######## block 1 ########
===== src/rtl/bcd_adjust.sv =====
// bcd_adjust -- multi-cycle decimal (BCD) correction of a binary ALU result.
//
// A start in IDLE captures the binary sum R with its carries CI/HC and the
// mode bits D/sub. In decimal mode the low nibble is corrected in LO, the
// high nibble in HI, and the result is published in DONE. In binary mode
// (D=0) the captured value is published directly, one cycle after start.
// SBC follows the 6502 convention: CI and HC mean "no borrow".
//
// Ports
//   clk            rising-edge clock
//   RST            synchronous active-low reset
//   start          request to adjust, sampled only in IDLE
//   D              decimal mode (0 = binary pass-through)
//   sub            0 = ADC correction, 1 = SBC correction
//   R[7:0]         binary ALU sum
//   CI             carry out of bit 7 of the sum
//   HC             carry out of bit 3 of the sum
//   OUT[7:0]       registered adjusted result
//   C              registered decimal carry
//   N, Z           registered sign (OUT[7]) and zero (OUT == 00) flags
//   busy           high while in LO or HI
//   done           one-cycle pulse in DONE
module bcd_adjust (
  input  logic       clk,
  input  logic       RST,
  input  logic       start,
  input  logic       D,
  input  logic       sub,
  input  logic [7:0] R,
  input  logic       CI,
  input  logic       HC,
  output logic [7:0] OUT,
  output logic       C,
  output logic       N,
  output logic       Z,
  output logic       busy,
  output logic       done
);

  typedef enum logic [1:0] {
    IDLE = 2'd0,
    LO   = 2'd1,
    HI   = 2'd2,
    DONE = 2'd3
  } state_t;

  state_t     state_q, state_d;
  logic [7:0] t_q, t_d;
  logic       c_q, c_d;
  logic       h_q, h_d;
  logic       d_q, d_d;
  logic       s_q, s_d;
  logic [7:0] out_q, out_d;
  logic       cout_q, cout_d;
  logic       n_q, n_d;
  logic       z_q, z_d;

  // 9-bit sum so the ADC low-nibble fix-up can see the carry out of bit 7.
  logic [8:0] lo_sum;
  logic [7:0] t_fix;
  logic       c_fix;

  always_comb begin
    state_d = state_q;
    t_d     = t_q;
    c_d     = c_q;
    h_d     = h_q;
    d_d     = d_q;
    s_d     = s_q;
    out_d   = out_q;
    cout_d  = cout_q;
    n_d     = n_q;
    z_d     = z_q;
    lo_sum  = {1'b0, t_q} + 9'h006;
    t_fix   = t_q;
    c_fix   = c_q;

    case (state_q)
      IDLE: begin
        if (start) begin
          t_d = R;
          c_d = CI;
          h_d = HC;
          d_d = D;
          s_d = sub;
          if (D) begin
            state_d = LO;
          end else begin
            // Pass-through publishes on the same edge that enters DONE.
            state_d = DONE;
            out_d   = R;
            cout_d  = CI;
            n_d     = R[7];
            z_d     = (R == 8'h00);
          end
        end
      end

      LO: begin
        state_d = HI;
        if (!s_q) begin
          if (h_q || (t_q[3:0] > 4'd9)) begin
            t_d = lo_sum[7:0];
            if (lo_sum[8]) c_d = 1'b1;
          end
        end else if (!h_q) begin
          t_d = t_q - 8'h06;
        end
      end

      HI: begin
        state_d = DONE;
        if (!s_q) begin
          if (c_q || (t_q[7:4] > 4'd9)) begin
            t_fix = t_q + 8'h60;
            c_fix = 1'b1;
          end
        end else if (!c_q) begin
          t_fix = t_q - 8'h60;
        end
        // The corrected value goes straight to the outputs so they are
        // already valid in the DONE cycle.
        t_d    = t_fix;
        c_d    = c_fix;
        out_d  = t_fix;
        cout_d = c_fix;
        n_d    = t_fix[7];
        z_d    = (t_fix == 8'h00);
      end

      DONE: begin
        state_d = IDLE;
      end

      default: begin
        state_d = IDLE;
      end
    endcase
  end

  always_ff @(posedge clk) begin
    if (!RST) begin
      state_q <= IDLE;
      t_q     <= '0;
      c_q     <= 1'b0;
      h_q     <= 1'b0;
      d_q     <= 1'b0;
      s_q     <= 1'b0;
      out_q   <= '0;
      cout_q  <= 1'b0;
      n_q     <= 1'b0;
      z_q     <= 1'b1;
    end else begin
      state_q <= state_d;
      t_q     <= t_d;
      c_q     <= c_d;
      h_q     <= h_d;
      d_q     <= d_d;
      s_q     <= s_d;
      out_q   <= out_d;
      cout_q  <= cout_d;
      n_q     <= n_d;
      z_q     <= z_d;
    end
  end

  assign OUT  = out_q;
  assign C    = cout_q;
  assign N    = n_q;
  assign Z    = z_q;
  // LO/HI are only reachable with d captured as 1, so qualifying busy with
  // it changes nothing functionally.
  assign busy = d_q && ((state_q == LO) || (state_q == HI));
  assign done = (state_q == DONE);

endmodule


===== config.mk =====
export PLATFORM = sky130hd
export DESIGN_NAME = bcd_adjust
export DESIGN_NICKNAME = d
export VERILOG_FILES = /design/src/rtl/bcd_adjust.sv
export SDC_FILE = /design/constraint.sdc
export NUM_CORES = 1
export LEC_CHECK = 0
export ABC_AREA = 1
export CAP_MARGIN = 20
export CORE_MARGIN = 10
export CORE_UTILIZATION = 50
export DETAILED_ROUTE_END_ITERATION = 10
export PLACE_DENSITY = 0.76
export SLEW_MARGIN = 5
export SYNTH_ARGS = -nofsm -noshare
export SYNTH_HDL_FRONTEND = slang
export SYNTH_SLANG_ARGS = --single-unit
export TNS_END_PERCENT = 10

===== constraint.sdc =====
create_clock -name clk -period 2.2 [get_ports clk]
set_clock_uncertainty 0.05 [all_clocks]
set_input_delay 0.44 -clock clk [delete_from_list [all_inputs] [get_ports clk]]
set_output_delay 0.44 -clock clk [all_outputs]
set_load 0.02 [all_outputs]

Block 1, wires at chosen ports, followed through buffers:
Drawn at 6 px/um.
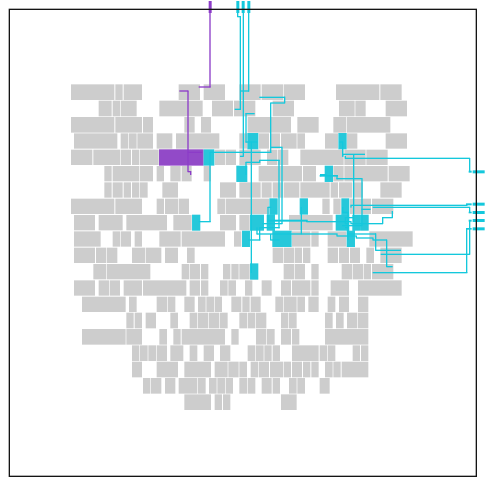
[`R`] cyan | direction: input | end cells: 18 | buffers: 8 | wire: 397 um
[`Z`] purple | direction: output | end cells: 1 | buffers: 1 | wire: 32.3 um
port bufs: 27
Top Ports: 28

==> impl_metrics.ini <==
; generated from flow reports
[clocking]
clkLatencyLatePin_ns = 0.32

[drt]
wl_met1_um = 1920

[finish]
final_nets = 301
buffers = 33
seq_area_share_pct = 24.1
nMultiInputCombCells = 188

[setup_path]
worstPathRequired_ns = 1.71
cp_common_cell = inv_1
crit_buf_inv = 3

[timing]
finalCritPeriodShare_pct = 91.8
rsz0062_at_grt = no
fmax_ghz = 0.495

[synth]
ys_sh_xor_pct = 1.06
synth-main-ff-cell = dfxtp_1
compound_area_share_pct = 20.4
async_reset_ff_share_pct = 0
ys_chip_area_um2 = 1660
ys.flops = 24

[run_status]
status = complete, no violations

[global_routing]
antenna_found_initial = 0
grt_first_pass_wirelength_um = 7330

[run]
max_cap_viol_count = 0

[power_and_ir_drop]
leakage_nw = 0.938
pwr-share-seq_pct = 32.5
==> layout by cell type (no fill, tap or decap), types with 8 or more instances in the layout <==
master	n
o21ai_0	12
ha_1	8
clkdlybuf4s50_1	25
nand2_1	53
dfxtp_1	24
nand3_1	23
nor2_1	26
o21ai_1	13
a21oi_1	19
inv_1	21
==> sequential cells by signal, summed over array words and instances, names as in the netlist <==
| register | count |
|---|---|
| C | 1 |
| OUT | 8 |
| Z | 1 |
| c_q | 1 |
| d_q | 1 |
| h_q | 1 |
| s_q | 1 |
| state_q | 2 |
| t_q | 8 |
==> logic make-up after synthesis <==
family / count (synthesis)
AND/OR/NAND/NOR: 119
flip-flops: 24
XOR/XNOR: 2
AND-OR/OR-AND: 59
buffers and inverters: 37
adder cells (fa/ha/maj): 8
==> worst paths after layout <==
| kind | endpoint | slack, ns | cells past startpoint |
|---|---|---|---|
| max | busy | 0.18 | 5 |
| min | Z | 0.46 | 2 |
| max reg2reg | c_q | 0.44 | 8 |
| min reg2reg | Z | 0.46 | 2 |
==> worst min-delay path, stage by stage, from the launching register on <==
cell	delay, ns
dfxtp_1	0.36
a21oi_1	0.06
o21ai_1	0.06

######## block 2 ########
==> src/rtl/nvm_cmd_pkg.sv <==
// nvm_cmd_pkg: shared types and constants for the nvmain command issuer.
//   - opcode ASCII constants and the case bit that separates query and issue forms
//   - issuer state enum
//   - cmd_t: one command-table entry (arg0..arg4)
package nvm_cmd_pkg;

    localparam logic [7:0] OP_L     = 8'h4C;
    localparam logic [7:0] OP_C     = 8'h43;
    localparam logic [7:0] OP_R     = 8'h52;
    localparam logic [7:0] OP_W     = 8'h57;
    localparam logic [7:0] OP_A     = 8'h41;
    localparam logic [7:0] CASE_BIT = 8'h20;

    typedef enum logic [2:0] {
        IDLE,
        QUERY,
        WAIT,
        ISSUE,
        HOLD,
        DONE
    } state_t;

    typedef struct packed {
        logic [7:0]  arg0;
        logic [31:0] arg1;
        logic [31:0] arg2;
        logic [31:0] arg3;
        logic [7:0]  arg4;
    } cmd_t;

endpackage

==> src/rtl/nvm_cmd_issuer_if.sv <==
// nvm_cmd_issuer_if: command bus between the issuer and the nvmain bridge.
//   command_enable  one-cycle command strobe (issuer -> bridge)
//   arg0..arg4      opcode, address/length/stride, mode (issuer -> bridge)
//   is_issuable     bridge ready indication (bridge -> issuer)
interface nvm_cmd_issuer_if;

    logic        command_enable;
    logic [7:0]  arg0;
    logic [31:0] arg1;
    logic [31:0] arg2;
    logic [31:0] arg3;
    logic [7:0]  arg4;
    logic        is_issuable;

    modport master (
        output command_enable, arg0, arg1, arg2, arg3, arg4,
        input  is_issuable
    );

    modport slave (
        input  command_enable, arg0, arg1, arg2, arg3, arg4,
        output is_issuable
    );

endinterface

==> src/rtl/nvm_cmd_table.sv <==
// nvm_cmd_table: DEPTH x cmd_t register file.
//   clk      clock
//   wr_en    write strobe (synchronous write)
//   wr_addr  write index
//   wr_data  entry to write
//   rd_addr  read index
//   rd_data  combinational read of rd_addr
// Contents are deliberately not reset.
module nvm_cmd_table
    import nvm_cmd_pkg::*;
#(
    parameter int DEPTH = 16,
    parameter int AW    = 4
) (
    input  logic          clk,
    input  logic          wr_en,
    input  logic [AW-1:0] wr_addr,
    input  cmd_t          wr_data,
    input  logic [AW-1:0] rd_addr,
    output cmd_t          rd_data
);

    cmd_t mem [DEPTH];

    always_ff @(posedge clk) begin
        if (wr_en) begin
            mem[wr_addr] <= wr_data;
        end
    end

    assign rd_data = mem[rd_addr];

endmodule

==> src/rtl/nvm_cmd_issuer.sv <==
// nvm_cmd_issuer: walks a host-loaded command table and drives the nvmain
// bridge with a lowercase query, waits for is_issuable, then an uppercase issue.
//   clk, rst_n              clock, synchronous active-low reset
//   tbl_wr_*                host table write port (ignored while busy)
//   start, num_cmds, loop_en run control (latched on an accepted start)
//   stop                    early termination request
//   bus                     command bus (master side)
//   busy, done              run status; done is a one-cycle pulse
//   issued_count            issue pulses since reset (wraps)
//   stall_cycles            WAIT cycles with is_issuable=0, saturating;
//                           present only when NVM_ISSUER_STATS_EN is defined
//
// state | meaning
// IDLE  | waiting for start
// QUERY | query pulse (lowercase opcode) for entry idx
// WAIT  | waiting for is_issuable; re-query after RETRY_GAP cycles
// ISSUE | issue pulse (uppercase opcode) for entry idx
// HOLD  | ISSUE_GAP idle cycles before the next entry
// DONE  | one-cycle done pulse, back to IDLE
module nvm_cmd_issuer
    import nvm_cmd_pkg::*;
#(
    parameter int DEPTH     = 16,
    parameter int AW        = 4,
    parameter int RETRY_GAP = 8,
    parameter int ISSUE_GAP = 2
) (
    input  logic          clk,
    input  logic          rst_n,
    input  logic          tbl_wr_en,
    input  logic [AW-1:0] tbl_wr_addr,
    input  logic [7:0]    tbl_wr_arg0,
    input  logic [31:0]   tbl_wr_arg1,
    input  logic [31:0]   tbl_wr_arg2,
    input  logic [31:0]   tbl_wr_arg3,
    input  logic [7:0]    tbl_wr_arg4,
    input  logic          start,
    input  logic [AW:0]   num_cmds,
    input  logic          loop_en,
    input  logic          stop,
    nvm_cmd_issuer_if.master bus,
    output logic          busy,
    output logic          done,
`ifdef NVM_ISSUER_STATS_EN
    output logic [31:0]   stall_cycles,
`endif
    output logic [31:0]   issued_count
);

    localparam int GMAX = (RETRY_GAP > ISSUE_GAP) ? RETRY_GAP : ISSUE_GAP;
    localparam int TW   = $clog2(GMAX) + 1;

    state_t        state_q, state_d;
    logic [AW-1:0] idx_q, idx_d;
    logic [AW:0]   num_q, num_d;
    logic          loop_q, loop_d;
    logic          stop_q, stop_d;
    logic [TW-1:0] tmr_q, tmr_d;
    logic          start_bad;
    logic          last_entry;
    cmd_t          rd_cmd;
    cmd_t          wr_cmd;

    logic          cmd_en_q;
    cmd_t          out_q;
    logic          busy_q, done_q;
    logic [31:0]   issued_q;

    assign wr_cmd = '{arg0: tbl_wr_arg0, arg1: tbl_wr_arg1, arg2: tbl_wr_arg2,
                      arg3: tbl_wr_arg3, arg4: tbl_wr_arg4};

    // Read at the next index so the registered args line up with the pulse.
    nvm_cmd_table #(.DEPTH(DEPTH), .AW(AW)) u_table (
        .clk     (clk),
        .wr_en   (tbl_wr_en & ~busy_q),
        .wr_addr (tbl_wr_addr),
        .wr_data (wr_cmd),
        .rd_addr (idx_d),
        .rd_data (rd_cmd)
    );

    assign last_entry = ({1'b0, idx_q} == (num_q - (AW+1)'(1)));

    always_ff @(posedge clk) begin
        if (!rst_n) begin
            state_q <= IDLE;
            idx_q   <= '0;
            num_q   <= '0;
            loop_q  <= 1'b0;
            stop_q  <= 1'b0;
            tmr_q   <= '0;
        end else begin
            state_q <= state_d;
            idx_q   <= idx_d;
            num_q   <= num_d;
            loop_q  <= loop_d;
            stop_q  <= stop_d;
            tmr_q   <= tmr_d;
        end
    end

    always_comb begin
        state_d   = state_q;
        idx_d     = idx_q;
        num_d     = num_q;
        loop_d    = loop_q;
        stop_d    = stop_q;
        tmr_d     = tmr_q;
        start_bad = 1'b0;
        case (state_q)
            IDLE: begin
                if (start) begin
                    if (num_cmds != '0 && num_cmds <= (AW+1)'(DEPTH)) begin
                        state_d = QUERY;
                        idx_d   = '0;
                        num_d   = num_cmds;
                        loop_d  = loop_en;
                        stop_d  = 1'b0;
                    end else begin
                        start_bad = 1'b1;
                    end
                end
            end
            QUERY: begin
                // WAIT lasts RETRY_GAP-1 cycles so queries are RETRY_GAP apart.
                tmr_d   = TW'(RETRY_GAP - 2);
                state_d = stop ? DONE : WAIT;
            end
            WAIT: begin
                if (stop) begin
                    state_d = DONE;
                end else if (bus.is_issuable) begin
                    state_d = ISSUE;
                end else if (tmr_q == '0) begin
                    state_d = QUERY;
                end else begin
                    tmr_d = tmr_q - TW'(1);
                end
            end
            ISSUE: begin
                tmr_d   = TW'(ISSUE_GAP - 1);
                stop_d  = stop;
                state_d = HOLD;
            end
            HOLD: begin
                stop_d = stop_q | stop;
                if (tmr_q == '0) begin
                    if (stop_q || stop) begin
                        state_d = DONE;
                    end else if (last_entry) begin
                        if (loop_q) begin
                            idx_d   = '0;
                            state_d = QUERY;
                        end else begin
                            state_d = DONE;
                        end
                    end else begin
                        idx_d   = idx_q + AW'(1);
                        state_d = QUERY;
                    end
                end else begin
                    tmr_d = tmr_q - TW'(1);
                end
            end
            DONE:    state_d = IDLE;
            default: state_d = IDLE;
        endcase
    end

    // Outputs are registered from the next state so they coincide with it.
    always_ff @(posedge clk) begin
        if (!rst_n) begin
            cmd_en_q <= 1'b0;
            out_q    <= '0;
            busy_q   <= 1'b0;
            done_q   <= 1'b0;
            issued_q <= '0;
        end else begin
            cmd_en_q <= (state_d == QUERY) || (state_d == ISSUE);
            busy_q   <= (state_d != IDLE);
            done_q   <= (state_d == DONE) || start_bad;
            if (state_d == QUERY) begin
                out_q      <= rd_cmd;
                out_q.arg0 <= rd_cmd.arg0 | CASE_BIT;
            end else if (state_d == ISSUE) begin
                out_q      <= rd_cmd;
                out_q.arg0 <= rd_cmd.arg0 & ~CASE_BIT;
                issued_q   <= issued_q + 32'd1;
            end
        end
    end

`ifdef NVM_ISSUER_STATS_EN
    logic [31:0] stall_q;

    always_ff @(posedge clk) begin
        if (!rst_n) begin
            stall_q <= '0;
        end else if (state_q == IDLE && state_d == QUERY) begin
            stall_q <= '0;
        end else if (state_q == WAIT && !bus.is_issuable && stall_q != 32'hFFFF_FFFF) begin
            stall_q <= stall_q + 32'd1;
        end
    end

    assign stall_cycles = stall_q;
`endif

    assign bus.command_enable = cmd_en_q;
    assign bus.arg0           = out_q.arg0;
    assign bus.arg1           = out_q.arg1;
    assign bus.arg2           = out_q.arg2;
    assign bus.arg3           = out_q.arg3;
    assign bus.arg4           = out_q.arg4;
    assign busy               = busy_q;
    assign done               = done_q;
    assign issued_count       = issued_q;

endmodule

==> src/flat_wrapper.sv <==
// flat-port wrapper written by rule: the top's interface ports become plain ports
module nvm_cmd_issuer_flat import nvm_cmd_pkg::*;
#(
    parameter int DEPTH     = 16,
    parameter int AW        = 4,
    parameter int RETRY_GAP = 8,
    parameter int ISSUE_GAP = 2
)
  (clk, rst_n, tbl_wr_en, tbl_wr_addr, tbl_wr_arg0, tbl_wr_arg1, tbl_wr_arg2, tbl_wr_arg3, tbl_wr_arg4, start, num_cmds, loop_en, stop, busy, done, issued_count, bus_command_enable, bus_arg0, bus_arg1, bus_arg2, bus_arg3, bus_arg4, bus_is_issuable);
  nvm_cmd_issuer_if bus_i ();
  input  logic clk;
  input  logic rst_n;
  input  logic tbl_wr_en;
  input  logic [AW-1:0] tbl_wr_addr;
  input  logic [7:0] tbl_wr_arg0;
  input  logic [31:0] tbl_wr_arg1;
  input  logic [31:0] tbl_wr_arg2;
  input  logic [31:0] tbl_wr_arg3;
  input  logic [7:0] tbl_wr_arg4;
  input  logic start;
  input  logic [AW:0] num_cmds;
  input  logic loop_en;
  input  logic stop;
  output logic busy;
  output logic done;
  output logic [31:0] issued_count;
  output wire logic [$bits(bus_i.command_enable)-1:0] bus_command_enable;
  output wire logic [$bits(bus_i.arg0)-1:0] bus_arg0;
  output wire logic [$bits(bus_i.arg1)-1:0] bus_arg1;
  output wire logic [$bits(bus_i.arg2)-1:0] bus_arg2;
  output wire logic [$bits(bus_i.arg3)-1:0] bus_arg3;
  output wire logic [$bits(bus_i.arg4)-1:0] bus_arg4;
  input wire logic [$bits(bus_i.is_issuable)-1:0] bus_is_issuable;
  assign bus_command_enable = bus_i.command_enable;
  assign bus_arg0 = bus_i.arg0;
  assign bus_arg1 = bus_i.arg1;
  assign bus_arg2 = bus_i.arg2;
  assign bus_arg3 = bus_i.arg3;
  assign bus_arg4 = bus_i.arg4;
  assign bus_i.is_issuable = bus_is_issuable;
  nvm_cmd_issuer #(.DEPTH(DEPTH), .AW(AW), .RETRY_GAP(RETRY_GAP), .ISSUE_GAP(ISSUE_GAP)) u_core (.clk(clk), .rst_n(rst_n), .tbl_wr_en(tbl_wr_en), .tbl_wr_addr(tbl_wr_addr), .tbl_wr_arg0(tbl_wr_arg0), .tbl_wr_arg1(tbl_wr_arg1), .tbl_wr_arg2(tbl_wr_arg2), .tbl_wr_arg3(tbl_wr_arg3), .tbl_wr_arg4(tbl_wr_arg4), .start(start), .num_cmds(num_cmds), .loop_en(loop_en), .stop(stop), .bus(bus_i), .busy(busy), .done(done), .issued_count(issued_count));
endmodule
==> config.mk <==
export PLATFORM = sky130hd
export DESIGN_NAME = nvm_cmd_issuer_flat
export DESIGN_NICKNAME = d
export VERILOG_FILES = /design/src/rtl/nvm_cmd_pkg.sv /design/src/rtl/nvm_cmd_issuer_if.sv /design/src/rtl/nvm_cmd_table.sv /design/src/rtl/nvm_cmd_issuer.sv /design/src/flat_wrapper.sv
export SDC_FILE = /design/constraint.sdc
export NUM_CORES = 2
export LEC_CHECK = 0
export ABC_AREA = 1
export ABC_CLOCK_PERIOD_IN_PS = 17210
export CORE_MARGIN = 5
export CORE_UTILIZATION = 45
export DETAILED_ROUTE_END_ITERATION = 10
export PLACE_DENSITY = 0.68
export SYNTH_ARGS = -nofsm -noshare
export SYNTH_HDL_FRONTEND = slang
export SYNTH_HIERARCHICAL = 1
export SYNTH_SLANG_ARGS = --single-unit
export TNS_END_PERCENT = 100
==> constraint.sdc <==
create_clock -name clk -period 17.21 [get_ports clk]
set_input_delay 3.442 -clock clk [delete_from_list [all_inputs] [get_ports clk]]
set_output_delay 3.442 -clock clk [all_outputs]
set_load 0.01 [all_outputs]
==> impl_metrics.ini <==
; generated from flow reports
[worst_hold_path]
worstHoldStart = u_core/num_q[4]
hp-class = register to register

[synth]
fp_nets = 8500
mappedNetlistArea_um2 = 83600

[finish]
nonClkBufAreaFrac_pct = 3.61
buffers = 342
ff_latch_area_um2 = 56600
area_growth_pct = 13.1
n_antenna_cell = 27

[timing]
maxSlewViolCount = 0
period_minus_slack_ns = 8.35

[setup_path]
path_depth = 18
crit_buf_inv = 4
worstSetupEndpoint = u_core/bus.arg2[2]
worstPathRequired_ns = 17.93

[drt]
drt-wirelength-per-cell_um = 18.9

[clocking]
h-tree-depth = 4
cts_hold_buf = 0
clkLatencyLatePin_ns = 0.84

[placed_design]
globalplace.congestion = 0.794

[run_status]
status = complete, no violations
## per-stage QoR
step / utilization, % / hold slack (ns) / worst slack [ns] / std cells
floorplan: - / 0.432 / 8.20 / 8368
global placement: 47.5 / 0.456 / 8.20 / 10800
detailed placement: 47.5 / 0.454 / 8.25 / 10800
CTS: 51.1 / 0.462 / 9.14 / 11100
global route: 51.1 / 0.486 / 8.47 / 11200
finish: 51.1 / 0.464 / 8.86 / 11200
## flip-flops by register name (all words and copies together) (netlist names), 3 cells and up
signal               cells
u_core/bus.arg2         32
u_core/tmr_q             4
u_core/state_q           3
u_core/bus.arg4          8
u_core/bus.arg3         32
u_core/issued_count     32
u_core/idx_q             4
u_core/bus.arg1         32
u_core/bus.arg0          8
u_core/num_q             5
u_core/u_table/mem    1776
## per-layer routing
layer  GRT usage (%)  vias to the layer above  part of all wire [%]
li1                -                    27000                     -
met1            26.6                    27200                    39
met2            36.5                     2004                    49
met3            4.49                      403                   8.0
met4            8.31                       28                   3.3
met5               0                        -                 0.080
## report_power, final
group / leakage [nW] / switching (mW) / internal [mW]
clock: 3.15 / 1.79 / 2.49
combinational: 19.1 / 0.673 / 0.359
sequential: 17.4 / 0.0604 / 5.29
total: 39.6 / 2.52 / 8.14
Block 2, wires at chosen ports, followed through buffers:
Drawn at 1 px/um.
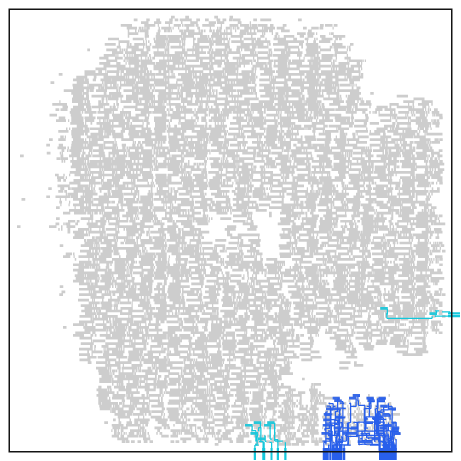
[`issued_count`] blue | direction: output | end cells: 32 | buffers: 32 | wire: 1920 um
[`bus_arg4`] cyan | direction: output | end cells: 8 | buffers: 8 | wire: 259 um
Top Ports: 275
port bufs: 273

Block 2, placed standard cells:
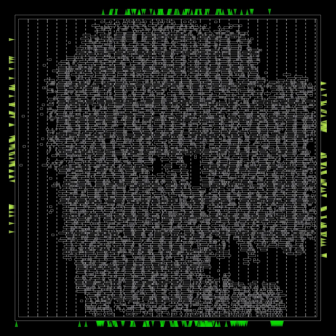
Row Count: 158
Flops: 1941
Fillers: 16000
Core Util, Final: 51.1%


######## block 3 ########
Block 3, cell classes on the final placement:
Drawn at 4 px/um.
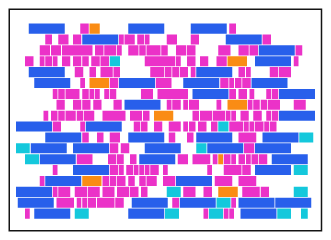
==> src/rtl/m_time_set_ctrl.sv <==
// m_time_set_ctrl
//   Mode/set controller for the HH:MM:SS clock chain. In RUN it forwards the
//   1 Hz tick to the counter chain. In SET_HOUR / SET_MIN / SET_SEC it turns the
//   debounced mode/inc buttons into single-cycle increment/clear pulses, with
//   auto-repeat, blink blanking and a return-to-RUN timeout.
// Ports
//   clk, rst_n          system clock, asynchronous active-low reset
//   tick_1hz            one-clk pulse per second from the divider
//   btn_mode, btn_inc   debounced buttons, level, active-high
//   run_en              seconds-advance pulse (RUN only)
//   inc_min, inc_hour   one-cycle increment pulses
//   clr_sec             one-cycle seconds clear pulse
//   mode                0=RUN 1=SET_HOUR 2=SET_MIN 3=SET_SEC
//   blank_hour/min      blink-phase blanking of the digits being set
module m_time_set_ctrl #(
  parameter int unsigned CNT_W      = 26,
  parameter int unsigned REPEAT_DLY = 25_000_000,
  parameter int unsigned REPEAT_PER = 5_000_000,
  parameter int unsigned TIMEOUT_S  = 10
) (
  input  logic       clk,
  input  logic       rst_n,
  input  logic       tick_1hz,
  input  logic       btn_mode,
  input  logic       btn_inc,
  output logic       run_en,
  output logic       inc_min,
  output logic       inc_hour,
  output logic       clr_sec,
  output logic [1:0] mode,
  output logic       blank_hour,
  output logic       blank_min
);

  localparam int unsigned IDLE_W = $clog2(TIMEOUT_S + 1);
  localparam logic [CNT_W-1:0]  REP_FIRST  = CNT_W'(1);
  localparam logic [CNT_W-1:0]  REP_LAST   = CNT_W'(REPEAT_DLY - 1);
  localparam logic [CNT_W-1:0]  REP_RELOAD = CNT_W'(REPEAT_DLY - REPEAT_PER);
  localparam logic [IDLE_W-1:0] IDLE_LAST  = IDLE_W'(TIMEOUT_S - 1);

  typedef enum logic [1:0] {
    RUN      = 2'd0,
    SET_HOUR = 2'd1,
    SET_MIN  = 2'd2,
    SET_SEC  = 2'd3
  } mode_e;

  mode_e             mode_q, mode_d;
  logic              btn_mode_q, btn_mode_d;
  logic              btn_mode_prev_q, btn_mode_prev_d;
  logic              btn_inc_q, btn_inc_d;
  logic              btn_inc_prev_q, btn_inc_prev_d;
  logic [CNT_W-1:0]  rep_cnt_q, rep_cnt_d;
  logic              armed_q, armed_d;
  logic [IDLE_W-1:0] idle_cnt_q, idle_cnt_d;
  logic              phase_q, phase_d;
  logic              run_en_q, run_en_d;
  logic              inc_min_q, inc_min_d;
  logic              inc_hour_q, inc_hour_d;
  logic              clr_sec_q, clr_sec_d;
  logic              blank_hour_q, blank_hour_d;
  logic              blank_min_q, blank_min_d;

  logic rise_mode;
  logic rise_inc;
  logic set_mode;
  logic mode_chg;
  logic rep_pulse;

  // Edges are taken between two registered samples so the resulting pulse
  // appears one cycle after the button is first sampled high.
  assign rise_mode = btn_mode_q & ~btn_mode_prev_q;
  assign rise_inc  = btn_inc_q  & ~btn_inc_prev_q;
  assign set_mode  = (mode_q != RUN);

  always_comb begin
    mode_d          = mode_q;
    btn_mode_d      = btn_mode;
    btn_mode_prev_d = btn_mode_q;
    btn_inc_d       = btn_inc;
    btn_inc_prev_d  = btn_inc_q;
    rep_cnt_d       = rep_cnt_q;
    armed_d         = armed_q;
    idle_cnt_d      = idle_cnt_q;
    phase_d         = phase_q;
    run_en_d        = tick_1hz & (mode_q == RUN);
    inc_min_d       = 1'b0;
    inc_hour_d      = 1'b0;
    clr_sec_d       = 1'b0;
    mode_chg        = 1'b0;
    rep_pulse       = 1'b0;

    if (rise_mode) begin
      mode_chg = 1'b1;
      unique case (mode_q)
        RUN:      mode_d = SET_HOUR;
        SET_HOUR: mode_d = SET_MIN;
        SET_MIN:  mode_d = SET_SEC;
        SET_SEC:  mode_d = RUN;
        default:  mode_d = RUN;
      endcase
    end else if (set_mode && tick_1hz && (idle_cnt_q == IDLE_LAST) && !rise_inc) begin
      mode_d   = RUN;
      mode_chg = 1'b1;
    end else if (set_mode && rise_inc) begin
      unique case (mode_q)
        SET_HOUR: begin
          inc_hour_d = 1'b1;
          armed_d    = 1'b1;
          rep_cnt_d  = REP_FIRST;
        end
        SET_MIN: begin
          inc_min_d = 1'b1;
          armed_d   = 1'b1;
          rep_cnt_d = REP_FIRST;
        end
        SET_SEC: clr_sec_d = 1'b1;
        default: ;
      endcase
    end else if (armed_q && btn_inc_q) begin
      // Reload instead of wrapping: the counter never passes REP_LAST.
      if (rep_cnt_q == REP_LAST) begin
        rep_pulse = 1'b1;
        rep_cnt_d = REP_RELOAD;
      end else begin
        rep_cnt_d = rep_cnt_q + REP_FIRST;
      end
    end else begin
      armed_d   = 1'b0;
      rep_cnt_d = '0;
    end

    if (rep_pulse) begin
      inc_hour_d = (mode_q == SET_HOUR);
      inc_min_d  = (mode_q == SET_MIN);
    end

    if (mode_chg || !set_mode || rise_inc || rep_pulse) begin
      idle_cnt_d = '0;
    end else if (tick_1hz) begin
      idle_cnt_d = idle_cnt_q + IDLE_W'(1);
    end

    if (mode_chg) begin
      armed_d   = 1'b0;
      rep_cnt_d = '0;
      phase_d   = 1'b0;
    end else if (tick_1hz) begin
      phase_d = ~phase_q;
    end

    // Digits stay visible while inc is being held for auto-repeat.
    blank_hour_d = phase_d & (mode_d == SET_HOUR) & ~armed_d;
    blank_min_d  = phase_d & (mode_d == SET_MIN)  & ~armed_d;
  end

  always_ff @(posedge clk or negedge rst_n) begin
    if (!rst_n) begin
      mode_q          <= RUN;
      btn_mode_q      <= 1'b0;
      btn_mode_prev_q <= 1'b0;
      btn_inc_q       <= 1'b0;
      btn_inc_prev_q  <= 1'b0;
      rep_cnt_q       <= '0;
      armed_q         <= 1'b0;
      idle_cnt_q      <= '0;
      phase_q         <= 1'b0;
      run_en_q        <= 1'b0;
      inc_min_q       <= 1'b0;
      inc_hour_q      <= 1'b0;
      clr_sec_q       <= 1'b0;
      blank_hour_q    <= 1'b0;
      blank_min_q     <= 1'b0;
    end else begin
      mode_q          <= mode_d;
      btn_mode_q      <= btn_mode_d;
      btn_mode_prev_q <= btn_mode_prev_d;
      btn_inc_q       <= btn_inc_d;
      btn_inc_prev_q  <= btn_inc_prev_d;
      rep_cnt_q       <= rep_cnt_d;
      armed_q         <= armed_d;
      idle_cnt_q      <= idle_cnt_d;
      phase_q         <= phase_d;
      run_en_q        <= run_en_d;
      inc_min_q       <= inc_min_d;
      inc_hour_q      <= inc_hour_d;
      clr_sec_q       <= clr_sec_d;
      blank_hour_q    <= blank_hour_d;
      blank_min_q     <= blank_min_d;
    end
  end

  assign run_en     = run_en_q;
  assign inc_min    = inc_min_q;
  assign inc_hour   = inc_hour_q;
  assign clr_sec    = clr_sec_q;
  assign mode       = mode_q;
  assign blank_hour = blank_hour_q;
  assign blank_min  = blank_min_q;

endmodule
==> config.mk <==
export PLATFORM = sky130hd
export DESIGN_NAME = m_time_set_ctrl
export DESIGN_NICKNAME = d
export VERILOG_FILES = /design/src/rtl/m_time_set_ctrl.sv
export SDC_FILE = /design/constraint.sdc
export NUM_CORES = 1
export LEC_CHECK = 0
export CAP_MARGIN = 0
export CORE_ASPECT_RATIO = 0.7
export CORE_UTILIZATION = 60
export DETAILED_ROUTE_END_ITERATION = 8
export GPL_ROUTABILITY_DRIVEN = 0
export PLACE_DENSITY = 0.8
export REMOVE_ABC_BUFFERS = 1
export SLEW_MARGIN = 20
export SYNTH_ARGS = -nofsm -noshare
export SYNTH_HDL_FRONTEND = slang
export SYNTH_SLANG_ARGS = --single-unit
==> constraint.sdc <==
create_clock -name clk -period 5 [get_ports clk]
set_input_delay 1 -clock clk [delete_from_list [all_inputs] [get_ports clk]]
set_output_delay 1 -clock clk [all_outputs]
set_load 0.02 [all_outputs]
==> impl_metrics.ini <==
; generated from flow reports
[finish]
most-common-layout-cells = dfrtp_1 (44), nand2_1 (22), nand3_1 (20), nor2_1 (15), a31oi_1 (15)
area_growth_pct = 9.20
buffers = 15
fillers = 255

[drt]
drt-wirelength-per-cell_um = 16.1
viasPerCell = 6.37
drt-total-wl_um = 5020

[synth]
synth_cells = 253
ys_types = 48

[power_and_ir_drop]
leakage_nw = 1.08

[setup_path]
worstPathRequired_ns = 5.22
crit_type = input port to register

[global_routing]
overflow = 0
grt_first_pass_wirelength_um = 8400

[clocking]
cts_tree = built

[run_status]
status = complete, no violations

[timing]
hold_viol = 0
Notes on 'cell classes on the final placement' of block 3 above:
[sequential cells] blue | cells: 44 | share of their area: 43%
[clock drivers and dummy loads] orange | cells: 8 | share of their area: 3.7%
[remaining logic cells] magenta | cells: 195 | share of their area: 48%
[remaining buffers and delay cells] cyan | cells: 15 | share of their area: 5.4%
Core Util, Final: 71.6%
Row Count: 18
core area: 3670 um^2
post-route cell area: 2630 um^2

## final timing paths
path	from	end	slack, ns	depth (start not counted)
max in group asynchronous	rst_n	rep_cnt_q[21]	3.55	1
min	btn_mode_prev_d	btn_mode_prev_q	0.41	0
min in group asynchronous	rst_n	inc_hour	0.83	1
max reg2reg	rep_cnt_q[9]	idle_cnt_q[2]	2.57	5
min reg2reg	btn_mode_prev_d	btn_mode_prev_q	0.41	0
max	tick_1hz	rep_cnt_q[7]	2.04	6
## power breakdown
part | internal [mW] | switching [mW]
registers | 0.382 | 0.0234
logic | 0.0835 | 0.123
clock network | 0.112 | 0.125
## metal layers
metal,up-vias,GRT usage (%)
met5,-,0
met4,0,10.1
met3,6,5.08
met2,76,37.5
met1,956,40.3
li1,949,-
## worst max-delay path, stage by stage
cell and delay [ns]:
clkdlybuf4s50_1 0.54, nand4b_1 0.23, a21oi_1 0.13, nor2_2 0.67, nand2_1 0.34, o21ai_0 0.26
## cells by family after synthesis
| family | synth area share [%] |
|---|---|
| mux | 0.468 |
| simple gates | 27.1 |
| xor+xnor | 2.55 |
| buf+inv | 4.99 |
| fa+ha+maj | 3.64 |
| compound gates | 15.4 |
| flops | 45.8 |

######## block 4 ########
## config.mk

```make
export PLATFORM = sky130hd
export DESIGN_NAME = serial_to_parallel
export DESIGN_NICKNAME = d
export VERILOG_FILES = /design/src/rtl/serial_to_parallel_pkg.sv /design/src/rtl/s2p_shift_reg.sv /design/src/rtl/serial_to_parallel.sv
export SDC_FILE = /design/constraint.sdc
export NUM_CORES = 1
export LEC_CHECK = 0
export ABC_AREA = 0
export CORE_ASPECT_RATIO = 0.9
export CORE_MARGIN = 3
export CORE_UTILIZATION = 52
export CTS_CLUSTER_DIAMETER = 150
export CTS_CLUSTER_SIZE = 30
export DETAILED_ROUTE_END_ITERATION = 12
export PLACE_DENSITY = 0.8
export SLEW_MARGIN = 30
export SYNTH_ARGS = -nofsm -noshare
export SYNTH_HDL_FRONTEND = slang
export SYNTH_SLANG_ARGS = --single-unit
export TNS_END_PERCENT = 20
```

## constraint.sdc

```tcl
create_clock -name clk -period 2.95 [get_ports clk]
set_input_delay 0.885 -clock clk [delete_from_list [all_inputs] [get_ports clk]]
set_output_delay 0.885 -clock clk [all_outputs]
set_load 0.02 [all_outputs]
```

## src/rtl/serial_to_parallel_pkg.sv

```systemverilog
// rtl/serial_to_parallel_pkg.sv - shared FSM encoding and counter sizing for the deserialiser
package serial_to_parallel_pkg;

    typedef enum logic {
        ST_IDLE    = 1'b0,
        ST_RECEIVE = 1'b1
    } s2p_state_t;

    // Bit counter width; held at 1 so a degenerate width never yields a zero-width vector.
    function automatic int s2p_cnt_width(input int data_size);
        return (data_size > 2) ? $clog2(data_size) : 1;
    endfunction

endpackage

```

## src/rtl/s2p_shift_reg.sv

```systemverilog
// rtl/s2p_shift_reg.sv - enabled shift register with selectable bit order
// o_next is the value the register takes if the current bit is sampled.
module s2p_shift_reg #(
    parameter int DATA_SIZE = 8,
    parameter bit MSB_FIRST = 1'b1
) (
    input  logic                 clk,
    input  logic                 rst,
    input  logic                 i_en,
    input  logic                 i_bit,
    output logic [DATA_SIZE-1:0] o_next
);

    logic [DATA_SIZE-1:0] r_sreg;
    logic [DATA_SIZE-1:0] w_next;

    generate
        if (MSB_FIRST) begin : g_msb_first
            assign w_next = {r_sreg[DATA_SIZE-2:0], i_bit};
        end else begin : g_lsb_first
            assign w_next = {i_bit, r_sreg[DATA_SIZE-1:1]};
        end
    endgenerate

    always_ff @(posedge clk) begin
        if (rst) begin
            r_sreg <= '0;
        end else if (i_en) begin
            r_sreg <= w_next;
        end
    end

    assign o_next = w_next;

endmodule

```

## src/rtl/serial_to_parallel.sv

```systemverilog
// rtl/serial_to_parallel.sv - 1-bit stream to DATA_SIZE-bit word deserialiser with short-frame detection
// Optional ready/overrun handshake on the word output: SERIAL_TO_PARALLEL_HANDSHAKE_EN.
module serial_to_parallel
    import serial_to_parallel_pkg::*;
#(
    parameter int DATA_SIZE = 8,
    parameter bit MSB_FIRST = 1'b1
) (
    input  logic                 clk,
    input  logic                 rst,
    input  logic                 serial_i,
    input  logic                 valid_i,
`ifdef SERIAL_TO_PARALLEL_HANDSHAKE_EN
    input  logic                 ready_i,
    output logic                 overrun_o,
`endif
    output logic [DATA_SIZE-1:0] parallel_o,
    output logic                 data_valid_o,
    output logic                 frame_err_o,
    output logic                 busy
);

    localparam int            CW       = s2p_cnt_width(DATA_SIZE);
    localparam logic [CW-1:0] LAST_CNT = CW'(DATA_SIZE - 1);

    s2p_state_t           r_state;
    s2p_state_t           w_state_next;
    logic [CW-1:0]        r_cnt;
    logic [DATA_SIZE-1:0] r_parallel;
    logic                 r_data_valid;
    logic                 r_frame_err;
    logic [DATA_SIZE-1:0] w_shift_next;
    logic                 w_busy;
    logic                 w_last;
    logic                 w_abort;

    s2p_shift_reg #(
        .DATA_SIZE (DATA_SIZE),
        .MSB_FIRST (MSB_FIRST)
    ) u_shift_reg (
        .clk    (clk),
        .rst    (rst),
        .i_en   (valid_i),
        .i_bit  (serial_i),
        .o_next (w_shift_next)
    );

    always_ff @(posedge clk) begin
        if (rst) begin
            r_state <= ST_IDLE;
        end else begin
            r_state <= w_state_next;
        end
    end

    always_comb begin
        w_state_next = r_state;
        case (r_state)
            ST_IDLE: begin
                if (valid_i) begin
                    w_state_next = ST_RECEIVE;
                end
            end
            ST_RECEIVE: begin
                if (!valid_i || (r_cnt == LAST_CNT)) begin
                    w_state_next = ST_IDLE;
                end
            end
            default: w_state_next = ST_IDLE;
        endcase
    end

    always_comb begin
        w_busy  = 1'b0;
        w_last  = 1'b0;
        w_abort = 1'b0;
        if (r_state == ST_RECEIVE) begin
            w_busy  = 1'b1;
            w_last  = valid_i && (r_cnt == LAST_CNT);
            w_abort = !valid_i;
        end
    end

    // The counter sits at zero in IDLE, so the first sampled bit lands it on 1.
    always_ff @(posedge clk) begin
        if (rst) begin
            r_cnt <= '0;
        end else if (w_last || w_abort) begin
            r_cnt <= '0;
        end else if (valid_i) begin
            r_cnt <= r_cnt + 1'b1;
        end
    end

`ifdef SERIAL_TO_PARALLEL_HANDSHAKE_EN
    logic r_overrun;
    logic w_xfer;

    assign w_xfer = r_data_valid && ready_i;

    // A completing word only replaces the pending one if that one leaves this cycle.
    always_ff @(posedge clk) begin
        if (rst) begin
            r_parallel   <= '0;
            r_data_valid <= 1'b0;
            r_frame_err  <= 1'b0;
            r_overrun    <= 1'b0;
        end else begin
            r_frame_err <= w_abort;
            r_overrun   <= w_last && r_data_valid && !w_xfer;
            if (w_last && (!r_data_valid || w_xfer)) begin
                r_parallel   <= w_shift_next;
                r_data_valid <= 1'b1;
            end else if (w_xfer) begin
                r_data_valid <= 1'b0;
            end
        end
    end

    assign overrun_o = r_overrun;
`else
    always_ff @(posedge clk) begin
        if (rst) begin
            r_parallel   <= '0;
            r_data_valid <= 1'b0;
            r_frame_err  <= 1'b0;
        end else begin
            r_frame_err  <= w_abort;
            r_data_valid <= w_last;
            if (w_last) begin
                r_parallel <= w_shift_next;
            end
        end
    end
`endif

    assign parallel_o   = r_parallel;
    assign data_valid_o = r_data_valid;
    assign frame_err_o  = r_frame_err;
    assign busy         = w_busy;

endmodule

```

==> impl_metrics.ini <==
; generated from flow reports
[finish]
final_nets = 105
layout_top_cell = dfxtp_1
most-common-layout-cells = dfxtp_1 (21), nand2_1 (17), clkdlybuf4s50_1 (14), nor2_1 (11), a21oi_2 (8)

[global_routing]
grt_max_degree = 16
antenna_found_initial = 0

[placed_design]
dp_cells = 108

[synth]
async_reset_ff_share_pct = 0
ys_seq_share_pct = 51.9
ys_sh_xor_pct = 0
top_cell = dfxtp_1
compound_area_share_pct = 12.1
synth.mux.area_fraction_pct = 8.66
ys_chip_area_um2 = 810
fp_nets = 90
synth_cells = 84
synth-main-ff-cell = dfxtp_1
ys_warn_count = 0

[timing]
worstMarginPinSlew_ns = 0.574
hold_viol = 0
maxSlewViolCount = 0

[drt]
dr.pass1.iters = 4
final_antenna_net_count = 0
drt-wirelength-per-cell_um = 12.3
viasPerCell = 5.19

[clocking]
cts_resized = 0

[setup_path]
arrival_ns = 1.47
crit_slowest_cell = clkdlybuf4s50_1
crit_type = register to primary output

[run_status]
status = complete, no violations

[worst_hold_path]
worstHoldStart = u_shift_reg.r_sreg[6]

[power_and_ir_drop]
p_int_mw = 0.355
-- power groups by stage --
stage	sequential, mW	clock [mW]	combinational, mW
2_1_floorplan	0.298	0	0.0211
3_3_place_gp	0.299	0	0.0283
3_5_place_dp	0.299	0	0.0287
4_1_cts	0.292	0.139	0.0290
5_1_grt	0.293	0.151	0.0317
6_report	0.292	0.134	0.0288
-- final cells by class --
class                           count  area [um^2]
Clock buffer                        4         26.3
Multi-Input combinational cell     57          345
Timing Repair Buffer               16          155
Tap cell                           14         17.5
Fill cell                         108          372
Sequential cell                    21          420
-- flip-flops by register name, indices dropped and copies added, names as in the netlist --
signal and flops:
data_valid_o 1, parallel_o 8, frame_err_o 1, u_shift_reg.r_sreg 7, r_cnt 3, r_state 1
-- through the flow --
stage	setup WS [ns]	hold slack, ns	utilization [%]
final	0.595	0.463	72.2
after detailed placement	0.675	0.458	70.2
after floorplan	1.43	0.440	-
after global placement	0.727	0.455	70.2
after CTS	0.592	0.465	72.2
after global routing	0.524	0.495	72.2
-- final timing paths --
check,to,slack [ns],cells after the start
setup / recovery,busy,0.60,1
hold / removal,parallel_o[7],0.46,2
setup reg to reg,parallel_o[6],1.58,5
hold reg to reg,parallel_o[7],0.46,2
Block 4, routed clock nets over the placement:
Drawn at 6 px/um.
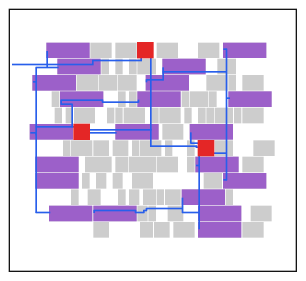
[clock-net drivers] red | count: 3
[flip-flops] purple | count: 21
[clock wires] blue | length: 210 um
routed clock nets: 4
Final Skew: 0.00876 ns
clock network power: 0.134 mW
Insertion Delay late pin: 0.30 ns
share of total power in the clock network: 29.4%

Block 4, cell classes on the final placement:
Drawn at 6 px/um.
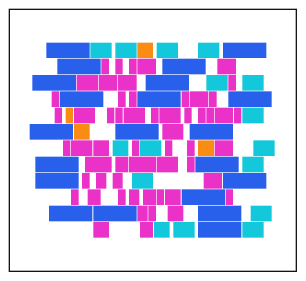
[clock drivers and dummy loads] orange | cells: 4 | share of their area: 2.8%
[remaining buffers and delay cells] cyan | cells: 16 | share of their area: 16%
[remaining logic cells] magenta | cells: 57 | share of their area: 36%
[sequential cells] blue | cells: 21 | share of their area: 44%
post-route cell area: 965 um^2
Row Count: 12

Block 4, register map, names as in the netlist:
Drawn at 6 px/um. Other sequential cells in the stronger grey, the rest of the logic in the fainter grey.
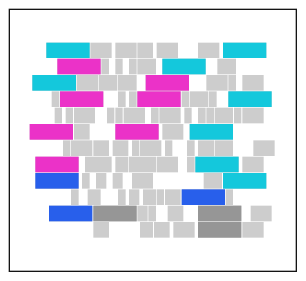
[`r_cnt`] blue | sequential cells: 3
[`parallel_o`] cyan | sequential cells: 8
[`u_shift_reg.r_sreg`] magenta | sequential cells: 7
Core Util, Final: 72.2%
Reg area: 420 um^2
Flop+latch power: 0.292 mW
flop share of the area: 43.6%


######## block 5 ########
Block 5, register map, names as in the netlist:
Drawn at 4 px/um. Other sequential cells in the stronger grey, the rest of the logic in the fainter grey.
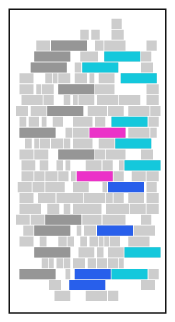
--- src/rtl/sign_magnitude_to_twos_pkg.sv ---
// Shared types and sizing helpers for the serial sign-magnitude to two's-complement converter.
package sign_magnitude_to_twos_pkg;

  typedef enum logic [1:0] {IDLE, SHIFT, DONE} state_t;

  localparam int DATA_W = 8;

  // Bit counter width; the extra bit keeps the count unambiguous for powers of two.
  function automatic int cnt_w(input int w);
    return $clog2(w) + 1;
  endfunction

endpackage

--- src/rtl/sign_magnitude_to_twos_if.sv ---
// Input/output handshake bundle for the converter; slave is the converter side.
interface sign_magnitude_to_twos_if #(parameter int W = 8);
  logic         in_valid;
  logic         in_ready;
  logic [W-1:0] mag;
  logic         sign;
  logic         out_valid;
  logic         out_ready;
  logic [W-1:0] result;
  logic         overflow;
  logic         busy;

  modport slave (
    input  in_valid, mag, sign, out_ready,
    output in_ready, out_valid, result, overflow, busy
  );

  modport master (
    output in_valid, mag, sign, out_ready,
    input  in_ready, out_valid, result, overflow, busy
  );
endinterface

--- src/rtl/sign_magnitude_to_twos_negate_bit.sv ---
// One-bit serial negate cell: passes the bit through when positive, else ~bit + carry.
module serial_negate_bit (
  input  logic m_bit,
  input  logic sign,
  input  logic carry_in,
  output logic out_bit,
  output logic carry_out
);
  assign out_bit   = sign ? (~m_bit ^ carry_in) : m_bit;
  assign carry_out = sign ? (~m_bit & carry_in) : carry_in;
endmodule

--- src/rtl/sign_magnitude_to_twos.sv ---
// Bit-serial sign-magnitude to two's-complement converter, LSB first, one bit per clock.
module sign_magnitude_to_twos
  import sign_magnitude_to_twos_pkg::*;
#(
  parameter int W = DATA_W
) (
  input  logic                      clk,
  input  logic                      rst_n,
  sign_magnitude_to_twos_if.slave   bus
);
  localparam int CW = cnt_w(W);

  state_t        state;
  logic [W-1:0]  m;
  logic [W-1:0]  res;
  logic          s;
  logic          carry;
  logic          ovf;
  logic [CW-1:0] cnt;
  logic          b;
  logic          carry_nx;

  serial_negate_bit u_neg (
    .m_bit    (m[0]),
    .sign     (s),
    .carry_in (carry),
    .out_bit  (b),
    .carry_out(carry_nx)
  );

  always_ff @(posedge clk or negedge rst_n) begin
    if (!rst_n) begin
      state <= IDLE;
      m     <= '0;
      res   <= '0;
      s     <= 1'b0;
      carry <= 1'b0;
      ovf   <= 1'b0;
      cnt   <= '0;
    end else begin
      case (state)
        IDLE: if (bus.in_valid) begin
          m     <= bus.mag;
          s     <= bus.sign;
          carry <= 1'b1;
          cnt   <= '0;
          // Negative side reaches one further: -2^(W-1) is representable.
          ovf   <= bus.sign ? (bus.mag[W-1] & (|bus.mag[W-2:0])) : bus.mag[W-1];
          state <= SHIFT;
        end
        SHIFT: begin
          m     <= m >> 1;
          res   <= {b, res[W-1:1]};
          carry <= carry_nx;
          cnt   <= cnt + 1'b1;
          if (cnt == CW'(W-1)) state <= DONE;
        end
        DONE: if (bus.out_ready) state <= IDLE;
        default: state <= IDLE;
      endcase
    end
  end

  assign bus.in_ready  = (state == IDLE);
  assign bus.out_valid = (state == DONE);
  assign bus.busy      = (state != IDLE);
  assign bus.result    = res;
  assign bus.overflow  = ovf;

endmodule
--- src/flat_wrapper.sv ---
// flat-port wrapper written by rule: the top's interface ports become plain ports
module sign_magnitude_to_twos_flat import sign_magnitude_to_twos_pkg::*;
#(
  parameter int W = DATA_W
)
  (clk, rst_n, bus_in_valid, bus_mag, bus_sign, bus_out_ready, bus_in_ready, bus_out_valid, bus_result, bus_overflow, bus_busy);
  sign_magnitude_to_twos_if #(.W(W)) bus_i ();
  input  logic clk;
  input  logic rst_n;
  input wire logic [$bits(bus_i.in_valid)-1:0] bus_in_valid;
  input wire logic [$bits(bus_i.mag)-1:0] bus_mag;
  input wire logic [$bits(bus_i.sign)-1:0] bus_sign;
  input wire logic [$bits(bus_i.out_ready)-1:0] bus_out_ready;
  output wire logic [$bits(bus_i.in_ready)-1:0] bus_in_ready;
  output wire logic [$bits(bus_i.out_valid)-1:0] bus_out_valid;
  output wire logic [$bits(bus_i.result)-1:0] bus_result;
  output wire logic [$bits(bus_i.overflow)-1:0] bus_overflow;
  output wire logic [$bits(bus_i.busy)-1:0] bus_busy;
  assign bus_i.in_valid = bus_in_valid;
  assign bus_i.mag = bus_mag;
  assign bus_i.sign = bus_sign;
  assign bus_i.out_ready = bus_out_ready;
  assign bus_in_ready = bus_i.in_ready;
  assign bus_out_valid = bus_i.out_valid;
  assign bus_result = bus_i.result;
  assign bus_overflow = bus_i.overflow;
  assign bus_busy = bus_i.busy;
  sign_magnitude_to_twos #(.W(W)) u_core (.clk(clk), .rst_n(rst_n), .bus(bus_i));
endmodule
--- config.mk ---
export PLATFORM = sky130hd
export DESIGN_NAME = sign_magnitude_to_twos_flat
export DESIGN_NICKNAME = d
export VERILOG_FILES = /design/src/rtl/sign_magnitude_to_twos_pkg.sv /design/src/rtl/sign_magnitude_to_twos_if.sv /design/src/rtl/sign_magnitude_to_twos_negate_bit.sv /design/src/rtl/sign_magnitude_to_twos.sv /design/src/flat_wrapper.sv
export SDC_FILE = /design/constraint.sdc
export NUM_CORES = 1
export LEC_CHECK = 0
export CORE_ASPECT_RATIO = 2
export CORE_UTILIZATION = 45
export DETAILED_ROUTE_END_ITERATION = 6
export PLACE_DENSITY = 0.74
export SLEW_MARGIN = 20
export SYNTH_ARGS = -nofsm -noshare
export SYNTH_HDL_FRONTEND = slang
export SYNTH_SLANG_ARGS = --single-unit
--- constraint.sdc ---
create_clock -name clk -period 1.2 [get_ports clk]
set_input_delay 0.12 -clock clk [delete_from_list [all_inputs] [get_ports clk]]
set_output_delay 0.12 -clock clk [all_outputs]
set_load 0.005 [all_outputs]
==> impl_metrics.ini <==
; generated from flow reports
[synth]
top_cells_by_count = dfrtp_1 (25), nand2_1 (14), o21ai_0 (8)
ys.flops = 25
ys_sh_xor_pct = 0
ys_warn_count = 0
compound_area_share_pct = 15.6
async_reset_ff_share_pct = 100
ys_chip_area_um2 = 1220
top_cells_by_area = dfrtp_1 (51%), mux2_2 (5.5%), mux2_4 (4.9%)
ys_types = 31
ys_cells = 106
top_logic_kind = AND-OR/OR-AND gates
ys_sh_simple_pct = 14.0
fp_nets = 121
synth-main-ff-cell = dfrtp_1

[finish]
layout-drive-gt1-share_pct = 42.5
layout_top_cell = dfrtp_1
area_growth_pct = 51.5
final_nets = 176

[clocking]
clkLatencyLatePin_ns = 0.27
numCtsBuffers = 3
root_buffer = clkbuf_8
clock_sink_count = 25
cts_tree = built
h-tree-depth = 1
clk_pin_slew_ns = 0.09

[power_and_ir_drop]
peakVddDrop_v = 0.00140
power_density_nw_per_um2 = 2310
p_total_mw = 4.26

[drt]
drt-total-wl_um = 3110
met3_length_um = 82
vias = 1060
wl_met1_um = 1110
drcViolationCount = 0
final_antenna_net_count = 0

[setup_path]
reg2reg_from = u_core.state[0]
reg2reg_depth = 5
timing.rr.end = u_core.bus.result[5]
r2r_setup_slack_ns = -0.14
end_kind = register
startpoint_type = register
worstPathRequired_ns = 1.36
crit_fanout = 6

[timing]
period_minus_slack_ns = 1.34
skew_ns = 0.00212
setup_tns_ns = -1.70
hold_viol = 0
finalCritPeriodShare_pct = 112
setup_viol = 22
fmax_ghz = 0.744
final.setup.worst_slack_ns = -0.144
maxSlewViolCount = 0
max_slew_margin_pct = 78.4
rsz0062_at_grt = yes
whs_ns = 0.211

[run_status]
status = finished with violations
violations = setup timing

[global_routing]
grt_max_degree = 26
grtUsageMet1_pct = 24.6
grt_busiest_layer = met2
antenna_found_initial = 0
grt_usage_pct = 23.5
grt_first_pass_wirelength_um = 4760
grt_pass1_vias = 1059

[placed_design]
dp_slack_ns = -0.176
place_area_um2 = 1530
numPortBuffers = 24
globalplace.congestion = 0.733

[floorplanning]
row_count = 26
ios = 25
die_x_um = 38.8
## Picture notes: 'register map, names as in the netlist' of block 5
[`u_core.cnt`] blue | sequential cells: 4 | where: bottom middle
[`u_core.state`] magenta | sequential cells: 2
[`u_core.bus.result`] cyan | sequential cells: 8
not coloured: 11
Flop+latch power: 1.48 mW
flop share of the area: 33.9%
Reg area: 626 um^2
Core Util, Final: 71.8%

-- timing repair --
| action | 4_1_cts | 5_1_grt |
|---|---|---|
| gates resized | 49 | 16 |
| endpoints found under the setup margin | 27 | 27 |
| hold buffers | 0 | 0 |
| pin swaps | 5 | 8 |
| setup buffers | 17 | 4 |
| gates cloned | 1 | 0 |
-- worst max-delay path, cell delays in order, from the launching register on --
cell	delay [ns]
dfrtp_1	0.42
buf_6	0.14
buf_6	0.11
buf_6	0.12
nand2b_4	0.13
mux2_4	0.32
-- layout make-up --
type | instances | area (um^2) | area share [%]
repair buffers | 54 | 489 | 26.5
inverters | 5 | 18.8 | 1.02
flip-flops and latches | 25 | 626 | 33.9
multi-input cells | 72 | 631 | 34.2
clock buffers | 4 | 45.0 | 2.44
well taps | 28 | 35.0 | 1.90
-- power breakdown --
group / total (mW) / switching (mW) / leakage, nW / internal (mW)
clock network: 0.497 / 0.260 / 0.0228 / 0.237
logic: 2.29 / 0.924 / 0.563 / 1.36
registers: 1.48 / 0.277 / 0.315 / 1.20
total: 4.26 / 1.46 / 0.901 / 2.80

######## block 6 ########
## src/rtl/cpu_bus_master.sv

```systemverilog
// Queued command master for a phi2-clocked peripheral bus: write, read and masked poll
// cycles, one in-order response per command.
module cpu_bus_master #(
  parameter int DEPTH    = 4,
  parameter int POLL_MAX = 255
) (
  input  logic       phi2,
  input  logic       rst,
  input  logic       cmd_valid,
  output logic       cmd_ready,
  input  logic [1:0] cmd_op,
  input  logic [9:0] cmd_addr,
  input  logic       cmd_rs0,
  input  logic [7:0] cmd_data,
  input  logic [7:0] cmd_mask,
  output logic       rsp_valid,
  input  logic       rsp_ready,
  output logic [7:0] rsp_data,
  output logic       rsp_timeout,
  output logic [9:0] A,
  output logic       RS0,
  output logic       CS1,
  output logic       we_n,
  output logic [7:0] DO,
  output logic       OE,
  input  logic [7:0] DI,
  output logic       busy
);

  localparam int AW = $clog2(DEPTH);
  localparam logic [AW-1:0] PTR_ONE    = AW'(1);
  localparam logic [AW-1:0] PTR_ZERO   = AW'(0);
  localparam logic [AW:0]   CNT_ONE    = (AW+1)'(1);
  localparam logic [AW:0]   CNT_ZERO   = (AW+1)'(0);
  localparam logic [AW:0]   CNT_FULL   = (AW+1)'(DEPTH);
  localparam logic [15:0]   POLL_LIMIT = 16'(POLL_MAX);

  localparam logic [1:0] OP_WRITE = 2'b00;
  localparam logic [1:0] OP_READ  = 2'b01;
  localparam logic [1:0] OP_POLL  = 2'b10;
  localparam logic [1:0] OP_RSVD  = 2'b11;

  typedef enum logic [1:0] {ST_IDLE, ST_BUS, ST_GAP, ST_RESP} state_e;

  typedef struct packed {
    logic [1:0] op;
    logic [9:0] addr;
    logic       rs0;
    logic [7:0] data;
    logic [7:0] mask;
  } cmd_t;

  cmd_t          mem_q [DEPTH];
  logic [AW-1:0] wr_ptr_q, wr_ptr_d, rd_ptr_q, rd_ptr_d;
  logic [AW:0]   count_q, count_d;
  cmd_t          cur_q, cur_d;
  state_e        state_q, state_d;
  logic [15:0]   poll_cnt_q, poll_cnt_d;
  logic          push_s, pop_s;

  logic       cmd_ready_q, cmd_ready_d;
  logic       rsp_valid_q, rsp_valid_d;
  logic [7:0] rsp_data_q, rsp_data_d;
  logic       rsp_timeout_q, rsp_timeout_d;
  logic       busy_q, busy_d;
  logic [9:0] a_q, a_d;
  logic       rs0_q, rs0_d, cs1_q, cs1_d, we_n_q, we_n_d, oe_q, oe_d;
  logic [7:0] do_q, do_d;

  // Queue bookkeeping; cmd_ready is registered, so a full queue never takes a same-cycle push.
  always_comb begin
    push_s   = cmd_valid && cmd_ready_q;
    pop_s    = (state_q == ST_IDLE) && (count_q != CNT_ZERO) && !rsp_valid_q;
    wr_ptr_d = push_s ? (wr_ptr_q + PTR_ONE) : wr_ptr_q;
    rd_ptr_d = pop_s ? (rd_ptr_q + PTR_ONE) : rd_ptr_q;
    if (push_s && !pop_s) begin
      count_d = count_q + CNT_ONE;
    end else if (!push_s && pop_s) begin
      count_d = count_q - CNT_ONE;
    end else begin
      count_d = count_q;
    end
  end

  // Sequencer next state and response capture.
  always_comb begin
    state_d       = state_q;
    cur_d         = cur_q;
    poll_cnt_d    = poll_cnt_q;
    rsp_data_d    = rsp_data_q;
    rsp_timeout_d = rsp_timeout_q;
    case (state_q)
      ST_IDLE: begin
        if (pop_s) begin
          cur_d      = mem_q[rd_ptr_q];
          poll_cnt_d = 16'd0;
          if (cur_d.op == OP_RSVD) begin
            state_d       = ST_RESP;
            rsp_data_d    = 8'h00;
            rsp_timeout_d = 1'b0;
          end else begin
            state_d = ST_BUS;
          end
        end else begin
          state_d = ST_IDLE;
        end
      end
      ST_BUS: begin
        case (cur_q.op)
          OP_WRITE: begin
            state_d       = ST_RESP;
            rsp_data_d    = cur_q.data;
            rsp_timeout_d = 1'b0;
          end
          OP_READ: begin
            state_d       = ST_RESP;
            rsp_data_d    = DI;
            rsp_timeout_d = 1'b0;
          end
          OP_POLL: begin
            if ((DI & cur_q.mask) == (cur_q.data & cur_q.mask)) begin
              state_d       = ST_RESP;
              rsp_data_d    = DI;
              rsp_timeout_d = 1'b0;
            end else begin
              poll_cnt_d = poll_cnt_q + 16'd1;
              if (poll_cnt_d == POLL_LIMIT) begin
                state_d       = ST_RESP;
                rsp_data_d    = DI;
                rsp_timeout_d = 1'b1;
              end else begin
                state_d = ST_GAP;
              end
            end
          end
          default: begin
            state_d       = ST_RESP;
            rsp_data_d    = 8'h00;
            rsp_timeout_d = 1'b0;
          end
        endcase
      end
      ST_GAP:  state_d = ST_BUS;
      ST_RESP: begin
        if (rsp_ready) begin
          state_d = ST_IDLE;
        end else begin
          state_d = ST_RESP;
        end
      end
      default: state_d = ST_IDLE;
    endcase
  end

  // Registered outputs are decoded from the next state so they line up with it.
  always_comb begin
    rsp_valid_d = (state_d == ST_RESP);
    busy_d      = (count_d != CNT_ZERO) || (state_d != ST_IDLE);
    cmd_ready_d = (count_d != CNT_FULL);
    if (state_d == ST_BUS) begin
      a_d    = cur_d.addr;
      rs0_d  = cur_d.rs0;
      cs1_d  = 1'b1;
      we_n_d = (cur_d.op != OP_WRITE);
      oe_d   = (cur_d.op == OP_WRITE);
      do_d   = (cur_d.op == OP_WRITE) ? cur_d.data : 8'h00;
    end else begin
      a_d    = 10'h000;
      rs0_d  = 1'b0;
      cs1_d  = 1'b0;
      we_n_d = 1'b1;
      oe_d   = 1'b0;
      do_d   = 8'h00;
    end
  end

  // Queue storage.
  always_ff @(posedge phi2) begin
    if (push_s) begin
      mem_q[wr_ptr_q] <= {cmd_op, cmd_addr, cmd_rs0, cmd_data, cmd_mask};
    end
  end

  // State and output registers.
  always_ff @(posedge phi2) begin
    if (rst) begin
      wr_ptr_q      <= PTR_ZERO;
      rd_ptr_q      <= PTR_ZERO;
      count_q       <= CNT_ZERO;
      cur_q         <= '{op: 2'b00, addr: 10'h000, rs0: 1'b0, data: 8'h00, mask: 8'h00};
      state_q       <= ST_IDLE;
      poll_cnt_q    <= 16'd0;
      cmd_ready_q   <= 1'b1;
      rsp_valid_q   <= 1'b0;
      rsp_data_q    <= 8'h00;
      rsp_timeout_q <= 1'b0;
      busy_q        <= 1'b0;
      a_q           <= 10'h000;
      rs0_q         <= 1'b0;
      cs1_q         <= 1'b0;
      we_n_q        <= 1'b1;
      oe_q          <= 1'b0;
      do_q          <= 8'h00;
    end else begin
      wr_ptr_q      <= wr_ptr_d;
      rd_ptr_q      <= rd_ptr_d;
      count_q       <= count_d;
      cur_q         <= cur_d;
      state_q       <= state_d;
      poll_cnt_q    <= poll_cnt_d;
      cmd_ready_q   <= cmd_ready_d;
      rsp_valid_q   <= rsp_valid_d;
      rsp_data_q    <= rsp_data_d;
      rsp_timeout_q <= rsp_timeout_d;
      busy_q        <= busy_d;
      a_q           <= a_d;
      rs0_q         <= rs0_d;
      cs1_q         <= cs1_d;
      we_n_q        <= we_n_d;
      oe_q          <= oe_d;
      do_q          <= do_d;
    end
  end

  assign cmd_ready   = cmd_ready_q;
  assign rsp_valid   = rsp_valid_q;
  assign rsp_data    = rsp_data_q;
  assign rsp_timeout = rsp_timeout_q;
  assign busy        = busy_q;
  assign A           = a_q;
  assign RS0         = rs0_q;
  assign CS1         = cs1_q;
  assign we_n        = we_n_q;
  assign OE          = oe_q;
  assign DO          = do_q;

endmodule

```

## config.mk

```make
export PLATFORM = sky130hd
export DESIGN_NAME = cpu_bus_master
export DESIGN_NICKNAME = d
export VERILOG_FILES = /design/src/rtl/cpu_bus_master.sv
export SDC_FILE = /design/constraint.sdc
export NUM_CORES = 1
export LEC_CHECK = 0
export CORE_MARGIN = 1
export CORE_UTILIZATION = 55
export CTS_CLUSTER_SIZE = 24
export DETAILED_ROUTE_END_ITERATION = 8
export PLACE_DENSITY_LB_ADDON = 0.15
export REMOVE_ABC_BUFFERS = 1
export SLEW_MARGIN = 20
export SYNTH_ARGS = -nofsm -noshare
export SYNTH_HDL_FRONTEND = slang
export SYNTH_SLANG_ARGS = --single-unit
```

## constraint.sdc

```tcl
create_clock -name phi2 -period 3.6 [get_ports phi2]
set_input_delay 0.36 -clock phi2 [delete_from_list [all_inputs] [get_ports phi2]]
set_output_delay 0.36 -clock phi2 [all_outputs]
set_load 0.005 [all_outputs]
```

Block 6, placed standard cells:
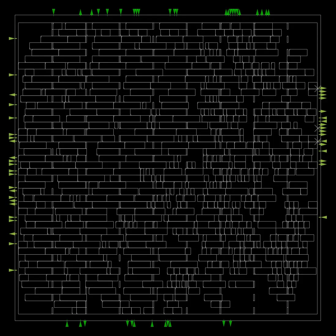
Fillers: 1020
Core Util, Final: 67.9%
flop share of the area: 53.0%
Final Non-Filler Cells: 895
Tapcells: 184

Block 6, cell classes on the final placement:
Drawn at 2 px/um.
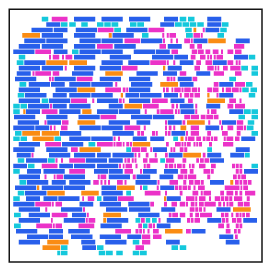
[sequential cells] blue | cells: 206 | share of their area: 54%
[clock drivers and dummy loads] orange | cells: 38 | share of their area: 7.3%
[remaining buffers and delay cells] cyan | cells: 86 | share of their area: 8.5%
[remaining logic cells] magenta | cells: 381 | share of their area: 30%
Row Count: 44
post-route cell area: 9980 um^2
core area: 14700 um^2

==> impl_metrics.ini <==
; generated from flow reports
[placed_design]
dp_cells = 857
globalplace.congestion = 0.840
dp_hpwl_um = 10600
numPortBuffers = 74
place_area_um2 = 9270

[finish]
inv_count = 22
nonClkBufAreaFrac_pct = 8.27
clk_share_pct = 7.17
n_antenna_cell = 0
comb_area_um2 = 2840

[synth]
top_cells_by_count = edfxtp_1 (116), dfxtp_1 (90), nor2_1 (66)
ys_types = 66
avgSynthCellArea_um2 = 13.5
ys_chip_area_um2 = 8400
top_cell = edfxtp_1

[floorplanning]
fp_util_pct = 57.2
die_y_um = 126

[drt]
drt-total-wl_um = 17000
drcViolationCount = 3
drt-wirelength-per-cell_um = 19.0
wl_met1_um = 7330

[setup_path]
crit_slowest_cell = or4_1
crit_type = register to register
crit_path_max_incr_delay_ns = 0.81

[clocking]
root_buffer = clkbuf_16

[global_routing]
met3_usage_pct = 4.24

[timing]
setup_tns_ns = 0
max_slew_margin_pct = 40.8
whs_ns = 0.465

[run_status]
violations = DRC
status = finished with violations

[power_and_ir_drop]
leakage_nw = 3.45
p_sw_share_pct = 30.1
pwr-share-seq_pct = 41.8
pg_comb_mw = 2.09
[flip-flops by register name, indices dropped and copies added (netlist names), named ones only]
signal / cells
A: 10
wr_ptr_q: 2
we_n: 1
RS0: 1
rd_ptr_q: 2
DO: 8
rsp_valid: 1
count_q: 3
mem_q: 116
cur_q: 29
rsp_timeout: 1
CS1: 1
state_q: 2
poll_cnt_q: 16
busy: 1
rsp_data: 8
cmd_ready: 1
OE: 1
[final timing paths]
| check | from | endpoint | slack (ns) | cells after the start |
|---|---|---|---|---|
| setup / recovery | count_q[0] | DO[1] | 0.71 | 9 |
| setup reg to reg | count_q[0] | DO[1] | 0.71 | 9 |
| hold / removal | cur_q[3] | cur_q[3] | 0.47 | 2 |
| hold reg to reg | cur_q[3] | cur_q[3] | 0.47 | 2 |
[cell families after synthesis]
family	count (synthesis)
AND-OR/OR-AND	96
adder cells (fa/ha/maj)	12
buffers and inverters	57
multiplexers	49
flip-flops	206
AND/OR/NAND/NOR	181
XOR/XNOR	21
[worst max-delay path: cells and delay by family (launching register included)]
family,cells,cell delay [ns]
AND/OR/NAND/NOR,2,0.90
flip-flops,1,0.41
buffers and inverters,2,0.29
AND-OR/OR-AND,3,0.74
adder cells (fa/ha/maj),2,0.42

######## block 7 ########
Block 7, routed clock nets over the placement:
Drawn at 2 px/um.
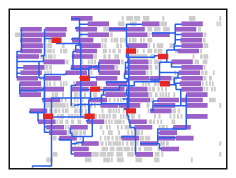
Block 7, cell classes on the final placement:
Drawn at 2 px/um.
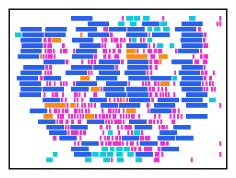
[src/rtl/data_link_pkg.sv]
// Shared types and defaults for the data source/sink link.
// Provides default widths, the sink state enum and the default depth.
package data_link_pkg;

    localparam int AW_DEF    = 4;
    localparam int DW_DEF    = 4;
    localparam int ECW_DEF   = 8;
    localparam int DEPTH_DEF = 1 << AW_DEF;

    typedef enum logic [1:0] {
        IDLE = 2'd0,
        RECV = 2'd1,
        FULL = 2'd2
    } state_e;

endpackage

[src/rtl/sink_checker.sv]
// Stream integrity checker: flags beats whose data differs from the address
// or whose address does not follow the previous one (mod DEPTH).
// Ports: clk, rst_n, clr, accept (beat taken), addr_in, data_in,
//        err_count (saturating), seq_err (sticky).
import data_link_pkg::*;

module sink_checker #(
    parameter int AW  = AW_DEF,
    parameter int DW  = DW_DEF,
    parameter int ECW = ECW_DEF
) (
    input  logic          clk,
    input  logic          rst_n,
    input  logic          clr,
    input  logic          accept,
    input  logic [AW-1:0] addr_in,
    input  logic [DW-1:0] data_in,
    output logic [ECW-1:0] err_count,
    output logic          seq_err
);

    logic [AW-1:0]  prev_q, prev_d;
    logic           have_prev_q, have_prev_d;
    logic [ECW-1:0] err_q, err_d;
    logic           seq_err_q, seq_err_d;
    logic [DW-1:0]  exp_data;
    logic [AW-1:0]  nxt_addr;
    logic           bad;

    generate
        if (DW <= AW) begin : g_trunc
            assign exp_data = addr_in[DW-1:0];
        end else begin : g_zext
            assign exp_data = {{(DW-AW){1'b0}}, addr_in};
        end
    endgenerate

    assign nxt_addr = prev_q + 1'b1;
    assign bad = (data_in != exp_data) ||
                 (have_prev_q && (addr_in != nxt_addr));

    always_comb begin
        prev_d      = prev_q;
        have_prev_d = have_prev_q;
        err_d       = err_q;
        seq_err_d   = seq_err_q;
        if (clr) begin
            prev_d      = '0;
            have_prev_d = 1'b0;
            err_d       = '0;
            seq_err_d   = 1'b0;
        end else if (accept) begin
            prev_d      = addr_in;
            have_prev_d = 1'b1;
            // both error kinds on one beat still count once
            if (bad) begin
                seq_err_d = 1'b1;
                if (err_q != '1) begin
                    err_d = err_q + 1'b1;
                end
            end
        end
    end

    always_ff @(posedge clk or negedge rst_n) begin
        if (!rst_n) begin
            prev_q      <= '0;
            have_prev_q <= 1'b0;
            err_q       <= '0;
            seq_err_q   <= 1'b0;
        end else begin
            prev_q      <= prev_d;
            have_prev_q <= have_prev_d;
            err_q       <= err_d;
            seq_err_q   <= seq_err_d;
        end
    end

    assign err_count = err_q;
    assign seq_err   = seq_err_q;

endmodule

[src/rtl/data_sink.sv]
// Receiving end of the addr/data beat stream: fills a DEPTH x DW register
// file, tracks filled addresses and raises full once all are written.
// Ports: clk, rst_n, ena_in/addr_in/data_in (beat), clr, rd_addr/rd_data
//        (1-cycle read), busy, full, rx_count, err_count, seq_err.
// Optional checker enabled by defining SINK_CHECK_EN.
import data_link_pkg::*;

module data_sink #(
    parameter int AW  = AW_DEF,
    parameter int DW  = DW_DEF,
    parameter int ECW = ECW_DEF
) (
    input  logic           clk,
    input  logic           rst_n,
    input  logic           ena_in,
    input  logic [AW-1:0]  addr_in,
    input  logic [DW-1:0]  data_in,
    input  logic           clr,
    input  logic [AW-1:0]  rd_addr,
    output logic [DW-1:0]  rd_data,
    output logic           busy,
    output logic           full,
    output logic [AW:0]    rx_count,
    output logic [ECW-1:0] err_count,
    output logic           seq_err
);

    localparam int DEPTH = 1 << AW;
    localparam logic [AW:0] RX_MAX = DEPTH[AW:0];

    state_e           state_q, state_d;
    logic [DEPTH-1:0] mask_q, mask_d;
    logic [AW:0]      rx_q, rx_d;
    logic             busy_q, busy_d;
    logic             full_q, full_d;
    logic [DW-1:0]    rd_data_q;
    logic             accept;
    logic [DW-1:0]    mem [DEPTH];

    // clr wins over a simultaneous beat
    assign accept = ena_in && !clr && (state_q != FULL);

    always_comb begin
        state_d = state_q;
        mask_d  = mask_q;
        rx_d    = rx_q;
        if (clr) begin
            state_d = IDLE;
            mask_d  = '0;
            rx_d    = '0;
        end else if (accept) begin
            mask_d[addr_in] = 1'b1;
            if (rx_q != RX_MAX) begin
                rx_d = rx_q + 1'b1;
            end
            state_d = (&mask_d) ? FULL : RECV;
        end
        busy_d = (state_d == RECV);
        full_d = (state_d == FULL);
    end

    always_ff @(posedge clk or negedge rst_n) begin
        if (!rst_n) begin
            state_q   <= IDLE;
            mask_q    <= '0;
            rx_q      <= '0;
            busy_q    <= 1'b0;
            full_q    <= 1'b0;
            rd_data_q <= '0;
        end else begin
            state_q   <= state_d;
            mask_q    <= mask_d;
            rx_q      <= rx_d;
            busy_q    <= busy_d;
            full_q    <= full_d;
            // reads see pre-write contents on same-address collision
            rd_data_q <= mem[rd_addr];
        end
    end

    // storage has no reset; contents survive reset and clr
    always_ff @(posedge clk) begin
        if (accept) begin
            mem[addr_in] <= data_in;
        end
    end

    assign rd_data  = rd_data_q;
    assign busy     = busy_q;
    assign full     = full_q;
    assign rx_count = rx_q;

`ifdef SINK_CHECK_EN
    sink_checker #(
        .AW (AW),
        .DW (DW),
        .ECW(ECW)
    ) u_checker (
        .clk      (clk),
        .rst_n    (rst_n),
        .clr      (clr),
        .accept   (accept),
        .addr_in  (addr_in),
        .data_in  (data_in),
        .err_count(err_count),
        .seq_err  (seq_err)
    );
`else
    assign err_count = '0;
    assign seq_err   = 1'b0;
`endif

endmodule

[config.mk]
export PLATFORM = sky130hd
export DESIGN_NAME = data_sink
export DESIGN_NICKNAME = d
export VERILOG_FILES = /design/src/rtl/data_link_pkg.sv /design/src/rtl/sink_checker.sv /design/src/rtl/data_sink.sv
export SDC_FILE = /design/constraint.sdc
export NUM_CORES = 1
export LEC_CHECK = 0
export ABC_AREA = 1
export CORE_AREA = 2 2 106 77
export CTS_CLUSTER_SIZE = 20
export DETAILED_ROUTE_END_ITERATION = 10
export DIE_AREA = 0 0 108 79
export PLACE_DENSITY = 0.77
export SYNTH_ARGS = -nofsm -noshare
export SYNTH_HDL_FRONTEND = slang
export SYNTH_SLANG_ARGS = --single-unit
[constraint.sdc]
create_clock -name clk -period 2.5 [get_ports clk]
set_input_delay 0.5 -clock clk [delete_from_list [all_inputs] [get_ports clk]]
set_output_delay 0.5 -clock clk [all_outputs]
set_load 0.02 [all_outputs]
==> impl_metrics.ini <==
; generated from flow reports
[run_status]
status = complete, no violations

[floorplanning]
fp_util_pct = 52.4
taps = 101

[synth]
top_cell = nor2_1
ys_types = 25
top_cells_by_area = edfxtp_1 (48%), dfrtp_1 (18%), nor2_1 (7.1%)

[global_routing]
grt_pass1_vias = 2699
grt_usage_pct = 21.1

[power_and_ir_drop]
p_sw_share_pct = 22.4
power_frac_comb_pct = 9.1
p_sw_mw = 0.676

[finish]
comb_area_share_pct = 24.6
ff_latch_area_um2 = 2650
fillers = 630
inv_count = 33

[worst_hold_path]
worstHoldStart = mask_q[14]
hold_depth = 2

[timing]
maxSlewViolCount = 0
whs_ns = 0.506

[setup_path]
arrival_ns = 1.47

[drt]
drt-wirelength-per-cell_um = 15.5

[clocking]
cts_setup_buffers = 0
numCtsBuffers = 9

[placed_design]
numPortBuffers = 26
About 'routed clock nets over the placement' of block 7:
[clock wires] blue | length: 935 um
[flip-flops] purple | count: 93
[clock-net drivers] red | count: 9
flops lie: all over the die
routed clock nets: 10
clock network power: 1.05 mW
share of total power in the clock network: 34.9%
Final Skew: 0.00900 ns

About 'cell classes on the final placement' of block 7:
[clock drivers and dummy loads] orange | cells: 16 | share of their area: 4.7%
[remaining logic cells] magenta | cells: 268 | share of their area: 28%
[remaining buffers and delay cells] cyan | cells: 34 | share of their area: 7.3%
[sequential cells] blue | cells: 93 | share of their area: 60%
core area: 7600 um^2
post-route cell area: 4540 um^2
flop share of the area: 58.3%
Row Count: 27
Core Util, Final: 59.8%

through the flow:
| step | area, um^2 | instances | power, mW | util (%) |
|---|---|---|---|---|
| floorplan | 4020 | 385 | 1.88 | - |
| global placement | 4340 | 496 | 1.99 | 57.0 |
| detailed placement | 4340 | 496 | 1.99 | 57.0 |
| CTS | 4540 | 512 | 3.02 | 59.8 |
| global route | 4540 | 512 | 3.11 | 59.8 |
| finish | 4540 | 512 | 3.01 | 59.8 |
kinds of logic after synthesis:
| logic type | Yosys count | share of synthesized area (%) |
|---|---|---|
| buffers and inverters | 57 | 6.31 |
| AND/OR/NAND/NOR | 143 | 14.4 |
| other | 1 | 0.0941 |
| flip-flops | 93 | 66.4 |
| AND-OR/OR-AND | 79 | 11.7 |
| XOR/XNOR | 2 | 0.440 |
| adder cells (fa/ha/maj) | 2 | 0.628 |
per-layer routing:
layer | global-route usage [%] | wire, um | vias up
met3 | 3.94 | 602 | 9
met5 | 0 | 0 | -
met1 | 30.1 | 3520 | 1308
met2 | 33.5 | 3730 | 87
li1 | - | - | 1323
met4 | 6.03 | 96 | 0
flip-flops by register name (all words and copies together) (netlist names):
signal,count
rx_count,5
busy,1
mask_q,16
state_q,2
full,1
mem,64
rd_data,4

######## block 8 ########
<file path="config.mk">
export PLATFORM = sky130hd
export DESIGN_NAME = jstk2_spi_responder
export DESIGN_NICKNAME = d
export VERILOG_FILES = /design/src/rtl/jstk2_pkg.sv /design/src/rtl/spi_edge_sync.sv /design/src/rtl/jstk2_spi_responder.sv
export SDC_FILE = /design/constraint.sdc
export NUM_CORES = 1
export LEC_CHECK = 0
export ABC_AREA = 1
export CAP_MARGIN = 20
export CELL_PAD_IN_SITES_DETAIL_PLACEMENT = 0
export CELL_PAD_IN_SITES_GLOBAL_PLACEMENT = 2
export CORE_MARGIN = 3
export CORE_UTILIZATION = 32
export CTS_CLUSTER_SIZE = 20
export DETAILED_ROUTE_END_ITERATION = 8
export GPL_TIMING_DRIVEN = 0
export PLACE_DENSITY_LB_ADDON = 0.1
export SYNTH_ARGS = -nofsm -noshare
export SYNTH_HDL_FRONTEND = slang
export SYNTH_SLANG_ARGS = --single-unit
export TNS_END_PERCENT = 100
</file>
<file path="constraint.sdc">
create_clock -name clk -period 1.85 [get_ports clk]
set_input_delay 0.2775 -clock clk [delete_from_list [all_inputs] [get_ports clk]]
set_output_delay 0.2775 -clock clk [all_outputs]
set_load 0.01 [all_outputs]
</file>
<file path="src/rtl/jstk2_pkg.sv">
// Shared definitions for the Pmod JSTK2 SPI responder: packet geometry, FSM states,
// byte layout and command codes.
package jstk2_pkg;

  localparam int unsigned PKT_BYTES = 5;
  localparam int unsigned PKT_BITS  = PKT_BYTES * 8;

  // Position of each field in the packet, byte 0 is shifted out first
  localparam int unsigned BYTE_X_LO = 0;
  localparam int unsigned BYTE_X_HI = 1;
  localparam int unsigned BYTE_Y_LO = 2;
  localparam int unsigned BYTE_Y_HI = 3;
  localparam int unsigned BYTE_BTN  = 4;

  localparam logic [7:0] CMD_SET_LED = 8'h84;

  typedef enum logic [1:0] {
    IDLE,
    LOAD,
    SHIFT,
    DONE
  } state_e;

  // Build the MSB-first shift image of one position/button packet
  function automatic logic [PKT_BITS-1:0] pack_packet(input logic [9:0] x,
                                                      input logic [9:0] y,
                                                      input logic [1:0] btn);
    logic [7:0]          pkt_bytes [PKT_BYTES];
    logic [PKT_BITS-1:0] pkt;
    pkt_bytes[BYTE_X_LO] = x[7:0];
    pkt_bytes[BYTE_X_HI] = {6'b0, x[9:8]};
    pkt_bytes[BYTE_Y_LO] = y[7:0];
    pkt_bytes[BYTE_Y_HI] = {6'b0, y[9:8]};
    pkt_bytes[BYTE_BTN]  = {6'b0, btn};
    pkt = '0;
    for (int i = 0; i < int'(PKT_BYTES); i++) begin
      pkt[PKT_BITS-1-8*i -: 8] = pkt_bytes[i];
    end
    return pkt;
  endfunction

endpackage

</file>
<file path="src/rtl/spi_edge_sync.sv">
// Multi-stage synchroniser for one asynchronous SPI input, with single-cycle
// rise/fall pulses derived from the synchronised copy.
module spi_edge_sync #(
  parameter int unsigned SYNC_STAGES = 2
) (
  input  logic clk,
  input  logic rst,
  input  logic d_i,
  output logic q_o,
  output logic rise_o,
  output logic fall_o
);

  logic [SYNC_STAGES-1:0] sync_q, sync_d;
  logic                   prev_q, prev_d;

  // Shift the raw input through the chain; prev holds the last synchronised value
  always_comb begin
    sync_d = {sync_q[SYNC_STAGES-2:0], d_i};
    prev_d = sync_q[SYNC_STAGES-1];
  end

  // Chain resets low so a slave select held low across reset never looks like a new edge
  always_ff @(posedge clk or posedge rst) begin
    if (rst) begin
      sync_q <= '0;
      prev_q <= 1'b0;
    end else begin
      sync_q <= sync_d;
      prev_q <= prev_d;
    end
  end

  assign q_o    = sync_q[SYNC_STAGES-1];
  assign rise_o = sync_q[SYNC_STAGES-1] & ~prev_q;
  assign fall_o = ~sync_q[SYNC_STAGES-1] & prev_q;

endmodule

</file>
<file path="src/rtl/jstk2_spi_responder.sv">
// Pmod JSTK2 SPI slave emulator (mode 0, MSB first). Answers each frame with a
// snapshot of x_pos/y_pos/buttons packed into 5 bytes.
// Build option: define JSTK2_RX_CMD_EN to capture the first MOSI byte into rx_cmd.
module jstk2_spi_responder #(
  parameter int unsigned SYNC_STAGES = 2,
  parameter int unsigned PKT_BYTES   = jstk2_pkg::PKT_BYTES
) (
  input  logic       clk,
  input  logic       rst,
  input  logic       ss,
  input  logic       sclk,
  input  logic       mosi,
  input  logic [9:0] x_pos,
  input  logic [9:0] y_pos,
  input  logic [1:0] buttons,
  output logic       miso,
  output logic       busy,
  output logic       frame_done,
  output logic [7:0] rx_cmd,
  output logic       cmd_valid
);

  import jstk2_pkg::*;

  // Bits beyond the 40-bit image read back as zero when PKT_BYTES is larger
  localparam logic [5:0] FRAME_BITS = 6'(PKT_BYTES * 8);

  logic ss_rise, ss_fall, sclk_rise, sclk_fall;
  logic unused_ss_lvl, unused_sclk_lvl;

  spi_edge_sync #(.SYNC_STAGES(SYNC_STAGES)) u_ss_sync (
    .clk    (clk),
    .rst    (rst),
    .d_i    (ss),
    .q_o    (unused_ss_lvl),
    .rise_o (ss_rise),
    .fall_o (ss_fall)
  );

  spi_edge_sync #(.SYNC_STAGES(SYNC_STAGES)) u_sclk_sync (
    .clk    (clk),
    .rst    (rst),
    .d_i    (sclk),
    .q_o    (unused_sclk_lvl),
    .rise_o (sclk_rise),
    .fall_o (sclk_fall)
  );

`ifdef JSTK2_RX_CMD_EN
  logic mosi_s;
  logic unused_mosi_rise, unused_mosi_fall;
  logic [7:0] cmd_sh_q, cmd_sh_d;

  spi_edge_sync #(.SYNC_STAGES(SYNC_STAGES)) u_mosi_sync (
    .clk    (clk),
    .rst    (rst),
    .d_i    (mosi),
    .q_o    (mosi_s),
    .rise_o (unused_mosi_rise),
    .fall_o (unused_mosi_fall)
  );
`else
  logic unused_mosi;
  assign unused_mosi = mosi;
`endif

  state_e              state_q, state_d;
  logic [PKT_BITS-1:0] sh_q, sh_d;
  logic [5:0]          bit_cnt_q, bit_cnt_d;
  logic                miso_q, miso_d;
  logic                busy_q, busy_d;
  logic                frame_done_q, frame_done_d;
  logic [7:0]          rx_cmd_q, rx_cmd_d;
  logic                cmd_valid_q, cmd_valid_d;

  // Next-state logic: ss edges take priority over sclk edges in the same cycle
  always_comb begin
    state_d      = state_q;
    sh_d         = sh_q;
    bit_cnt_d    = bit_cnt_q;
    miso_d       = miso_q;
    busy_d       = busy_q;
    frame_done_d = 1'b0;
    rx_cmd_d     = rx_cmd_q;
    cmd_valid_d  = 1'b0;
`ifdef JSTK2_RX_CMD_EN
    cmd_sh_d     = cmd_sh_q;
`endif
    unique case (state_q)
      IDLE: begin
        miso_d    = 1'b0;
        busy_d    = 1'b0;
        bit_cnt_d = '0;
        if (ss_fall) state_d = LOAD;
      end
      LOAD: begin
        sh_d      = pack_packet(x_pos, y_pos, buttons);
        miso_d    = sh_d[PKT_BITS-1];
        busy_d    = 1'b1;
        bit_cnt_d = '0;
        state_d   = SHIFT;
`ifdef JSTK2_RX_CMD_EN
        cmd_sh_d  = '0;
`endif
        if (ss_rise) begin
          state_d = IDLE;
          busy_d  = 1'b0;
          miso_d  = 1'b0;
        end
      end
      SHIFT: begin
        if (ss_rise) begin
          miso_d    = 1'b0;
          busy_d    = 1'b0;
          bit_cnt_d = '0;
          if (bit_cnt_q >= FRAME_BITS) begin
            state_d      = DONE;
            frame_done_d = 1'b1;
`ifdef JSTK2_RX_CMD_EN
            rx_cmd_d     = cmd_sh_q;
            cmd_valid_d  = 1'b1;
`endif
          end else begin
            state_d = IDLE;
          end
        end else if (sclk_rise) begin
          if (bit_cnt_q != 6'd63) bit_cnt_d = bit_cnt_q + 6'd1;
`ifdef JSTK2_RX_CMD_EN
          if (bit_cnt_q < 6'd8) cmd_sh_d = {cmd_sh_q[6:0], mosi_s};
`endif
        end else if (sclk_fall) begin
          sh_d   = sh_q << 1;
          miso_d = (bit_cnt_q >= FRAME_BITS) ? 1'b0 : sh_d[PKT_BITS-1];
        end
      end
      DONE: begin
        busy_d  = 1'b0;
        state_d = IDLE;
      end
      default: state_d = IDLE;
    endcase
  end

  // FSM and registered outputs
  always_ff @(posedge clk or posedge rst) begin
    if (rst) begin
      state_q      <= IDLE;
      sh_q         <= '0;
      bit_cnt_q    <= '0;
      miso_q       <= 1'b0;
      busy_q       <= 1'b0;
      frame_done_q <= 1'b0;
      rx_cmd_q     <= '0;
      cmd_valid_q  <= 1'b0;
`ifdef JSTK2_RX_CMD_EN
      cmd_sh_q     <= '0;
`endif
    end else begin
      state_q      <= state_d;
      sh_q         <= sh_d;
      bit_cnt_q    <= bit_cnt_d;
      miso_q       <= miso_d;
      busy_q       <= busy_d;
      frame_done_q <= frame_done_d;
      rx_cmd_q     <= rx_cmd_d;
      cmd_valid_q  <= cmd_valid_d;
`ifdef JSTK2_RX_CMD_EN
      cmd_sh_q     <= cmd_sh_d;
`endif
    end
  end

  assign miso       = miso_q;
  assign busy       = busy_q;
  assign frame_done = frame_done_q;
  assign rx_cmd     = rx_cmd_q;
  assign cmd_valid  = cmd_valid_q;

endmodule

</file>
Block 8, placed standard cells:
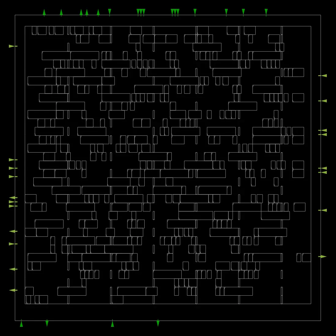
Flops: 56
flop share of the area: 41.9%
Row Count: 33
Fillers: 873
Core Util, Final: 40.3%

Block 8, wires at chosen ports, followed through buffers:
Drawn at 4 px/um.
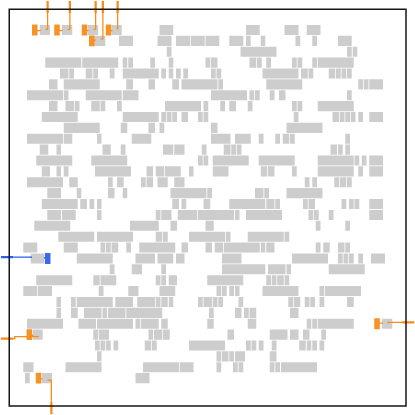
[`rx_cmd`] orange | direction: output | end cells: 8 | buffers: 8 | wire: 50.3 um
[`rst`] blue | direction: input | end cells: 1 | buffers: 1 | wire: 5.50 um
port bufs: 28
Top Ports: 39

## logic make-up (layout without fill, tap and decap cells)
kind of cell / after synthesis / after routing
simple gates: 183 / 183
buf+inv: 60 / 97
flops: 56 / 56
compound gates: 30 / 30
other cells: 1 / 9
fa+ha+maj: 8 / 8
## sequential cells by signal, indices dropped and copies added (netlist names)
signal / cells
bit_cnt_q: 6
busy: 1
frame_done: 1
miso: 1
sh_q: 39
state_q: 2
u_sclk_sync.prev_q: 1
u_sclk_sync.sync_q: 2
u_ss_sync.prev_q: 1
u_ss_sync.sync_q: 2
## power by group through the flow
stage	combinational, mW	sequential (mW)	clock, mW
3_3_place_gp	1.40	1.69	0
6_report	1.40	1.66	0.821
4_1_cts	1.41	1.67	0.854
3_5_place_dp	1.40	1.69	0
2_1_floorplan	0.990	1.66	0
5_1_grt	1.63	1.70	0.894
## synthesized netlist by cell type, types with 3 or more instances
| library cell | count |
|---|---|
| nand2_1 | 130 |
| dfrtp_1 | 56 |
| inv_1 | 32 |
| nand3_1 | 32 |
| o22ai_1 | 15 |
| nor2_1 | 11 |
| buf_4 | 10 |
| buf_2 | 9 |
| o21ai_0 | 9 |
| ha_1 | 8 |
| buf_6 | 4 |
| nand2_4 | 3 |
==> impl_metrics.ini <==
; generated from flow reports
[run_status]
status = complete, no violations

[power_and_ir_drop]
power.share.clock_pct = 21.1
power_frac_comb_pct = 36.1
p_sw_share_pct = 37.1

[finish]
layout-drive-gt1-share_pct = 11.7
dominant_cells = sequential cells
most-common-layout-cells = nand2_1 (130), dfrtp_1 (56), nand3_1 (32), inv_1 (31), clkdlybuf4s50_1 (28)
comb_area_um2 = 1080
nMultiInputCombCells = 230
clk_share_pct = 3.33
ff_latch_area_um2 = 1400
final_nets = 417
n_antenna_cell = 0

[clocking]
cts_hold_buf = 0
cts_buffer_depth = 2
h-tree-depth = 2
clkLatencyLatePin_ns = 0.31
numCtsBuffers = 5
cts_setup_buffers = 0

[drt]
first_iter_violations = 47
final_antenna_net_count = 0
highest_layer = met4
viasPerCell = 4.31
vias = 2104
wl_met2_um = 2580
met3_length_um = 178
drt-wirelength-per-cell_um = 12.3
wl_met1_um = 3160
drcViolationCount = 0

[global_routing]
grtUsageMet1_pct = 19.1
antenna_found_initial = 0
grt_util_met2_pct = 19.6
overflow = 0
grt_first_pass_wirelength_um = 10300
grt_usage_pct = 13.0

[timing]
setup_tns_ns = 0
hold_viol = 0
maxSlewViolCount = 0
fmax_ghz = 0.603

[placed_design]
globalplace.congestion = 0.752
dp_slack_ns = 0.0991

[synth]
compound_area_share_pct = 6.40
ys.flops = 56
top_cells_by_area = dfrtp_1 (51%), nand2_1 (18%), nand3_1 (5.8%)
ys_types = 27
synth_cells = 338
ys_sh_xor_pct = 0
mappedNetlistArea_um2 = 2760
edf_count = 0
largest_area_cell = dfrtp_1

[setup_path]
reg2reg_from = state_q[0]
crit_start = state_q[0]
r2r_setup_slack_ns = 0.19
crit_buf_inv = 5

[floorplanning]
core_um2 = 8300
fp_util_pct = 33.2
die_y_um = 98.8
taps = 105

######## block 9 ########
$ cat src/rtl/demux_reg_if.sv
// ----------------------------------------------------------------------------
// demux_reg_if
//   Bundles the stream-side signals of the registered 1-to-4 demultiplexer.
//   The input stream has one valid/ready pair. Each of the four output
//   channels has its own valid/ready pair and data lane, plus a beat counter.
//
//   Signals
//     in_data    WIDTH      input payload
//     in_valid   1          input beat offered
//     in_ready   1          input beat can be taken this cycle
//     sel        2          destination channel 0..3, sampled only on accept
//     out_data   4*WIDTH    channel k at [k*WIDTH +: WIDTH]
//     out_valid  4          channel k holds a beat
//     out_ready  4          channel k consumer takes the beat
//     beat_cnt   4*CNT_W    accepted beats for channel k at [k*CNT_W +: CNT_W]
//
//   Modports
//     slave   the demultiplexer side
//     master  the producer/consumer side that drives the demultiplexer
// ----------------------------------------------------------------------------
interface demux_reg_if #(
    parameter int WIDTH = 1,
    parameter int CNT_W = 8
);

    logic [WIDTH-1:0]   in_data;
    logic               in_valid;
    logic               in_ready;
    logic [1:0]         sel;
    logic [4*WIDTH-1:0] out_data;
    logic [3:0]         out_valid;
    logic [3:0]         out_ready;
    logic [4*CNT_W-1:0] beat_cnt;

    modport slave (
        input  in_data,
        input  in_valid,
        input  sel,
        input  out_ready,
        output in_ready,
        output out_data,
        output out_valid,
        output beat_cnt
    );

    modport master (
        output in_data,
        output in_valid,
        output sel,
        output out_ready,
        input  in_ready,
        input  out_data,
        input  out_valid,
        input  beat_cnt
    );

endinterface

$ cat src/rtl/demux_reg.sv
// ----------------------------------------------------------------------------
// demux_reg
//   Registered 1-to-4 stream demultiplexer. One input stream is routed to one
//   of four output channels chosen by sel. Each channel owns a one-entry
//   output register with its own valid/ready handshake, so a stalled channel
//   only blocks beats that are aimed at it. Each channel also counts the beats
//   it has accepted (wrapping) for bring-up and debug.
//
//   Parameters
//     WIDTH   data width of the input and of each output channel
//     CNT_W   width of each per-channel accepted-beat counter
//
//   Ports
//     clk     single clock, all state updates on the rising edge
//     rst     synchronous reset, active-high; clears slots, valids, counters
//     bus     demux_reg_if.slave: input stream, four output channels and
//             the packed beat counters
// ----------------------------------------------------------------------------
module demux_reg #(
    parameter int WIDTH = 1,
    parameter int CNT_W = 8
) (
    input  logic         clk,
    input  logic         rst,
    demux_reg_if.slave   bus
);

    typedef enum logic {
        EMPTY = 1'b0,
        FULL  = 1'b1
    } chan_state_t;

    chan_state_t      state_q [4];
    chan_state_t      state_d [4];
    logic [WIDTH-1:0] slot_q  [4];
    logic [CNT_W-1:0] cnt_q   [4];

    logic             accept;
    logic [3:0]       accept_vec;
    logic [3:0]       drain_vec;

    // The only combinational path: the selected channel can take a beat if it
    // is empty or is being drained in this same cycle (back-to-back).
    assign bus.in_ready = !rst &&
                          ((state_q[bus.sel] == EMPTY) || bus.out_ready[bus.sel]);

    assign accept     = bus.in_valid && bus.in_ready;
    assign accept_vec = accept ? (4'b0001 << bus.sel) : 4'b0000;

    // Per-channel next state. A drain and an accept on the same edge keep the
    // channel FULL, which is what gives one beat per cycle through a channel.
    always_comb begin
        for (int k = 0; k < 4; k++) begin
            state_d[k]   = state_q[k];
            drain_vec[k] = (state_q[k] == FULL) && bus.out_ready[k];
            case (state_q[k])
                EMPTY: begin
                    if (accept_vec[k]) begin
                        state_d[k] = FULL;
                    end
                end
                FULL: begin
                    if (drain_vec[k] && !accept_vec[k]) begin
                        state_d[k] = EMPTY;
                    end
                end
                default: begin
                    state_d[k] = EMPTY;
                end
            endcase
        end
    end

    // State, payload and counter registers. Slots are only written on accept,
    // so a drained channel keeps showing its last payload.
    always_ff @(posedge clk) begin
        if (rst) begin
            for (int k = 0; k < 4; k++) begin
                state_q[k] <= EMPTY;
                slot_q[k]  <= '0;
                cnt_q[k]   <= '0;
            end
        end else begin
            for (int k = 0; k < 4; k++) begin
                state_q[k] <= state_d[k];
                if (accept_vec[k]) begin
                    slot_q[k] <= bus.in_data;
                    cnt_q[k]  <= cnt_q[k] + CNT_W'(1);
                end
            end
        end
    end

    // Pack the per-channel registers onto the flat output lanes.
    for (genvar k = 0; k < 4; k++) begin : g_pack
        assign bus.out_data[k*WIDTH +: WIDTH] = slot_q[k];
        assign bus.out_valid[k]               = (state_q[k] == FULL);
        assign bus.beat_cnt[k*CNT_W +: CNT_W] = cnt_q[k];
    end

endmodule

$ cat src/flat_wrapper.sv
// flat-port wrapper written by rule: the top's interface ports become plain ports
module demux_reg_flat 
#(
    parameter int WIDTH = 1,
    parameter int CNT_W = 8
)
  (clk, rst, bus_in_data, bus_in_valid, bus_sel, bus_out_ready, bus_in_ready, bus_out_data, bus_out_valid, bus_beat_cnt);
  demux_reg_if #(.WIDTH(WIDTH), .CNT_W(CNT_W)) bus_i ();
  input  logic clk;
  input  logic rst;
  input wire logic [$bits(bus_i.in_data)-1:0] bus_in_data;
  input wire logic [$bits(bus_i.in_valid)-1:0] bus_in_valid;
  input wire logic [$bits(bus_i.sel)-1:0] bus_sel;
  input wire logic [$bits(bus_i.out_ready)-1:0] bus_out_ready;
  output wire logic [$bits(bus_i.in_ready)-1:0] bus_in_ready;
  output wire logic [$bits(bus_i.out_data)-1:0] bus_out_data;
  output wire logic [$bits(bus_i.out_valid)-1:0] bus_out_valid;
  output wire logic [$bits(bus_i.beat_cnt)-1:0] bus_beat_cnt;
  assign bus_i.in_data = bus_in_data;
  assign bus_i.in_valid = bus_in_valid;
  assign bus_i.sel = bus_sel;
  assign bus_i.out_ready = bus_out_ready;
  assign bus_in_ready = bus_i.in_ready;
  assign bus_out_data = bus_i.out_data;
  assign bus_out_valid = bus_i.out_valid;
  assign bus_beat_cnt = bus_i.beat_cnt;
  demux_reg #(.WIDTH(WIDTH), .CNT_W(CNT_W)) u_core (.clk(clk), .rst(rst), .bus(bus_i));
endmodule
$ cat config.mk
export PLATFORM = sky130hd
export DESIGN_NAME = demux_reg_flat
export DESIGN_NICKNAME = d
export VERILOG_FILES = /design/src/rtl/demux_reg_if.sv /design/src/rtl/demux_reg.sv /design/src/flat_wrapper.sv
export SDC_FILE = /design/constraint.sdc
export NUM_CORES = 1
export LEC_CHECK = 0
export CAP_MARGIN = 20
export CORE_MARGIN = 10
export CORE_UTILIZATION = 35
export DETAILED_ROUTE_END_ITERATION = 7
export SLEW_MARGIN = 0
export SYNTH_ARGS = -nofsm -noshare
export SYNTH_HDL_FRONTEND = slang
export SYNTH_SLANG_ARGS = --single-unit
export TNS_END_PERCENT = 30
$ cat constraint.sdc
create_clock -name clk -period 2.2 [get_ports clk]
set_input_delay 0.44 -clock clk [delete_from_list [all_inputs] [get_ports clk]]
set_output_delay 0.44 -clock clk [all_outputs]
set_load 0.05 [all_outputs]
Block 9, register map, names as in the netlist:
Drawn at 3 px/um. Other sequential cells in the stronger grey, the rest of the logic in the fainter grey.
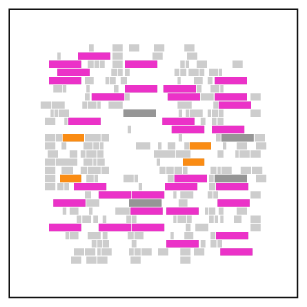
[`u_core.state_q`] orange | sequential cells: 4
[`u_core.cnt_q`] magenta | sequential cells: 32
not coloured: 4
flop share of the area: 43.2%
Core Util, Final: 48.5%

Block 9, wires at chosen ports, followed through buffers:
Drawn at 4 px/um.
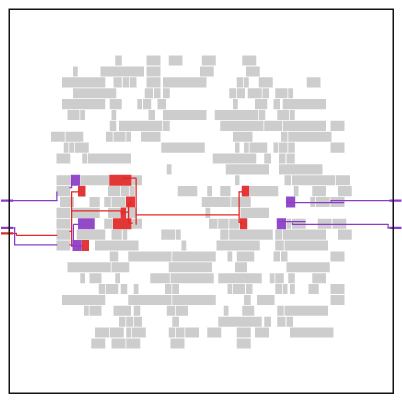
[`bus_out_ready`] purple | direction: input | end cells: 5 | buffers: 4 | wire: 102 um
[`rst`] red | direction: input | end cells: 8 | buffers: 2 | wire: 103 um
Top Ports: 51
port bufs: 50

kinds of logic after synthesis:
| group | Yosys count | synth area share, % |
|---|---|---|
| AOI/OAI and AO/OA | 30 | 7.88 |
| xor gates and xnor gates | 12 | 5.25 |
| adders and majority gates | 4 | 2.50 |
| buffers and inverters | 17 | 4.82 |
| DFF | 40 | 58.0 |
| muxes | 1 | 0.500 |
| and+or+nand+nor | 76 | 21.0 |
worst min path at each step:
stage | start | to | slack [ns] | depth (start not counted)
floorplan | u_core.state_q[2] | u_core.state_q[2] | 0.50 | 2
global placement | u_core.state_q[2] | u_core.state_q[2] | 0.54 | 2
detailed placement | u_core.state_q[2] | u_core.state_q[2] | 0.54 | 2
CTS | u_core.state_q[2] | u_core.state_q[2] | 0.55 | 2
global route | u_core.state_q[2] | u_core.state_q[2] | 0.58 | 2
finish | u_core.state_q[2] | u_core.state_q[2] | 0.54 | 2
area by class of cell:
| class | count | area [um^2] |
|---|---|---|
| clock buffer | 5 | 68.8 |
| fill | 523 | 2850 |
| inverter | 7 | 26.3 |
| multi-input combinational | 123 | 743 |
| sequential | 40 | 1160 |
| tap | 72 | 90.1 |
| timing repair buffer | 60 | 598 |
==> impl_metrics.ini <==
; generated from flow reports
[clocking]
cts_hold_buf = 0
h-tree-depth = 2
clk_pin_slew_ns = 0.07

[drt]
final_antenna_net_count = 0
highest_layer = met4

[global_routing]
grt_max_degree = 11
grt_pass1_vias = 1507
met3_usage_pct = 3.06

[timing]
final.setup.worst_slack_ns = 0.0574
fmax_ghz = 0.467

[power_and_ir_drop]
peakVddDrop_v = 0.000230
clk-power_mw = 0.424

[setup_path]
arrival_ns = 1.70
crit_fanout = 5

[run]
log.warning_count = 26

[synth]
ys_cells = 180
avgSynthCellArea_um2 = 11.1
ys_seq_share_pct = 58.0

[floorplanning]
dieArea_um2 = 9140
die_y_um = 95.6

[finish]
most-common-layout-cells = clkdlybuf4s50_1 (49), edfxtp_1 (36), nor2_1 (22), o21ai_0 (16), nand3_1 (15)
n_antenna_cell = 0
design_area_um2 = 2690

[run_status]
status = complete, no violations

######## block 10 ########
Block 10, routed clock nets over the placement:
Drawn at 3 px/um.
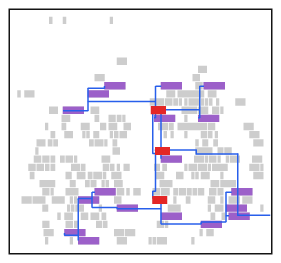
### config.mk
export PLATFORM = sky130hd
export DESIGN_NAME = fighter_ctrl_flat
export DESIGN_NICKNAME = d
export VERILOG_FILES = /design/src/rtl/fighter_pkg.sv /design/src/rtl/fighter_ctrl_if.sv /design/src/rtl/fighter_ctrl_frame_timer.sv /design/src/rtl/fighter_ctrl.sv /design/src/flat_wrapper.sv
export SDC_FILE = /design/constraint.sdc
export NUM_CORES = 1
export LEC_CHECK = 0
export CORE_AREA = 2 2 85 79
export DETAILED_ROUTE_END_ITERATION = 6
export DIE_AREA = 0 0 87 81
export PLACE_DENSITY = 0.46
export SETUP_SLACK_MARGIN = 0.4
export SLEW_MARGIN = 20
export SYNTH_ARGS = -nofsm -noshare
export SYNTH_HDL_FRONTEND = slang
export SYNTH_HIERARCHICAL = 1
export SYNTH_SLANG_ARGS = --single-unit
### constraint.sdc
create_clock -name clk -period 2.65 [get_ports clk]
set_clock_uncertainty 0.1 [all_clocks]
set_input_delay 0.265 -clock clk [delete_from_list [all_inputs] [get_ports clk]]
set_output_delay 0.265 -clock clk [all_outputs]
set_load 0.01 [all_outputs]
### src/rtl/fighter_pkg.sv
// Shared fighter definitions: state encoding, sprite/screen geometry and the
// horizontal step-with-clamp helper used by the controller.
package fighter_pkg;

    typedef enum logic [2:0] {
        ST_IDLE       = 3'd0,
        ST_BACK       = 3'd1,
        ST_FWD        = 3'd2,
        ST_ATK_START  = 3'd3,
        ST_ATK_ACTIVE = 3'd4,
        ST_ATK_RECOV  = 3'd5,
        ST_HITSTUN    = 3'd6
    } fstate_t;

    localparam int SPRITE_WIDTH  = 64;
    localparam int SPRITE_HEIGHT = 128;
    localparam int SCREEN_WIDTH  = 640;
    localparam int SCREEN_HEIGHT = 480;
    localparam int X_LEFT        = 0;
    localparam int X_RIGHT       = SCREEN_WIDTH - SPRITE_WIDTH;

    // One walking step. Done in 11 bits so neither 0-speed nor 1023+speed wraps.
    function automatic logic [9:0] step_x(input logic [9:0] x, input logic fwd,
                                          input int speed, input int xmin, input int xmax);
        logic [10:0] xe, sp, lo, hi, nx;
        xe = {1'b0, x};
        sp = 11'(speed);
        lo = 11'(xmin);
        hi = 11'(xmax);
        if (fwd) begin
            nx = xe + sp;
            if (nx > hi) nx = hi;
        end else begin
            if (xe < lo + sp) nx = lo;
            else              nx = xe - sp;
        end
        return 10'(nx);
    endfunction

    // Attack phases and hitstun lock out the buttons.
    function automatic logic is_busy(input fstate_t s);
        return (s == ST_ATK_START) || (s == ST_ATK_ACTIVE) ||
               (s == ST_ATK_RECOV) || (s == ST_HITSTUN);
    endfunction

endpackage

### src/rtl/fighter_ctrl_if.sv
// Frame strobe, buttons and hit input into the fighter; state and sprite
// position back out to the box generator.
interface fighter_ctrl_if;
    import fighter_pkg::*;

    logic       frame_tick;
    logic       btn_fwd;
    logic       btn_back;
    logic       btn_attack;
    logic       hit_taken;
    fstate_t    state;
    logic [9:0] sprite_x;
    logic [9:0] sprite_y;
    logic       busy;

    modport master (
        output frame_tick, btn_fwd, btn_back, btn_attack, hit_taken,
        input  state, sprite_x, sprite_y, busy
    );

    modport slave (
        input  frame_tick, btn_fwd, btn_back, btn_attack, hit_taken,
        output state, sprite_x, sprite_y, busy
    );

endinterface

### src/rtl/fighter_ctrl_frame_timer.sv
// Phase timer: 4-bit loadable down-counter; load beats dec, dec stops at zero.
module frame_timer #(
    parameter int W = 4
) (
    input  logic         clk,
    input  logic         rst,
    input  logic         load,
    input  logic [W-1:0] load_val,
    input  logic         dec,
    output logic         zero
);

    logic [W-1:0] cnt_q, cnt_d;

    // Next count: load has priority, decrement saturates at zero.
    always_comb begin
        cnt_d = cnt_q;
        if (load)                     cnt_d = load_val;
        else if (dec && cnt_q != '0)  cnt_d = cnt_q - W'(1);
    end

    // Count register.
    always_ff @(posedge clk) begin
        if (rst) cnt_q <= '0;
        else     cnt_q <= cnt_d;
    end

    assign zero = (cnt_q == '0);

endmodule

### src/rtl/fighter_ctrl.sv
// Fighter movement/attack/hitstun controller. Everything except the sticky
// hit flag advances only on frame ticks.
module fighter_ctrl
    import fighter_pkg::*;
#(
    parameter int X_INIT      = 100,
    parameter int X_MIN       = X_LEFT,
    parameter int X_MAX       = X_RIGHT,
    parameter int Y_GROUND    = 300,
    parameter int SPEED       = 4,
    parameter int STARTUP_FR  = 4,
    parameter int ACTIVE_FR   = 3,
    parameter int RECOVERY_FR = 8,
    parameter int HITSTUN_FR  = 12
) (
    input  logic           clk,
    input  logic           rst,
    fighter_ctrl_if.slave  bus
);

    if (STARTUP_FR < 1 || STARTUP_FR > 16 || ACTIVE_FR  < 1 || ACTIVE_FR  > 16 ||
        RECOVERY_FR < 1 || RECOVERY_FR > 16 || HITSTUN_FR < 1 || HITSTUN_FR > 16) begin : g_fr_check
        $error("fighter_ctrl: every *_FR parameter must be in 1..16");
    end

    fstate_t    state_q, state_d;
    logic [9:0] x_q, x_d;
    logic       armed_q, armed_d;
    logic       hit_pend_q, hit_pend_d;
    logic       busy_q;
    logic       tmr_load, tmr_dec, tmr_zero;
    logic [3:0] tmr_val;
    logic       hit_now;

    frame_timer #(.W(4)) u_timer (
        .clk      (clk),
        .rst      (rst),
        .load     (tmr_load),
        .load_val (tmr_val),
        .dec      (tmr_dec),
        .zero     (tmr_zero)
    );

    // A hit landing on the tick cycle itself counts for that tick.
    assign hit_now = hit_pend_q | bus.hit_taken;

    // Next-state, position, arming and timer control for the coming tick.
    always_comb begin
        state_d    = state_q;
        x_d        = x_q;
        armed_d    = armed_q;
        hit_pend_d = hit_pend_q | bus.hit_taken;
        tmr_load   = 1'b0;
        tmr_val    = '0;
        tmr_dec    = 1'b0;
        if (bus.frame_tick) begin
            hit_pend_d = 1'b0;
            // Any tick with the button up re-arms, even while busy.
            if (!bus.btn_attack) armed_d = 1'b1;
            if (hit_now) begin
                state_d  = ST_HITSTUN;
                tmr_load = 1'b1;
                tmr_val  = 4'(HITSTUN_FR - 1);
            end else begin
                case (state_q)
                    ST_IDLE, ST_BACK, ST_FWD: begin
                        if (bus.btn_attack && armed_q) begin
                            state_d  = ST_ATK_START;
                            armed_d  = 1'b0;
                            tmr_load = 1'b1;
                            tmr_val  = 4'(STARTUP_FR - 1);
                        end else if (bus.btn_fwd ^ bus.btn_back) begin
                            state_d = bus.btn_fwd ? ST_FWD : ST_BACK;
                            x_d     = step_x(x_q, bus.btn_fwd, SPEED, X_MIN, X_MAX);
                        end else begin
                            state_d = ST_IDLE;
                        end
                    end
                    default: begin
                        if (!tmr_zero) begin
                            tmr_dec = 1'b1;
                        end else begin
                            case (state_q)
                                ST_ATK_START: begin
                                    state_d  = ST_ATK_ACTIVE;
                                    tmr_load = 1'b1;
                                    tmr_val  = 4'(ACTIVE_FR - 1);
                                end
                                ST_ATK_ACTIVE: begin
                                    state_d  = ST_ATK_RECOV;
                                    tmr_load = 1'b1;
                                    tmr_val  = 4'(RECOVERY_FR - 1);
                                end
                                default: state_d = ST_IDLE;
                            endcase
                        end
                    end
                endcase
            end
        end
    end

    // State registers; reset aborts any attack/hitstun and drops a pending hit.
    always_ff @(posedge clk) begin
        if (rst) begin
            state_q    <= ST_IDLE;
            x_q        <= 10'(X_INIT);
            armed_q    <= 1'b1;
            hit_pend_q <= 1'b0;
            busy_q     <= 1'b0;
        end else begin
            state_q    <= state_d;
            x_q        <= x_d;
            armed_q    <= armed_d;
            hit_pend_q <= hit_pend_d;
            busy_q     <= is_busy(state_d);
        end
    end

    assign bus.state    = state_q;
    assign bus.sprite_x = x_q;
    assign bus.sprite_y = 10'(Y_GROUND);
    assign bus.busy     = busy_q;

endmodule

### src/flat_wrapper.sv
// flat-port wrapper written by rule: the top's interface ports become plain ports
module fighter_ctrl_flat import fighter_pkg::*;
#(
    parameter int X_INIT      = 100,
    parameter int X_MIN       = X_LEFT,
    parameter int X_MAX       = X_RIGHT,
    parameter int Y_GROUND    = 300,
    parameter int SPEED       = 4,
    parameter int STARTUP_FR  = 4,
    parameter int ACTIVE_FR   = 3,
    parameter int RECOVERY_FR = 8,
    parameter int HITSTUN_FR  = 12
)
  (clk, rst, bus_frame_tick, bus_btn_fwd, bus_btn_back, bus_btn_attack, bus_hit_taken, bus_state, bus_sprite_x, bus_sprite_y, bus_busy);
  fighter_ctrl_if bus_i ();
  input  logic clk;
  input  logic rst;
  input wire logic [$bits(bus_i.frame_tick)-1:0] bus_frame_tick;
  input wire logic [$bits(bus_i.btn_fwd)-1:0] bus_btn_fwd;
  input wire logic [$bits(bus_i.btn_back)-1:0] bus_btn_back;
  input wire logic [$bits(bus_i.btn_attack)-1:0] bus_btn_attack;
  input wire logic [$bits(bus_i.hit_taken)-1:0] bus_hit_taken;
  output wire logic [$bits(bus_i.state)-1:0] bus_state;
  output wire logic [$bits(bus_i.sprite_x)-1:0] bus_sprite_x;
  output wire logic [$bits(bus_i.sprite_y)-1:0] bus_sprite_y;
  output wire logic [$bits(bus_i.busy)-1:0] bus_busy;
  assign bus_i.frame_tick = bus_frame_tick;
  assign bus_i.btn_fwd = bus_btn_fwd;
  assign bus_i.btn_back = bus_btn_back;
  assign bus_i.btn_attack = bus_btn_attack;
  assign bus_i.hit_taken = bus_hit_taken;
  assign bus_state = bus_i.state;
  assign bus_sprite_x = bus_i.sprite_x;
  assign bus_sprite_y = bus_i.sprite_y;
  assign bus_busy = bus_i.busy;
  fighter_ctrl #(.X_INIT(X_INIT), .X_MIN(X_MIN), .X_MAX(X_MAX), .Y_GROUND(Y_GROUND), .SPEED(SPEED), .STARTUP_FR(STARTUP_FR), .ACTIVE_FR(ACTIVE_FR), .RECOVERY_FR(RECOVERY_FR), .HITSTUN_FR(HITSTUN_FR)) u_core (.clk(clk), .rst(rst), .bus(bus_i));
endmodule
==> impl_metrics.ini <==
; generated from flow reports
[run_status]
status = complete, no violations

[clocking]
cts_buffer_depth = 2

[finish]
final_nets = 231
n_antenna_cell = 0
layout-drive-gt1-share_pct = 15.1
comb_area_share_pct = 55.2
inv_count = 12
fin_util_pct = 29.7

[timing]
max_slew_margin_pct = 63.4

[synth]
top_cell = nor2_1
top_cells_by_area = dfxtp_1 (24%), buf_4 (6.1%), nor2_1 (5.3%)
ys_types = 52
top_cells_by_count = nor2_1 (21), dfxtp_1 (18), nand2_1 (15)
largest_area_cell = dfxtp_1

[drt]
highest_layer = met4
dr.pass1.iters = 4

[floorplanning]
die_y_um = 81

[power_and_ir_drop]
peakVddDrop_v = 0.000151

[setup_path]
arrival_ns = 2.26
worstSetupEndpoint = u_core/bus.busy
crit_slowest_cell = or3b_4

[run]
log.warning_count = 29
## Picture notes: 'routed clock nets over the placement' of block 10
[flip-flops] purple | count: 18
[clock wires] blue | length: 294 um
[clock-net drivers] red | count: 3
routed clock nets: 4
clock network power: 0.227 mW
share of total power in the clock network: 30.8%

## cells in the final DEF (no fill, tap or decap), types with 7 or more instances in the layout
cell type,instances
inv_1,10
nor3_1,13
nor2_1,21
conb_1,12
a21oi_1,7
buf_4,13
dfxtp_1,18
clkdlybuf4s50_1,18
nand2_1,14
## logic make-up (layout without fill, tap and decap cells)
group | Yosys count | in the layout
compound gates | 57 | 57
xor+xnor | 3 | 3
fa+ha+maj | 5 | 5
buf+inv | 35 | 47
flops | 18 | 18
mux | 2 | 2
other cells | 2 | 12
simple gates | 74 | 74
## power breakdown
| part | leakage (nW) | internal, mW | switching (mW) | total (mW) |
|---|---|---|---|---|
| clock network | 0.0288 | 0.132 | 0.0953 | 0.227 |
| registers | 0.147 | 0.286 | 0.0189 | 0.305 |
| logic | 0.487 | 0.0882 | 0.118 | 0.206 |
## through the flow
step           hold slack [ns]  std cells
2_1_floorplan            0.237        206
3_3_place_gp             0.423        286
3_5_place_dp             0.418        286
4_1_cts                  0.434        292
5_1_grt                  0.472        293
6_report                 0.436        293
## worst min-delay path, delay by kind of cell (launching register included)
kind | cells | cell delay [ns]
DFF | 1 | 0.35
AOI/OAI and AO/OA | 1 | 0.08
and+or+nand+nor | 1 | 0.07

######## block 11 ########
**src/rtl/snes_autojoy_pkg.sv**
```systemverilog
// Shared types and constants for the SNES auto-joypad read engine.
package snes_autojoy_pkg;

  localparam int NUM_BITS = 16;
  localparam int CNT_W    = 5;

  typedef enum logic [2:0] {
    IDLE   = 3'd0,
    LATCH  = 3'd1,
    CLK_HI = 3'd2,
    CLK_LO = 3'd3,
    DONE   = 3'd4
  } autojoy_state_t;

endpackage

```
**src/rtl/snes_autojoy_if.sv**
```systemverilog
// Port/register-file bus of the auto-joypad engine; the CPU_* manual-access
// signals exist only when SNES_AUTOJOY_MANUAL_EN is defined.
import snes_autojoy_pkg::*;

interface snes_autojoy_if;
  logic                START;
  logic                ENABLE;
  logic [1:0]          PORT_DO;
  logic                PORT_LATCH;
  logic                PORT_CLK;
  logic                BUSY;
  logic [NUM_BITS-1:0] JOY_D0;
  logic [NUM_BITS-1:0] JOY_D1;
  autojoy_state_t      DBG_STATE;
`ifdef SNES_AUTOJOY_MANUAL_EN
  logic                CPU_LATCH;
  logic                CPU_CLK_STB;
  logic [1:0]          CPU_DO;

  modport master (
    input  START, ENABLE, PORT_DO, CPU_LATCH, CPU_CLK_STB,
    output PORT_LATCH, PORT_CLK, BUSY, JOY_D0, JOY_D1, DBG_STATE, CPU_DO
  );
  modport slave (
    output START, ENABLE, PORT_DO, CPU_LATCH, CPU_CLK_STB,
    input  PORT_LATCH, PORT_CLK, BUSY, JOY_D0, JOY_D1, DBG_STATE, CPU_DO
  );
`else
  modport master (
    input  START, ENABLE, PORT_DO,
    output PORT_LATCH, PORT_CLK, BUSY, JOY_D0, JOY_D1, DBG_STATE
  );
  modport slave (
    output START, ENABLE, PORT_DO,
    input  PORT_LATCH, PORT_CLK, BUSY, JOY_D0, JOY_D1, DBG_STATE
  );
`endif
endinterface

```
**src/rtl/snes_autojoy_phase_timer.sv**
```systemverilog
// Loadable down-counter timing one phase of HALF_PERIOD (or 2x with dbl_i);
// expire_o pulses on the last cycle of the phase.
module autojoy_phase_timer #(
  parameter int HALF_PERIOD = 96
) (
  input  logic clk_i,
  input  logic rst_i,
  input  logic load_i,
  input  logic dbl_i,
  output logic expire_o
);
  localparam int TW = $clog2(2 * HALF_PERIOD);

  logic [TW-1:0] cnt_q, cnt_d;
  logic          run_q, run_d;

  assign expire_o = run_q & (cnt_q == '0);

  always_comb begin
    cnt_d = cnt_q;
    run_d = run_q;
    if (load_i) begin
      cnt_d = dbl_i ? TW'(2 * HALF_PERIOD - 1) : TW'(HALF_PERIOD - 1);
      run_d = 1'b1;
    end else if (expire_o) begin
      run_d = 1'b0;
    end else if (cnt_q != '0) begin
      cnt_d = cnt_q - TW'(1);
    end
  end

  always_ff @(posedge clk_i) begin
    if (rst_i) begin
      cnt_q <= '0;
      run_q <= 1'b0;
    end else begin
      cnt_q <= cnt_d;
      run_q <= run_d;
    end
  end
endmodule

```
**src/rtl/snes_autojoy.sv**
```systemverilog
// Auto-joypad read engine: latch + 16 serial clocks per vblank, results held in JOY_D0/JOY_D1.
// Optional CPU manual port access is compiled in with SNES_AUTOJOY_MANUAL_EN.
import snes_autojoy_pkg::*;

module snes_autojoy #(
  parameter int HALF_PERIOD = 96
) (
  input  logic           CLK,
  input  logic           RST,
  snes_autojoy_if.master bus
);
  autojoy_state_t      state_q, state_d;
  logic [CNT_W-1:0]    bit_q, bit_d;
  logic [NUM_BITS-1:0] sh0_q, sh0_d, sh1_q, sh1_d;
  logic [NUM_BITS-1:0] joy0_q, joy0_d, joy1_q, joy1_d;
  logic                latch_q, latch_d, pclk_q, pclk_d, busy_q, busy_d;
  logic                fsm_load, fsm_dbl, tmr_load, tmr_expire, go;

`ifdef SNES_AUTOJOY_MANUAL_EN
  logic       man_lo_q, man_lo_d, pend_q, pend_d, man_stb;
  logic [1:0] cpu_do_q, cpu_do_d;

  // A START seen while a manual clock-low window is open waits for PORT_CLK to rise.
  assign go       = (bus.START | pend_q) & bus.ENABLE & ~man_lo_q;
  assign man_stb  = (state_q == IDLE) & bus.CPU_CLK_STB & ~bus.CPU_LATCH & ~man_lo_q & ~go;
  assign pend_d   = (state_q == IDLE) & man_lo_q & (bus.START | pend_q);
  assign man_lo_d = man_stb ? 1'b1 : ((man_lo_q & tmr_expire) ? 1'b0 : man_lo_q);
  assign cpu_do_d = man_stb ? ~bus.PORT_DO : cpu_do_q;
  assign tmr_load = fsm_load | man_stb;
  assign latch_d  = (state_d == LATCH) | ((state_d == IDLE) & bus.CPU_LATCH & ~man_lo_d);
  assign pclk_d   = (state_d != CLK_LO) & ~man_lo_d;
  assign bus.CPU_DO = cpu_do_q;
`else
  assign go       = bus.START & bus.ENABLE;
  assign tmr_load = fsm_load;
  assign latch_d  = (state_d == LATCH);
  assign pclk_d   = (state_d != CLK_LO);
`endif

  assign busy_d = (state_d != IDLE);

  autojoy_phase_timer #(.HALF_PERIOD(HALF_PERIOD)) u_timer (
    .clk_i    (CLK),
    .rst_i    (RST),
    .load_i   (tmr_load),
    .dbl_i    (fsm_dbl),
    .expire_o (tmr_expire)
  );

  always_comb begin
    state_d  = state_q;
    bit_d    = bit_q;
    sh0_d    = sh0_q;
    sh1_d    = sh1_q;
    joy0_d   = joy0_q;
    joy1_d   = joy1_q;
    fsm_load = 1'b0;
    fsm_dbl  = 1'b0;
    case (state_q)
      IDLE: begin
        if (go) begin
          state_d  = LATCH;
          bit_d    = '0;
          fsm_load = 1'b1;
          fsm_dbl  = 1'b1;
        end
      end
      LATCH: begin
        if (tmr_expire) begin
          state_d  = CLK_HI;
          fsm_load = 1'b1;
        end
      end
      CLK_HI: begin
        // Data is taken at the end of the high phase, just before PORT_CLK falls.
        if (tmr_expire) begin
          sh0_d    = {sh0_q[NUM_BITS-2:0], ~bus.PORT_DO[0]};
          sh1_d    = {sh1_q[NUM_BITS-2:0], ~bus.PORT_DO[1]};
          state_d  = CLK_LO;
          fsm_load = 1'b1;
        end
      end
      CLK_LO: begin
        if (tmr_expire) begin
          bit_d    = bit_q + CNT_W'(1);
          state_d  = (bit_d < CNT_W'(NUM_BITS)) ? CLK_HI : DONE;
          fsm_load = 1'b1;
        end
      end
      DONE: begin
        joy0_d  = sh0_q;
        joy1_d  = sh1_q;
        state_d = IDLE;
      end
      default: state_d = IDLE;
    endcase
  end

  always_ff @(posedge CLK) begin
    if (RST) begin
      state_q <= IDLE;
      bit_q   <= '0;
      sh0_q   <= '0;
      sh1_q   <= '0;
      joy0_q  <= '0;
      joy1_q  <= '0;
      latch_q <= 1'b0;
      pclk_q  <= 1'b1;
      busy_q  <= 1'b0;
    end else begin
      state_q <= state_d;
      bit_q   <= bit_d;
      sh0_q   <= sh0_d;
      sh1_q   <= sh1_d;
      joy0_q  <= joy0_d;
      joy1_q  <= joy1_d;
      latch_q <= latch_d;
      pclk_q  <= pclk_d;
      busy_q  <= busy_d;
    end
  end

`ifdef SNES_AUTOJOY_MANUAL_EN
  always_ff @(posedge CLK) begin
    if (RST) begin
      man_lo_q <= 1'b0;
      pend_q   <= 1'b0;
      cpu_do_q <= '0;
    end else begin
      man_lo_q <= man_lo_d;
      pend_q   <= pend_d;
      cpu_do_q <= cpu_do_d;
    end
  end
`endif

  assign bus.PORT_LATCH = latch_q;
  assign bus.PORT_CLK   = pclk_q;
  assign bus.BUSY       = busy_q;
  assign bus.JOY_D0     = joy0_q;
  assign bus.JOY_D1     = joy1_q;
  assign bus.DBG_STATE  = state_q;
endmodule
```
**src/flat_wrapper.sv**
```systemverilog
// flat-port wrapper written by rule: the top's interface ports become plain ports
module snes_autojoy_flat 
#(
  parameter int HALF_PERIOD = 96
)
  (CLK, RST, bus_START, bus_ENABLE, bus_PORT_DO, bus_PORT_LATCH, bus_PORT_CLK, bus_BUSY, bus_JOY_D0, bus_JOY_D1, bus_DBG_STATE);
  snes_autojoy_if bus_i ();
  input  logic CLK;
  input  logic RST;
  input wire logic [$bits(bus_i.START)-1:0] bus_START;
  input wire logic [$bits(bus_i.ENABLE)-1:0] bus_ENABLE;
  input wire logic [$bits(bus_i.PORT_DO)-1:0] bus_PORT_DO;
  output wire logic [$bits(bus_i.PORT_LATCH)-1:0] bus_PORT_LATCH;
  output wire logic [$bits(bus_i.PORT_CLK)-1:0] bus_PORT_CLK;
  output wire logic [$bits(bus_i.BUSY)-1:0] bus_BUSY;
  output wire logic [$bits(bus_i.JOY_D0)-1:0] bus_JOY_D0;
  output wire logic [$bits(bus_i.JOY_D1)-1:0] bus_JOY_D1;
  output wire logic [$bits(bus_i.DBG_STATE)-1:0] bus_DBG_STATE;
  assign bus_i.START = bus_START;
  assign bus_i.ENABLE = bus_ENABLE;
  assign bus_i.PORT_DO = bus_PORT_DO;
  assign bus_PORT_LATCH = bus_i.PORT_LATCH;
  assign bus_PORT_CLK = bus_i.PORT_CLK;
  assign bus_BUSY = bus_i.BUSY;
  assign bus_JOY_D0 = bus_i.JOY_D0;
  assign bus_JOY_D1 = bus_i.JOY_D1;
  assign bus_DBG_STATE = bus_i.DBG_STATE;
  snes_autojoy #(.HALF_PERIOD(HALF_PERIOD)) u_core (.CLK(CLK), .RST(RST), .bus(bus_i));
endmodule
```
**config.mk**
```make
export PLATFORM = sky130hd
export DESIGN_NAME = snes_autojoy_flat
export DESIGN_NICKNAME = d
export VERILOG_FILES = /design/src/rtl/snes_autojoy_pkg.sv /design/src/rtl/snes_autojoy_if.sv /design/src/rtl/snes_autojoy_phase_timer.sv /design/src/rtl/snes_autojoy.sv /design/src/flat_wrapper.sv
export SDC_FILE = /design/constraint.sdc
export NUM_CORES = 1
export LEC_CHECK = 0
export CAP_MARGIN = 0
export CORE_UTILIZATION = 53
export CTS_BUF_LIST = sky130_fd_sc_hd__clkbuf_16
export CTS_CLUSTER_SIZE = 10
export DETAILED_ROUTE_END_ITERATION = 8
export GPL_ROUTABILITY_DRIVEN = 0
export PLACE_DENSITY_LB_ADDON = 0.15
export SETUP_SLACK_MARGIN = 0.05
export SLEW_MARGIN = 0
export SYNTH_ARGS = -nofsm -noshare
export SYNTH_HDL_FRONTEND = slang
export SYNTH_SLANG_ARGS = --single-unit
```
**constraint.sdc**
```tcl
create_clock -name CLK -period 2.25 [get_ports CLK]
set_input_delay 0.45 -clock CLK [delete_from_list [all_inputs] [get_ports CLK]]
set_output_delay 0.45 -clock CLK [all_outputs]
set_load 0.05 [all_outputs]
```
Block 11, cell classes on the final placement:
Drawn at 4 px/um.
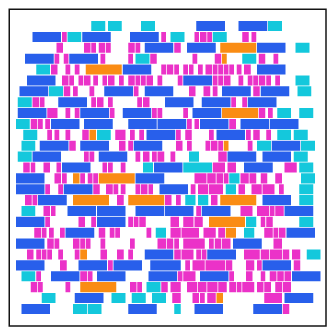
[remaining logic cells] magenta | cells: 280 | share of their area: 36%
[clock drivers and dummy loads] orange | cells: 16 | share of their area: 6.8%
[remaining buffers and delay cells] cyan | cells: 53 | share of their area: 13%
[sequential cells] blue | cells: 84 | share of their area: 44%
Core Util, Final: 69.6%
Row Count: 27
flop share of the area: 43.1%
post-route cell area: 3900 um^2
core area: 5610 um^2

Block 11, routed clock nets over the placement:
Drawn at 4 px/um.
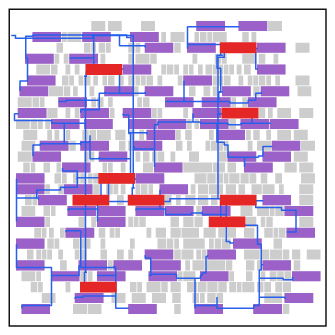
[clock-net drivers] red | count: 9
[clock wires] blue | length: 922 um
[flip-flops] purple | count: 84
routed clock nets: 10
flops lie: all over the die
Final Skew: 0.00590 ns
clock network power: 1.29 mW
share of total power in the clock network: 38.0%

==> impl_metrics.ini <==
; generated from flow reports
[run_status]
status = complete, no violations

[floorplanning]
dieArea_um2 = 6210
die_x_um = 78.8
taps = 72

[placed_design]
place_area_um2 = 3630
dp_hpwl_um = 4100
dp_slack_ns = 0.0493

[drt]
highest_layer = met4
vias = 2702
wl_met2_um = 3070

[finish]
nonClkBufAreaFrac_pct = 13.1
most-common-layout-cells = nand2_1 (133), dfxtp_1 (83), a21oi_1 (72), clkdlybuf4s50_1 (42)
comb_area_um2 = 1340
clk_share_pct = 6.67
layout_top_cell = nand2_1
fillers = 489
stdcell_count = 505
n_clock_buffer = 9

[clocking]
h-tree-depth = 3
clkLatencyLatePin_ns = 0.33

[synth]
ys_chip_area_um2 = 3130
fp_nets = 397
mappedNetlistArea_um2 = 3130
ys_cells = 388
largest_area_cell = dfxtp_1
async_reset_ff_share_pct = 0
synth.mux.area_fraction_pct = 0
ys_sh_xor_pct = 1.40
ys_sh_adder_pct = 1.20

[setup_path]
end_kind = primary output
crit_chain = clkdlybuf4s50_1
crit_buf_inv = 1
crit_path_max_incr_delay_ns = 0.85
startpoint_type = register

[power_and_ir_drop]
power_density_nw_per_um2 = 870
p_sw_mw = 0.910
peakVddDrop_v = 0.000662

[worst_hold_path]
worstHoldStart = RST

[global_routing]
antenna_found_initial = 0
met3_usage_pct = 3.91
grt_pass1_vias = 2459
grt_busiest_layer = met2

[run]
log.warning_count = 27

[timing]
fmax_ghz = 0.480
finalCritPeriodShare_pct = 92.5
whs_ns = 0.418
Block 11, wires at chosen ports, followed through buffers:
Drawn at 6 px/um.
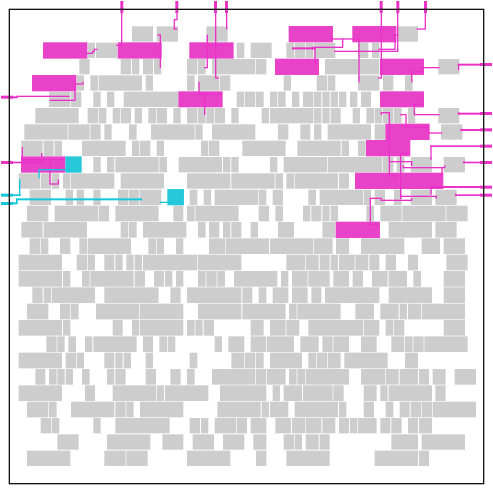
[`bus_JOY_D1`] magenta | direction: output | end cells: 16 | buffers: 16 | wire: 277 um
[`bus_PORT_DO`] cyan | direction: input | end cells: 2 | buffers: 2 | wire: 34.2 um
port bufs: 43
Top Ports: 44

[path summary, 6_finish.rpt]
| check | cells past startpoint | end |
|---|---|---|
| hold reg to reg | 2 | u_core.bus.JOY_D1[15] |
| setup reg to reg | 6 | u_core.bit_q[3] |
| setup / recovery | 1 | bus_DBG_STATE[2] |
| hold / removal | 2 | u_core.bit_q[1] |
[sequential cells by signal, indices dropped and copies added, names as in the netlist]
register               count
u_core.bit_q               5
u_core.bus.BUSY            1
u_core.bus.DBG_STATE       3
u_core.bus.JOY_D0         16
u_core.bus.JOY_D1         16
u_core.bus.PORT_CLK        1
u_core.bus.PORT_LATCH      1
u_core.sh0_q              16
u_core.sh1_q              16
u_core.u_timer.cnt_q       8
u_core.u_timer.run_q       1
[synthesized netlist by cell type, types with 2 or more instances]
cell type,instances
a211oi_1,3
a21oi_1,72
a31oi_1,4
clkbuf_1,22
dfxtp_1,84
ha_1,3
inv_1,4
nand2_1,133
nand2b_1,3
nand3_1,8
nand4b_1,2
nor2_1,8
nor2b_1,2
nor3_1,4
nor4_1,2
o21ai_0,5
or2_2,2
or3_1,4
xnor2_1,2
xor2_1,3

######## block 12 ########
Block 12, placed standard cells:
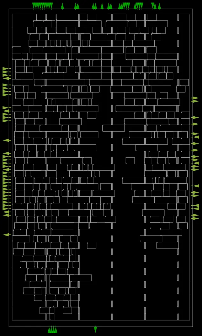
Block 12, register map, names as in the netlist:
Drawn at 3 px/um. Other sequential cells in the stronger grey, the rest of the logic in the fainter grey.
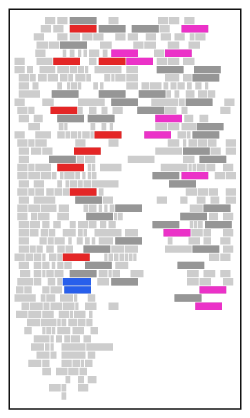
Block 12, cell classes on the final placement:
Drawn at 3 px/um.
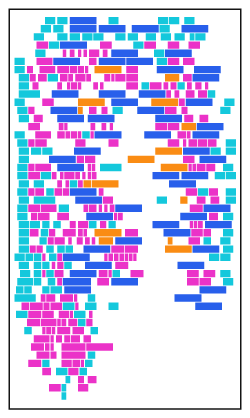
===== src/rtl/twiddle_pkg.sv =====
// Shared widths, FSM encoding and the saturating negate used by the twiddle fetch path.
package twiddle_pkg;

  localparam int A_WIDTH_DEF = 9;
  localparam int D_WIDTH_DEF = 10;
  localparam int SIN_OFS_DEF = 384;

  typedef enum logic [1:0] {
    IDLE   = 2'd0,
    RD_COS = 2'd1,
    RD_SIN = 2'd2,
    CAPT   = 2'd3
  } state_t;

  // x is a w-bit two's complement value sign-extended to 32 bits; the most negative
  // value has no positive twin, so it clamps to the largest positive one.
  function automatic logic [31:0] sat_neg(input logic [31:0] x, input int w);
    logic [31:0] min_v;
    min_v = 32'hFFFF_FFFF << (w - 1);
    if (x == min_v) return ~min_v;
    return 32'd0 - x;
  endfunction

endpackage


===== src/rtl/rr_arbiter.sv =====
// Rotating-priority one-hot arbiter: ptr has top priority, then ptr+1, wrapping at N.
// Purely combinational, zero latency; grant is all-zero when en is low or nothing requests.
module rr_arbiter #(
  parameter int  N  = 4,
  localparam int PW = $clog2(N)
) (
  input  logic [N-1:0]  req,
  input  logic          en,
  input  logic [PW-1:0] ptr,
  output logic [N-1:0]  grant
);

  logic [PW-1:0] pos;
  logic          found;

  // N is a power of two, so pos wraps naturally.
  always_comb begin
    grant = '0;
    found = 1'b0;
    pos   = '0;
    for (int i = 0; i < N; i++) begin
      pos = ptr + PW'(i);
      if (en && !found && req[pos]) begin
        grant[pos] = 1'b1;
        found      = 1'b1;
      end
    end
  end

endmodule


===== src/rtl/twiddle_fetch_arb.sv =====
// Arbitrates N_REQ requesters onto one cos ROM, reading cos then sin for each index; rsp 4 cycles after accept.
// One request per 4 cycles; req_ready is low outside IDLE, responses have no backpressure.
module twiddle_fetch_arb
  import twiddle_pkg::*;
#(
  parameter int  N_REQ   = 4,
  parameter int  A_WIDTH = A_WIDTH_DEF,
  parameter int  D_WIDTH = D_WIDTH_DEF,
  parameter int  SIN_OFS = SIN_OFS_DEF,
  parameter int  NEG_SIN = 1,
  localparam int ID_W    = $clog2(N_REQ)
) (
  input  logic                     clk,
  input  logic                     rstn,
  input  logic [N_REQ-1:0]         req_valid,
  input  logic [N_REQ*A_WIDTH-1:0] req_idx,
  output logic [N_REQ-1:0]         req_ready,
  output logic [A_WIDTH-1:0]       rom_addr,
  input  logic [D_WIDTH-1:0]       rom_data,
  output logic                     rsp_valid,
  output logic [ID_W-1:0]          rsp_id,
  output logic [D_WIDTH-1:0]       rsp_cos,
  output logic [D_WIDTH-1:0]       rsp_sin,
  output logic                     busy
);

  state_t             state;
  logic [ID_W-1:0]    ptr;
  logic [ID_W-1:0]    id_q;
  logic [A_WIDTH-1:0] idx_q;
  logic [D_WIDTH-1:0] cos_q;

  logic [N_REQ-1:0]   grant;
  logic [ID_W-1:0]    win_id;
  logic [A_WIDTH-1:0] sel_idx;
  logic [D_WIDTH-1:0] sin_val;

  rr_arbiter #(
    .N (N_REQ)
  ) u_arb (
    .req   (req_valid),
    .en    (state == IDLE),
    .ptr   (ptr),
    .grant (grant)
  );

  assign req_ready = grant;

  always_comb begin
    win_id = '0;
    for (int i = 0; i < N_REQ; i++) begin
      if (grant[i]) win_id = ID_W'(i);
    end
  end

  assign sel_idx = req_idx[int'(win_id) * A_WIDTH +: A_WIDTH];

  always_comb begin
    sin_val = rom_data;
    if (NEG_SIN != 0) sin_val = D_WIDTH'(sat_neg(32'(signed'(rom_data)), D_WIDTH));
  end

  // ROM read is registered: the address set in one state returns data two states later.
  always_ff @(posedge clk or negedge rstn) begin
    if (!rstn) begin
      state     <= IDLE;
      ptr       <= '0;
      id_q      <= '0;
      idx_q     <= '0;
      cos_q     <= '0;
      rom_addr  <= '0;
      rsp_valid <= 1'b0;
      rsp_id    <= '0;
      rsp_cos   <= '0;
      rsp_sin   <= '0;
      busy      <= 1'b0;
    end else begin
      rsp_valid <= 1'b0;
      case (state)
        IDLE: begin
          if (|grant) begin
            id_q     <= win_id;
            idx_q    <= sel_idx;
            rom_addr <= sel_idx;
            ptr      <= win_id + ID_W'(1);
            busy     <= 1'b1;
            state    <= RD_COS;
          end
        end
        RD_COS: begin
          rom_addr <= idx_q + A_WIDTH'(SIN_OFS);
          state    <= RD_SIN;
        end
        RD_SIN: begin
          cos_q <= rom_data;
          state <= CAPT;
        end
        CAPT: begin
          rsp_cos   <= cos_q;
          rsp_sin   <= sin_val;
          rsp_id    <= id_q;
          rsp_valid <= 1'b1;
          busy      <= 1'b0;
          state     <= IDLE;
        end
        default: begin
          busy  <= 1'b0;
          state <= IDLE;
        end
      endcase
    end
  end

endmodule


===== config.mk =====
export PLATFORM = sky130hd
export DESIGN_NAME = twiddle_fetch_arb
export DESIGN_NICKNAME = d
export VERILOG_FILES = /design/src/rtl/twiddle_pkg.sv /design/src/rtl/rr_arbiter.sv /design/src/rtl/twiddle_fetch_arb.sv
export SDC_FILE = /design/constraint.sdc
export NUM_CORES = 1
export LEC_CHECK = 0
export CORE_ASPECT_RATIO = 1.75
export CORE_UTILIZATION = 33
export CTS_CLUSTER_DIAMETER = 200
export CTS_CLUSTER_SIZE = 40
export DETAILED_ROUTE_END_ITERATION = 8
export MAX_ROUTING_LAYER = met4
export PLACE_DENSITY = 0.69
export SYNTH_ARGS = -nofsm -noshare
export SYNTH_HDL_FRONTEND = slang
export SYNTH_SLANG_ARGS = --single-unit

===== constraint.sdc =====
create_clock -name clk -period 3.2 [get_ports clk]
set_input_delay 0.8 -clock clk [delete_from_list [all_inputs] [get_ports clk]]
set_output_delay 0.8 -clock clk [all_outputs]
set_load 0.05 [all_outputs]

==> impl_metrics.ini <==
; generated from flow reports
[setup_path]
timing.rr.end = id_q[0]
cp_top_family = buffers and inverters
crit_start = req_valid[2]
crit_path_max_incr_delay_ns = 0.52
worstSetupEndpoint = req_ready[2]
crit_buf_inv = 5
path_depth = 9
worstPathRequired_ns = 2.40
crit_fanout = 4
cp_common_cell = buf_6
r2r_setup_slack_ns = -0.02

[timing]
rsz0062_at_grt = yes
period_minus_slack_ns = 3.33
setup_viol = 4
skew_ns = 0.00455
fmax_ghz = 0.300
setup_tns_ns = -0.319
final.setup.worst_slack_ns = -0.133
maxSlewViolCount = 0
worstMarginPinSlew_ns = 0.847

[drt]
drt-wirelength-per-cell_um = 14.6
dr.pass1.iters = 4
viasPerCell = 5.08
final_antenna_net_count = 0
drt-total-wl_um = 8150
first_iter_violations = 105
wl_met1_um = 3100
wl_met2_um = 4600

[synth]
ys_seq_share_pct = 45.0
synth-main-ff-cell = dfrtp_1
ys_cells = 304
ys_warn_count = 0
edf_count = 0
top_cell = dfrtp_1
ys_chip_area_um2 = 3220
synth_cells = 304
ys_types = 40
top_area_share_pct = 45.0

[finish]
final_nets = 496
most-common-layout-cells = clkdlybuf4s50_1 (79), dfrtp_1 (57), buf_4 (38), mux2_2 (32), nand2_1 (22)
layout-drive-gt1-share_pct = 30.6

[floorplanning]
die_x_um = 76.7
ios = 89

[power_and_ir_drop]
peakVddDrop_v = 0.000607

[placed_design]
place_area_um2 = 4440
globalplace.congestion = 0.890
dp_slack_ns = -0.547
numPortBuffers = 88
dp_cells = 525

[global_routing]
grt_first_pass_wirelength_um = 13700
grt_usage_pct = 17.3
grt_pass1_vias = 2923

[clocking]
root_buffer = clkbuf_16
cts_buffer_depth = 2
h-tree-depth = 3
cts_tree = built
clock_sink_count = 58
clk_pin_slew_ns = 0.05
numCtsBuffers = 9

[run_status]
status = finished with violations
violations = setup timing

[worst_hold_path]
hp-class = input port to asynchronous set/reset pin

[run]
max_cap_viol_count = 0
log.warning_count = 40
About 'placed standard cells' of block 12:
Row Count: 47
Core Util, Final: 52.2%

About 'register map, names as in the netlist' of block 12:
[`rom_addr`] red | sequential cells: 9
[`rsp_cos`] magenta | sequential cells: 10
[`ptr`] blue | sequential cells: 2
not coloured: 37
flop share of the area: 29.4%
Flop+latch power: 1.38 mW

About 'cell classes on the final placement' of block 12:
[remaining buffers and delay cells] cyan | cells: 132 | share of their area: 26%
[remaining logic cells] magenta | cells: 229 | share of their area: 37%
[clock drivers and dummy loads] orange | cells: 16 | share of their area: 6.1%
[sequential cells] blue | cells: 58 | share of their area: 30%
core area: 9470 um^2
post-route cell area: 4940 um^2

-- logic make-up (layout without fill, tap and decap cells) --
group / Yosys count / in the layout / synth area share, %
flops: 58 / 58 / 45.0
xor+xnor: 8 / 8 / 2.17
compound gates: 67 / 67 / 14.5
fa+ha+maj: 14 / 14 / 5.43
buf+inv: 34 / 165 / 4.58
simple gates: 79 / 79 / 12.6
mux: 44 / 44 / 15.7
-- registers in the layout, summed over array words and instances (netlist names) --
name	flops
busy	1
cos_q	10
id_q	2
idx_q	9
ptr	2
rom_addr	9
rsp_cos	10
rsp_id	2
rsp_sin	10
rsp_valid	1
state	2
-- power by group --
part / leakage (nW) / internal, mW / switching [mW]
clock: 0.141 / 0.583 / 0.306
combinational: 1.25 / 1.77 / 2.22
sequential: 0.686 / 1.14 / 0.237
-- cell type report --
class	instances	area [um^2]	area share, %
Clock inverter	4	25.0	0.506
Clock buffer	12	267	5.39
Tap cell	122	153	3.09
Multi-Input combinational cell	212	1720	34.7
Sequential cell	58	1450	29.4
Inverter	17	70.1	1.42
Timing Repair Buffer	132	1260	25.5
-- repair_timing --
action                     4_1_cts  5_1_grt
resized                         33       11
setup endpoints to repair       25       10
pin swaps                        7        3
setup buffers                   14        2

######## block 13 ########
Block 13, wires at chosen ports, followed through buffers:
Drawn at 4 px/um.
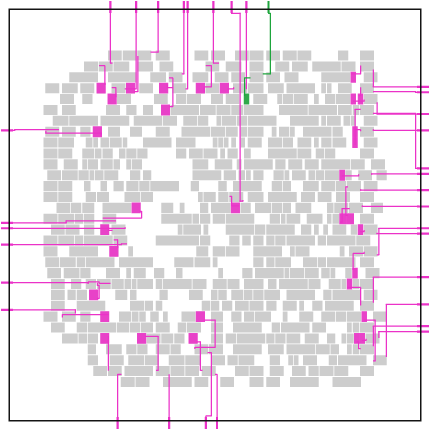
Block 13, cell classes on the final placement:
Drawn at 3 px/um.
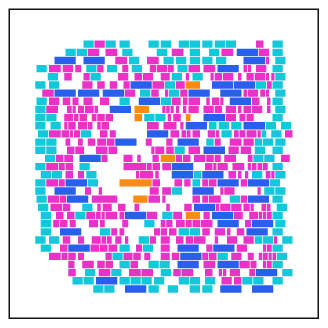
===== config.mk =====
export PLATFORM = sky130hd
export DESIGN_NAME = cp0_unit
export DESIGN_NICKNAME = d
export VERILOG_FILES = /design/src/rtl/cp0_unit_pkg.sv /design/src/rtl/cp0_unit.sv
export SDC_FILE = /design/constraint.sdc
export NUM_CORES = 1
export LEC_CHECK = 0
export CAP_MARGIN = 25
export CORE_MARGIN = 8
export CORE_UTILIZATION = 47
export DETAILED_ROUTE_END_ITERATION = 8
export PLACE_DENSITY_LB_ADDON = 0.3
export SLEW_MARGIN = 20
export SYNTH_ARGS = -nofsm -noshare
export SYNTH_HDL_FRONTEND = slang
export SYNTH_SLANG_ARGS = --single-unit

===== constraint.sdc =====
create_clock -name clk -period 7.1 [get_ports clk]
set_input_delay 1.42 -clock clk [delete_from_list [all_inputs] [get_ports clk]]
set_output_delay 1.42 -clock clk [all_outputs]
set_load 0.005 [all_outputs]

===== src/rtl/cp0_unit_pkg.sv =====
// Shared CP0 constants: register indices, field positions,
// exception codes and the exception handler entry point.
package cp0_unit_pkg;

  localparam logic [4:0] IDX_SR    = 5'd12;
  localparam logic [4:0] IDX_CAUSE = 5'd13;
  localparam logic [4:0] IDX_EPC   = 5'd14;
  localparam logic [4:0] IDX_PRID  = 5'd15;

  localparam int SR_IM_LSB     = 10;
  localparam int SR_EXL        = 1;
  localparam int SR_IE         = 0;
  localparam int CAUSE_BD      = 31;
  localparam int CAUSE_IP_LSB  = 10;
  localparam int CAUSE_EXC_LSB = 2;

  localparam logic [4:0] EXC_INT  = 5'd0;
  localparam logic [4:0] EXC_ADEL = 5'd4;
  localparam logic [4:0] EXC_ADES = 5'd5;
  localparam logic [4:0] EXC_RI   = 5'd10;
  localparam logic [4:0] EXC_OV   = 5'd12;

  localparam logic [31:0] HANDLER_PC = 32'h0000_4180;

endpackage


===== src/rtl/cp0_unit.sv =====
// Coprocessor 0: SR/Cause/EPC/PRId plus the M-stage
// exception/interrupt flush request.
module cp0_unit
  import cp0_unit_pkg::*;
#(
  parameter logic [31:0] PRID = 32'h0000_0001,
  parameter int          IM_W = 6
) (
  input  logic            clk,
  input  logic            reset,
  input  logic            en,
  input  logic [4:0]      cp0_addr,
  input  logic [31:0]     cp0_wdata,
  output logic [31:0]     cp0_rdata,
  input  logic [31:0]     vpc,
  input  logic            bd_in,
  input  logic [4:0]      exc_code_in,
  input  logic            eret,
  input  logic [IM_W-1:0] hw_int,
  output logic            req,
  output logic [31:0]     epc_out
);

  logic [IM_W-1:0] im;
  logic            exl;
  logic            ie;
  logic            bd;
  logic [IM_W-1:0] ip;
  logic [4:0]      exc_code;
  logic [31:0]     epc;

  logic int_req;
  logic exc_req;
  logic wr_sr;
  logic wr_epc;

  assign int_req = ie & ~exl & (|(hw_int & im));
  assign exc_req = ~exl & (|exc_code_in);
  assign req     = ~reset & (int_req | exc_req);

  assign wr_sr  = en & (cp0_addr == IDX_SR);
  assign wr_epc = en & (cp0_addr == IDX_EPC);

  assign epc_out = (wr_epc && !req) ? cp0_wdata : epc;

  always_ff @(posedge clk) begin
    if (reset) begin
      im       <= '0;
      exl      <= 1'b0;
      ie       <= 1'b0;
      bd       <= 1'b0;
      ip       <= '0;
      exc_code <= '0;
      epc      <= '0;
    end else begin
      ip <= hw_int;
      if (req) begin
        exl      <= 1'b1;
        bd       <= bd_in;
        exc_code <= int_req ? EXC_INT : exc_code_in;
        epc      <= bd_in ? vpc - 32'd4 : vpc;
      end else begin
        if (wr_sr) begin
          im  <= cp0_wdata[SR_IM_LSB +: IM_W];
          exl <= cp0_wdata[SR_EXL];
          ie  <= cp0_wdata[SR_IE];
        end
        if (wr_epc)
          epc <= cp0_wdata;
        // eret clears EXL after any same-cycle SR write
        if (eret)
          exl <= 1'b0;
      end
    end
  end

  always_comb begin
    cp0_rdata = '0;
    case (cp0_addr)
      IDX_SR: begin
        cp0_rdata[SR_IM_LSB +: IM_W] = im;
        cp0_rdata[SR_EXL]            = exl;
        cp0_rdata[SR_IE]             = ie;
      end
      IDX_CAUSE: begin
        cp0_rdata[CAUSE_BD]                = bd;
        cp0_rdata[CAUSE_IP_LSB +: IM_W]    = ip;
        cp0_rdata[CAUSE_EXC_LSB +: 5]      = exc_code;
      end
      IDX_EPC:  cp0_rdata = epc;
      IDX_PRID: cp0_rdata = PRID;
      default:  cp0_rdata = '0;
    endcase
  end

endmodule


==> impl_metrics.ini <==
; generated from flow reports
[clocking]
cts_hold_buf = 0
root_buffer = clkbuf_8
cts_buffer_depth = 2
h-tree-depth = 2
cts_setup_buffers = 0
numCtsBuffers = 5
clk_pin_slew_ns = 0.09

[setup_path]
r2r_setup_slack_ns = 4.79
crit_start = cp0_addr[1]
end_kind = primary output
timing.rr.end = epc[6]
startpoint_type = input port
reg2reg_from = im[4]
worstSetupEndpoint = epc_out[6]

[synth]
ys_sh_adder_pct = 0.356
async_reset_ff_share_pct = 0
ys_sh_simple_pct = 24.2
top_logic_kind = simple AND/OR/NAND/NOR gates
synth-main-ff-cell = dfxtp_1
ys_seq_share_pct = 29.6
top_cells_by_count = dfxtp_1 (52), nor2_1 (52), a211oi_1 (41)
ys_sh_xor_pct = 4.73
edf_count = 0
ys_warn_count = 0
avgSynthCellArea_um2 = 8.64
synth.mux.area_fraction_pct = 20.2
ys_chip_area_um2 = 3520
mappedNetlistArea_um2 = 3520
ys_cells = 407

[timing]
setup_tns_ns = 0
worstMarginPinSlew_ns = 0.910
whs_ns = 0.457
finalCritPeriodShare_pct = 82.5
max_slew_margin_pct = 39.3
rsz0062_at_grt = no

[power_and_ir_drop]
peakVddDrop_v = 0.0000898
pwr-share-seq_pct = 44.3
leakage_nw = 1.88
pg_comb_mw = 0.209
clk-power_mw = 0.205
power_density_nw_per_um2 = 144
p_sw_mw = 0.202
p_sw_share_pct = 27.1

[drt]
final_antenna_net_count = 0
wl_met1_um = 4750
dr.pass1.iters = 4
wl_met2_um = 5780
highest_layer = met4
drcViolationCount = 0

[run]
max_cap_viol_count = 0
log.warning_count = 26

[global_routing]
grt_max_degree = 51
overflow = 0

[finish]
comb_area_um2 = 2350
most-common-layout-cells = clkdlybuf4s50_1 (148), dfxtp_1 (52), nor2_1 (51), a211oi_1 (41), mux2i_1 (34)
fillers = 577

[floorplanning]
fp_util_pct = 48.5

[run_status]
status = complete, no violations

[placed_design]
dp_hpwl_um = 8930

[worst_hold_path]
hold_depth = 2
Notes on 'wires at chosen ports, followed through buffers' of block 13 above:
[`req`] green | direction: output | end cells: 1 | buffers: 1 | wire: 23.9 um
[`cp0_rdata`] magenta | direction: output | end cells: 32 | buffers: 32 | wire: 784 um
Top Ports: 150
port bufs: 149

Notes on 'cell classes on the final placement' of block 13 above:
[sequential cells] blue | cells: 52 | share of their area: 21%
[remaining buffers and delay cells] cyan | cells: 155 | share of their area: 30%
[clock drivers and dummy loads] orange | cells: 8 | share of their area: 2.2%
[remaining logic cells] magenta | cells: 325 | share of their area: 47%
flop share of the area: 20.1%
Core Util, Final: 71.3%
core area: 7250 um^2
Row Count: 31

cell type report:
class,instances,share of cell area [%]
multi-input combinational,321,45.5
timing repair buffer,155,29.6
sequential,52,20.1
tap,99,2.39
clock buffer,5,1.33
clock inverter,3,0.822
inverter,4,0.290
critical path, stage by stage:
cell and delay (ns):
clkdlybuf4s50_1 0.79, nor2b_2 0.24, buf_4 0.29, and3_2 0.24, o21a_1 0.29, buf_4 0.32
mux2_2 0.37, clkdlybuf4s50_1 0.46
registers in the layout, indices dropped and copies added (netlist names):
| register | count |
|---|---|
| epc | 32 |
| exc_code | 5 |
| bd | 1 |
| ie | 1 |
| exl | 1 |
| ip | 6 |
| im | 6 |
through the flow:
stage          setup slack (ns)  std cells  util [%]  area, um^2  total power, mW
6_report                   1.24        639      71.3        5170            0.743
5_1_grt                    1.12        639      71.3        5170            0.777
4_1_cts                    1.23        639      71.3        5170            0.749
3_5_place_dp               1.25        631      69.8        5060            0.544
3_3_place_gp               1.40        631      69.8        5060            0.538
2_1_floorplan              2.66        407         -        3520            0.425
layer usage:
layer	vias to the layer above	GRT usage (%)
met5	-	0
met4	0	6.09
met3	17	5.67
met2	122	38.7
met1	1649	23.8
li1	1774	-

######## block 14 ########
File: src/rtl/counter_pkg.sv
// counter_pkg: shared direction/mode encodings and elaboration-time parameter sanity check.
package counter_pkg;

    typedef enum logic {DIR_DOWN, DIR_UP} dir_t;
    typedef enum logic {MODE_SAT, MODE_WRAP} mode_t;

    function automatic bit params_ok(input int unsigned w, input int unsigned sw,
                                     input longint unsigned lo, input longint unsigned hi);
        return lo < hi && sw <= w && (w >= 64 || hi < (64'd1 << w));
    endfunction

endpackage

File: src/rtl/counter_step_calc.sv
// counter_step_calc: combinational next count and wrap flag for one enabled step.
module counter_step_calc
    import counter_pkg::*;
#(
    parameter int unsigned     Width     = 32,
    parameter int unsigned     StepWidth = 8,
    parameter longint unsigned InitVal   = 8,
    parameter longint unsigned EndVal    = 64
) (
    input  logic [Width-1:0]     data,
    input  logic [StepWidth-1:0] step,
    input  dir_t                 dir,
    input  mode_t                mode,
    output logic [Width-1:0]     next,
    output logic                 wrapped
);

    localparam logic [Width-1:0] Lo = Width'(InitVal);
    localparam logic [Width-1:0] Hi = Width'(EndVal);

    logic [Width:0] room;
    logic           over;

    // Distance to the bound in the travel direction; stepping past it means overshoot.
    always_comb begin
        room    = {1'b0, dir == DIR_UP ? Hi - data : data - Lo};
        over    = (Width+1)'(step) > room;
        next    = !over ? (dir == DIR_UP ? data + Width'(step) : data - Width'(step))
                        : ((dir == DIR_UP) == (mode == MODE_WRAP) ? Lo : Hi);
        wrapped = over && mode == MODE_WRAP;
    end

endmodule

File: src/rtl/counter_updown.sv
// counter_updown: bounded up/down counter with runtime step, wrap/saturate mode,
// clamped synchronous load and boundary flags.
module counter_updown
    import counter_pkg::*;
#(
    parameter int unsigned     Width     = 32,
    parameter int unsigned     StepWidth = 8,
    parameter longint unsigned InitVal   = 8,
    parameter longint unsigned EndVal    = 64
) (
    input  logic                 Clk_i,
    input  logic                 Reset_n_i,
    input  logic                 En_i,
    input  logic                 Dir_i,
    input  logic                 Wrap_i,
    input  logic                 Load_i,
    input  logic [Width-1:0]     LoadVal_i,
    input  logic [StepWidth-1:0] Step_i,
    output logic [Width-1:0]     Data_o,
    output logic                 AtInit_o,
    output logic                 AtEnd_o,
    output logic                 Wrapped_o
);

    localparam logic [Width-1:0] Lo = Width'(InitVal);
    localparam logic [Width-1:0] Hi = Width'(EndVal);

    if (!params_ok(Width, StepWidth, InitVal, EndVal)) begin : g_param_check
        $error("counter_updown: need InitVal < EndVal < 2**Width and StepWidth <= Width");
    end

    logic [Width-1:0] step_next;
    logic             step_wrapped;
    logic [Width-1:0] load_clamped;

    counter_step_calc #(
        .Width    (Width),
        .StepWidth(StepWidth),
        .InitVal  (InitVal),
        .EndVal   (EndVal)
    ) u_step_calc (
        .data   (Data_o),
        .step   (Step_i),
        .dir    (dir_t'(Dir_i)),
        .mode   (mode_t'(Wrap_i)),
        .next   (step_next),
        .wrapped(step_wrapped)
    );

    always_comb load_clamped = LoadVal_i < Lo ? Lo : (LoadVal_i > Hi ? Hi : LoadVal_i);

    always_ff @(posedge Clk_i or negedge Reset_n_i) begin
        if (!Reset_n_i) begin
            Data_o    <= Lo;
            Wrapped_o <= 1'b0;
        end else if (Load_i) begin
            Data_o    <= load_clamped;
            Wrapped_o <= 1'b0;
        end else if (En_i) begin
            Data_o    <= step_next;
            Wrapped_o <= step_wrapped;
        end else begin
            Wrapped_o <= 1'b0;
        end
    end

    assign AtInit_o = Data_o == Lo;
    assign AtEnd_o  = Data_o == Hi;

endmodule
File: config.mk
export PLATFORM = sky130hd
export DESIGN_NAME = counter_updown
export DESIGN_NICKNAME = d
export VERILOG_FILES = /design/src/rtl/counter_pkg.sv /design/src/rtl/counter_step_calc.sv /design/src/rtl/counter_updown.sv
export SDC_FILE = /design/constraint.sdc
export NUM_CORES = 1
export LEC_CHECK = 0
export ABC_AREA = 1
export CAP_MARGIN = 30
export CORE_UTILIZATION = 35
export CTS_BUF_LIST = sky130_fd_sc_hd__clkbuf_4 sky130_fd_sc_hd__clkbuf_8
export DETAILED_ROUTE_END_ITERATION = 6
export GPL_TIMING_DRIVEN = 0
export SYNTH_ARGS = -nofsm -noshare
export SYNTH_HDL_FRONTEND = slang
export SYNTH_HIERARCHICAL = 1
export SYNTH_SLANG_ARGS = --single-unit
File: constraint.sdc
create_clock -name Clk_i -period 3.21 [get_ports Clk_i]
set_input_delay 0.642 -clock Clk_i [delete_from_list [all_inputs] [get_ports Clk_i]]
set_output_delay 0.642 -clock Clk_i [all_outputs]
set_load 0.1 [all_outputs]
Block 14, routed clock nets over the placement:
Drawn at 2 px/um.
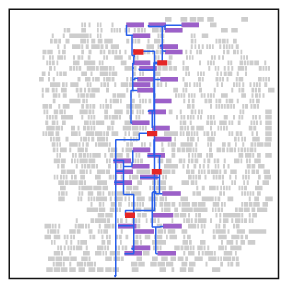
[flip-flops] purple | count: 33
[clock wires] blue | length: 544 um
[clock-net drivers] red | count: 5
routed clock nets: 6
flops lie: a column down the middle
share of total power in the clock network: 7.2%
Final Skew: 0.00635 ns
Insertion Delay late pin: 0.30 ns
clock network power: 0.324 mW

Block 14, placed standard cells:
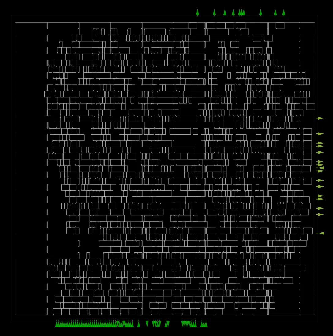
Row Count: 47
Fillers: 1789
Tapcells: 220
Core Util, Final: 47.0%

Block 14, the metal 2 layer:
Drawn at 4 px/um.
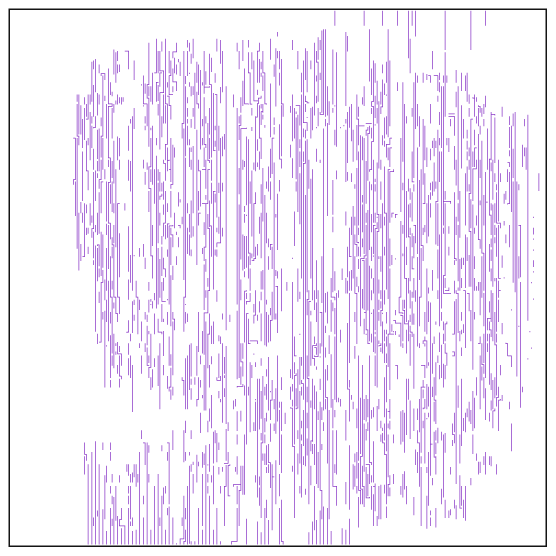
wire length on this layer: 10500 um
longest straight run: 70.4 um
Vias: 7085
final wirelength: 21400 um
met2 global-route usage: 41.9%

-- worst max-delay path by stage --
stage | from | to | cells past startpoint
after detailed placement | Step_i[1] | Data_o[23] | 21
after floorplan | Data_o[3] | Data_o[2] | 26
after global placement | Step_i[1] | Data_o[23] | 21
final | Data_o[3] | Data_o[2] | 21
after CTS | Data_o[3] | Data_o[20] | 27
after global routing | Step_i[0] | Data_o[18] | 20
-- cell usage after synthesis, types with 11 or more instances --
cell type	count	area, um^2
nand2_1	334	1250
nor2_1	152	571
inv_1	140	526
nand3_1	91	455
a21oi_1	50	250
ha_1	45	563
o21ai_0	37	185
dfrtp_1	32	801
nand4_1	22	138
nor2_2	21	131
xor2_1	21	184
nand3_2	19	190
or2_2	11	68.8
-- what timing repair did --
item | in CTS | in global routing
gates resized | 83 | 76
endpoints found under the setup margin | 35 | 33
pin swaps | 29 | 32
gates cloned | 1 | 0
hold endpoints to repair | 0 | 0
buffers inserted | 15 | 3
-- kinds of logic after synthesis --
group,synth area share (%)
and+or+nand+nor,50.0
buffers and inverters,11.6
AOI/OAI and AO/OA,11.7
adders and majority gates,9.58
DFF,13.6
xor gates and xnor gates,3.60
==> impl_metrics.ini <==
; generated from flow reports
[run_status]
status = finished with violations
violations = setup timing

[drt]
drt-wirelength-per-cell_um = 15.3
wl_met1_um = 9960

[power_and_ir_drop]
p_int_mw = 1.82
power_frac_comb_pct = 76.8

[timing]
period_minus_slack_ns = 3.34
final.setup.worst_slack_ns = -0.129
worstMarginPinSlew_ns = 1.00
setup_viol = 31
fmax_ghz = 0.299

[finish]
layout-drive-gt1-share_pct = 20.3
nonClkBufAreaFrac_pct = 13.8
inv_count = 151

[clocking]
root_buffer = clkbuf_8
numCtsBuffers = 5
clk_pin_slew_ns = 0.07
h-tree-depth = 2

[global_routing]
grt_pass1_vias = 6705
met3_usage_pct = 0.756

[synth]
async_reset_ff_share_pct = 100
ys_cells = 1078
ys_seq_share_pct = 13.6

[floorplanning]
fp_util_pct = 36.3
die_x_um = 134

[setup_path]
crit_fanout = 10
r2r_setup_slack_ns = -0.13
crit_slowest_cell = dfstp_4

[run]
log.warning_count = 32

[placed_design]
dp_slack_ns = -1.15
dp_cells = 1376

######## block 15 ########
**src/rtl/data_cache_pkg.sv**
```systemverilog
// Shared types and sizing helpers for the data cache.
// Provides the controller state enum, the counter width, and functions
// that derive the index and tag field widths from the geometry.
package data_cache_pkg;

  typedef enum logic [1:0] {
    IDLE   = 2'd0,
    REFILL = 2'd1,
    BYPASS = 2'd2
  } cache_state_t;

  localparam int CNT_WIDTH = 32;

  function automatic int index_bits(input int sets);
    return $clog2(sets);
  endfunction

  // Two low address bits select the byte within the one-word line.
  function automatic int tag_bits(input int addr_width, input int sets);
    return addr_width - $clog2(sets) - 2;
  endfunction

endpackage

```
**src/rtl/data_cache_line_array.sv**
```systemverilog
// Line storage for the direct-mapped cache: one valid bit, tag and
// data word per set.
// Ports:
//   clk, rst            clock, async active-high reset (valid bits only)
//   flush               clear every valid bit at the edge
//   index               set addressed for both read and write
//   rd_valid/tag/data   combinational read of the addressed set
//   fill                write wr_tag and set valid for the addressed set
//   be                  byte-lane enables for the data word
//   wr_tag, wr_data     write values
module cache_line_array #(
  parameter int SETS       = 8,
  parameter int INDEX_BITS = 3,
  parameter int TAG_BITS   = 27,
  parameter int DATA_WIDTH = 32,
  parameter int LANES      = DATA_WIDTH / 8
) (
  input  logic                  clk,
  input  logic                  rst,
  input  logic                  flush,
  input  logic [INDEX_BITS-1:0] index,
  output logic                  rd_valid,
  output logic [TAG_BITS-1:0]   rd_tag,
  output logic [DATA_WIDTH-1:0] rd_data,
  input  logic                  fill,
  input  logic [LANES-1:0]      be,
  input  logic [TAG_BITS-1:0]   wr_tag,
  input  logic [DATA_WIDTH-1:0] wr_data
);

  logic [SETS-1:0]       valid;
  logic [TAG_BITS-1:0]   tags [SETS];
  logic [DATA_WIDTH-1:0] data [SETS];

  // Flush wins over a same-cycle fill so an aborted refill never revalidates.
  always_ff @(posedge clk or posedge rst) begin
    if (rst)        valid        <= '0;
    else if (flush) valid        <= '0;
    else if (fill)  valid[index] <= 1'b1;
  end

  // Tag and data need no reset: they are meaningless while valid is clear.
  always_ff @(posedge clk) begin
    if (fill) tags[index] <= wr_tag;
    for (int i = 0; i < LANES; i++) begin
      if (be[i]) data[index][8*i +: 8] <= wr_data[8*i +: 8];
    end
  end

  assign rd_valid = valid[index];
  assign rd_tag   = tags[index];
  assign rd_data  = data[index];

endmodule

```
**src/rtl/data_cache.sv**
```systemverilog
// Direct-mapped, write-through, read-allocate data cache in front of
// DataMemory. Loads hit in zero cycles, cacheable misses refill one word
// over two stall cycles, misaligned word loads bypass the array.
// Ports:
//   clk, rst                  clock, async active-high reset
//   cpu_req/we/addr_mode      CPU access strobe, store flag, byte/word mode
//   cpu_addr, cpu_wd          byte address, store data
//   flush                     invalidate all lines
//   cpu_rd, stall             load data (zero-extended bytes), busy flag
//   mem_we/addr_mode/a/wd     DataMemory write/read port
//   mem_rd                    DataMemory combinational read data
//   hit_count, miss_count     saturating performance counters
module data_cache
  import data_cache_pkg::*;
#(
  parameter int ADDRESS_WIDTH = 32,
  parameter int DATA_WIDTH    = 32,
  parameter int SETS          = 8
) (
  input  logic                     clk,
  input  logic                     rst,
  input  logic                     cpu_req,
  input  logic                     cpu_we,
  input  logic                     addr_mode,
  input  logic [ADDRESS_WIDTH-1:0] cpu_addr,
  input  logic [DATA_WIDTH-1:0]    cpu_wd,
  input  logic                     flush,
  output logic [DATA_WIDTH-1:0]    cpu_rd,
  output logic                     stall,
  output logic                     mem_we,
  output logic                     mem_addr_mode,
  output logic [ADDRESS_WIDTH-1:0] mem_a,
  output logic [DATA_WIDTH-1:0]    mem_wd,
  input  logic [DATA_WIDTH-1:0]    mem_rd,
  output logic [CNT_WIDTH-1:0]     hit_count,
  output logic [CNT_WIDTH-1:0]     miss_count
);

  localparam int INDEX_BITS = index_bits(SETS);
  localparam int TAG_BITS   = tag_bits(ADDRESS_WIDTH, SETS);
  localparam int LANES      = DATA_WIDTH / 8;

  cache_state_t state, state_next;

  logic [1:0]            offset;
  logic [INDEX_BITS-1:0] index;
  logic [TAG_BITS-1:0]   tag;
  logic                  line_valid;
  logic [TAG_BITS-1:0]   line_tag;
  logic [DATA_WIDTH-1:0] line_data;
  logic                  hit, cacheable;
  logic [7:0]            lane_byte;
  logic                  fill;
  logic [LANES-1:0]      be;
  logic [DATA_WIDTH-1:0] wr_data;
  logic                  hit_inc, miss_inc;

  assign offset    = cpu_addr[1:0];
  assign index     = cpu_addr[INDEX_BITS+1:2];
  assign tag       = cpu_addr[ADDRESS_WIDTH-1:INDEX_BITS+2];
  assign hit       = line_valid && (line_tag == tag);
  assign cacheable = addr_mode || (offset == 2'b00);
  assign lane_byte = line_data[{offset, 3'b000} +: 8];

  cache_line_array #(
    .SETS       (SETS),
    .INDEX_BITS (INDEX_BITS),
    .TAG_BITS   (TAG_BITS),
    .DATA_WIDTH (DATA_WIDTH),
    .LANES      (LANES)
  ) u_lines (
    .clk      (clk),
    .rst      (rst),
    .flush    (flush),
    .index    (index),
    .rd_valid (line_valid),
    .rd_tag   (line_tag),
    .rd_data  (line_data),
    .fill     (fill),
    .be       (be),
    .wr_tag   (tag),
    .wr_data  (wr_data)
  );

  always_ff @(posedge clk or posedge rst) begin
    if (rst) state <= IDLE;
    else     state <= state_next;
  end

  always_comb begin
    state_next    = state;
    stall         = 1'b0;
    cpu_rd        = '0;
    mem_we        = 1'b0;
    mem_a         = cpu_addr;
    mem_wd        = cpu_wd;
    mem_addr_mode = addr_mode;
    fill          = 1'b0;
    be            = '0;
    wr_data       = cpu_wd;
    hit_inc       = 1'b0;
    miss_inc      = 1'b0;
    // Reset drives the CPU-facing outputs quiet immediately, not just at the next edge.
    if (!rst) begin
      unique case (state)
        IDLE: begin
          if (cpu_req && cpu_we) begin
            mem_we = 1'b1;
            if (hit && cacheable) begin
              if (addr_mode) begin
                be[offset] = 1'b1;
                wr_data    = {LANES{cpu_wd[7:0]}};
              end else begin
                be = '1;
              end
            end
          end else if (cpu_req) begin
            if (!cacheable) begin
              stall      = 1'b1;
              state_next = BYPASS;
            end else if (hit) begin
              cpu_rd  = addr_mode ? DATA_WIDTH'(lane_byte) : line_data;
              hit_inc = 1'b1;
            end else begin
              stall      = 1'b1;
              miss_inc   = 1'b1;
              state_next = REFILL;
            end
          end
        end
        REFILL: begin
          mem_a         = {cpu_addr[ADDRESS_WIDTH-1:2], 2'b00};
          mem_addr_mode = 1'b0;
          stall         = 1'b1;
          state_next    = IDLE;
          if (!flush) begin
            fill    = 1'b1;
            be      = '1;
            wr_data = mem_rd;
          end
        end
        BYPASS: begin
          mem_addr_mode = 1'b0;
          cpu_rd        = mem_rd;
          state_next    = IDLE;
        end
        default: state_next = IDLE;
      endcase
    end
  end

  always_ff @(posedge clk or posedge rst) begin
    if (rst) begin
      hit_count  <= '0;
      miss_count <= '0;
    end else begin
      if (hit_inc  && (hit_count  != '1)) hit_count  <= hit_count + 1'b1;
      if (miss_inc && (miss_count != '1)) miss_count <= miss_count + 1'b1;
    end
  end

endmodule

```
**config.mk**
```make
export PLATFORM = sky130hd
export DESIGN_NAME = data_cache
export DESIGN_NICKNAME = d
export VERILOG_FILES = /design/src/rtl/data_cache_pkg.sv /design/src/rtl/data_cache_line_array.sv /design/src/rtl/data_cache.sv
export SDC_FILE = /design/constraint.sdc
export NUM_CORES = 1
export LEC_CHECK = 0
export CAP_MARGIN = 20
export CORE_ASPECT_RATIO = 1.75
export CORE_MARGIN = 3
export CORE_UTILIZATION = 51
export CTS_CLUSTER_SIZE = 12
export DETAILED_ROUTE_END_ITERATION = 16
export PLACE_DENSITY_LB_ADDON = 0.12
export SYNTH_ARGS = -nofsm -noshare
export SYNTH_HDL_FRONTEND = slang
export SYNTH_SLANG_ARGS = --single-unit
```
**constraint.sdc**
```tcl
create_clock -name clk -period 3.6 [get_ports clk]
set_input_delay 0.54 -clock clk [delete_from_list [all_inputs] [get_ports clk]]
set_output_delay 0.54 -clock clk [all_outputs]
set_load 0.05 [all_outputs]
```
Block 15, register map, names as in the netlist:
Drawn at 1 px/um. Other sequential cells in the stronger grey, the rest of the logic in the fainter grey.
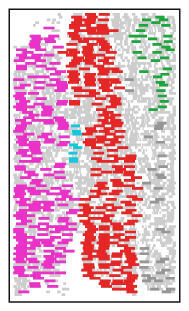
[`miss_count`] green | sequential cells: 32 | where: top right
[`u_lines.tags`] magenta | sequential cells: 216 | where: a column on the left
[`u_lines.data`] red | sequential cells: 256
[`u_lines.valid`] cyan | sequential cells: 8
not coloured: 34
Core Util, Final: 68.4%
Flop+latch power: 7.12 mW
Reg area: 16000 um^2

Block 15, wires at chosen ports, followed through buffers:
Drawn at 2 px/um.
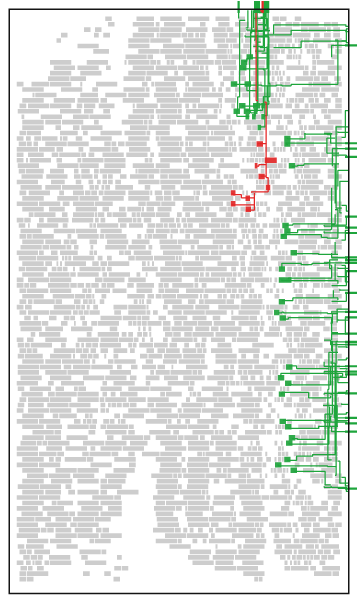
[`rst`] red | direction: input | end cells: 9 | buffers: 2 | wire: 155 um
[`cpu_wd`] green | direction: input | end cells: 40 | buffers: 64 | wire: 2370 um
Top Ports: 265
port bufs: 264

==> impl_metrics.ini <==
; generated from flow reports
[run_status]
status = finished with violations
violations = setup timing

[global_routing]
grt_max_degree = 56
overflow = 0
grt_pass1_vias = 16800

[setup_path]
worstSetupEndpoint = cpu_rd[8]
crit_fanout = 14
startpoint_type = register
end_kind = primary output
r2r_setup_slack_ns = -0.07
arrival_ns = 3.86

[clocking]
cts_setup_buffers = 4
h-tree-depth = 2
cts_tree = built
cts_resized = 36
cts_buffer_depth = 3
clk_pin_slew_ns = 0.06
numCtsBuffers = 52

[synth]
top_cell = edfxtp_1
top_area_share_pct = 59.7
synth_cells = 1676
mappedNetlistArea_um2 = 23700
ys.flops = 546
ys_warn_count = 0
fp_nets = 1783
ys_types = 68

[timing]
hold_viol = 0
setup_tns_ns = -22.82
finalCritPeriodShare_pct = 122
final.setup.worst_slack_ns = -0.800
fmax_ghz = 0.227
max_slew_margin_pct = 34.0
setup_viol = 85

[finish]
reg.largest.list = u_lines.data (256), u_lines.tags (216)
regMostFlops = u_lines.data
n_antenna_cell = 0
seq_area_share_pct = 50.8
dominant_cells = sequential cells
layout_top_cell = edfxtp_1
layout-drive-gt1-share_pct = 25.6
comb_area_um2 = 7550
area_growth_pct = 32.9
comb_area_share_pct = 23.9

[worst_hold_path]
min_to = hit_count[5]
worstHoldStart = hit_count[5]
hold_depth = 1

[placed_design]
globalplace.congestion = 0.980
dp_hpwl_um = 50000
dp_slack_ns = -0.856

[floorplanning]
dieArea_um2 = 49300
die_y_um = 291
die_x_um = 169

[power_and_ir_drop]
pg_comb_mw = 2.48
p_sw_share_pct = 26.0
power_leader = sequential cells
pwr-share-seq_pct = 48.9
p_sw_mw = 3.78
peakVddDrop_v = 0.000429

[run]
max_cap_viol_count = 0

[drt]
drcViolationCount = 0
drt-total-wl_um = 70000
vias = 16300
Block 15, routed clock nets over the placement:
Drawn at 1 px/um.
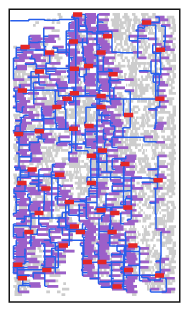
[clock wires] blue | length: 5950 um
[clock-net drivers] red | count: 52
[flip-flops] purple | count: 546
flops lie: all over the die
routed clock nets: 53
Insertion Delay late pin: 0.59 ns
Final Skew: 0.0336 ns
clock network power: 4.96 mW

[stage by stage]
stage	hold slack (ns)	cells	power (mW)	area (um^2)
after floorplan	0.501	1676	8.57	24300
after global placement	0.474	2600	9.59	29500
after detailed placement	0.482	2600	9.63	29500
after CTS	0.491	2697	14.6	31300
after global routing	0.509	2699	15.0	31500
final	0.487	2699	14.6	31500
[routing by layer]
| metal | GRT usage (%) | vias up | part of all wire [%] |
|---|---|---|---|
| met5 | 0 | - | 0 |
| met1 | 31.9 | 8157 | 35 |
| met2 | 51.7 | 699 | 53 |
| li1 | - | 7282 | - |
| met3 | 3.85 | 175 | 5.8 |
| met4 | 14.4 | 0 | 5.7 |
[critical path, stage by stage (launching register included)]
cell	delay, ns
edfxtp_1	0.38
mux4_2	0.46
mux2i_1	0.19
xor2_1	0.28
nand3b_1	0.13
or4_4	0.51
or4_4	0.59
or4_4	0.51
nand2_8	0.09
buf_12	0.13
[cell families after synthesis]
group,after synthesis,synth area share (%)
DFF,546,67.5
buffers and inverters,184,4.42
and+or+nand+nor,470,10.5
adders and majority gates,5,0.264
AOI/OAI and AO/OA,289,8.37
xor gates and xnor gates,82,3.03
muxes,100,5.92

######## block 16 ########
### config.mk
export PLATFORM = sky130hd
export DESIGN_NAME = alu_pipe
export DESIGN_NICKNAME = d
export VERILOG_FILES = /design/src/rtl/alu_pkg.sv /design/src/rtl/alu_core.sv /design/src/rtl/alu_pipe.sv
export SDC_FILE = /design/constraint.sdc
export NUM_CORES = 1
export LEC_CHECK = 0
export CORE_ASPECT_RATIO = 1.25
export CORE_MARGIN = 8
export CORE_UTILIZATION = 40
export DETAILED_ROUTE_END_ITERATION = 8
export GPL_TIMING_DRIVEN = 0
export PLACE_DENSITY_LB_ADDON = 0.2
export SETUP_SLACK_MARGIN = 0.15
export SKIP_LAST_GASP = 1
export SYNTH_ARGS = -nofsm -noshare
export SYNTH_HDL_FRONTEND = slang
export SYNTH_SLANG_ARGS = --single-unit
export TNS_END_PERCENT = 5
### constraint.sdc
create_clock -name clk -period 3.5 [get_ports clk]
set_input_delay 1.05 -clock clk [delete_from_list [all_inputs] [get_ports clk]]
set_output_delay 1.05 -clock clk [all_outputs]
set_load 0.1 [all_outputs]
### src/rtl/alu_pkg.sv
// Shared opcodes, FSM state encodings and flag bundle for the pipelined ALU.
package alu_pkg;
    localparam logic [2:0] OP_AND = 3'b000;
    localparam logic [2:0] OP_OR  = 3'b001;
    localparam logic [2:0] OP_ADD = 3'b010;
    localparam logic [2:0] OP_XOR = 3'b011;
    localparam logic [2:0] OP_SLT = 3'b100;
    localparam logic [2:0] OP_SHL = 3'b101;
    localparam logic [2:0] OP_SUB = 3'b110;
    localparam logic [2:0] OP_MUL = 3'b111;

    localparam logic [0:0] ST_IDLE = 1'b0;
    localparam logic [0:0] ST_MUL  = 1'b1;

    typedef struct packed {
        logic zero;
        logic negative;
        logic carry;
        logic overflow;
    } flags_t;
endpackage

### src/rtl/alu_core.sv
// Combinational single-cycle ALU ops and flags; zero latency, no handshake.
// MUL is not handled here and yields y=0 so a MUL-less build reports flags on zero.
module alu_core
    import alu_pkg::*;
#(
    parameter int WIDTH = 8
) (
    input  logic [WIDTH-1:0] a,
    input  logic [WIDTH-1:0] b,
    input  logic [2:0]       ctrl,
    output logic [WIDTH-1:0] y,
    output flags_t           flags
);
    localparam int SW = $clog2(WIDTH);

    logic [WIDTH:0] w_sum;
    logic [WIDTH:0] w_diff;

    assign w_sum  = {1'b0, a} + {1'b0, b};
    assign w_diff = {1'b0, a} + {1'b0, ~b} + {{WIDTH{1'b0}}, 1'b1};

    always_comb begin
        y              = '0;
        flags.carry    = 1'b0;
        flags.overflow = 1'b0;
        case (ctrl)
            OP_AND: y = a & b;
            OP_OR:  y = a | b;
            OP_XOR: y = a ^ b;
            OP_ADD: begin
                y              = w_sum[WIDTH-1:0];
                flags.carry    = w_sum[WIDTH];
                flags.overflow = (a[WIDTH-1] == b[WIDTH-1]) && (w_sum[WIDTH-1] != a[WIDTH-1]);
            end
            OP_SUB: begin
                // carry reports a borrow, i.e. the inverted carry-out of a + ~b + 1
                y              = w_diff[WIDTH-1:0];
                flags.carry    = ~w_diff[WIDTH];
                flags.overflow = (a[WIDTH-1] != b[WIDTH-1]) && (w_diff[WIDTH-1] != a[WIDTH-1]);
            end
            OP_SLT: y = {{(WIDTH-1){1'b0}}, ($signed(a) < $signed(b))};
            OP_SHL: y = a << b[SW-1:0];
            default: y = '0;
        endcase
        flags.zero     = (y == '0);
        flags.negative = y[WIDTH-1];
    end
endmodule

### src/rtl/alu_pipe.sv
// Registered ALU: single-cycle ops land 1 edge after accept, MUL after WIDTH edges.
// in_ready drops while multiplying or while a result is held by out_ready=0.
module alu_pipe
    import alu_pkg::*;
#(
    parameter int WIDTH  = 8,
    parameter int MUL_EN = 1
) (
    input  logic             clk,
    input  logic             rst,
    input  logic             in_valid,
    output logic             in_ready,
    input  logic [WIDTH-1:0] a,
    input  logic [WIDTH-1:0] b,
    input  logic [2:0]       ctrl,
    output logic             out_valid,
    input  logic             out_ready,
    output logic [WIDTH-1:0] y,
    output logic             zero,
    output logic             negative,
    output logic             carry,
    output logic             overflow
);
    localparam int CW = $clog2(WIDTH);

    logic [0:0]         r_state;
    logic               r_out_valid;
    logic [WIDTH-1:0]   r_y;
    flags_t             r_flags;
    logic [2*WIDTH-1:0] r_acc;
    logic [2*WIDTH-1:0] r_mcand;
    logic [WIDTH-1:0]   r_mplier;
    logic [CW-1:0]      r_cnt;

    logic [WIDTH-1:0]   w_core_y;
    flags_t             w_core_flags;
    logic               w_accept;
    logic               w_is_mul;
    logic               w_mul_last;
    logic [2*WIDTH-1:0] w_acc_next;
    flags_t             w_mul_flags;

    alu_core #(.WIDTH(WIDTH)) u_core (
        .a     (a),
        .b     (b),
        .ctrl  (ctrl),
        .y     (w_core_y),
        .flags (w_core_flags)
    );

    assign in_ready   = (r_state == ST_IDLE) && (!r_out_valid || out_ready);
    assign w_accept   = in_valid && in_ready;
    assign w_is_mul   = (ctrl == OP_MUL) && (MUL_EN != 0);
    assign w_mul_last = (r_state == ST_MUL) && (r_cnt == CW'(WIDTH - 1));

    // One shift-add step: multiplicand shifts left, multiplier shifts right.
    assign w_acc_next = r_acc + (r_mplier[0] ? r_mcand : '0);

    assign w_mul_flags.zero     = (w_acc_next[WIDTH-1:0] == '0);
    assign w_mul_flags.negative = w_acc_next[WIDTH-1];
    assign w_mul_flags.carry    = 1'b0;
    assign w_mul_flags.overflow = |w_acc_next[2*WIDTH-1:WIDTH];

    always_ff @(posedge clk) begin
        if (rst) begin
            r_state     <= ST_IDLE;
            r_out_valid <= 1'b0;
            r_y         <= '0;
            r_flags     <= '0;
            r_acc       <= '0;
            r_mcand     <= '0;
            r_mplier    <= '0;
            r_cnt       <= '0;
        end else if (r_state == ST_MUL) begin
            r_acc    <= w_acc_next;
            r_mcand  <= r_mcand << 1;
            r_mplier <= r_mplier >> 1;
            r_cnt    <= r_cnt + CW'(1);
            if (w_mul_last) begin
                r_state     <= ST_IDLE;
                r_out_valid <= 1'b1;
                r_y         <= w_acc_next[WIDTH-1:0];
                r_flags     <= w_mul_flags;
            end
        end else if (w_accept) begin
            if (w_is_mul) begin
                r_state     <= ST_MUL;
                r_out_valid <= 1'b0;
                r_acc       <= '0;
                r_mcand     <= {{WIDTH{1'b0}}, a};
                r_mplier    <= b;
                r_cnt       <= '0;
            end else begin
                r_out_valid <= 1'b1;
                r_y         <= w_core_y;
                r_flags     <= w_core_flags;
            end
        end else if (out_ready) begin
            r_out_valid <= 1'b0;
        end
    end

    assign out_valid = r_out_valid;
    assign y         = r_y;
    assign zero      = r_flags.zero;
    assign negative  = r_flags.negative;
    assign carry     = r_flags.carry;
    assign overflow  = r_flags.overflow;
endmodule

Block 16, register map, names as in the netlist:
Drawn at 2 px/um. Other sequential cells in the stronger grey, the rest of the logic in the fainter grey.
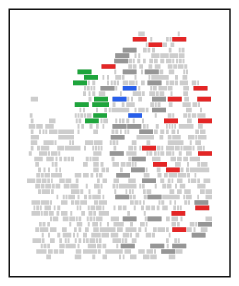
[`r_cnt`] blue | sequential cells: 3
[`r_mplier`] green | sequential cells: 8
[`r_acc`] red | sequential cells: 16
Core Util, Final: 48.5%
flop share of the area: 21.8%
Flop+latch power: 0.664 mW
Reg area: 1120 um^2

Block 16, routed clock nets over the placement:
Drawn at 2 px/um.
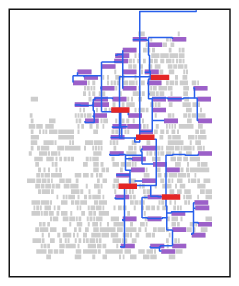
[clock wires] blue | length: 778 um
[clock-net drivers] red | count: 5
[flip-flops] purple | count: 56
routed clock nets: 6
share of total power in the clock network: 32.4%
clock network power: 0.545 mW
Final Skew: 0.00600 ns
Insertion Delay late pin: 0.31 ns

Block 16, placed standard cells:
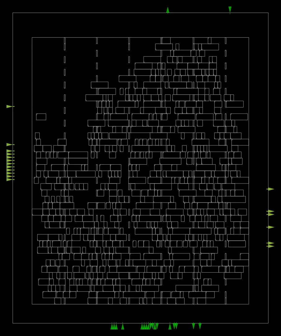
core area: 10600 um^2
Tapcells: 132
Fillers: 1072

==> impl_metrics.ini <==
; generated from flow reports
[synth]
synth_cells = 573
ys_sh_simple_pct = 22.1
avgSynthCellArea_um2 = 7.64
largest_area_cell = dfxtp_1
ys_seq_share_pct = 25.6
synth.mux.area_fraction_pct = 4.34
top_cell = a21oi_1

[drt]
vias = 4295
dr.pass1.iters = 4
met3_length_um = 435
wl_met1_um = 5920
viasPerCell = 5.71

[setup_path]
reg2reg_depth = 10
startpoint_type = input port
arrival_ns = 2.22
crit_fanout = 4
crit_type = input port to primary output
path_depth = 4
r2r_setup_slack_ns = 0.29

[clocking]
clk_pin_slew_ns = 0.08
clock_sink_count = 56
cts_tree = built
cts_buffer_depth = 2

[worst_hold_path]
min_to = y[1]

[placed_design]
place_area_um2 = 4890
dp_hpwl_um = 10200

[power_and_ir_drop]
p_sw_share_pct = 35.3
power_frac_comb_pct = 28.2

[floorplanning]
die_x_um = 110
dieArea_um2 = 14600

[global_routing]
met3_usage_pct = 1.85
grt_first_pass_wirelength_um = 21300
grt_pass1_vias = 4273

[timing]
maxSlewViolCount = 0
finalCritPeriodShare_pct = 93.5

[run]
log.warning_count = 45

[finish]
area_growth_pct = 17.6

[run_status]
status = complete, no violations
## repair_timing
action	CTS	global route
hold buffers	0	0
resized	47	29
endpoints found under the setup margin	10	8
pin swaps	5	10
buffers inserted	4	2
## area by class of cell
class                      count  area, um^2
clock inverter                 3        28.8
buffer                        36         171
multi-input combinational    451        3090
clock buffer                   5         125
tap                          132         165
inverter                      30         115
fill                        1072        5470
sequential                    56        1120
timing repair buffer          39         332
## power groups by stage
| stage | registers [mW] | logic [mW] | clock network (mW) |
|---|---|---|---|
| 3_5_place_dp | 0.679 | 0.454 | 0 |
| 5_1_grt | 0.666 | 0.510 | 0.578 |
| 3_3_place_gp | 0.679 | 0.451 | 0 |
| 2_1_floorplan | 0.757 | 0.239 | 0 |
| 4_1_cts | 0.664 | 0.472 | 0.552 |
| 6_report | 0.664 | 0.475 | 0.545 |
## tightest hold or removal path, cell delays in order, from the launching register on
cell and delay, ns:
dfxtp_1 0.32, nand2_1 0.05, a21oi_1 0.05
## flip-flops by register name (all words and copies together) (netlist names)
signal / cells
r_state: 1
carry: 1
r_mcand: 16
overflow: 1
out_valid: 1
r_acc: 16
y: 8
r_cnt: 3
zero: 1
r_mplier: 8

######## block 17 ########
Block 17, register map, names as in the netlist:
Drawn at 1 px/um. Other sequential cells in the stronger grey, the rest of the logic in the fainter grey.
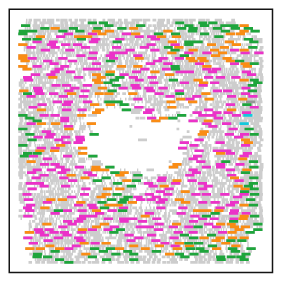
Block 17, cell classes on the final placement:
Drawn at 1 px/um.
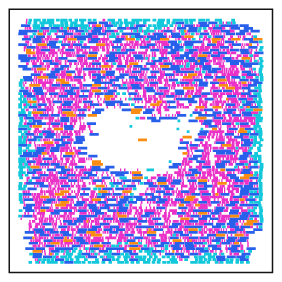
--- config.mk ---
export PLATFORM = sky130hd
export DESIGN_NAME = gf163_reduce_seq
export DESIGN_NICKNAME = d
export VERILOG_FILES = /design/src/rtl/gf163_reduce_seq.sv
export SDC_FILE = /design/constraint.sdc
export NUM_CORES = 1
export LEC_CHECK = 0
export ABC_AREA = 1
export CORE_MARGIN = 8
export CORE_UTILIZATION = 55
export DETAILED_ROUTE_END_ITERATION = 16
export PLACE_DENSITY = 0.8
export SYNTH_ARGS = -nofsm -noshare
export SYNTH_HDL_FRONTEND = slang
export SYNTH_SLANG_ARGS = --single-unit
--- constraint.sdc ---
create_clock -name clk -period 49.9 [get_ports clk]
set_input_delay 9.98 -clock clk [delete_from_list [all_inputs] [get_ports clk]]
set_output_delay 9.98 -clock clk [all_outputs]
set_load 0.02 [all_outputs]
--- src/rtl/gf163_reduce_seq.sv ---
// gf163_reduce_seq
//   Sequential reduction of a 325-bit carry-less product modulo
//   f(x) = x^163 + x^7 + x^6 + x^3 + 1. The block takes the unreduced product
//   over a valid/ready handshake and folds it in two registered passes. It
//   holds the 163-bit field element until the consumer takes it.
//
// Ports
//   clk        rising-edge clock
//   rst        asynchronous, active-high reset
//   c          unreduced product, c[i] = coefficient of x^i
//   in_valid   c is valid
//   in_ready   block can accept c (state == IDLE)
//   y          reduced result c mod f (registered)
//   out_valid  y is valid (registered)
//   out_ready  consumer accepts y
module gf163_reduce_seq (
   input  logic         clk,
   input  logic         rst,
   input  logic [324:0] c,
   input  logic         in_valid,
   output logic         in_ready,
   output logic [162:0] y,
   output logic         out_valid,
   input  logic         out_ready
);

   typedef enum logic [1:0] {IDLE, FOLD1, FOLD2, DONE} state_t;

   state_t       state, state_next;
   logic [324:0] c_reg;
   logic [168:0] t_reg;
   logic [161:0] h;
   logic [5:0]   h2;
   logic [168:0] t_next;
   logic [162:0] y_next;

   // Fold datapath. Because x^163 == x^7 + x^6 + x^3 + 1, each high term
   // maps onto four low terms. The first fold leaves at most 6 bits above
   // x^162. The second fold lands at degree <= 12, so it is exact.
   always_comb begin
      h      = c_reg[324:163];
      t_next = {6'b0, c_reg[162:0]}
             ^ {7'b0, h}
             ^ {4'b0, h, 3'b0}
             ^ {1'b0, h, 6'b0}
             ^ {h, 7'b0};
      h2     = t_reg[168:163];
      y_next = t_reg[162:0]
             ^ {157'b0, h2}
             ^ {154'b0, h2, 3'b0}
             ^ {151'b0, h2, 6'b0}
             ^ {150'b0, h2, 7'b0};
   end

   always_ff @(posedge clk or posedge rst) begin
      if (rst) state <= IDLE;
      else     state <= state_next;
   end

   always_comb begin
      state_next = state;
      in_ready   = 1'b0;
      case (state)
         IDLE: begin
            in_ready = 1'b1;
            if (in_valid) state_next = FOLD1;
         end
         FOLD1:   state_next = FOLD2;
         FOLD2:   state_next = DONE;
         DONE:    if (out_ready) state_next = IDLE;
         default: state_next = IDLE;
      endcase
   end

   always_ff @(posedge clk or posedge rst) begin
      if (rst) begin
         c_reg     <= '0;
         t_reg     <= '0;
         y         <= '0;
         out_valid <= 1'b0;
      end else begin
         if (state == IDLE && in_valid) c_reg <= c;
         if (state == FOLD1) t_reg <= t_next;
         if (state == FOLD2) begin
            y         <= y_next;
            out_valid <= 1'b1;
         end else if (state == DONE && out_ready) begin
            out_valid <= 1'b0;
         end
      end
   end

endmodule

==> impl_metrics.ini <==
; generated from flow reports
[timing]
setup_viol = 0
fmax_ghz = 0.0723
period_minus_slack_ns = 13.84

[clocking]
clk_pin_slew_ns = 0.06
h-tree-depth = 3
cts_resized = 0

[run_status]
status = complete, no violations

[power_and_ir_drop]
p_total_mw = 3.10
power_density_nw_per_um2 = 75.4

[global_routing]
grt_pass1_vias = 29200
grt_max_degree = 180

[synth]
avgSynthCellArea_um2 = 7.67
ys_sh_adder_pct = 0.151

[drt]
dr.pass1.iters = 6
drt-total-wl_um = 100000
wl_met2_um = 47300
vias = 29900
final_antenna_net_count = 0

[placed_design]
dp_hpwl_um = 71000
place_area_um2 = 38400

[finish]
most-common-layout-cells = nand2_1 (1756), dfrtp_1 (660), clkdlybuf4s50_1 (493), nand3_1 (472), inv_1 (454)

[floorplanning]
dieArea_um2 = 68500

[setup_path]
worstPathRequired_ns = 50.43
reg2reg_from = state[0]
## Picture notes: 'register map, names as in the netlist' of block 17
[`c_reg`] magenta | sequential cells: 325 | where: all over the die
[`t_reg`] orange | sequential cells: 169 | where: all over the die
[`y`] green | sequential cells: 163 | where: all over the die
[`state`] cyan | sequential cells: 2
not coloured: 1
Reg area: 16500 um^2
Flop+latch power: 1.03 mW

## Picture notes: 'cell classes on the final placement' of block 17
[remaining buffers and delay cells] cyan | cells: 509 | share of their area: 13%
[clock drivers and dummy loads] orange | cells: 132 | share of their area: 6.7%
[sequential cells] blue | cells: 660 | share of their area: 41%
[remaining logic cells] magenta | cells: 3520 | share of their area: 39%
Row Count: 90
Core Util, Final: 68.5%
post-route cell area: 41100 um^2
core area: 60000 um^2

==> worst max-delay path: stages <==
cell and delay, ns:
clkdlybuf4s50_1 0.52, nand2_8 0.65, buf_4 0.96, buf_4 0.87, buf_4 0.87, nor2_1 0.12
a21oi_1 0.15
==> layout make-up <==
cell class / instances / area share, %
Multi-Input combinational cell: 3063 / 34.3
Clock inverter: 28 / 1.17
Sequential cell: 660 / 40.2
Antenna cell: 3 / 0.0183
Tap cell: 782 / 2.38
Timing Repair Buffer: 509 / 12.4
Inverter: 457 / 4.22
Clock buffer: 104 / 5.40
==> power by group <==
| group | internal [mW] | total, mW | switching [mW] | leakage [nW] |
|---|---|---|---|---|
| clock network | 0.377 | 0.602 | 0.226 | 1.33 |
| logic | 0.557 | 1.46 | 0.903 | 12.9 |
| registers | 0.794 | 1.03 | 0.240 | 7.68 |
| total | 1.73 | 3.10 | 1.37 | 21.9 |
==> synthesized netlist by cell type (all sizes together) <==
cell type,number
clkbuf,47
nor2,297
o22ai,1
a21oi,289
xor2,139
mux2,36
xnor2,45
nand3,472
inv,457
dfrtp,660
buf,106
nand2,1757
ha,4
o21ai,23

######## block 18 ########
Block 18, routed clock nets over the placement:
Drawn at 1.5 px/um.
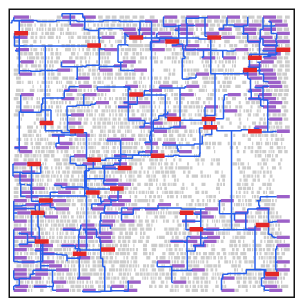
Block 18, placed standard cells:
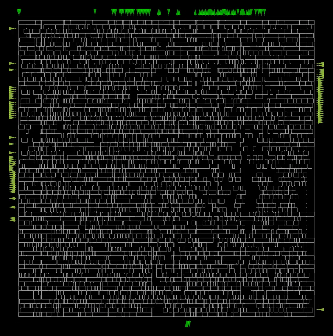
Block 18, cell classes on the final placement:
Drawn at 1.5 px/um.
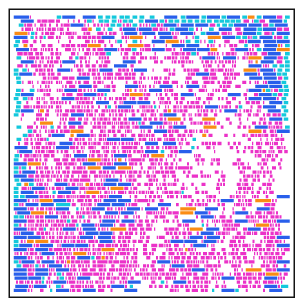
### config.mk
export PLATFORM = sky130hd
export DESIGN_NAME = seq_arith_unit
export DESIGN_NICKNAME = d
export VERILOG_FILES = /design/src/rtl/seq_arith_unit.sv
export SDC_FILE = /design/constraint.sdc
export NUM_CORES = 1
export LEC_CHECK = 0
export CAP_MARGIN = 20
export CORE_AREA = 2 2 187 189
export DETAILED_ROUTE_END_ITERATION = 7
export DIE_AREA = 0 0 189 191
export PLACE_DENSITY = 0.85
export RECOVER_POWER = 100
export SYNTH_ARGS = -nofsm -noshare
export SYNTH_HDL_FRONTEND = slang
export SYNTH_SLANG_ARGS = --single-unit
### constraint.sdc
create_clock -name clk -period 6.5 [get_ports clk]
set_clock_uncertainty 0.05 [all_clocks]
set_input_delay 1.3 -clock clk [delete_from_list [all_inputs] [get_ports clk]]
set_output_delay 1.3 -clock clk [all_outputs]
set_load 0.01 [all_outputs]
### src/rtl/seq_arith_unit.sv
// Multi-cycle integer arithmetic unit: single-cycle ADD/SUB, shift-add MUL and restoring DIV.
// Signed MUL/DIV run on magnitudes, and the result signs are applied in FIX.
module seq_arith_unit #(
  parameter int WIDTH = 32
) (
  input  logic             clk,
  input  logic             rst_n,
  input  logic             start,
  input  logic [1:0]       op,
  input  logic             is_signed,
  input  logic [WIDTH-1:0] a,
  input  logic [WIDTH-1:0] b,
  output logic             busy,
  output logic             done,
  output logic [WIDTH-1:0] result_lo,
  output logic [WIDTH-1:0] result_hi,
  output logic             overflow,
  output logic             div_by_zero
);

  localparam int CW = $clog2(WIDTH);
  localparam logic [CW-1:0] LAST_BIT = CW'(WIDTH - 1);
  localparam logic [1:0] OP_ADD = 2'b00;
  localparam logic [1:0] OP_SUB = 2'b01;
  localparam logic [1:0] OP_MUL = 2'b10;
  localparam logic [1:0] OP_DIV = 2'b11;
  localparam logic [WIDTH-1:0] MIN_VAL = {1'b1, {(WIDTH-1){1'b0}}};

  typedef enum logic [2:0] {
    S_IDLE,
    S_PREP,
    S_ITER,
    S_FIX,
    S_DONE
  } state_t;

  state_t state, next_state;

  logic [1:0]       op_q;
  logic             sgn_q;
  logic [WIDTH-1:0] a_q, b_q;
  logic [WIDTH-1:0] opnd;
  logic [WIDTH-1:0] acc_hi, acc_lo;
  logic [CW-1:0]    cnt;

  logic             accept, short_op;
  logic             a_neg, b_neg;
  logic [WIDTH-1:0] a_abs, b_abs;
  logic [WIDTH:0]   mul_sum, rem_shift;
  logic             rem_ge;
  logic [WIDTH-1:0] rem_sub;
  logic [2*WIDTH-1:0] prod_fix;
  logic [WIDTH-1:0] quo_fix, rem_fix;
  logic [WIDTH:0]   add_sum, sub_diff;
  logic             min_neg1;

  // A new request can land in the DONE cycle, so DONE counts as not busy.
  assign accept   = start && ((state == S_IDLE) || (state == S_DONE));
  assign short_op = !op[1] || ((op == OP_DIV) && (b == '0));

  always_ff @(posedge clk or negedge rst_n) begin
    if (!rst_n) state <= S_IDLE;
    else        state <= next_state;
  end

  always_comb begin
    next_state = state;
    busy       = 1'b0;
    done       = 1'b0;
    case (state)
      S_IDLE: begin
        if (accept) next_state = short_op ? S_FIX : S_PREP;
      end
      S_PREP: begin
        busy       = 1'b1;
        next_state = S_ITER;
      end
      S_ITER: begin
        busy = 1'b1;
        if (cnt == LAST_BIT) next_state = S_FIX;
      end
      S_FIX: begin
        busy       = 1'b1;
        next_state = S_DONE;
      end
      S_DONE: begin
        done = 1'b1;
        if (accept) next_state = short_op ? S_FIX : S_PREP;
        else        next_state = S_IDLE;
      end
      default: next_state = S_IDLE;
    endcase
  end

  assign a_neg = sgn_q & a_q[WIDTH-1];
  assign b_neg = sgn_q & b_q[WIDTH-1];
  assign a_abs = a_neg ? -a_q : a_q;
  assign b_abs = b_neg ? -b_q : b_q;

  // acc_lo shifts out multiplier bits (MUL) or dividend bits (DIV) while acc_hi accumulates.
  assign mul_sum   = {1'b0, acc_hi} + ({1'b0, opnd} & {(WIDTH+1){acc_lo[0]}});
  assign rem_shift = {acc_hi, acc_lo[WIDTH-1]};
  assign rem_ge    = rem_shift >= {1'b0, opnd};
  assign rem_sub   = rem_shift[WIDTH-1:0] - opnd;

  assign prod_fix = (a_neg ^ b_neg) ? -{acc_hi, acc_lo} : {acc_hi, acc_lo};
  assign quo_fix  = (a_neg ^ b_neg) ? -acc_lo : acc_lo;
  assign rem_fix  = a_neg ? -acc_hi : acc_hi;

  assign add_sum  = {1'b0, a_q} + {1'b0, b_q};
  assign sub_diff = {1'b0, a_q} - {1'b0, b_q};
  assign min_neg1 = sgn_q && (a_q == MIN_VAL) && (b_q == '1);

  // Results are written only on the FIX->DONE edge, so outputs never move while busy.
  always_ff @(posedge clk or negedge rst_n) begin
    if (!rst_n) begin
      op_q        <= OP_ADD;
      sgn_q       <= 1'b0;
      a_q         <= '0;
      b_q         <= '0;
      opnd        <= '0;
      acc_hi      <= '0;
      acc_lo      <= '0;
      cnt         <= '0;
      result_lo   <= '0;
      result_hi   <= '0;
      overflow    <= 1'b0;
      div_by_zero <= 1'b0;
    end else begin
      if (accept) begin
        op_q  <= op;
        sgn_q <= is_signed;
        a_q   <= a;
        b_q   <= b;
      end
      case (state)
        S_PREP: begin
          acc_hi <= '0;
          cnt    <= '0;
          if (op_q == OP_MUL) begin
            opnd   <= a_abs;
            acc_lo <= b_abs;
          end else begin
            opnd   <= b_abs;
            acc_lo <= a_abs;
          end
        end
        S_ITER: begin
          cnt <= cnt + CW'(1);
          if (op_q == OP_MUL) begin
            acc_hi <= mul_sum[WIDTH:1];
            acc_lo <= {mul_sum[0], acc_lo[WIDTH-1:1]};
          end else begin
            acc_hi <= rem_ge ? rem_sub : rem_shift[WIDTH-1:0];
            acc_lo <= {acc_lo[WIDTH-2:0], rem_ge};
          end
        end
        S_FIX: begin
          case (op_q)
            OP_ADD: begin
              result_lo   <= add_sum[WIDTH-1:0];
              result_hi   <= '0;
              overflow    <= sgn_q ? ((a_q[WIDTH-1] == b_q[WIDTH-1]) &&
                                      (add_sum[WIDTH-1] != a_q[WIDTH-1]))
                                   : add_sum[WIDTH];
              div_by_zero <= 1'b0;
            end
            OP_SUB: begin
              result_lo   <= sub_diff[WIDTH-1:0];
              result_hi   <= '0;
              overflow    <= sgn_q ? ((a_q[WIDTH-1] != b_q[WIDTH-1]) &&
                                      (sub_diff[WIDTH-1] != a_q[WIDTH-1]))
                                   : sub_diff[WIDTH];
              div_by_zero <= 1'b0;
            end
            OP_MUL: begin
              result_lo   <= prod_fix[WIDTH-1:0];
              result_hi   <= prod_fix[2*WIDTH-1:WIDTH];
              overflow    <= sgn_q ? (prod_fix[2*WIDTH-1:WIDTH] != {WIDTH{prod_fix[WIDTH-1]}})
                                   : (prod_fix[2*WIDTH-1:WIDTH] != '0);
              div_by_zero <= 1'b0;
            end
            default: begin
              if (b_q == '0) begin
                result_lo   <= '1;
                result_hi   <= a_q;
                overflow    <= 1'b0;
                div_by_zero <= 1'b1;
              end else begin
                result_lo   <= quo_fix;
                result_hi   <= rem_fix;
                overflow    <= min_neg1;
                div_by_zero <= 1'b0;
              end
            end
          endcase
        end
        default: ;
      endcase
    end
  end

endmodule

==> impl_metrics.ini <==
; generated from flow reports
[synth]
top_cell = nand2_1
ys_sh_adder_pct = 8.12
edf_count = 0
synth.mux.area_fraction_pct = 2.31
ys_warn_count = 0
ys_types = 85
ys_seq_share_pct = 27.2
largest_area_cell = dfrtp_1

[timing]
worstMarginPinSlew_ns = 3.94
maxSlewViolCount = 608
setup_viol = 0
whs_ns = 0.426

[finish]
stdcell_count = 3315
final_nets = 3045

[run_status]
status = finished with violations
violations = capacitance limit, slew limit

[global_routing]
overflow = 0
grt_max_degree = 87

[clocking]
clock_sink_count = 237

[drt]
drt-total-wl_um = 86600

[setup_path]
arrival_ns = 5.96

[run]
max_cap_viol_count = 12
About 'routed clock nets over the placement' of block 18:
[clock wires] blue | length: 3770 um
[flip-flops] purple | count: 237
[clock-net drivers] red | count: 30
flops lie: all over the die
Insertion Delay late pin: 0.58 ns

About 'placed standard cells' of block 18:
Fillers: 2679
Core Util, Final: 71.2%

About 'cell classes on the final placement' of block 18:
[clock drivers and dummy loads] orange | cells: 56 | share of their area: 4.6%
[sequential cells] blue | cells: 237 | share of their area: 25%
[remaining logic cells] magenta | cells: 2394 | share of their area: 64%
[remaining buffers and delay cells] cyan | cells: 173 | share of their area: 6.8%
Row Count: 68
post-route cell area: 24300 um^2
core area: 34100 um^2
flop share of the area: 24.4%

[final cells by class]
| type | instances | area [um^2] | area share (%) |
|---|---|---|---|
| repair buffers | 173 | 1610 | 6.63 |
| clock inverters | 20 | 258 | 1.06 |
| clock buffers | 36 | 825 | 3.39 |
| well taps | 455 | 569 | 2.34 |
| flip-flops and latches | 237 | 5940 | 24.4 |
| multi-input cells | 2271 | 14600 | 60.3 |
| inverters | 123 | 462 | 1.90 |
[path summary, 6_finish.rpt]
kind	startpoint	to	slack [ns]	cells after the start
max	op_q[0]	opnd[22]	0.95	5
min	result_hi[0]	result_hi[0]	0.43	2
max reg2reg	op_q[0]	opnd[22]	0.95	5
min reg2reg	result_hi[0]	result_hi[0]	0.43	2
max in group asynchronous	rst_n	result_lo[22]	1.70	2
min in group asynchronous	rst_n	acc_hi[22]	0.65	1
[layer usage]
metal  wire (um)  global-route usage (%)  up-vias
met5          13                       0        -
met4        6610                    27.6        2
met3       10500                    11.1      398
met2       36300                    71.1     1745
met1       33100                    62.8    11000
li1            -                       -    10200

######## block 19 ########
Block 19, placed standard cells:
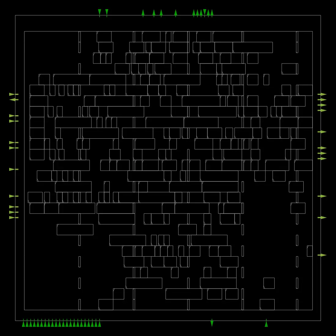
Block 19, register map, names as in the netlist:
Drawn at 4 px/um. Other sequential cells in the stronger grey, the rest of the logic in the fainter grey.
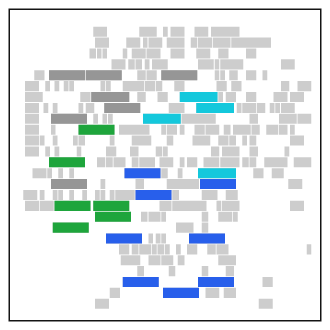
Block 19, wires at chosen ports, followed through buffers:
Drawn at 6 px/um.
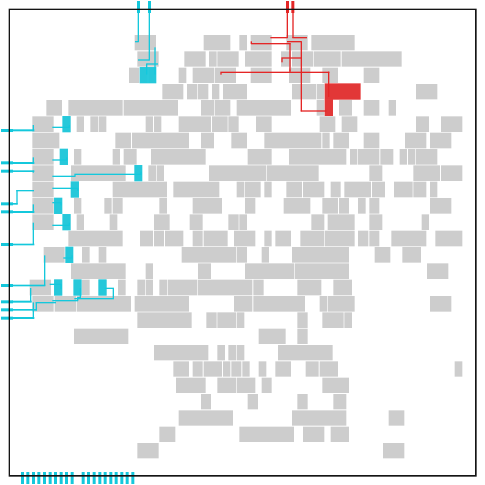
$ cat config.mk
export PLATFORM = sky130hd
export DESIGN_NAME = mc_control
export DESIGN_NICKNAME = d
export VERILOG_FILES = /design/src/rtl/mc_control.sv
export SDC_FILE = /design/constraint.sdc
export NUM_CORES = 1
export LEC_CHECK = 0
export CAP_MARGIN = 20
export CORE_MARGIN = 2
export CORE_UTILIZATION = 30
export DETAILED_ROUTE_END_ITERATION = 6
export MAX_ROUTING_LAYER = met4
export SLEW_MARGIN = 15
export SYNTH_ARGS = -nofsm -noshare
export SYNTH_HDL_FRONTEND = slang
export SYNTH_SLANG_ARGS = --single-unit
$ cat constraint.sdc
create_clock -name clk -period 2.36 [get_ports clk]
set_input_delay 0.472 -clock clk [delete_from_list [all_inputs] [get_ports clk]]
set_output_delay 0.472 -clock clk [all_outputs]
set_load 0.01 [all_outputs]
$ cat src/rtl/mc_control.sv
// rtl/mc_control.sv - multi-cycle MIPS sequencing controller
// Optional addi support is enabled by defining MC_CONTROL_ADDI_EN.
module mc_control #(
  parameter int MEM_TIMEOUT = 15
) (
  input  logic        clk,
  input  logic        rst_n,
  input  logic [31:0] instr,
  input  logic        mem_ready,
  input  logic        zero,
  output logic [3:0]  aluctrl,
  output logic        alu_src_a,
  output logic [1:0]  alu_src_b,
  output logic [1:0]  pc_source,
  output logic        pc_write,
  output logic        iord,
  output logic        mem_read,
  output logic        mem_write,
  output logic        ir_write,
  output logic        reg_dst,
  output logic        mem_to_reg,
  output logic        reg_write,
  output logic        illegal,
  output logic [3:0]  state
);

  localparam logic [3:0] S_FETCH  = 4'd0,  S_DECODE = 4'd1,  S_MEMADR = 4'd2;
  localparam logic [3:0] S_MEMRD  = 4'd3,  S_MEMWB  = 4'd4,  S_MEMWR  = 4'd5;
  localparam logic [3:0] S_RTEXEC = 4'd6,  S_RTWB   = 4'd7,  S_BRANCH = 4'd8;
  localparam logic [3:0] S_JUMP   = 4'd9,  S_ADDIEX = 4'd10, S_ADDIWB = 4'd11;

  localparam logic [5:0] OP_RTYPE = 6'b000000, OP_LW = 6'b100011, OP_SW = 6'b101011;
  localparam logic [5:0] OP_BEQ = 6'b000100, OP_J = 6'b000010, OP_ADDI = 6'b001000;

  localparam logic [3:0] ALU_ADD = 4'b0010, ALU_SUB = 4'b0110, ALU_AND = 4'b0000;
  localparam logic [3:0] ALU_OR = 4'b0001, ALU_SLT = 4'b0111;

  // Timeout fires on the cycle the held count would reach MEM_TIMEOUT.
  localparam logic [7:0] LP_LIMIT = 8'(MEM_TIMEOUT - 1);

  logic [3:0] r_state, w_next;
  logic [5:0] r_opcode, r_funct;
  logic [7:0] r_cnt;
  logic       r_illegal;
  logic       w_timeout, w_bad, w_funct_ok;
  logic [3:0] w_rt_alu;
  logic       w_unused;

  assign w_unused = ^instr[25:6];
  assign state    = r_state;
  assign illegal  = r_illegal;

  assign w_timeout = ((r_state == S_FETCH) || (r_state == S_MEMRD) || (r_state == S_MEMWR))
                     && !mem_ready && (r_cnt == LP_LIMIT);

  always_comb begin
    w_funct_ok = 1'b1;
    w_rt_alu   = ALU_ADD;
    case (r_funct)
      6'b100000, 6'b100001: w_rt_alu = ALU_ADD;
      6'b100010, 6'b100011: w_rt_alu = ALU_SUB;
      6'b100100:            w_rt_alu = ALU_AND;
      6'b100101:            w_rt_alu = ALU_OR;
      6'b101010:            w_rt_alu = ALU_SLT;
      default:              w_funct_ok = 1'b0;
    endcase
  end

  always_ff @(posedge clk or negedge rst_n) begin
    if (!rst_n) begin
      r_state   <= S_FETCH;
      r_opcode  <= 6'd0;
      r_funct   <= 6'd0;
      r_cnt     <= 8'd0;
      r_illegal <= 1'b0;
    end else begin
      r_state   <= w_next;
      r_illegal <= w_bad;
      if ((r_state == S_FETCH) && mem_ready) begin
        r_opcode <= instr[31:26];
        r_funct  <= instr[5:0];
      end
      if ((w_next != r_state) || w_timeout) r_cnt <= 8'd0;
      else if (!mem_ready)                  r_cnt <= r_cnt + 8'd1;
    end
  end

  always_comb begin
    w_next = r_state;
    w_bad  = 1'b0;
    case (r_state)
      S_FETCH: begin
        if (mem_ready)      w_next = S_DECODE;
        else if (w_timeout) w_bad  = 1'b1;
      end
      S_DECODE: begin
        case (r_opcode)
          OP_LW, OP_SW: w_next = S_MEMADR;
          OP_RTYPE:     w_next = S_RTEXEC;
          OP_BEQ:       w_next = S_BRANCH;
          OP_J:         w_next = S_JUMP;
`ifdef MC_CONTROL_ADDI_EN
          OP_ADDI:      w_next = S_ADDIEX;
`endif
          default: begin
            w_next = S_FETCH;
            w_bad  = 1'b1;
          end
        endcase
      end
      S_MEMADR: w_next = (r_opcode == OP_LW) ? S_MEMRD : S_MEMWR;
      S_MEMRD, S_MEMWR: begin
        if (mem_ready)      w_next = (r_state == S_MEMRD) ? S_MEMWB : S_FETCH;
        else if (w_timeout) begin
          w_next = S_FETCH;
          w_bad  = 1'b1;
        end
      end
      S_RTEXEC: begin
        w_next = w_funct_ok ? S_RTWB : S_FETCH;
        w_bad  = !w_funct_ok;
      end
`ifdef MC_CONTROL_ADDI_EN
      S_ADDIEX: w_next = S_ADDIWB;
`endif
      default: w_next = S_FETCH;
    endcase
  end

  always_comb begin
    aluctrl    = ALU_ADD;
    alu_src_a  = 1'b0;
    alu_src_b  = 2'b00;
    pc_source  = 2'b00;
    pc_write   = 1'b0;
    iord       = 1'b0;
    mem_read   = 1'b0;
    mem_write  = 1'b0;
    ir_write   = 1'b0;
    reg_dst    = 1'b0;
    mem_to_reg = 1'b0;
    reg_write  = 1'b0;
    case (r_state)
      S_FETCH: begin
        mem_read  = 1'b1;
        alu_src_b = 2'b01;
        ir_write  = mem_ready;
        pc_write  = mem_ready;
      end
      S_DECODE: alu_src_b = 2'b11;
      S_MEMADR: begin
        alu_src_a = 1'b1;
        alu_src_b = 2'b10;
      end
      S_MEMRD: begin
        mem_read = 1'b1;
        iord     = 1'b1;
      end
      S_MEMWB: begin
        reg_write  = 1'b1;
        mem_to_reg = 1'b1;
      end
      S_MEMWR: begin
        mem_write = 1'b1;
        iord      = 1'b1;
      end
      S_RTEXEC: begin
        alu_src_a = 1'b1;
        aluctrl   = w_rt_alu;
      end
      S_RTWB: begin
        reg_write = 1'b1;
        reg_dst   = 1'b1;
      end
      S_BRANCH: begin
        alu_src_a = 1'b1;
        aluctrl   = ALU_SUB;
        pc_source = 2'b01;
        pc_write  = zero;
      end
      S_JUMP: begin
        pc_source = 2'b10;
        pc_write  = 1'b1;
      end
`ifdef MC_CONTROL_ADDI_EN
      S_ADDIEX: begin
        alu_src_a = 1'b1;
        alu_src_b = 2'b10;
      end
      S_ADDIWB: reg_write = 1'b1;
`endif
      default: ;
    endcase
  end

endmodule
==> impl_metrics.ini <==
; generated from flow reports
[run]
log.warning_count = 49
max_cap_viol_count = 0

[power_and_ir_drop]
p_total_mw = 2.30
power_frac_comb_pct = 57.8
pwr-share-seq_pct = 30.9

[setup_path]
reg2reg_from = state[1]
arrival_ns = 1.84
crit_type = register to primary output
end_kind = primary output

[drt]
first_iter_violations = 51

[finish]
dominant_cells = multi-input combinational cells
area_growth_pct = 41.7
n_clock_buffer = 3
layout_top_cell = nand2_1
clk_share_pct = 2.12
buffers = 55
comb_area_um2 = 973

[timing]
setup_viol = 0
fmax_ghz = 0.432
skew_ns = 0.0108
rsz0062_at_grt = yes

[worst_hold_path]
worstHoldStart = r_funct[4]

[clocking]
root_buffer = clkbuf_8
cts_setup_buffers = 2
h-tree-depth = 1
cts_resized = 6

[placed_design]
place_area_um2 = 2090

[synth]
edf_count = 0
ys_cells = 185
ys_chip_area_um2 = 1620
ys_sh_adder_pct = 1.54
synth-main-ff-cell = dfrtp_1
top_logic_kind = simple AND/OR/NAND/NOR gates
ys_seq_share_pct = 38.6
avgSynthCellArea_um2 = 8.77

[floorplanning]
fp_util_pct = 31.3

[run_status]
status = complete, no violations
Notes on 'placed standard cells' of block 19 above:
flop share of the area: 27.5%
core area: 5170 um^2
Core Util, Final: 44.4%
Row Count: 26
Final Non-Filler Cells: 304

Notes on 'register map, names as in the netlist' of block 19 above:
[`r_opcode`] green | sequential cells: 6
[`r_cnt`] blue | sequential cells: 8
[`state`] cyan | sequential cells: 4
not coloured: 7
Flop+latch power: 0.710 mW
Reg area: 632 um^2

Notes on 'wires at chosen ports, followed through buffers' of block 19 above:
[`pc_source`] red | direction: output | end cells: 2 | buffers: 2 | wire: 69.4 um
[`instr`] cyan | direction: input | end cells: 12 | buffers: 12 | wire: 133 um
port bufs: 36
Top Ports: 58

[worst max-delay path, cell delays in order, from the launching register on]
cell and delay (ns):
dfrtp_2 0.41, buf_6 0.15, nand2b_1 0.17, nor2_1 0.07, or2_2 0.29, clkdlybuf4s50_1 0.47
[final timing paths]
| kind | end | slack [ns] | cells after the start |
|---|---|---|---|
| worst max-delay path | reg_write | 0.04 | 5 |
| worst min-delay path | r_funct[4] | 0.47 | 2 |
| worst max register to register | r_cnt[6] | 0.20 | 6 |
| worst min register to register | r_funct[4] | 0.47 | 2 |
| max in group asynchronous | state[1] | 1.54 | 2 |
| min in group asynchronous | r_funct[5] | 0.56 | 2 |
[state kept, by name, indices dropped and copies added (netlist names)]
register / cells
r_funct: 6
r_cnt: 8
r_opcode: 6
illegal: 1
state: 4
[per-stage QoR]
step | hold slack, ns | worst slack (ns)
after floorplan | 0.176 | 0.434
after global placement | 0.452 | -0.0529
after detailed placement | 0.454 | -0.0555
after CTS | 0.478 | -0.0187
after global routing | 0.493 | -0.0687
final | 0.475 | 0.0435
[routing by layer]
layer	up-vias	track usage [%]	part of all wire, %
met1	662	17.1	48
li1	730	-	-
met3	2	0.698	3.3
met2	36	21.6	48
met5	-	-	0
met4	0	4.29	0.73

######## block 20 ########
Block 20, placed standard cells:
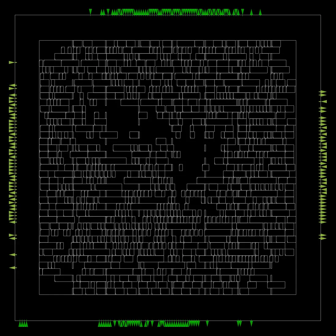
Block 20, register map, names as in the netlist:
Drawn at 2 px/um. Other sequential cells in the stronger grey, the rest of the logic in the fainter grey.
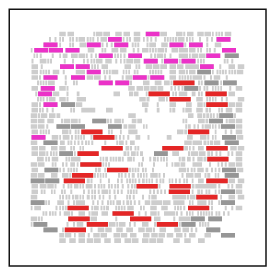
### config.mk
export PLATFORM = sky130hd
export DESIGN_NAME = if_stage
export DESIGN_NICKNAME = d
export VERILOG_FILES = /design/src/rtl/if_stage_pkg.sv /design/src/rtl/if_stage_if_id_reg.sv /design/src/rtl/if_stage.sv
export SDC_FILE = /design/constraint.sdc
export NUM_CORES = 1
export LEC_CHECK = 0
export ABC_AREA = 1
export CORE_MARGIN = 10
export CORE_UTILIZATION = 45
export CTS_BUF_LIST = sky130_fd_sc_hd__clkbuf_4 sky130_fd_sc_hd__clkbuf_8
export CTS_CLUSTER_DIAMETER = 120
export DETAILED_ROUTE_END_ITERATION = 10
export PLACE_DENSITY = 0.8
export SYNTH_ARGS = -nofsm -noshare
export SYNTH_HDL_FRONTEND = slang
export SYNTH_HIERARCHICAL = 1
export SYNTH_SLANG_ARGS = --single-unit
### constraint.sdc
create_clock -name clk -period 2.49 [get_ports clk]
set_input_delay 0.249 -clock clk [delete_from_list [all_inputs] [get_ports clk]]
set_output_delay 0.249 -clock clk [all_outputs]
set_load 0.02 [all_outputs]
### src/rtl/if_stage_pkg.sv
// Shared constants and helpers for the instruction fetch stage.
// BRANCH_DELAY_SLOT_EN is consumed by if_stage.sv; nothing in this package depends on it.
package if_stage_pkg;

   localparam logic [31:0] NOP_INSTR        = 32'h0000_0000;
   localparam logic [31:0] INSTR_BYTES      = 32'd4;
   localparam logic [31:0] RESET_PC_DEFAULT = 32'h0000_3000;

   typedef enum logic [2:0] {
      PC_SEL_RESET,
      PC_SEL_BRANCH,
      PC_SEL_JUMP,
      PC_SEL_HOLD,
      PC_SEL_SEQ
   } pc_sel_e;

   function automatic logic [31:0] word_align(input logic [31:0] addr);
      return {addr[31:2], 2'b00};
   endfunction

endpackage

### src/rtl/if_stage_if_id_reg.sv
// IF/ID pipeline register: reset and flush load a bubble, enable low holds.
// The flush input wins over a deasserted enable so a redirect can squash a stalled slot.
module if_id_reg
   import if_stage_pkg::*;
(
   input  logic        clk,
   input  logic        rst,
   input  logic        enable,
   input  logic        flush,
   input  logic [31:0] pc4_in,
   input  logic [31:0] instr_in,
   input  logic        valid_in,
   output logic [31:0] pc4,
   output logic [31:0] instr,
   output logic        valid
);

   always_ff @(posedge clk) begin
      if (rst || flush) begin
         pc4   <= '0;
         instr <= NOP_INSTR;
         valid <= 1'b0;
      end else if (enable) begin
         pc4   <= pc4_in;
         instr <= instr_in;
         valid <= valid_in;
      end
   end

endmodule

### src/rtl/if_stage.sv
// Instruction fetch stage: PC register, next-PC selection and the IF/ID register.
// Define BRANCH_DELAY_SLOT_EN to keep the instruction after a jump (delay slot) and never kill ID.
module if_stage
   import if_stage_pkg::*;
#(
   parameter logic [31:0] RESET_PC = RESET_PC_DEFAULT
) (
   input  logic        clk,
   input  logic        rst,
   input  logic        Stall,
   input  logic        Branch_fc,
   input  logic [31:0] BranchTarget,
   input  logic        Jump,
   input  logic [31:0] JumpTarget,
   input  logic [31:0] Instr_in,
   output logic [31:0] PC,
   output logic [31:0] IFID_PC4,
   output logic [31:0] IFID_Instr,
   output logic        IFID_Valid,
   output logic        Flush_ID
);

   pc_sel_e     pc_sel;
   logic [31:0] pc_next;
   logic [31:0] pc_plus4;
   logic        ifid_flush;
   logic        ifid_enable;

   assign pc_plus4 = PC + INSTR_BYTES;

   // A branch outranks a same-cycle jump because the jump sits on the squashed path.
   always_comb begin
      pc_sel = PC_SEL_SEQ;
      if (rst)            pc_sel = PC_SEL_RESET;
      else if (Branch_fc) pc_sel = PC_SEL_BRANCH;
      else if (Jump)      pc_sel = PC_SEL_JUMP;
      else if (Stall)     pc_sel = PC_SEL_HOLD;
   end

   always_comb begin
      pc_next = pc_plus4;
      unique case (pc_sel)
         PC_SEL_RESET:  pc_next = RESET_PC;
         PC_SEL_BRANCH: pc_next = word_align(BranchTarget);
         PC_SEL_JUMP:   pc_next = word_align(JumpTarget);
         PC_SEL_HOLD:   pc_next = PC;
         PC_SEL_SEQ:    pc_next = pc_plus4;
         default:       pc_next = pc_plus4;
      endcase
   end

   always_ff @(posedge clk) begin
      PC <= pc_next;
   end

   assign ifid_enable = ~Stall;

`ifdef BRANCH_DELAY_SLOT_EN
   assign ifid_flush = Branch_fc;
   assign Flush_ID   = 1'b0;
`else
   assign ifid_flush = Branch_fc | Jump;
   assign Flush_ID   = Branch_fc & ~rst;
`endif

   if_id_reg u_if_id_reg (
      .clk      (clk),
      .rst      (rst),
      .enable   (ifid_enable),
      .flush    (ifid_flush),
      .pc4_in   (pc_plus4),
      .instr_in (Instr_in),
      .valid_in (1'b1),
      .pc4      (IFID_PC4),
      .instr    (IFID_Instr),
      .valid    (IFID_Valid)
   );

endmodule

==> impl_metrics.ini <==
; generated from flow reports
[power_and_ir_drop]
clk-power_mw = 1.09
peakVddDrop_v = 0.000346
leakage_nw = 3.29
pg_comb_mw = 0.765
p_sw_share_pct = 28.0
power_density_nw_per_um2 = 483
p_int_mw = 2.59
pwr-share-seq_pct = 48.6

[finish]
layout_top_cell = nand2_1
area_growth_pct = 43.1
n_antenna_cell = 0
clk_share_pct = 2.79
inv_count = 110
most-common-layout-cells = nand2_1 (267), clkdlybuf4s50_1 (192), nor2_1 (171), inv_1 (107), dfxtp_1 (65)
dominant_cells = multi-input combinational cells
comb_area_share_pct = 32.4
n_clock_buffer = 13
comb_area_um2 = 2420
nMultiInputCombCells = 533
flops = 95

[timing]
max_slew_margin_pct = 38.9
finalCritPeriodShare_pct = 76.2
whs_ns = 0.464
hold_viol = 0
fmax_ghz = 0.527
setup_tns_ns = 0

[synth]
avgSynthCellArea_um2 = 6.76
edf_count = 30
top_cells_by_count = nand2_1 (267), nor2_1 (173), inv_1 (108)
ys_chip_area_um2 = 5210
top_area_share_pct = 25.0
top_cells_by_area = dfxtp_1 (25%), nand2_1 (19%), edfxtp_1 (17%)
synth-main-ff-cell = dfxtp_1
synth.mux.area_fraction_pct = 0
ys_types = 30
ys_sh_xor_pct = 3.10
ys_cells = 770
synth_cells = 770
ys_seq_share_pct = 42.3
ys_sh_simple_pct = 38.1

[worst_hold_path]
hp-class = input port to register

[run_status]
status = complete, no violations

[setup_path]
end_kind = primary output
crit_buf_inv = 5
crit_path_max_incr_delay_ns = 0.61
startpoint_type = input port
crit_type = input port to primary output
crit_chain = clkdlybuf4s50_1 > buf_4 > inv_2 > nand2_1 > inv_2 > clkdlybuf4s50_1
arrival_ns = 1.65
crit_slowest_cell = clkdlybuf4s50_1

[placed_design]
numPortBuffers = 192
globalplace.congestion = 0.904

[global_routing]
overflow = 0
grt_pass1_vias = 4857
grt_usage_pct = 19.1

[clocking]
root_buffer = clkbuf_8
cts_resized = 0
clk_pin_slew_ns = 0.10
clock_sink_count = 95
cts_buffer_depth = 2
numCtsBuffers = 9

[floorplanning]
die_x_um = 128
taps = 143

[drt]
drt-total-wl_um = 15900
vias = 5047
drcViolationCount = 0
drt-wirelength-per-cell_um = 14.4
About 'placed standard cells' of block 20:
Final Non-Filler Cells: 1102
Fillers: 1009

About 'register map, names as in the netlist' of block 20:
[`PC`] red | sequential cells: 30
[`u_if_id_reg/instr`] magenta | sequential cells: 32 | where: a band across the top
not coloured: 33
Flop+latch power: 1.75 mW
Reg area: 2200 um^2
Core Util, Final: 65.6%
flop share of the area: 29.5%

[per-stage QoR]
step / setup WS, ns / instances / total power [mW] / area, um^2
finish: 0.593 / 1102 / 3.60 / 7450
global route: 0.483 / 1102 / 3.77 / 7450
CTS: 0.589 / 1102 / 3.63 / 7450
detailed placement: 0.224 / 1086 / 2.55 / 7250
global placement: 0.269 / 1086 / 2.54 / 7250
floorplan: 0.531 / 773 / 2.17 / 5220
[layer usage]
metal	GRT usage (%)	up-vias	routed length, um
met3	5.79	17	1290
li1	-	2673	-
met2	31.5	163	7470
met4	6.56	0	286
met1	23.1	2194	6810
met5	0	-	0
[worst paths after layout]
| path | start | end | slack (ns) | depth (start not counted) |
|---|---|---|---|---|
| min | Instr_in[27] | u_if_id_reg/instr[27] | 0.46 | 5 |
| min reg2reg | u_if_id_reg/instr[6] | u_if_id_reg/instr[6] | 0.47 | 2 |
| max | rst | Flush_ID | 0.59 | 6 |
| max reg2reg | PC[3] | u_if_id_reg/pc4[18] | 0.68 | 10 |
[state kept, by name (all words and copies together) (netlist names)]
name and flops:
u_if_id_reg/pc4 32, u_if_id_reg/valid 1, u_if_id_reg/instr 32, PC 30

######## block 21 ########
Block 21, register map, names as in the netlist:
Drawn at 1 px/um. Other sequential cells in the stronger grey, the rest of the logic in the fainter grey.
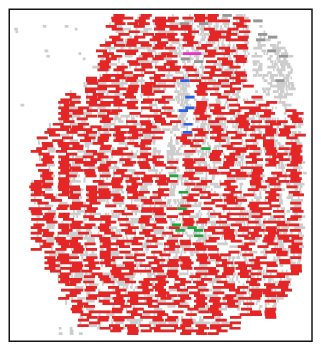
Block 21, routed clock nets over the placement:
Drawn at 1 px/um.
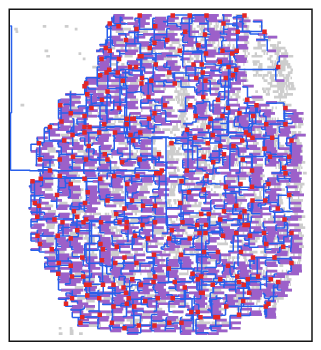
Block 21, cell classes on the final placement:
Drawn at 1 px/um.
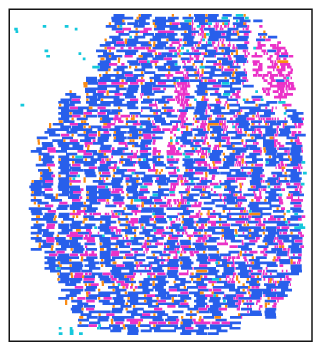
[src/rtl/dctq_pkg.sv]
// Shared constants for the zigzag reorder buffer.
// Holds the coefficient width, the block size, the index type and the JPEG zigzag table.
package dctq_pkg;

   localparam int DW    = 9;
   localparam int NCOEF = 64;

   typedef logic [5:0] idx_t;

   // Entry k is the raster address of the k-th coefficient in zigzag order.
   localparam idx_t ZZ_TABLE [NCOEF] = '{
      6'd0,  6'd1,  6'd8,  6'd16, 6'd9,  6'd2,  6'd3,  6'd10,
      6'd17, 6'd24, 6'd32, 6'd25, 6'd18, 6'd11, 6'd4,  6'd5,
      6'd12, 6'd19, 6'd26, 6'd33, 6'd40, 6'd48, 6'd41, 6'd34,
      6'd27, 6'd20, 6'd13, 6'd6,  6'd7,  6'd14, 6'd21, 6'd28,
      6'd35, 6'd42, 6'd49, 6'd56, 6'd57, 6'd50, 6'd43, 6'd36,
      6'd29, 6'd22, 6'd15, 6'd23, 6'd30, 6'd37, 6'd44, 6'd51,
      6'd58, 6'd59, 6'd52, 6'd45, 6'd38, 6'd31, 6'd39, 6'd46,
      6'd53, 6'd60, 6'd61, 6'd54, 6'd47, 6'd55, 6'd62, 6'd63
   };

endpackage

[src/rtl/dctq_zigzag_rom.sv]
// Combinational zigzag lookup: maps a zigzag position to the raster address
// of the coefficient that belongs there.
module dctq_zigzag_rom
   import dctq_pkg::*;
(
   input  idx_t zz_idx,
   output idx_t raster_addr
);

   assign raster_addr = ZZ_TABLE[zz_idx];

endmodule

[src/rtl/dctq_zigzag_buffer.sv]
// Ping-pong 8x8 block buffer: accepts coefficients in raster order and re-emits
// each completed block in zigzag order through a one-deep output register.
module dctq_zigzag_buffer #(
   parameter int DW = dctq_pkg::DW
) (
   input  logic          clk,
   input  logic          rst_n,
   input  logic          in_valid,
   input  logic          in_sob,
   input  logic [DW-1:0] in_data,
   output logic          in_ready,
   output logic          out_valid,
   input  logic          out_ready,
   output logic [DW-1:0] out_data,
   output logic          out_sob,
   output logic          out_eob,
   output logic          sync_err
);
   import dctq_pkg::*;

   localparam idx_t LAST_IDX = idx_t'(NCOEF - 1);

   // Two banks of NCOEF entries, addressed as {bank, index}.
   logic [DW-1:0] mem_q [2*NCOEF];

   logic          wr_bank_q, wr_bank_d;
   logic          rd_bank_q, rd_bank_d;
   idx_t          wr_cnt_q, wr_cnt_d;
   idx_t          rd_cnt_q, rd_cnt_d;
   logic [1:0]    full_q, full_d;
   logic          out_valid_q, out_valid_d;
   logic [DW-1:0] out_data_q, out_data_d;
   logic          out_sob_q, out_sob_d;
   logic          out_eob_q, out_eob_d;
   logic          sync_err_q, sync_err_d;

   logic          in_accept;
   logic          resync;
   logic          rd_load;
   idx_t          wr_idx;
   idx_t          rd_raster;
   logic [6:0]    wr_addr;
   logic [6:0]    rd_addr;

   dctq_zigzag_rom u_zigzag_rom (
      .zz_idx      (rd_cnt_q),
      .raster_addr (rd_raster)
   );

   assign in_ready  = !full_q[wr_bank_q];
   assign in_accept = in_valid && in_ready;
   // A start marker landing mid-block restarts the block from index 0.
   assign resync    = in_accept && in_sob && (wr_cnt_q != '0);
   assign wr_idx    = resync ? '0 : wr_cnt_q;
   assign wr_addr   = {wr_bank_q, wr_idx};
   assign rd_addr   = {rd_bank_q, rd_raster};
   assign rd_load   = (!out_valid_q || out_ready) && full_q[rd_bank_q];

   always_ff @(posedge clk) begin
      if (in_accept) begin
         mem_q[wr_addr] <= in_data;
      end
   end

   always_comb begin
      wr_bank_d   = wr_bank_q;
      wr_cnt_d    = wr_cnt_q;
      rd_bank_d   = rd_bank_q;
      rd_cnt_d    = rd_cnt_q;
      full_d      = full_q;
      out_valid_d = out_valid_q;
      out_data_d  = out_data_q;
      out_sob_d   = out_sob_q;
      out_eob_d   = out_eob_q;
      sync_err_d  = resync;

      if (in_accept) begin
         if (resync) begin
            wr_cnt_d = idx_t'(1);
         end else if (wr_cnt_q == LAST_IDX) begin
            wr_cnt_d          = '0;
            wr_bank_d         = !wr_bank_q;
            full_d[wr_bank_q] = 1'b1;
         end else begin
            wr_cnt_d = wr_cnt_q + idx_t'(1);
         end
      end

      // Read and write never touch the same bank's flag on one edge.
      if (rd_load) begin
         out_valid_d = 1'b1;
         out_data_d  = mem_q[rd_addr];
         out_sob_d   = (rd_cnt_q == '0);
         out_eob_d   = (rd_cnt_q == LAST_IDX);
         if (rd_cnt_q == LAST_IDX) begin
            rd_cnt_d          = '0;
            rd_bank_d         = !rd_bank_q;
            full_d[rd_bank_q] = 1'b0;
         end else begin
            rd_cnt_d = rd_cnt_q + idx_t'(1);
         end
      end else if (out_ready) begin
         out_valid_d = 1'b0;
      end
   end

   always_ff @(posedge clk or negedge rst_n) begin
      if (!rst_n) begin
         wr_bank_q   <= 1'b0;
         rd_bank_q   <= 1'b0;
         wr_cnt_q    <= '0;
         rd_cnt_q    <= '0;
         full_q      <= '0;
         out_valid_q <= 1'b0;
         out_data_q  <= '0;
         out_sob_q   <= 1'b0;
         out_eob_q   <= 1'b0;
         sync_err_q  <= 1'b0;
      end else begin
         wr_bank_q   <= wr_bank_d;
         rd_bank_q   <= rd_bank_d;
         wr_cnt_q    <= wr_cnt_d;
         rd_cnt_q    <= rd_cnt_d;
         full_q      <= full_d;
         out_valid_q <= out_valid_d;
         out_data_q  <= out_data_d;
         out_sob_q   <= out_sob_d;
         out_eob_q   <= out_eob_d;
         sync_err_q  <= sync_err_d;
      end
   end

   assign out_valid = out_valid_q;
   assign out_data  = out_data_q;
   assign out_sob   = out_sob_q;
   assign out_eob   = out_eob_q;
   assign sync_err  = sync_err_q;

endmodule

[config.mk]
export PLATFORM = sky130hd
export DESIGN_NAME = dctq_zigzag_buffer
export DESIGN_NICKNAME = d
export VERILOG_FILES = /design/src/rtl/dctq_pkg.sv /design/src/rtl/dctq_zigzag_rom.sv /design/src/rtl/dctq_zigzag_buffer.sv
export SDC_FILE = /design/constraint.sdc
export NUM_CORES = 2
export LEC_CHECK = 0
export CAP_MARGIN = 10
export CORE_ASPECT_RATIO = 1.1
export CORE_MARGIN = 4
export CORE_UTILIZATION = 50
export CTS_BUF_LIST = sky130_fd_sc_hd__clkbuf_2
export CTS_CLUSTER_DIAMETER = 200
export DETAILED_ROUTE_END_ITERATION = 7
export PLACE_DENSITY = 0.66
export SETUP_SLACK_MARGIN = 0.1
export SLEW_MARGIN = 10
export SYNTH_ARGS = -nofsm -noshare
export SYNTH_HDL_FRONTEND = slang
export SYNTH_SLANG_ARGS = --single-unit
[constraint.sdc]
create_clock -name clk -period 6.3 [get_ports clk]
set_input_delay 0.63 -clock clk [delete_from_list [all_inputs] [get_ports clk]]
set_output_delay 0.63 -clock clk [all_outputs]
set_load 0.005 [all_outputs]
==> impl_metrics.ini <==
; generated from flow reports
[power_and_ir_drop]
leakage_nw = 16.5
peakVddDrop_v = 0.000160
power_density_nw_per_um2 = 273
p_total_mw = 14.1

[clocking]
numCtsBuffers = 298
cts_hold_buf = 15
clk_pin_slew_ns = 0.11
clkLatencyLatePin_ns = 1.53
h-tree-depth = 5

[worst_hold_path]
min_to = wr_cnt_q[5]
worstHoldStart = in_valid
hold_depth = 4

[global_routing]
grt_util_met2_pct = 39.9
antenna_found_initial = 6
overflow = 0

[synth]
mappedNetlistArea_um2 = 47300
ys_seq_share_pct = 74.7
avgSynthCellArea_um2 = 17.6
top_cells_by_count = edfxtp_1 (1152), nand2_1 (308), nand3_1 (222)
ys_cells = 2680
ys_types = 80
edf_count = 1152
top_area_share_pct = 73.2
top_cell = edfxtp_1
top_cells_by_area = edfxtp_1 (73%), mux4_2 (9.5%), nand2_1 (2.4%)
synth-main-ff-cell = edfxtp_1

[setup_path]
crit_start = rd_cnt_q[0]
timing.rr.end = out_data[4]
worstPathRequired_ns = 7.56
r2r_setup_slack_ns = 1.03
reg2reg_from = rd_cnt_q[0]
reg2reg_depth = 11
end_kind = register
crit_type = register to register

[drt]
drt-total-wl_um = 124000
drcViolationCount = 0
final_antenna_net_count = 0
first_iter_violations = 3191
drt-wirelength-per-cell_um = 28.3
wl_met1_um = 46600

[floorplanning]
ios = 28
die_y_um = 330
die_x_um = 301

[run_status]
status = complete, no violations

[finish]
layout-drive-gt1-share_pct = 25.4
clk_share_pct = 4.80
dominant_cells = sequential cells
layout_top_cell = edfxtp_1
final_nets = 2971
fillers = 7449
buffers = 116

[timing]
setup_viol = 0
setup_tns_ns = 0
fmax_ghz = 0.190
whs_ns = 0.176
hold_viol = 0

[run]
max_cap_viol_count = 0

[placed_design]
dp_cells = 3885
dp_hpwl_um = 77100
dp_slack_ns = 1.09
globalplace.congestion = 0.937
## Picture notes: 'register map, names as in the netlist' of block 21
[`wr_cnt_q`] blue | sequential cells: 6
[`full_q`] magenta | sequential cells: 2
[`out_data`] green | sequential cells: 9
[`mem_q`] red | sequential cells: 1152 | where: all over the die
not coloured: 12
Core Util, Final: 54.9%
flop share of the area: 68.6%
Flop+latch power: 8.74 mW
Reg area: 35300 um^2

## Picture notes: 'routed clock nets over the placement' of block 21
[flip-flops] purple | count: 1181
[clock wires] blue | length: 14100 um
[clock-net drivers] red | count: 298
flops lie: all over the die
Final Skew: 0.162 ns
clock network power: 4.86 mW
share of total power in the clock network: 34.6%

## Picture notes: 'cell classes on the final placement' of block 21
[clock drivers and dummy loads] orange | cells: 486 | share of their area: 5.0%
[remaining buffers and delay cells] cyan | cells: 116 | share of their area: 2.1%
[sequential cells] blue | cells: 1181 | share of their area: 71%
[remaining logic cells] magenta | cells: 1343 | share of their area: 22%
Row Count: 118
post-route cell area: 51500 um^2
core area: 93900 um^2

-- sequential cells by signal (all words and copies together), names as in the netlist --
signal and flops:
full_q 2, sync_err 1, wr_bank_q 1, out_eob 1
wr_cnt_q 6, mem_q 1152, out_data 9, rd_bank_q 1
out_valid 1, out_sob 1, rd_cnt_q 6
-- report_power, final --
group          internal (mW)  switching, mW
combinational         0.0793          0.391
clock                   1.94           2.92
sequential              8.69         0.0473
-- cells by family (layout without fill, tap and decap cells) --
logic type / count (synthesis) / count (layout) / share of synthesized area, %
adders and majority gates: 17 / 17 / 0.450
DFF: 1181 / 1181 / 74.7
other: 0 / 5 / 0
AOI/OAI and AO/OA: 245 / 245 / 3.92
buffers and inverters: 171 / 617 / 2.17
muxes: 261 / 261 / 10.9
and+or+nand+nor: 799 / 799 / 7.75
xor gates and xnor gates: 6 / 6 / 0.127
-- critical path, cell delays in order, from the launching register on --
cell,delay (ns)
dfrtp_1,0.72
inv_1,0.30
ha_1,0.48
xnor2_2,0.19
a211oi_2,0.46
a221o_4,0.72
buf_12,0.39
buf_4,0.35
mux4_2,0.38
a22o_1,0.36
nor4_1,0.53
a211oi_2,0.15

######## block 22 ########
Block 22, placed standard cells:
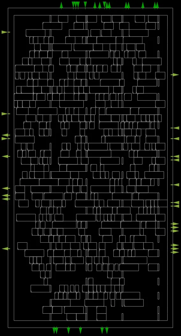
$ cat config.mk
export PLATFORM = sky130hd
export DESIGN_NAME = fifo_burst_writer
export DESIGN_NICKNAME = d
export VERILOG_FILES = /design/src/rtl/fifo_burst_writer.sv
export SDC_FILE = /design/constraint.sdc
export NUM_CORES = 1
export LEC_CHECK = 0
export CELL_PAD_IN_SITES_DETAIL_PLACEMENT = 0
export CELL_PAD_IN_SITES_GLOBAL_PLACEMENT = 1
export CORE_ASPECT_RATIO = 2
export CORE_MARGIN = 2
export CORE_UTILIZATION = 43
export CTS_CLUSTER_SIZE = 14
export DETAILED_ROUTE_END_ITERATION = 16
export PLACE_DENSITY = 0.86
export SLEW_MARGIN = 5
export SYNTH_ARGS = -nofsm -noshare
export SYNTH_HDL_FRONTEND = slang
export SYNTH_SLANG_ARGS = --single-unit
$ cat constraint.sdc
create_clock -name clk -period 4.95 [get_ports clk]
set_input_delay 1.485 -clock clk [delete_from_list [all_inputs] [get_ports clk]]
set_output_delay 1.485 -clock clk [all_outputs]
set_load 0.1 [all_outputs]
$ cat src/rtl/fifo_burst_writer.sv
// Burst writer for the sensor-path FIFO: writes BURST_LEN patterned words,
// stalls on full, supervises write_ack with a timeout and latches faults.
// Optional build macro: FIFO_BURST_WRITER_STALL_STATS_EN (stall/ack-latency stats).
module fifo_burst_writer #(
    parameter int DATA_W      = 8,
    parameter int BURST_LEN   = 2,
    parameter int PATTERN     = 0,
    parameter int ACK_TIMEOUT = 15
) (
    input  logic              clk,
    input  logic              reset,
    input  logic              start,
    input  logic              restart,
    input  logic [DATA_W-1:0] seed,
    output logic              done,
    output logic              busy,
    output logic              error,
    output logic [15:0]       words_written,
    output logic [DATA_W-1:0] data_out,
    output logic              write_en,
    output logic              ext_reset,
    input  logic              full,
    input  logic              write_ack,
    input  logic              overflow
`ifdef FIFO_BURST_WRITER_STALL_STATS_EN
    ,
    output logic [15:0]       stall_cycles,
    output logic [7:0]        max_ack_latency
`endif
);

    typedef enum logic [2:0] {IDLE, CHECK, ISSUE, WAIT_ACK, DONE, ERROR} state_t;

    state_t            state;
    logic [DATA_W-1:0] seed_q;
    logic [7:0]        tcnt;
    logic [DATA_W-1:0] pat;
    logic [15:0]       ww_next;
    logic              timed_out;

    always_comb begin
        pat = seed_q + DATA_W'(words_written);
        if (PATTERN == 1)
            pat = words_written[0] ? ~seed_q : seed_q;
    end

    assign ww_next   = words_written + 16'd1;
    // This cycle is the ACK_TIMEOUT-th WAIT_ACK cycle without an ack.
    assign timed_out = ({1'b0, tcnt} + 9'd1) >= 9'(ACK_TIMEOUT);

    always_ff @(posedge clk) begin
        if (reset) begin
            state         <= IDLE;
            ext_reset     <= 1'b1;
            done          <= 1'b0;
            busy          <= 1'b0;
            error         <= 1'b0;
            write_en      <= 1'b0;
            data_out      <= '0;
            words_written <= '0;
            tcnt          <= '0;
            seed_q        <= '0;
`ifdef FIFO_BURST_WRITER_STALL_STATS_EN
            stall_cycles    <= '0;
            max_ack_latency <= '0;
`endif
        end else begin
            case (state)
                IDLE: begin
                    ext_reset <= 1'b1;
                    data_out  <= '0;
                    done      <= 1'b0;
                    if (start) begin
                        seed_q        <= seed;
                        words_written <= '0;
                        ext_reset     <= 1'b0;
                        busy          <= 1'b1;
                        state         <= CHECK;
`ifdef FIFO_BURST_WRITER_STALL_STATS_EN
                        stall_cycles    <= '0;
                        max_ack_latency <= '0;
`endif
                    end
                end
                CHECK: state <= ISSUE;
                ISSUE: begin
`ifdef FIFO_BURST_WRITER_STALL_STATS_EN
                    if (full && stall_cycles != 16'hFFFF)
                        stall_cycles <= stall_cycles + 16'd1;
`endif
                    if (overflow) begin
                        error    <= 1'b1;
                        busy     <= 1'b0;
                        write_en <= 1'b0;
                        state    <= ERROR;
                    end else if (full) begin
                        write_en <= 1'b0;
                    end else begin
                        write_en <= 1'b1;
                        data_out <= pat;
                        tcnt     <= '0;
                        state    <= WAIT_ACK;
                    end
                end
                WAIT_ACK: begin
                    write_en <= 1'b0;
                    // Overflow wins over a same-cycle ack; that word is not counted.
                    if (overflow) begin
                        error <= 1'b1;
                        busy  <= 1'b0;
                        state <= ERROR;
                    end else if (write_ack) begin
                        words_written <= ww_next;
`ifdef FIFO_BURST_WRITER_STALL_STATS_EN
                        if (tcnt + 8'd1 > max_ack_latency)
                            max_ack_latency <= tcnt + 8'd1;
`endif
                        if (ww_next == 16'(BURST_LEN)) begin
                            done     <= 1'b1;
                            busy     <= 1'b0;
                            data_out <= '0;
                            state    <= DONE;
                        end else begin
                            state <= ISSUE;
                        end
                    end else begin
                        tcnt <= tcnt + 8'd1;
                        if (timed_out) begin
                            error <= 1'b1;
                            busy  <= 1'b0;
                            state <= ERROR;
                        end
                    end
                end
                DONE: begin
                    done <= 1'b0;
                    if (restart) begin
                        ext_reset <= 1'b1;
                        state     <= IDLE;
                    end
                end
                ERROR: begin
                    write_en <= 1'b0;
                    if (restart) begin
                        error     <= 1'b0;
                        ext_reset <= 1'b1;
                        data_out  <= '0;
                        state     <= IDLE;
                    end
                end
                default: state <= IDLE;
            endcase
        end
    end

endmodule

==> impl_metrics.ini <==
; generated from flow reports
[run_status]
status = complete, no violations

[finish]
inv_count = 10
design_area_um2 = 3630
comb_area_share_pct = 52.7
flops = 48
fillers = 730
dominant_cells = multi-input combinational cells

[run]
max_cap_viol_count = 0

[drt]
wl_met1_um = 3170
final_antenna_net_count = 0
viasPerCell = 5.85
wl_met2_um = 4580
first_iter_violations = 159
vias = 3041
drt-total-wl_um = 8210
highest_layer = met4
drt-wirelength-per-cell_um = 15.8

[clocking]
clk_pin_slew_ns = 0.07
h-tree-depth = 2
cts_tree = built
cts_buffer_depth = 2
numCtsBuffers = 5
clkLatencyLatePin_ns = 0.29
cts_hold_buf = 0

[timing]
hold_viol = 0
skew_ns = 0.00577
rsz0062_at_grt = no
whs_ns = 0.466

[setup_path]
worstSetupEndpoint = data_out[4]
timing.rr.end = data_out[5]

[floorplanning]
die_x_um = 63.2

[synth]
ys_types = 56
top_area_share_pct = 31.8
ys_sh_adder_pct = 5.22
compound_area_share_pct = 24.9
ys_warn_count = 0
ys_seq_share_pct = 31.8
mappedNetlistArea_um2 = 3020
top_cells_by_count = dfxtp_1 (48), a21oi_1 (44), nand2_1 (43)
avgSynthCellArea_um2 = 7.58
synth_cells = 398
synth.mux.area_fraction_pct = 1.08
largest_area_cell = dfxtp_1

[worst_hold_path]
min_to = seed_q[4]
hold_depth = 2

[global_routing]
grt_first_pass_wirelength_um = 13700
grtUsageMet1_pct = 23.7
grt_pass1_vias = 2901

[power_and_ir_drop]
power_density_nw_per_um2 = 318
## Picture notes: 'placed standard cells' of block 22
Tapcells: 90
Final Non-Filler Cells: 520
flop share of the area: 26.4%
Core Util, Final: 52.8%
Row Count: 43

sequential cells by signal (all words and copies together), names as in the netlist:
signal         cells
data_out           8
busy               1
state              3
done               1
ext_reset          1
error              1
write_en           1
words_written     16
tcnt               8
seed_q             8
worst max-delay path, cell delays in order:
cell	delay, ns
clkdlybuf4s50_1	0.57
or4b_1	0.58
nor2_1	0.55
o21a_1	0.24
nand2_1	0.07
a31o_2	0.24
a211oi_1	0.21
logic make-up (layout without fill, tap and decap cells):
logic type	Yosys count	after routing
AND/OR/NAND/NOR	170	170
AND-OR/OR-AND	121	121
flip-flops	48	48
buffers and inverters	33	65
adder cells (fa/ha/maj)	12	12
XOR/XNOR	11	11
multiplexers	3	3
metrics by stage:
step,power [mW],utilization (%),worst slack (ns),cells
floorplan,0.714,-,1.89,398
global placement,0.812,50.6,1.01,512
detailed placement,0.813,50.6,0.909,512
CTS,1.17,52.8,1.21,520
global route,1.22,52.8,0.987,520
finish,1.15,52.8,1.20,520
power by group:
| part | switching (mW) | leakage [nW] | internal [mW] |
|---|---|---|---|
| sequential | 0.0402 | 0.389 | 0.414 |
| clock | 0.151 | 0.0766 | 0.200 |
| combinational | 0.238 | 0.872 | 0.111 |
| total | 0.430 | 1.34 | 0.725 |

######## block 23 ########
Block 23, wires at chosen ports, followed through buffers:
Drawn at 4 px/um.
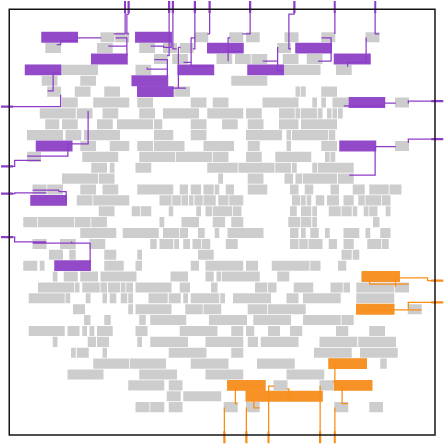
--- src/rtl/seg7_pkg.sv ---
// Shared definitions for the 7-segment display path: the active-low segment
// code table, the blank pattern and the scan-decoder FSM states.
package seg7_pkg;

    localparam logic [6:0] SEG_BLANK = 7'h7F;

    // Active-low codes for 0..F, bit 6 = segment a, bit 0 = segment g.
    localparam logic [6:0] SEG_CODE [16] = '{
        7'h01, 7'h4F, 7'h12, 7'h06, 7'h4C, 7'h24, 7'h20, 7'h0F,
        7'h00, 7'h04, 7'h08, 7'h60, 7'h31, 7'h42, 7'h30, 7'h38
    };

    typedef enum logic [1:0] {
        ST_HUNT,
        ST_COLLECT,
        ST_OFFER
    } scan_state_e;

endpackage

--- src/rtl/seg7_to_hex.sv ---
// Combinational reverse lookup of an active-low segment pattern to a hex nibble;
// anything outside the code table decodes to 0 with err_o set.
module seg7_to_hex
    import seg7_pkg::*;
(
    input  logic [6:0] seg_i,
    output logic [3:0] nib_o,
    output logic       err_o
);

    always_comb begin
        // NOTE: every output gets a default before the loop, so no path can infer a latch.
        nib_o = 4'h0;
        err_o = 1'b1;
        for (int i = 0; i < 16; i++) begin
            if (seg_i == SEG_CODE[i]) begin
                nib_o = 4'(i);
                err_o = 1'b0;
            end
        end
    end

endmodule

--- src/rtl/seg7_scan_decoder.sv ---
// Watches a multiplexed active-low 7-segment bus, debounces each strobed digit,
// decodes it and assembles whole frames offered over a valid/ready handshake.
module seg7_scan_decoder
    import seg7_pkg::*;
#(
    parameter int DIGITS     = 4,
    parameter int STABLE_CYC = 8
) (
    input  logic                clk_i,
    input  logic                rst_i,
    input  logic [DIGITS-1:0]   an_i,
    input  logic [6:0]          seg_i,
    output logic [4*DIGITS-1:0] frame_o,
    output logic [DIGITS-1:0]   err_o,
    output logic                valid_o,
    input  logic                ready_i,
    output logic                ovf_o
);

    localparam int              IW       = $clog2(DIGITS);
    localparam logic [7:0]      CNT_MAX  = 8'(STABLE_CYC);
    localparam logic [IW-1:0]   LAST_IDX = IW'(DIGITS - 1);

    logic [DIGITS-1:0]   an_s1_q, an_s2_q, an_prev_q;
    logic [6:0]          seg_s1_q, seg_s2_q, seg_prev_q;
    logic [7:0]          cnt_q, cnt_d;
    scan_state_e         state_q, state_d;
    logic [IW-1:0]       idx_q, idx_d;
    logic [4*DIGITS-1:0] part_nib_q, part_nib_d;
    logic [DIGITS-1:0]   part_err_q, part_err_d;
    logic [4*DIGITS-1:0] frame_q, frame_d;
    logic [DIGITS-1:0]   err_q, err_d;
    logic                ovf_q, ovf_d;

    logic          same;
    logic          cap;
    logic [IW-1:0] cap_idx;
    logic [3:0]    dec_nib;
    logic          dec_err;

    seg7_to_hex u_dec (
        .seg_i (seg_s2_q),
        .nib_o (dec_nib),
        .err_o (dec_err)
    );

    assign same = ({an_s2_q, seg_s2_q} == {an_prev_q, seg_prev_q});

    always_comb begin
        cnt_d = 8'd0;
        if (same) begin
            cnt_d = (cnt_q == CNT_MAX) ? cnt_q : cnt_q + 8'd1;
        end
    end

    // Fires only on the step into saturation and only for a single lit anode.
    assign cap = same && (cnt_q == CNT_MAX - 8'd1) && $onehot(~an_s2_q);

    always_comb begin
        cap_idx = '0;
        for (int k = 0; k < DIGITS; k++) begin
            if (!an_s2_q[k]) cap_idx = IW'(k);
        end
    end

    always_comb begin
        state_d    = state_q;
        idx_d      = idx_q;
        part_nib_d = part_nib_q;
        part_err_d = part_err_q;
        frame_d    = frame_q;
        err_d      = err_q;
        ovf_d      = 1'b0;
        unique case (state_q)
            ST_HUNT: begin
                if (cap && cap_idx == '0) begin
                    part_nib_d[3:0] = dec_nib;
                    part_err_d[0]   = dec_err;
                    idx_d           = IW'(1);
                    state_d         = ST_COLLECT;
                end
            end
            ST_COLLECT: begin
                if (cap) begin
                    if (cap_idx == idx_q) begin
                        part_nib_d[4*int'(cap_idx) +: 4] = dec_nib;
                        part_err_d[cap_idx]              = dec_err;
                        if (idx_q == LAST_IDX) begin
                            frame_d = part_nib_d;
                            err_d   = part_err_d;
                            state_d = ST_OFFER;
                        end else begin
                            idx_d = idx_q + 1'b1;
                        end
                    end else if (cap_idx == '0) begin
                        part_nib_d[3:0] = dec_nib;
                        part_err_d[0]   = dec_err;
                        idx_d           = IW'(1);
                    end else begin
                        state_d = ST_HUNT;
                    end
                end
            end
            ST_OFFER: begin
                ovf_d = cap;
                if (ready_i) state_d = ST_HUNT;
            end
            default: state_d = ST_HUNT;
        endcase
    end

    always_ff @(posedge clk_i or posedge rst_i) begin
        if (rst_i) begin
            // Reset to the blank pattern so the synchroniser reads as "nothing lit".
            an_s1_q    <= '1;
            an_s2_q    <= '1;
            an_prev_q  <= '1;
            seg_s1_q   <= SEG_BLANK;
            seg_s2_q   <= SEG_BLANK;
            seg_prev_q <= SEG_BLANK;
            cnt_q      <= 8'd0;
            state_q    <= ST_HUNT;
            idx_q      <= '0;
            part_nib_q <= '0;
            part_err_q <= '0;
            frame_q    <= '0;
            err_q      <= '0;
            ovf_q      <= 1'b0;
        end else begin
            // NOTE: non-blocking so every flop samples the pre-edge values of the chain.
            an_s1_q    <= an_i;
            an_s2_q    <= an_s1_q;
            an_prev_q  <= an_s2_q;
            seg_s1_q   <= seg_i;
            seg_s2_q   <= seg_s1_q;
            seg_prev_q <= seg_s2_q;
            cnt_q      <= cnt_d;
            state_q    <= state_d;
            idx_q      <= idx_d;
            part_nib_q <= part_nib_d;
            part_err_q <= part_err_d;
            frame_q    <= frame_d;
            err_q      <= err_d;
            ovf_q      <= ovf_d;
        end
    end

    assign frame_o = frame_q;
    assign err_o   = err_q;
    assign valid_o = (state_q == ST_OFFER);
    assign ovf_o   = ovf_q;

endmodule

--- config.mk ---
export PLATFORM = sky130hd
export DESIGN_NAME = seg7_scan_decoder
export DESIGN_NICKNAME = d
export VERILOG_FILES = /design/src/rtl/seg7_pkg.sv /design/src/rtl/seg7_to_hex.sv /design/src/rtl/seg7_scan_decoder.sv
export SDC_FILE = /design/constraint.sdc
export NUM_CORES = 1
export LEC_CHECK = 0
export CAP_MARGIN = 25
export CORE_MARGIN = 3
export CORE_UTILIZATION = 40
export CTS_CLUSTER_SIZE = 12
export DETAILED_ROUTE_END_ITERATION = 7
export GPL_ROUTABILITY_DRIVEN = 0
export PLACE_DENSITY_LB_ADDON = 0.1
export SKIP_CTS_REPAIR_TIMING = 1
export SLEW_MARGIN = 20
export SYNTH_ARGS = -nofsm -noshare
export SYNTH_HDL_FRONTEND = slang
export SYNTH_HIERARCHICAL = 1
export SYNTH_SLANG_ARGS = --single-unit
--- constraint.sdc ---
create_clock -name clk_i -period 8.5 [get_ports clk_i]
set_input_delay 1.7 -clock clk_i [delete_from_list [all_inputs] [get_ports clk_i]]
set_output_delay 1.7 -clock clk_i [all_outputs]
set_load 0.03 [all_outputs]
==> impl_metrics.ini <==
; generated from flow reports
[run_status]
status = complete, no violations

[timing]
maxSlewViolCount = 0
rsz0062_at_grt = no
setup_tns_ns = 0
hold_viol = 0

[setup_path]
cp_top_family = buffers and inverters
crit_buf_inv = 3
r2r_setup_slack_ns = 5.04
crit_type = register to primary output
reg2reg_from = an_s2_q[3]
cp_common_cell = inv_1
worstPathRequired_ns = 6.80
timing.rr.end = err_o[3]
crit_path_max_incr_delay_ns = 0.66
worstSetupEndpoint = valid_o

[global_routing]
overflow = 0
grt_first_pass_wirelength_um = 13100
antenna_found_initial = 0

[floorplanning]
die_x_um = 106
row_count = 35
fp_util_pct = 42.2
taps = 129
dieArea_um2 = 11300

[finish]
dominant_cells = sequential cells
n_antenna_cell = 0
seq_area_share_pct = 47.1
most-common-layout-cells = mux2_2 (55), dfrtp_1 (53), clkdlybuf4s50_1 (35), dfstp_2 (33), nand2_1 (26)
n_clock_buffer = 11
area_growth_pct = 16.2
final_nets = 374
comb_area_um2 = 1690
inv_count = 12
clk_share_pct = 4.08
fin_util_pct = 49.0
flops = 86
stdcell_count = 488
nonClkBufAreaFrac_pct = 8.04
buffers = 38

[power_and_ir_drop]
peakVddDrop_v = 0.000105
leakage_nw = 2.04
p_sw_mw = 0.183
power_density_nw_per_um2 = 161
p_total_mw = 0.751
power_leader = sequential cells
clk-power_mw = 0.275

[synth]
async_reset_ff_share_pct = 100
ys_cells = 320
ys.flops = 86
fp_nets = 340
synth-main-ff-cell = dfrtp_1
top_cells_by_area = dfrtp_1 (33%), dfstp_2 (22%), mux2_2 (15%)

[clocking]
h-tree-depth = 3
cts_tree = built
cts_buffer_depth = 2

[placed_design]
place_area_um2 = 4450

[drt]
drcViolationCount = 0
drt-wirelength-per-cell_um = 15.6
final_antenna_net_count = 0
first_iter_violations = 158

[worst_hold_path]
worstHoldStart = an_s1_q[0]
min_to = an_s2_q[0]
hp-class = register to register
## Picture notes: 'wires at chosen ports, followed through buffers' of block 23
[`frame_o`] purple | direction: output | end cells: 16 | buffers: 16 | wire: 353 um
[`seg_i`] orange | direction: input | end cells: 7 | buffers: 7 | wire: 112 um
port bufs: 35
Top Ports: 36

[kinds of logic (layout without fill, tap and decap cells)]
kind of cell / count (synthesis) / in the layout / synth area share, %
simple gates: 95 / 95 / 14.7
flops: 86 / 86 / 54.7
mux: 57 / 57 / 16.0
compound gates: 29 / 29 / 5.09
buf+inv: 27 / 66 / 3.06
xor+xnor: 20 / 20 / 4.37
fa+ha+maj: 6 / 6 / 2.06
[Yosys cell counts (3+ instances only)]
cell,n
ha_1,5
a31oi_1,5
xor2_1,14
xnor2_1,6
nor4_1,3
dfrtp_1,53
nand2_1,26
nor2b_1,5
buf_2,8
clkbuf_1,4
a211oi_1,3
o21ai_0,3
a21oi_1,3
nor4_4,3
nor3_1,9
or3_1,4
nand3_1,5
dfstp_2,33
mux2_2,55
inv_1,12
nand4_1,4
nor2_1,15
[per-layer routing]
metal | up-vias | wire (um) | global-route usage, %
met2 | 45 | 3640 | 22.6
met4 | 0 | 87 | 4.53
li1 | 1201 | - | -
met3 | 8 | 281 | 4.01
met1 | 1255 | 3620 | 20.2
met5 | - | 0 | 0


## Gallery

Routed clock nets over the placement.
image #1
Drawn at 3 px/um.
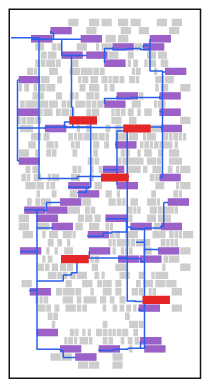
image #2
Drawn at 2 px/um.
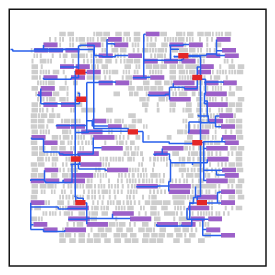
image #3
Drawn at 4 px/um.
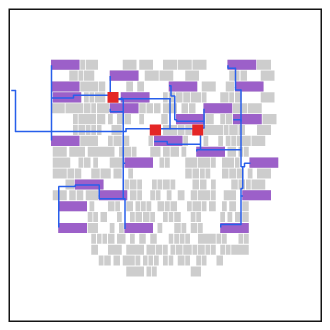
image #4
Drawn at 1 px/um.
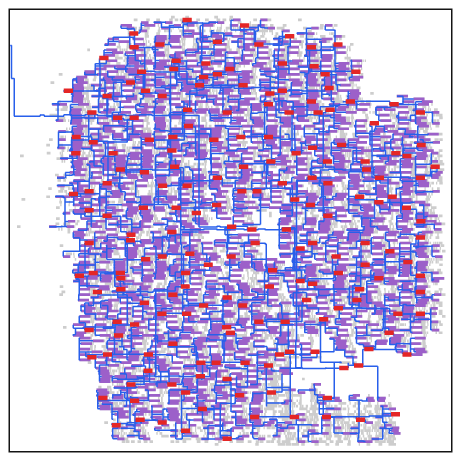
image #5
Drawn at 3 px/um.
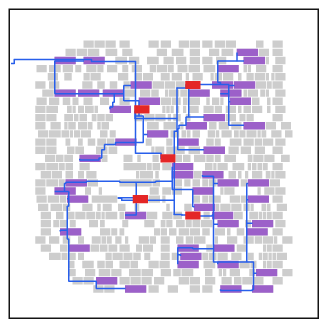
image #6
Drawn at 2 px/um.
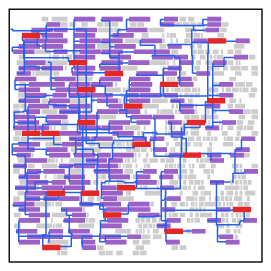
Block 6 is image #6.
Block 1 is image #3.
Block 20 is image #2.
Block 13 is image #5.
Block 22 is image #1.
Block 2 is image #4.


==> screenshots <==
Cell classes on the final placement.
shot_01.png
Drawn at 4 px/um.
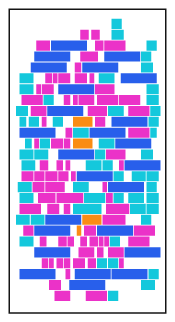
shot_02.png
Drawn at 3 px/um.
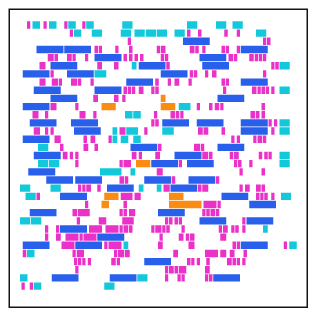
shot_03.png
Drawn at 2 px/um.
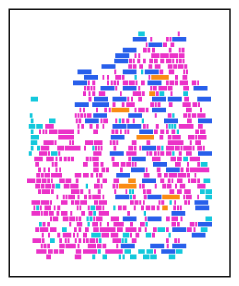
shot_04.png
Drawn at 2 px/um.
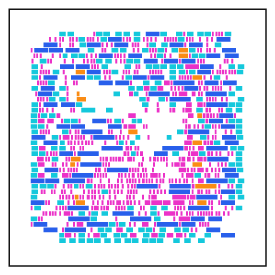
shot_05.png
Drawn at 4 px/um.
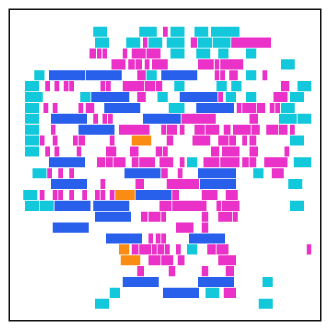
shot_06.png
Drawn at 3 px/um.
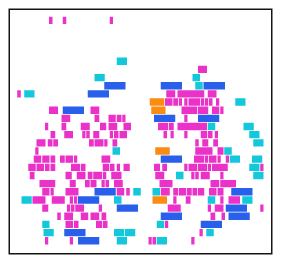
shot_06.png comes from block 10.
shot_05.png comes from block 19.
shot_03.png comes from block 16.
shot_04.png comes from block 20.
shot_01.png comes from block 5.
shot_02.png comes from block 8.
Of these, smallest die: shot_01.png

Key to shot_05.png:
[clock drivers and dummy loads] orange | cells: 4 | share of their area: 2.2%
[remaining buffers and delay cells] cyan | cells: 55 | share of their area: 24%
[remaining logic cells] magenta | cells: 150 | share of their area: 45%
[sequential cells] blue | cells: 25 | share of their area: 29%

Power and IR drop assume default switching activity.
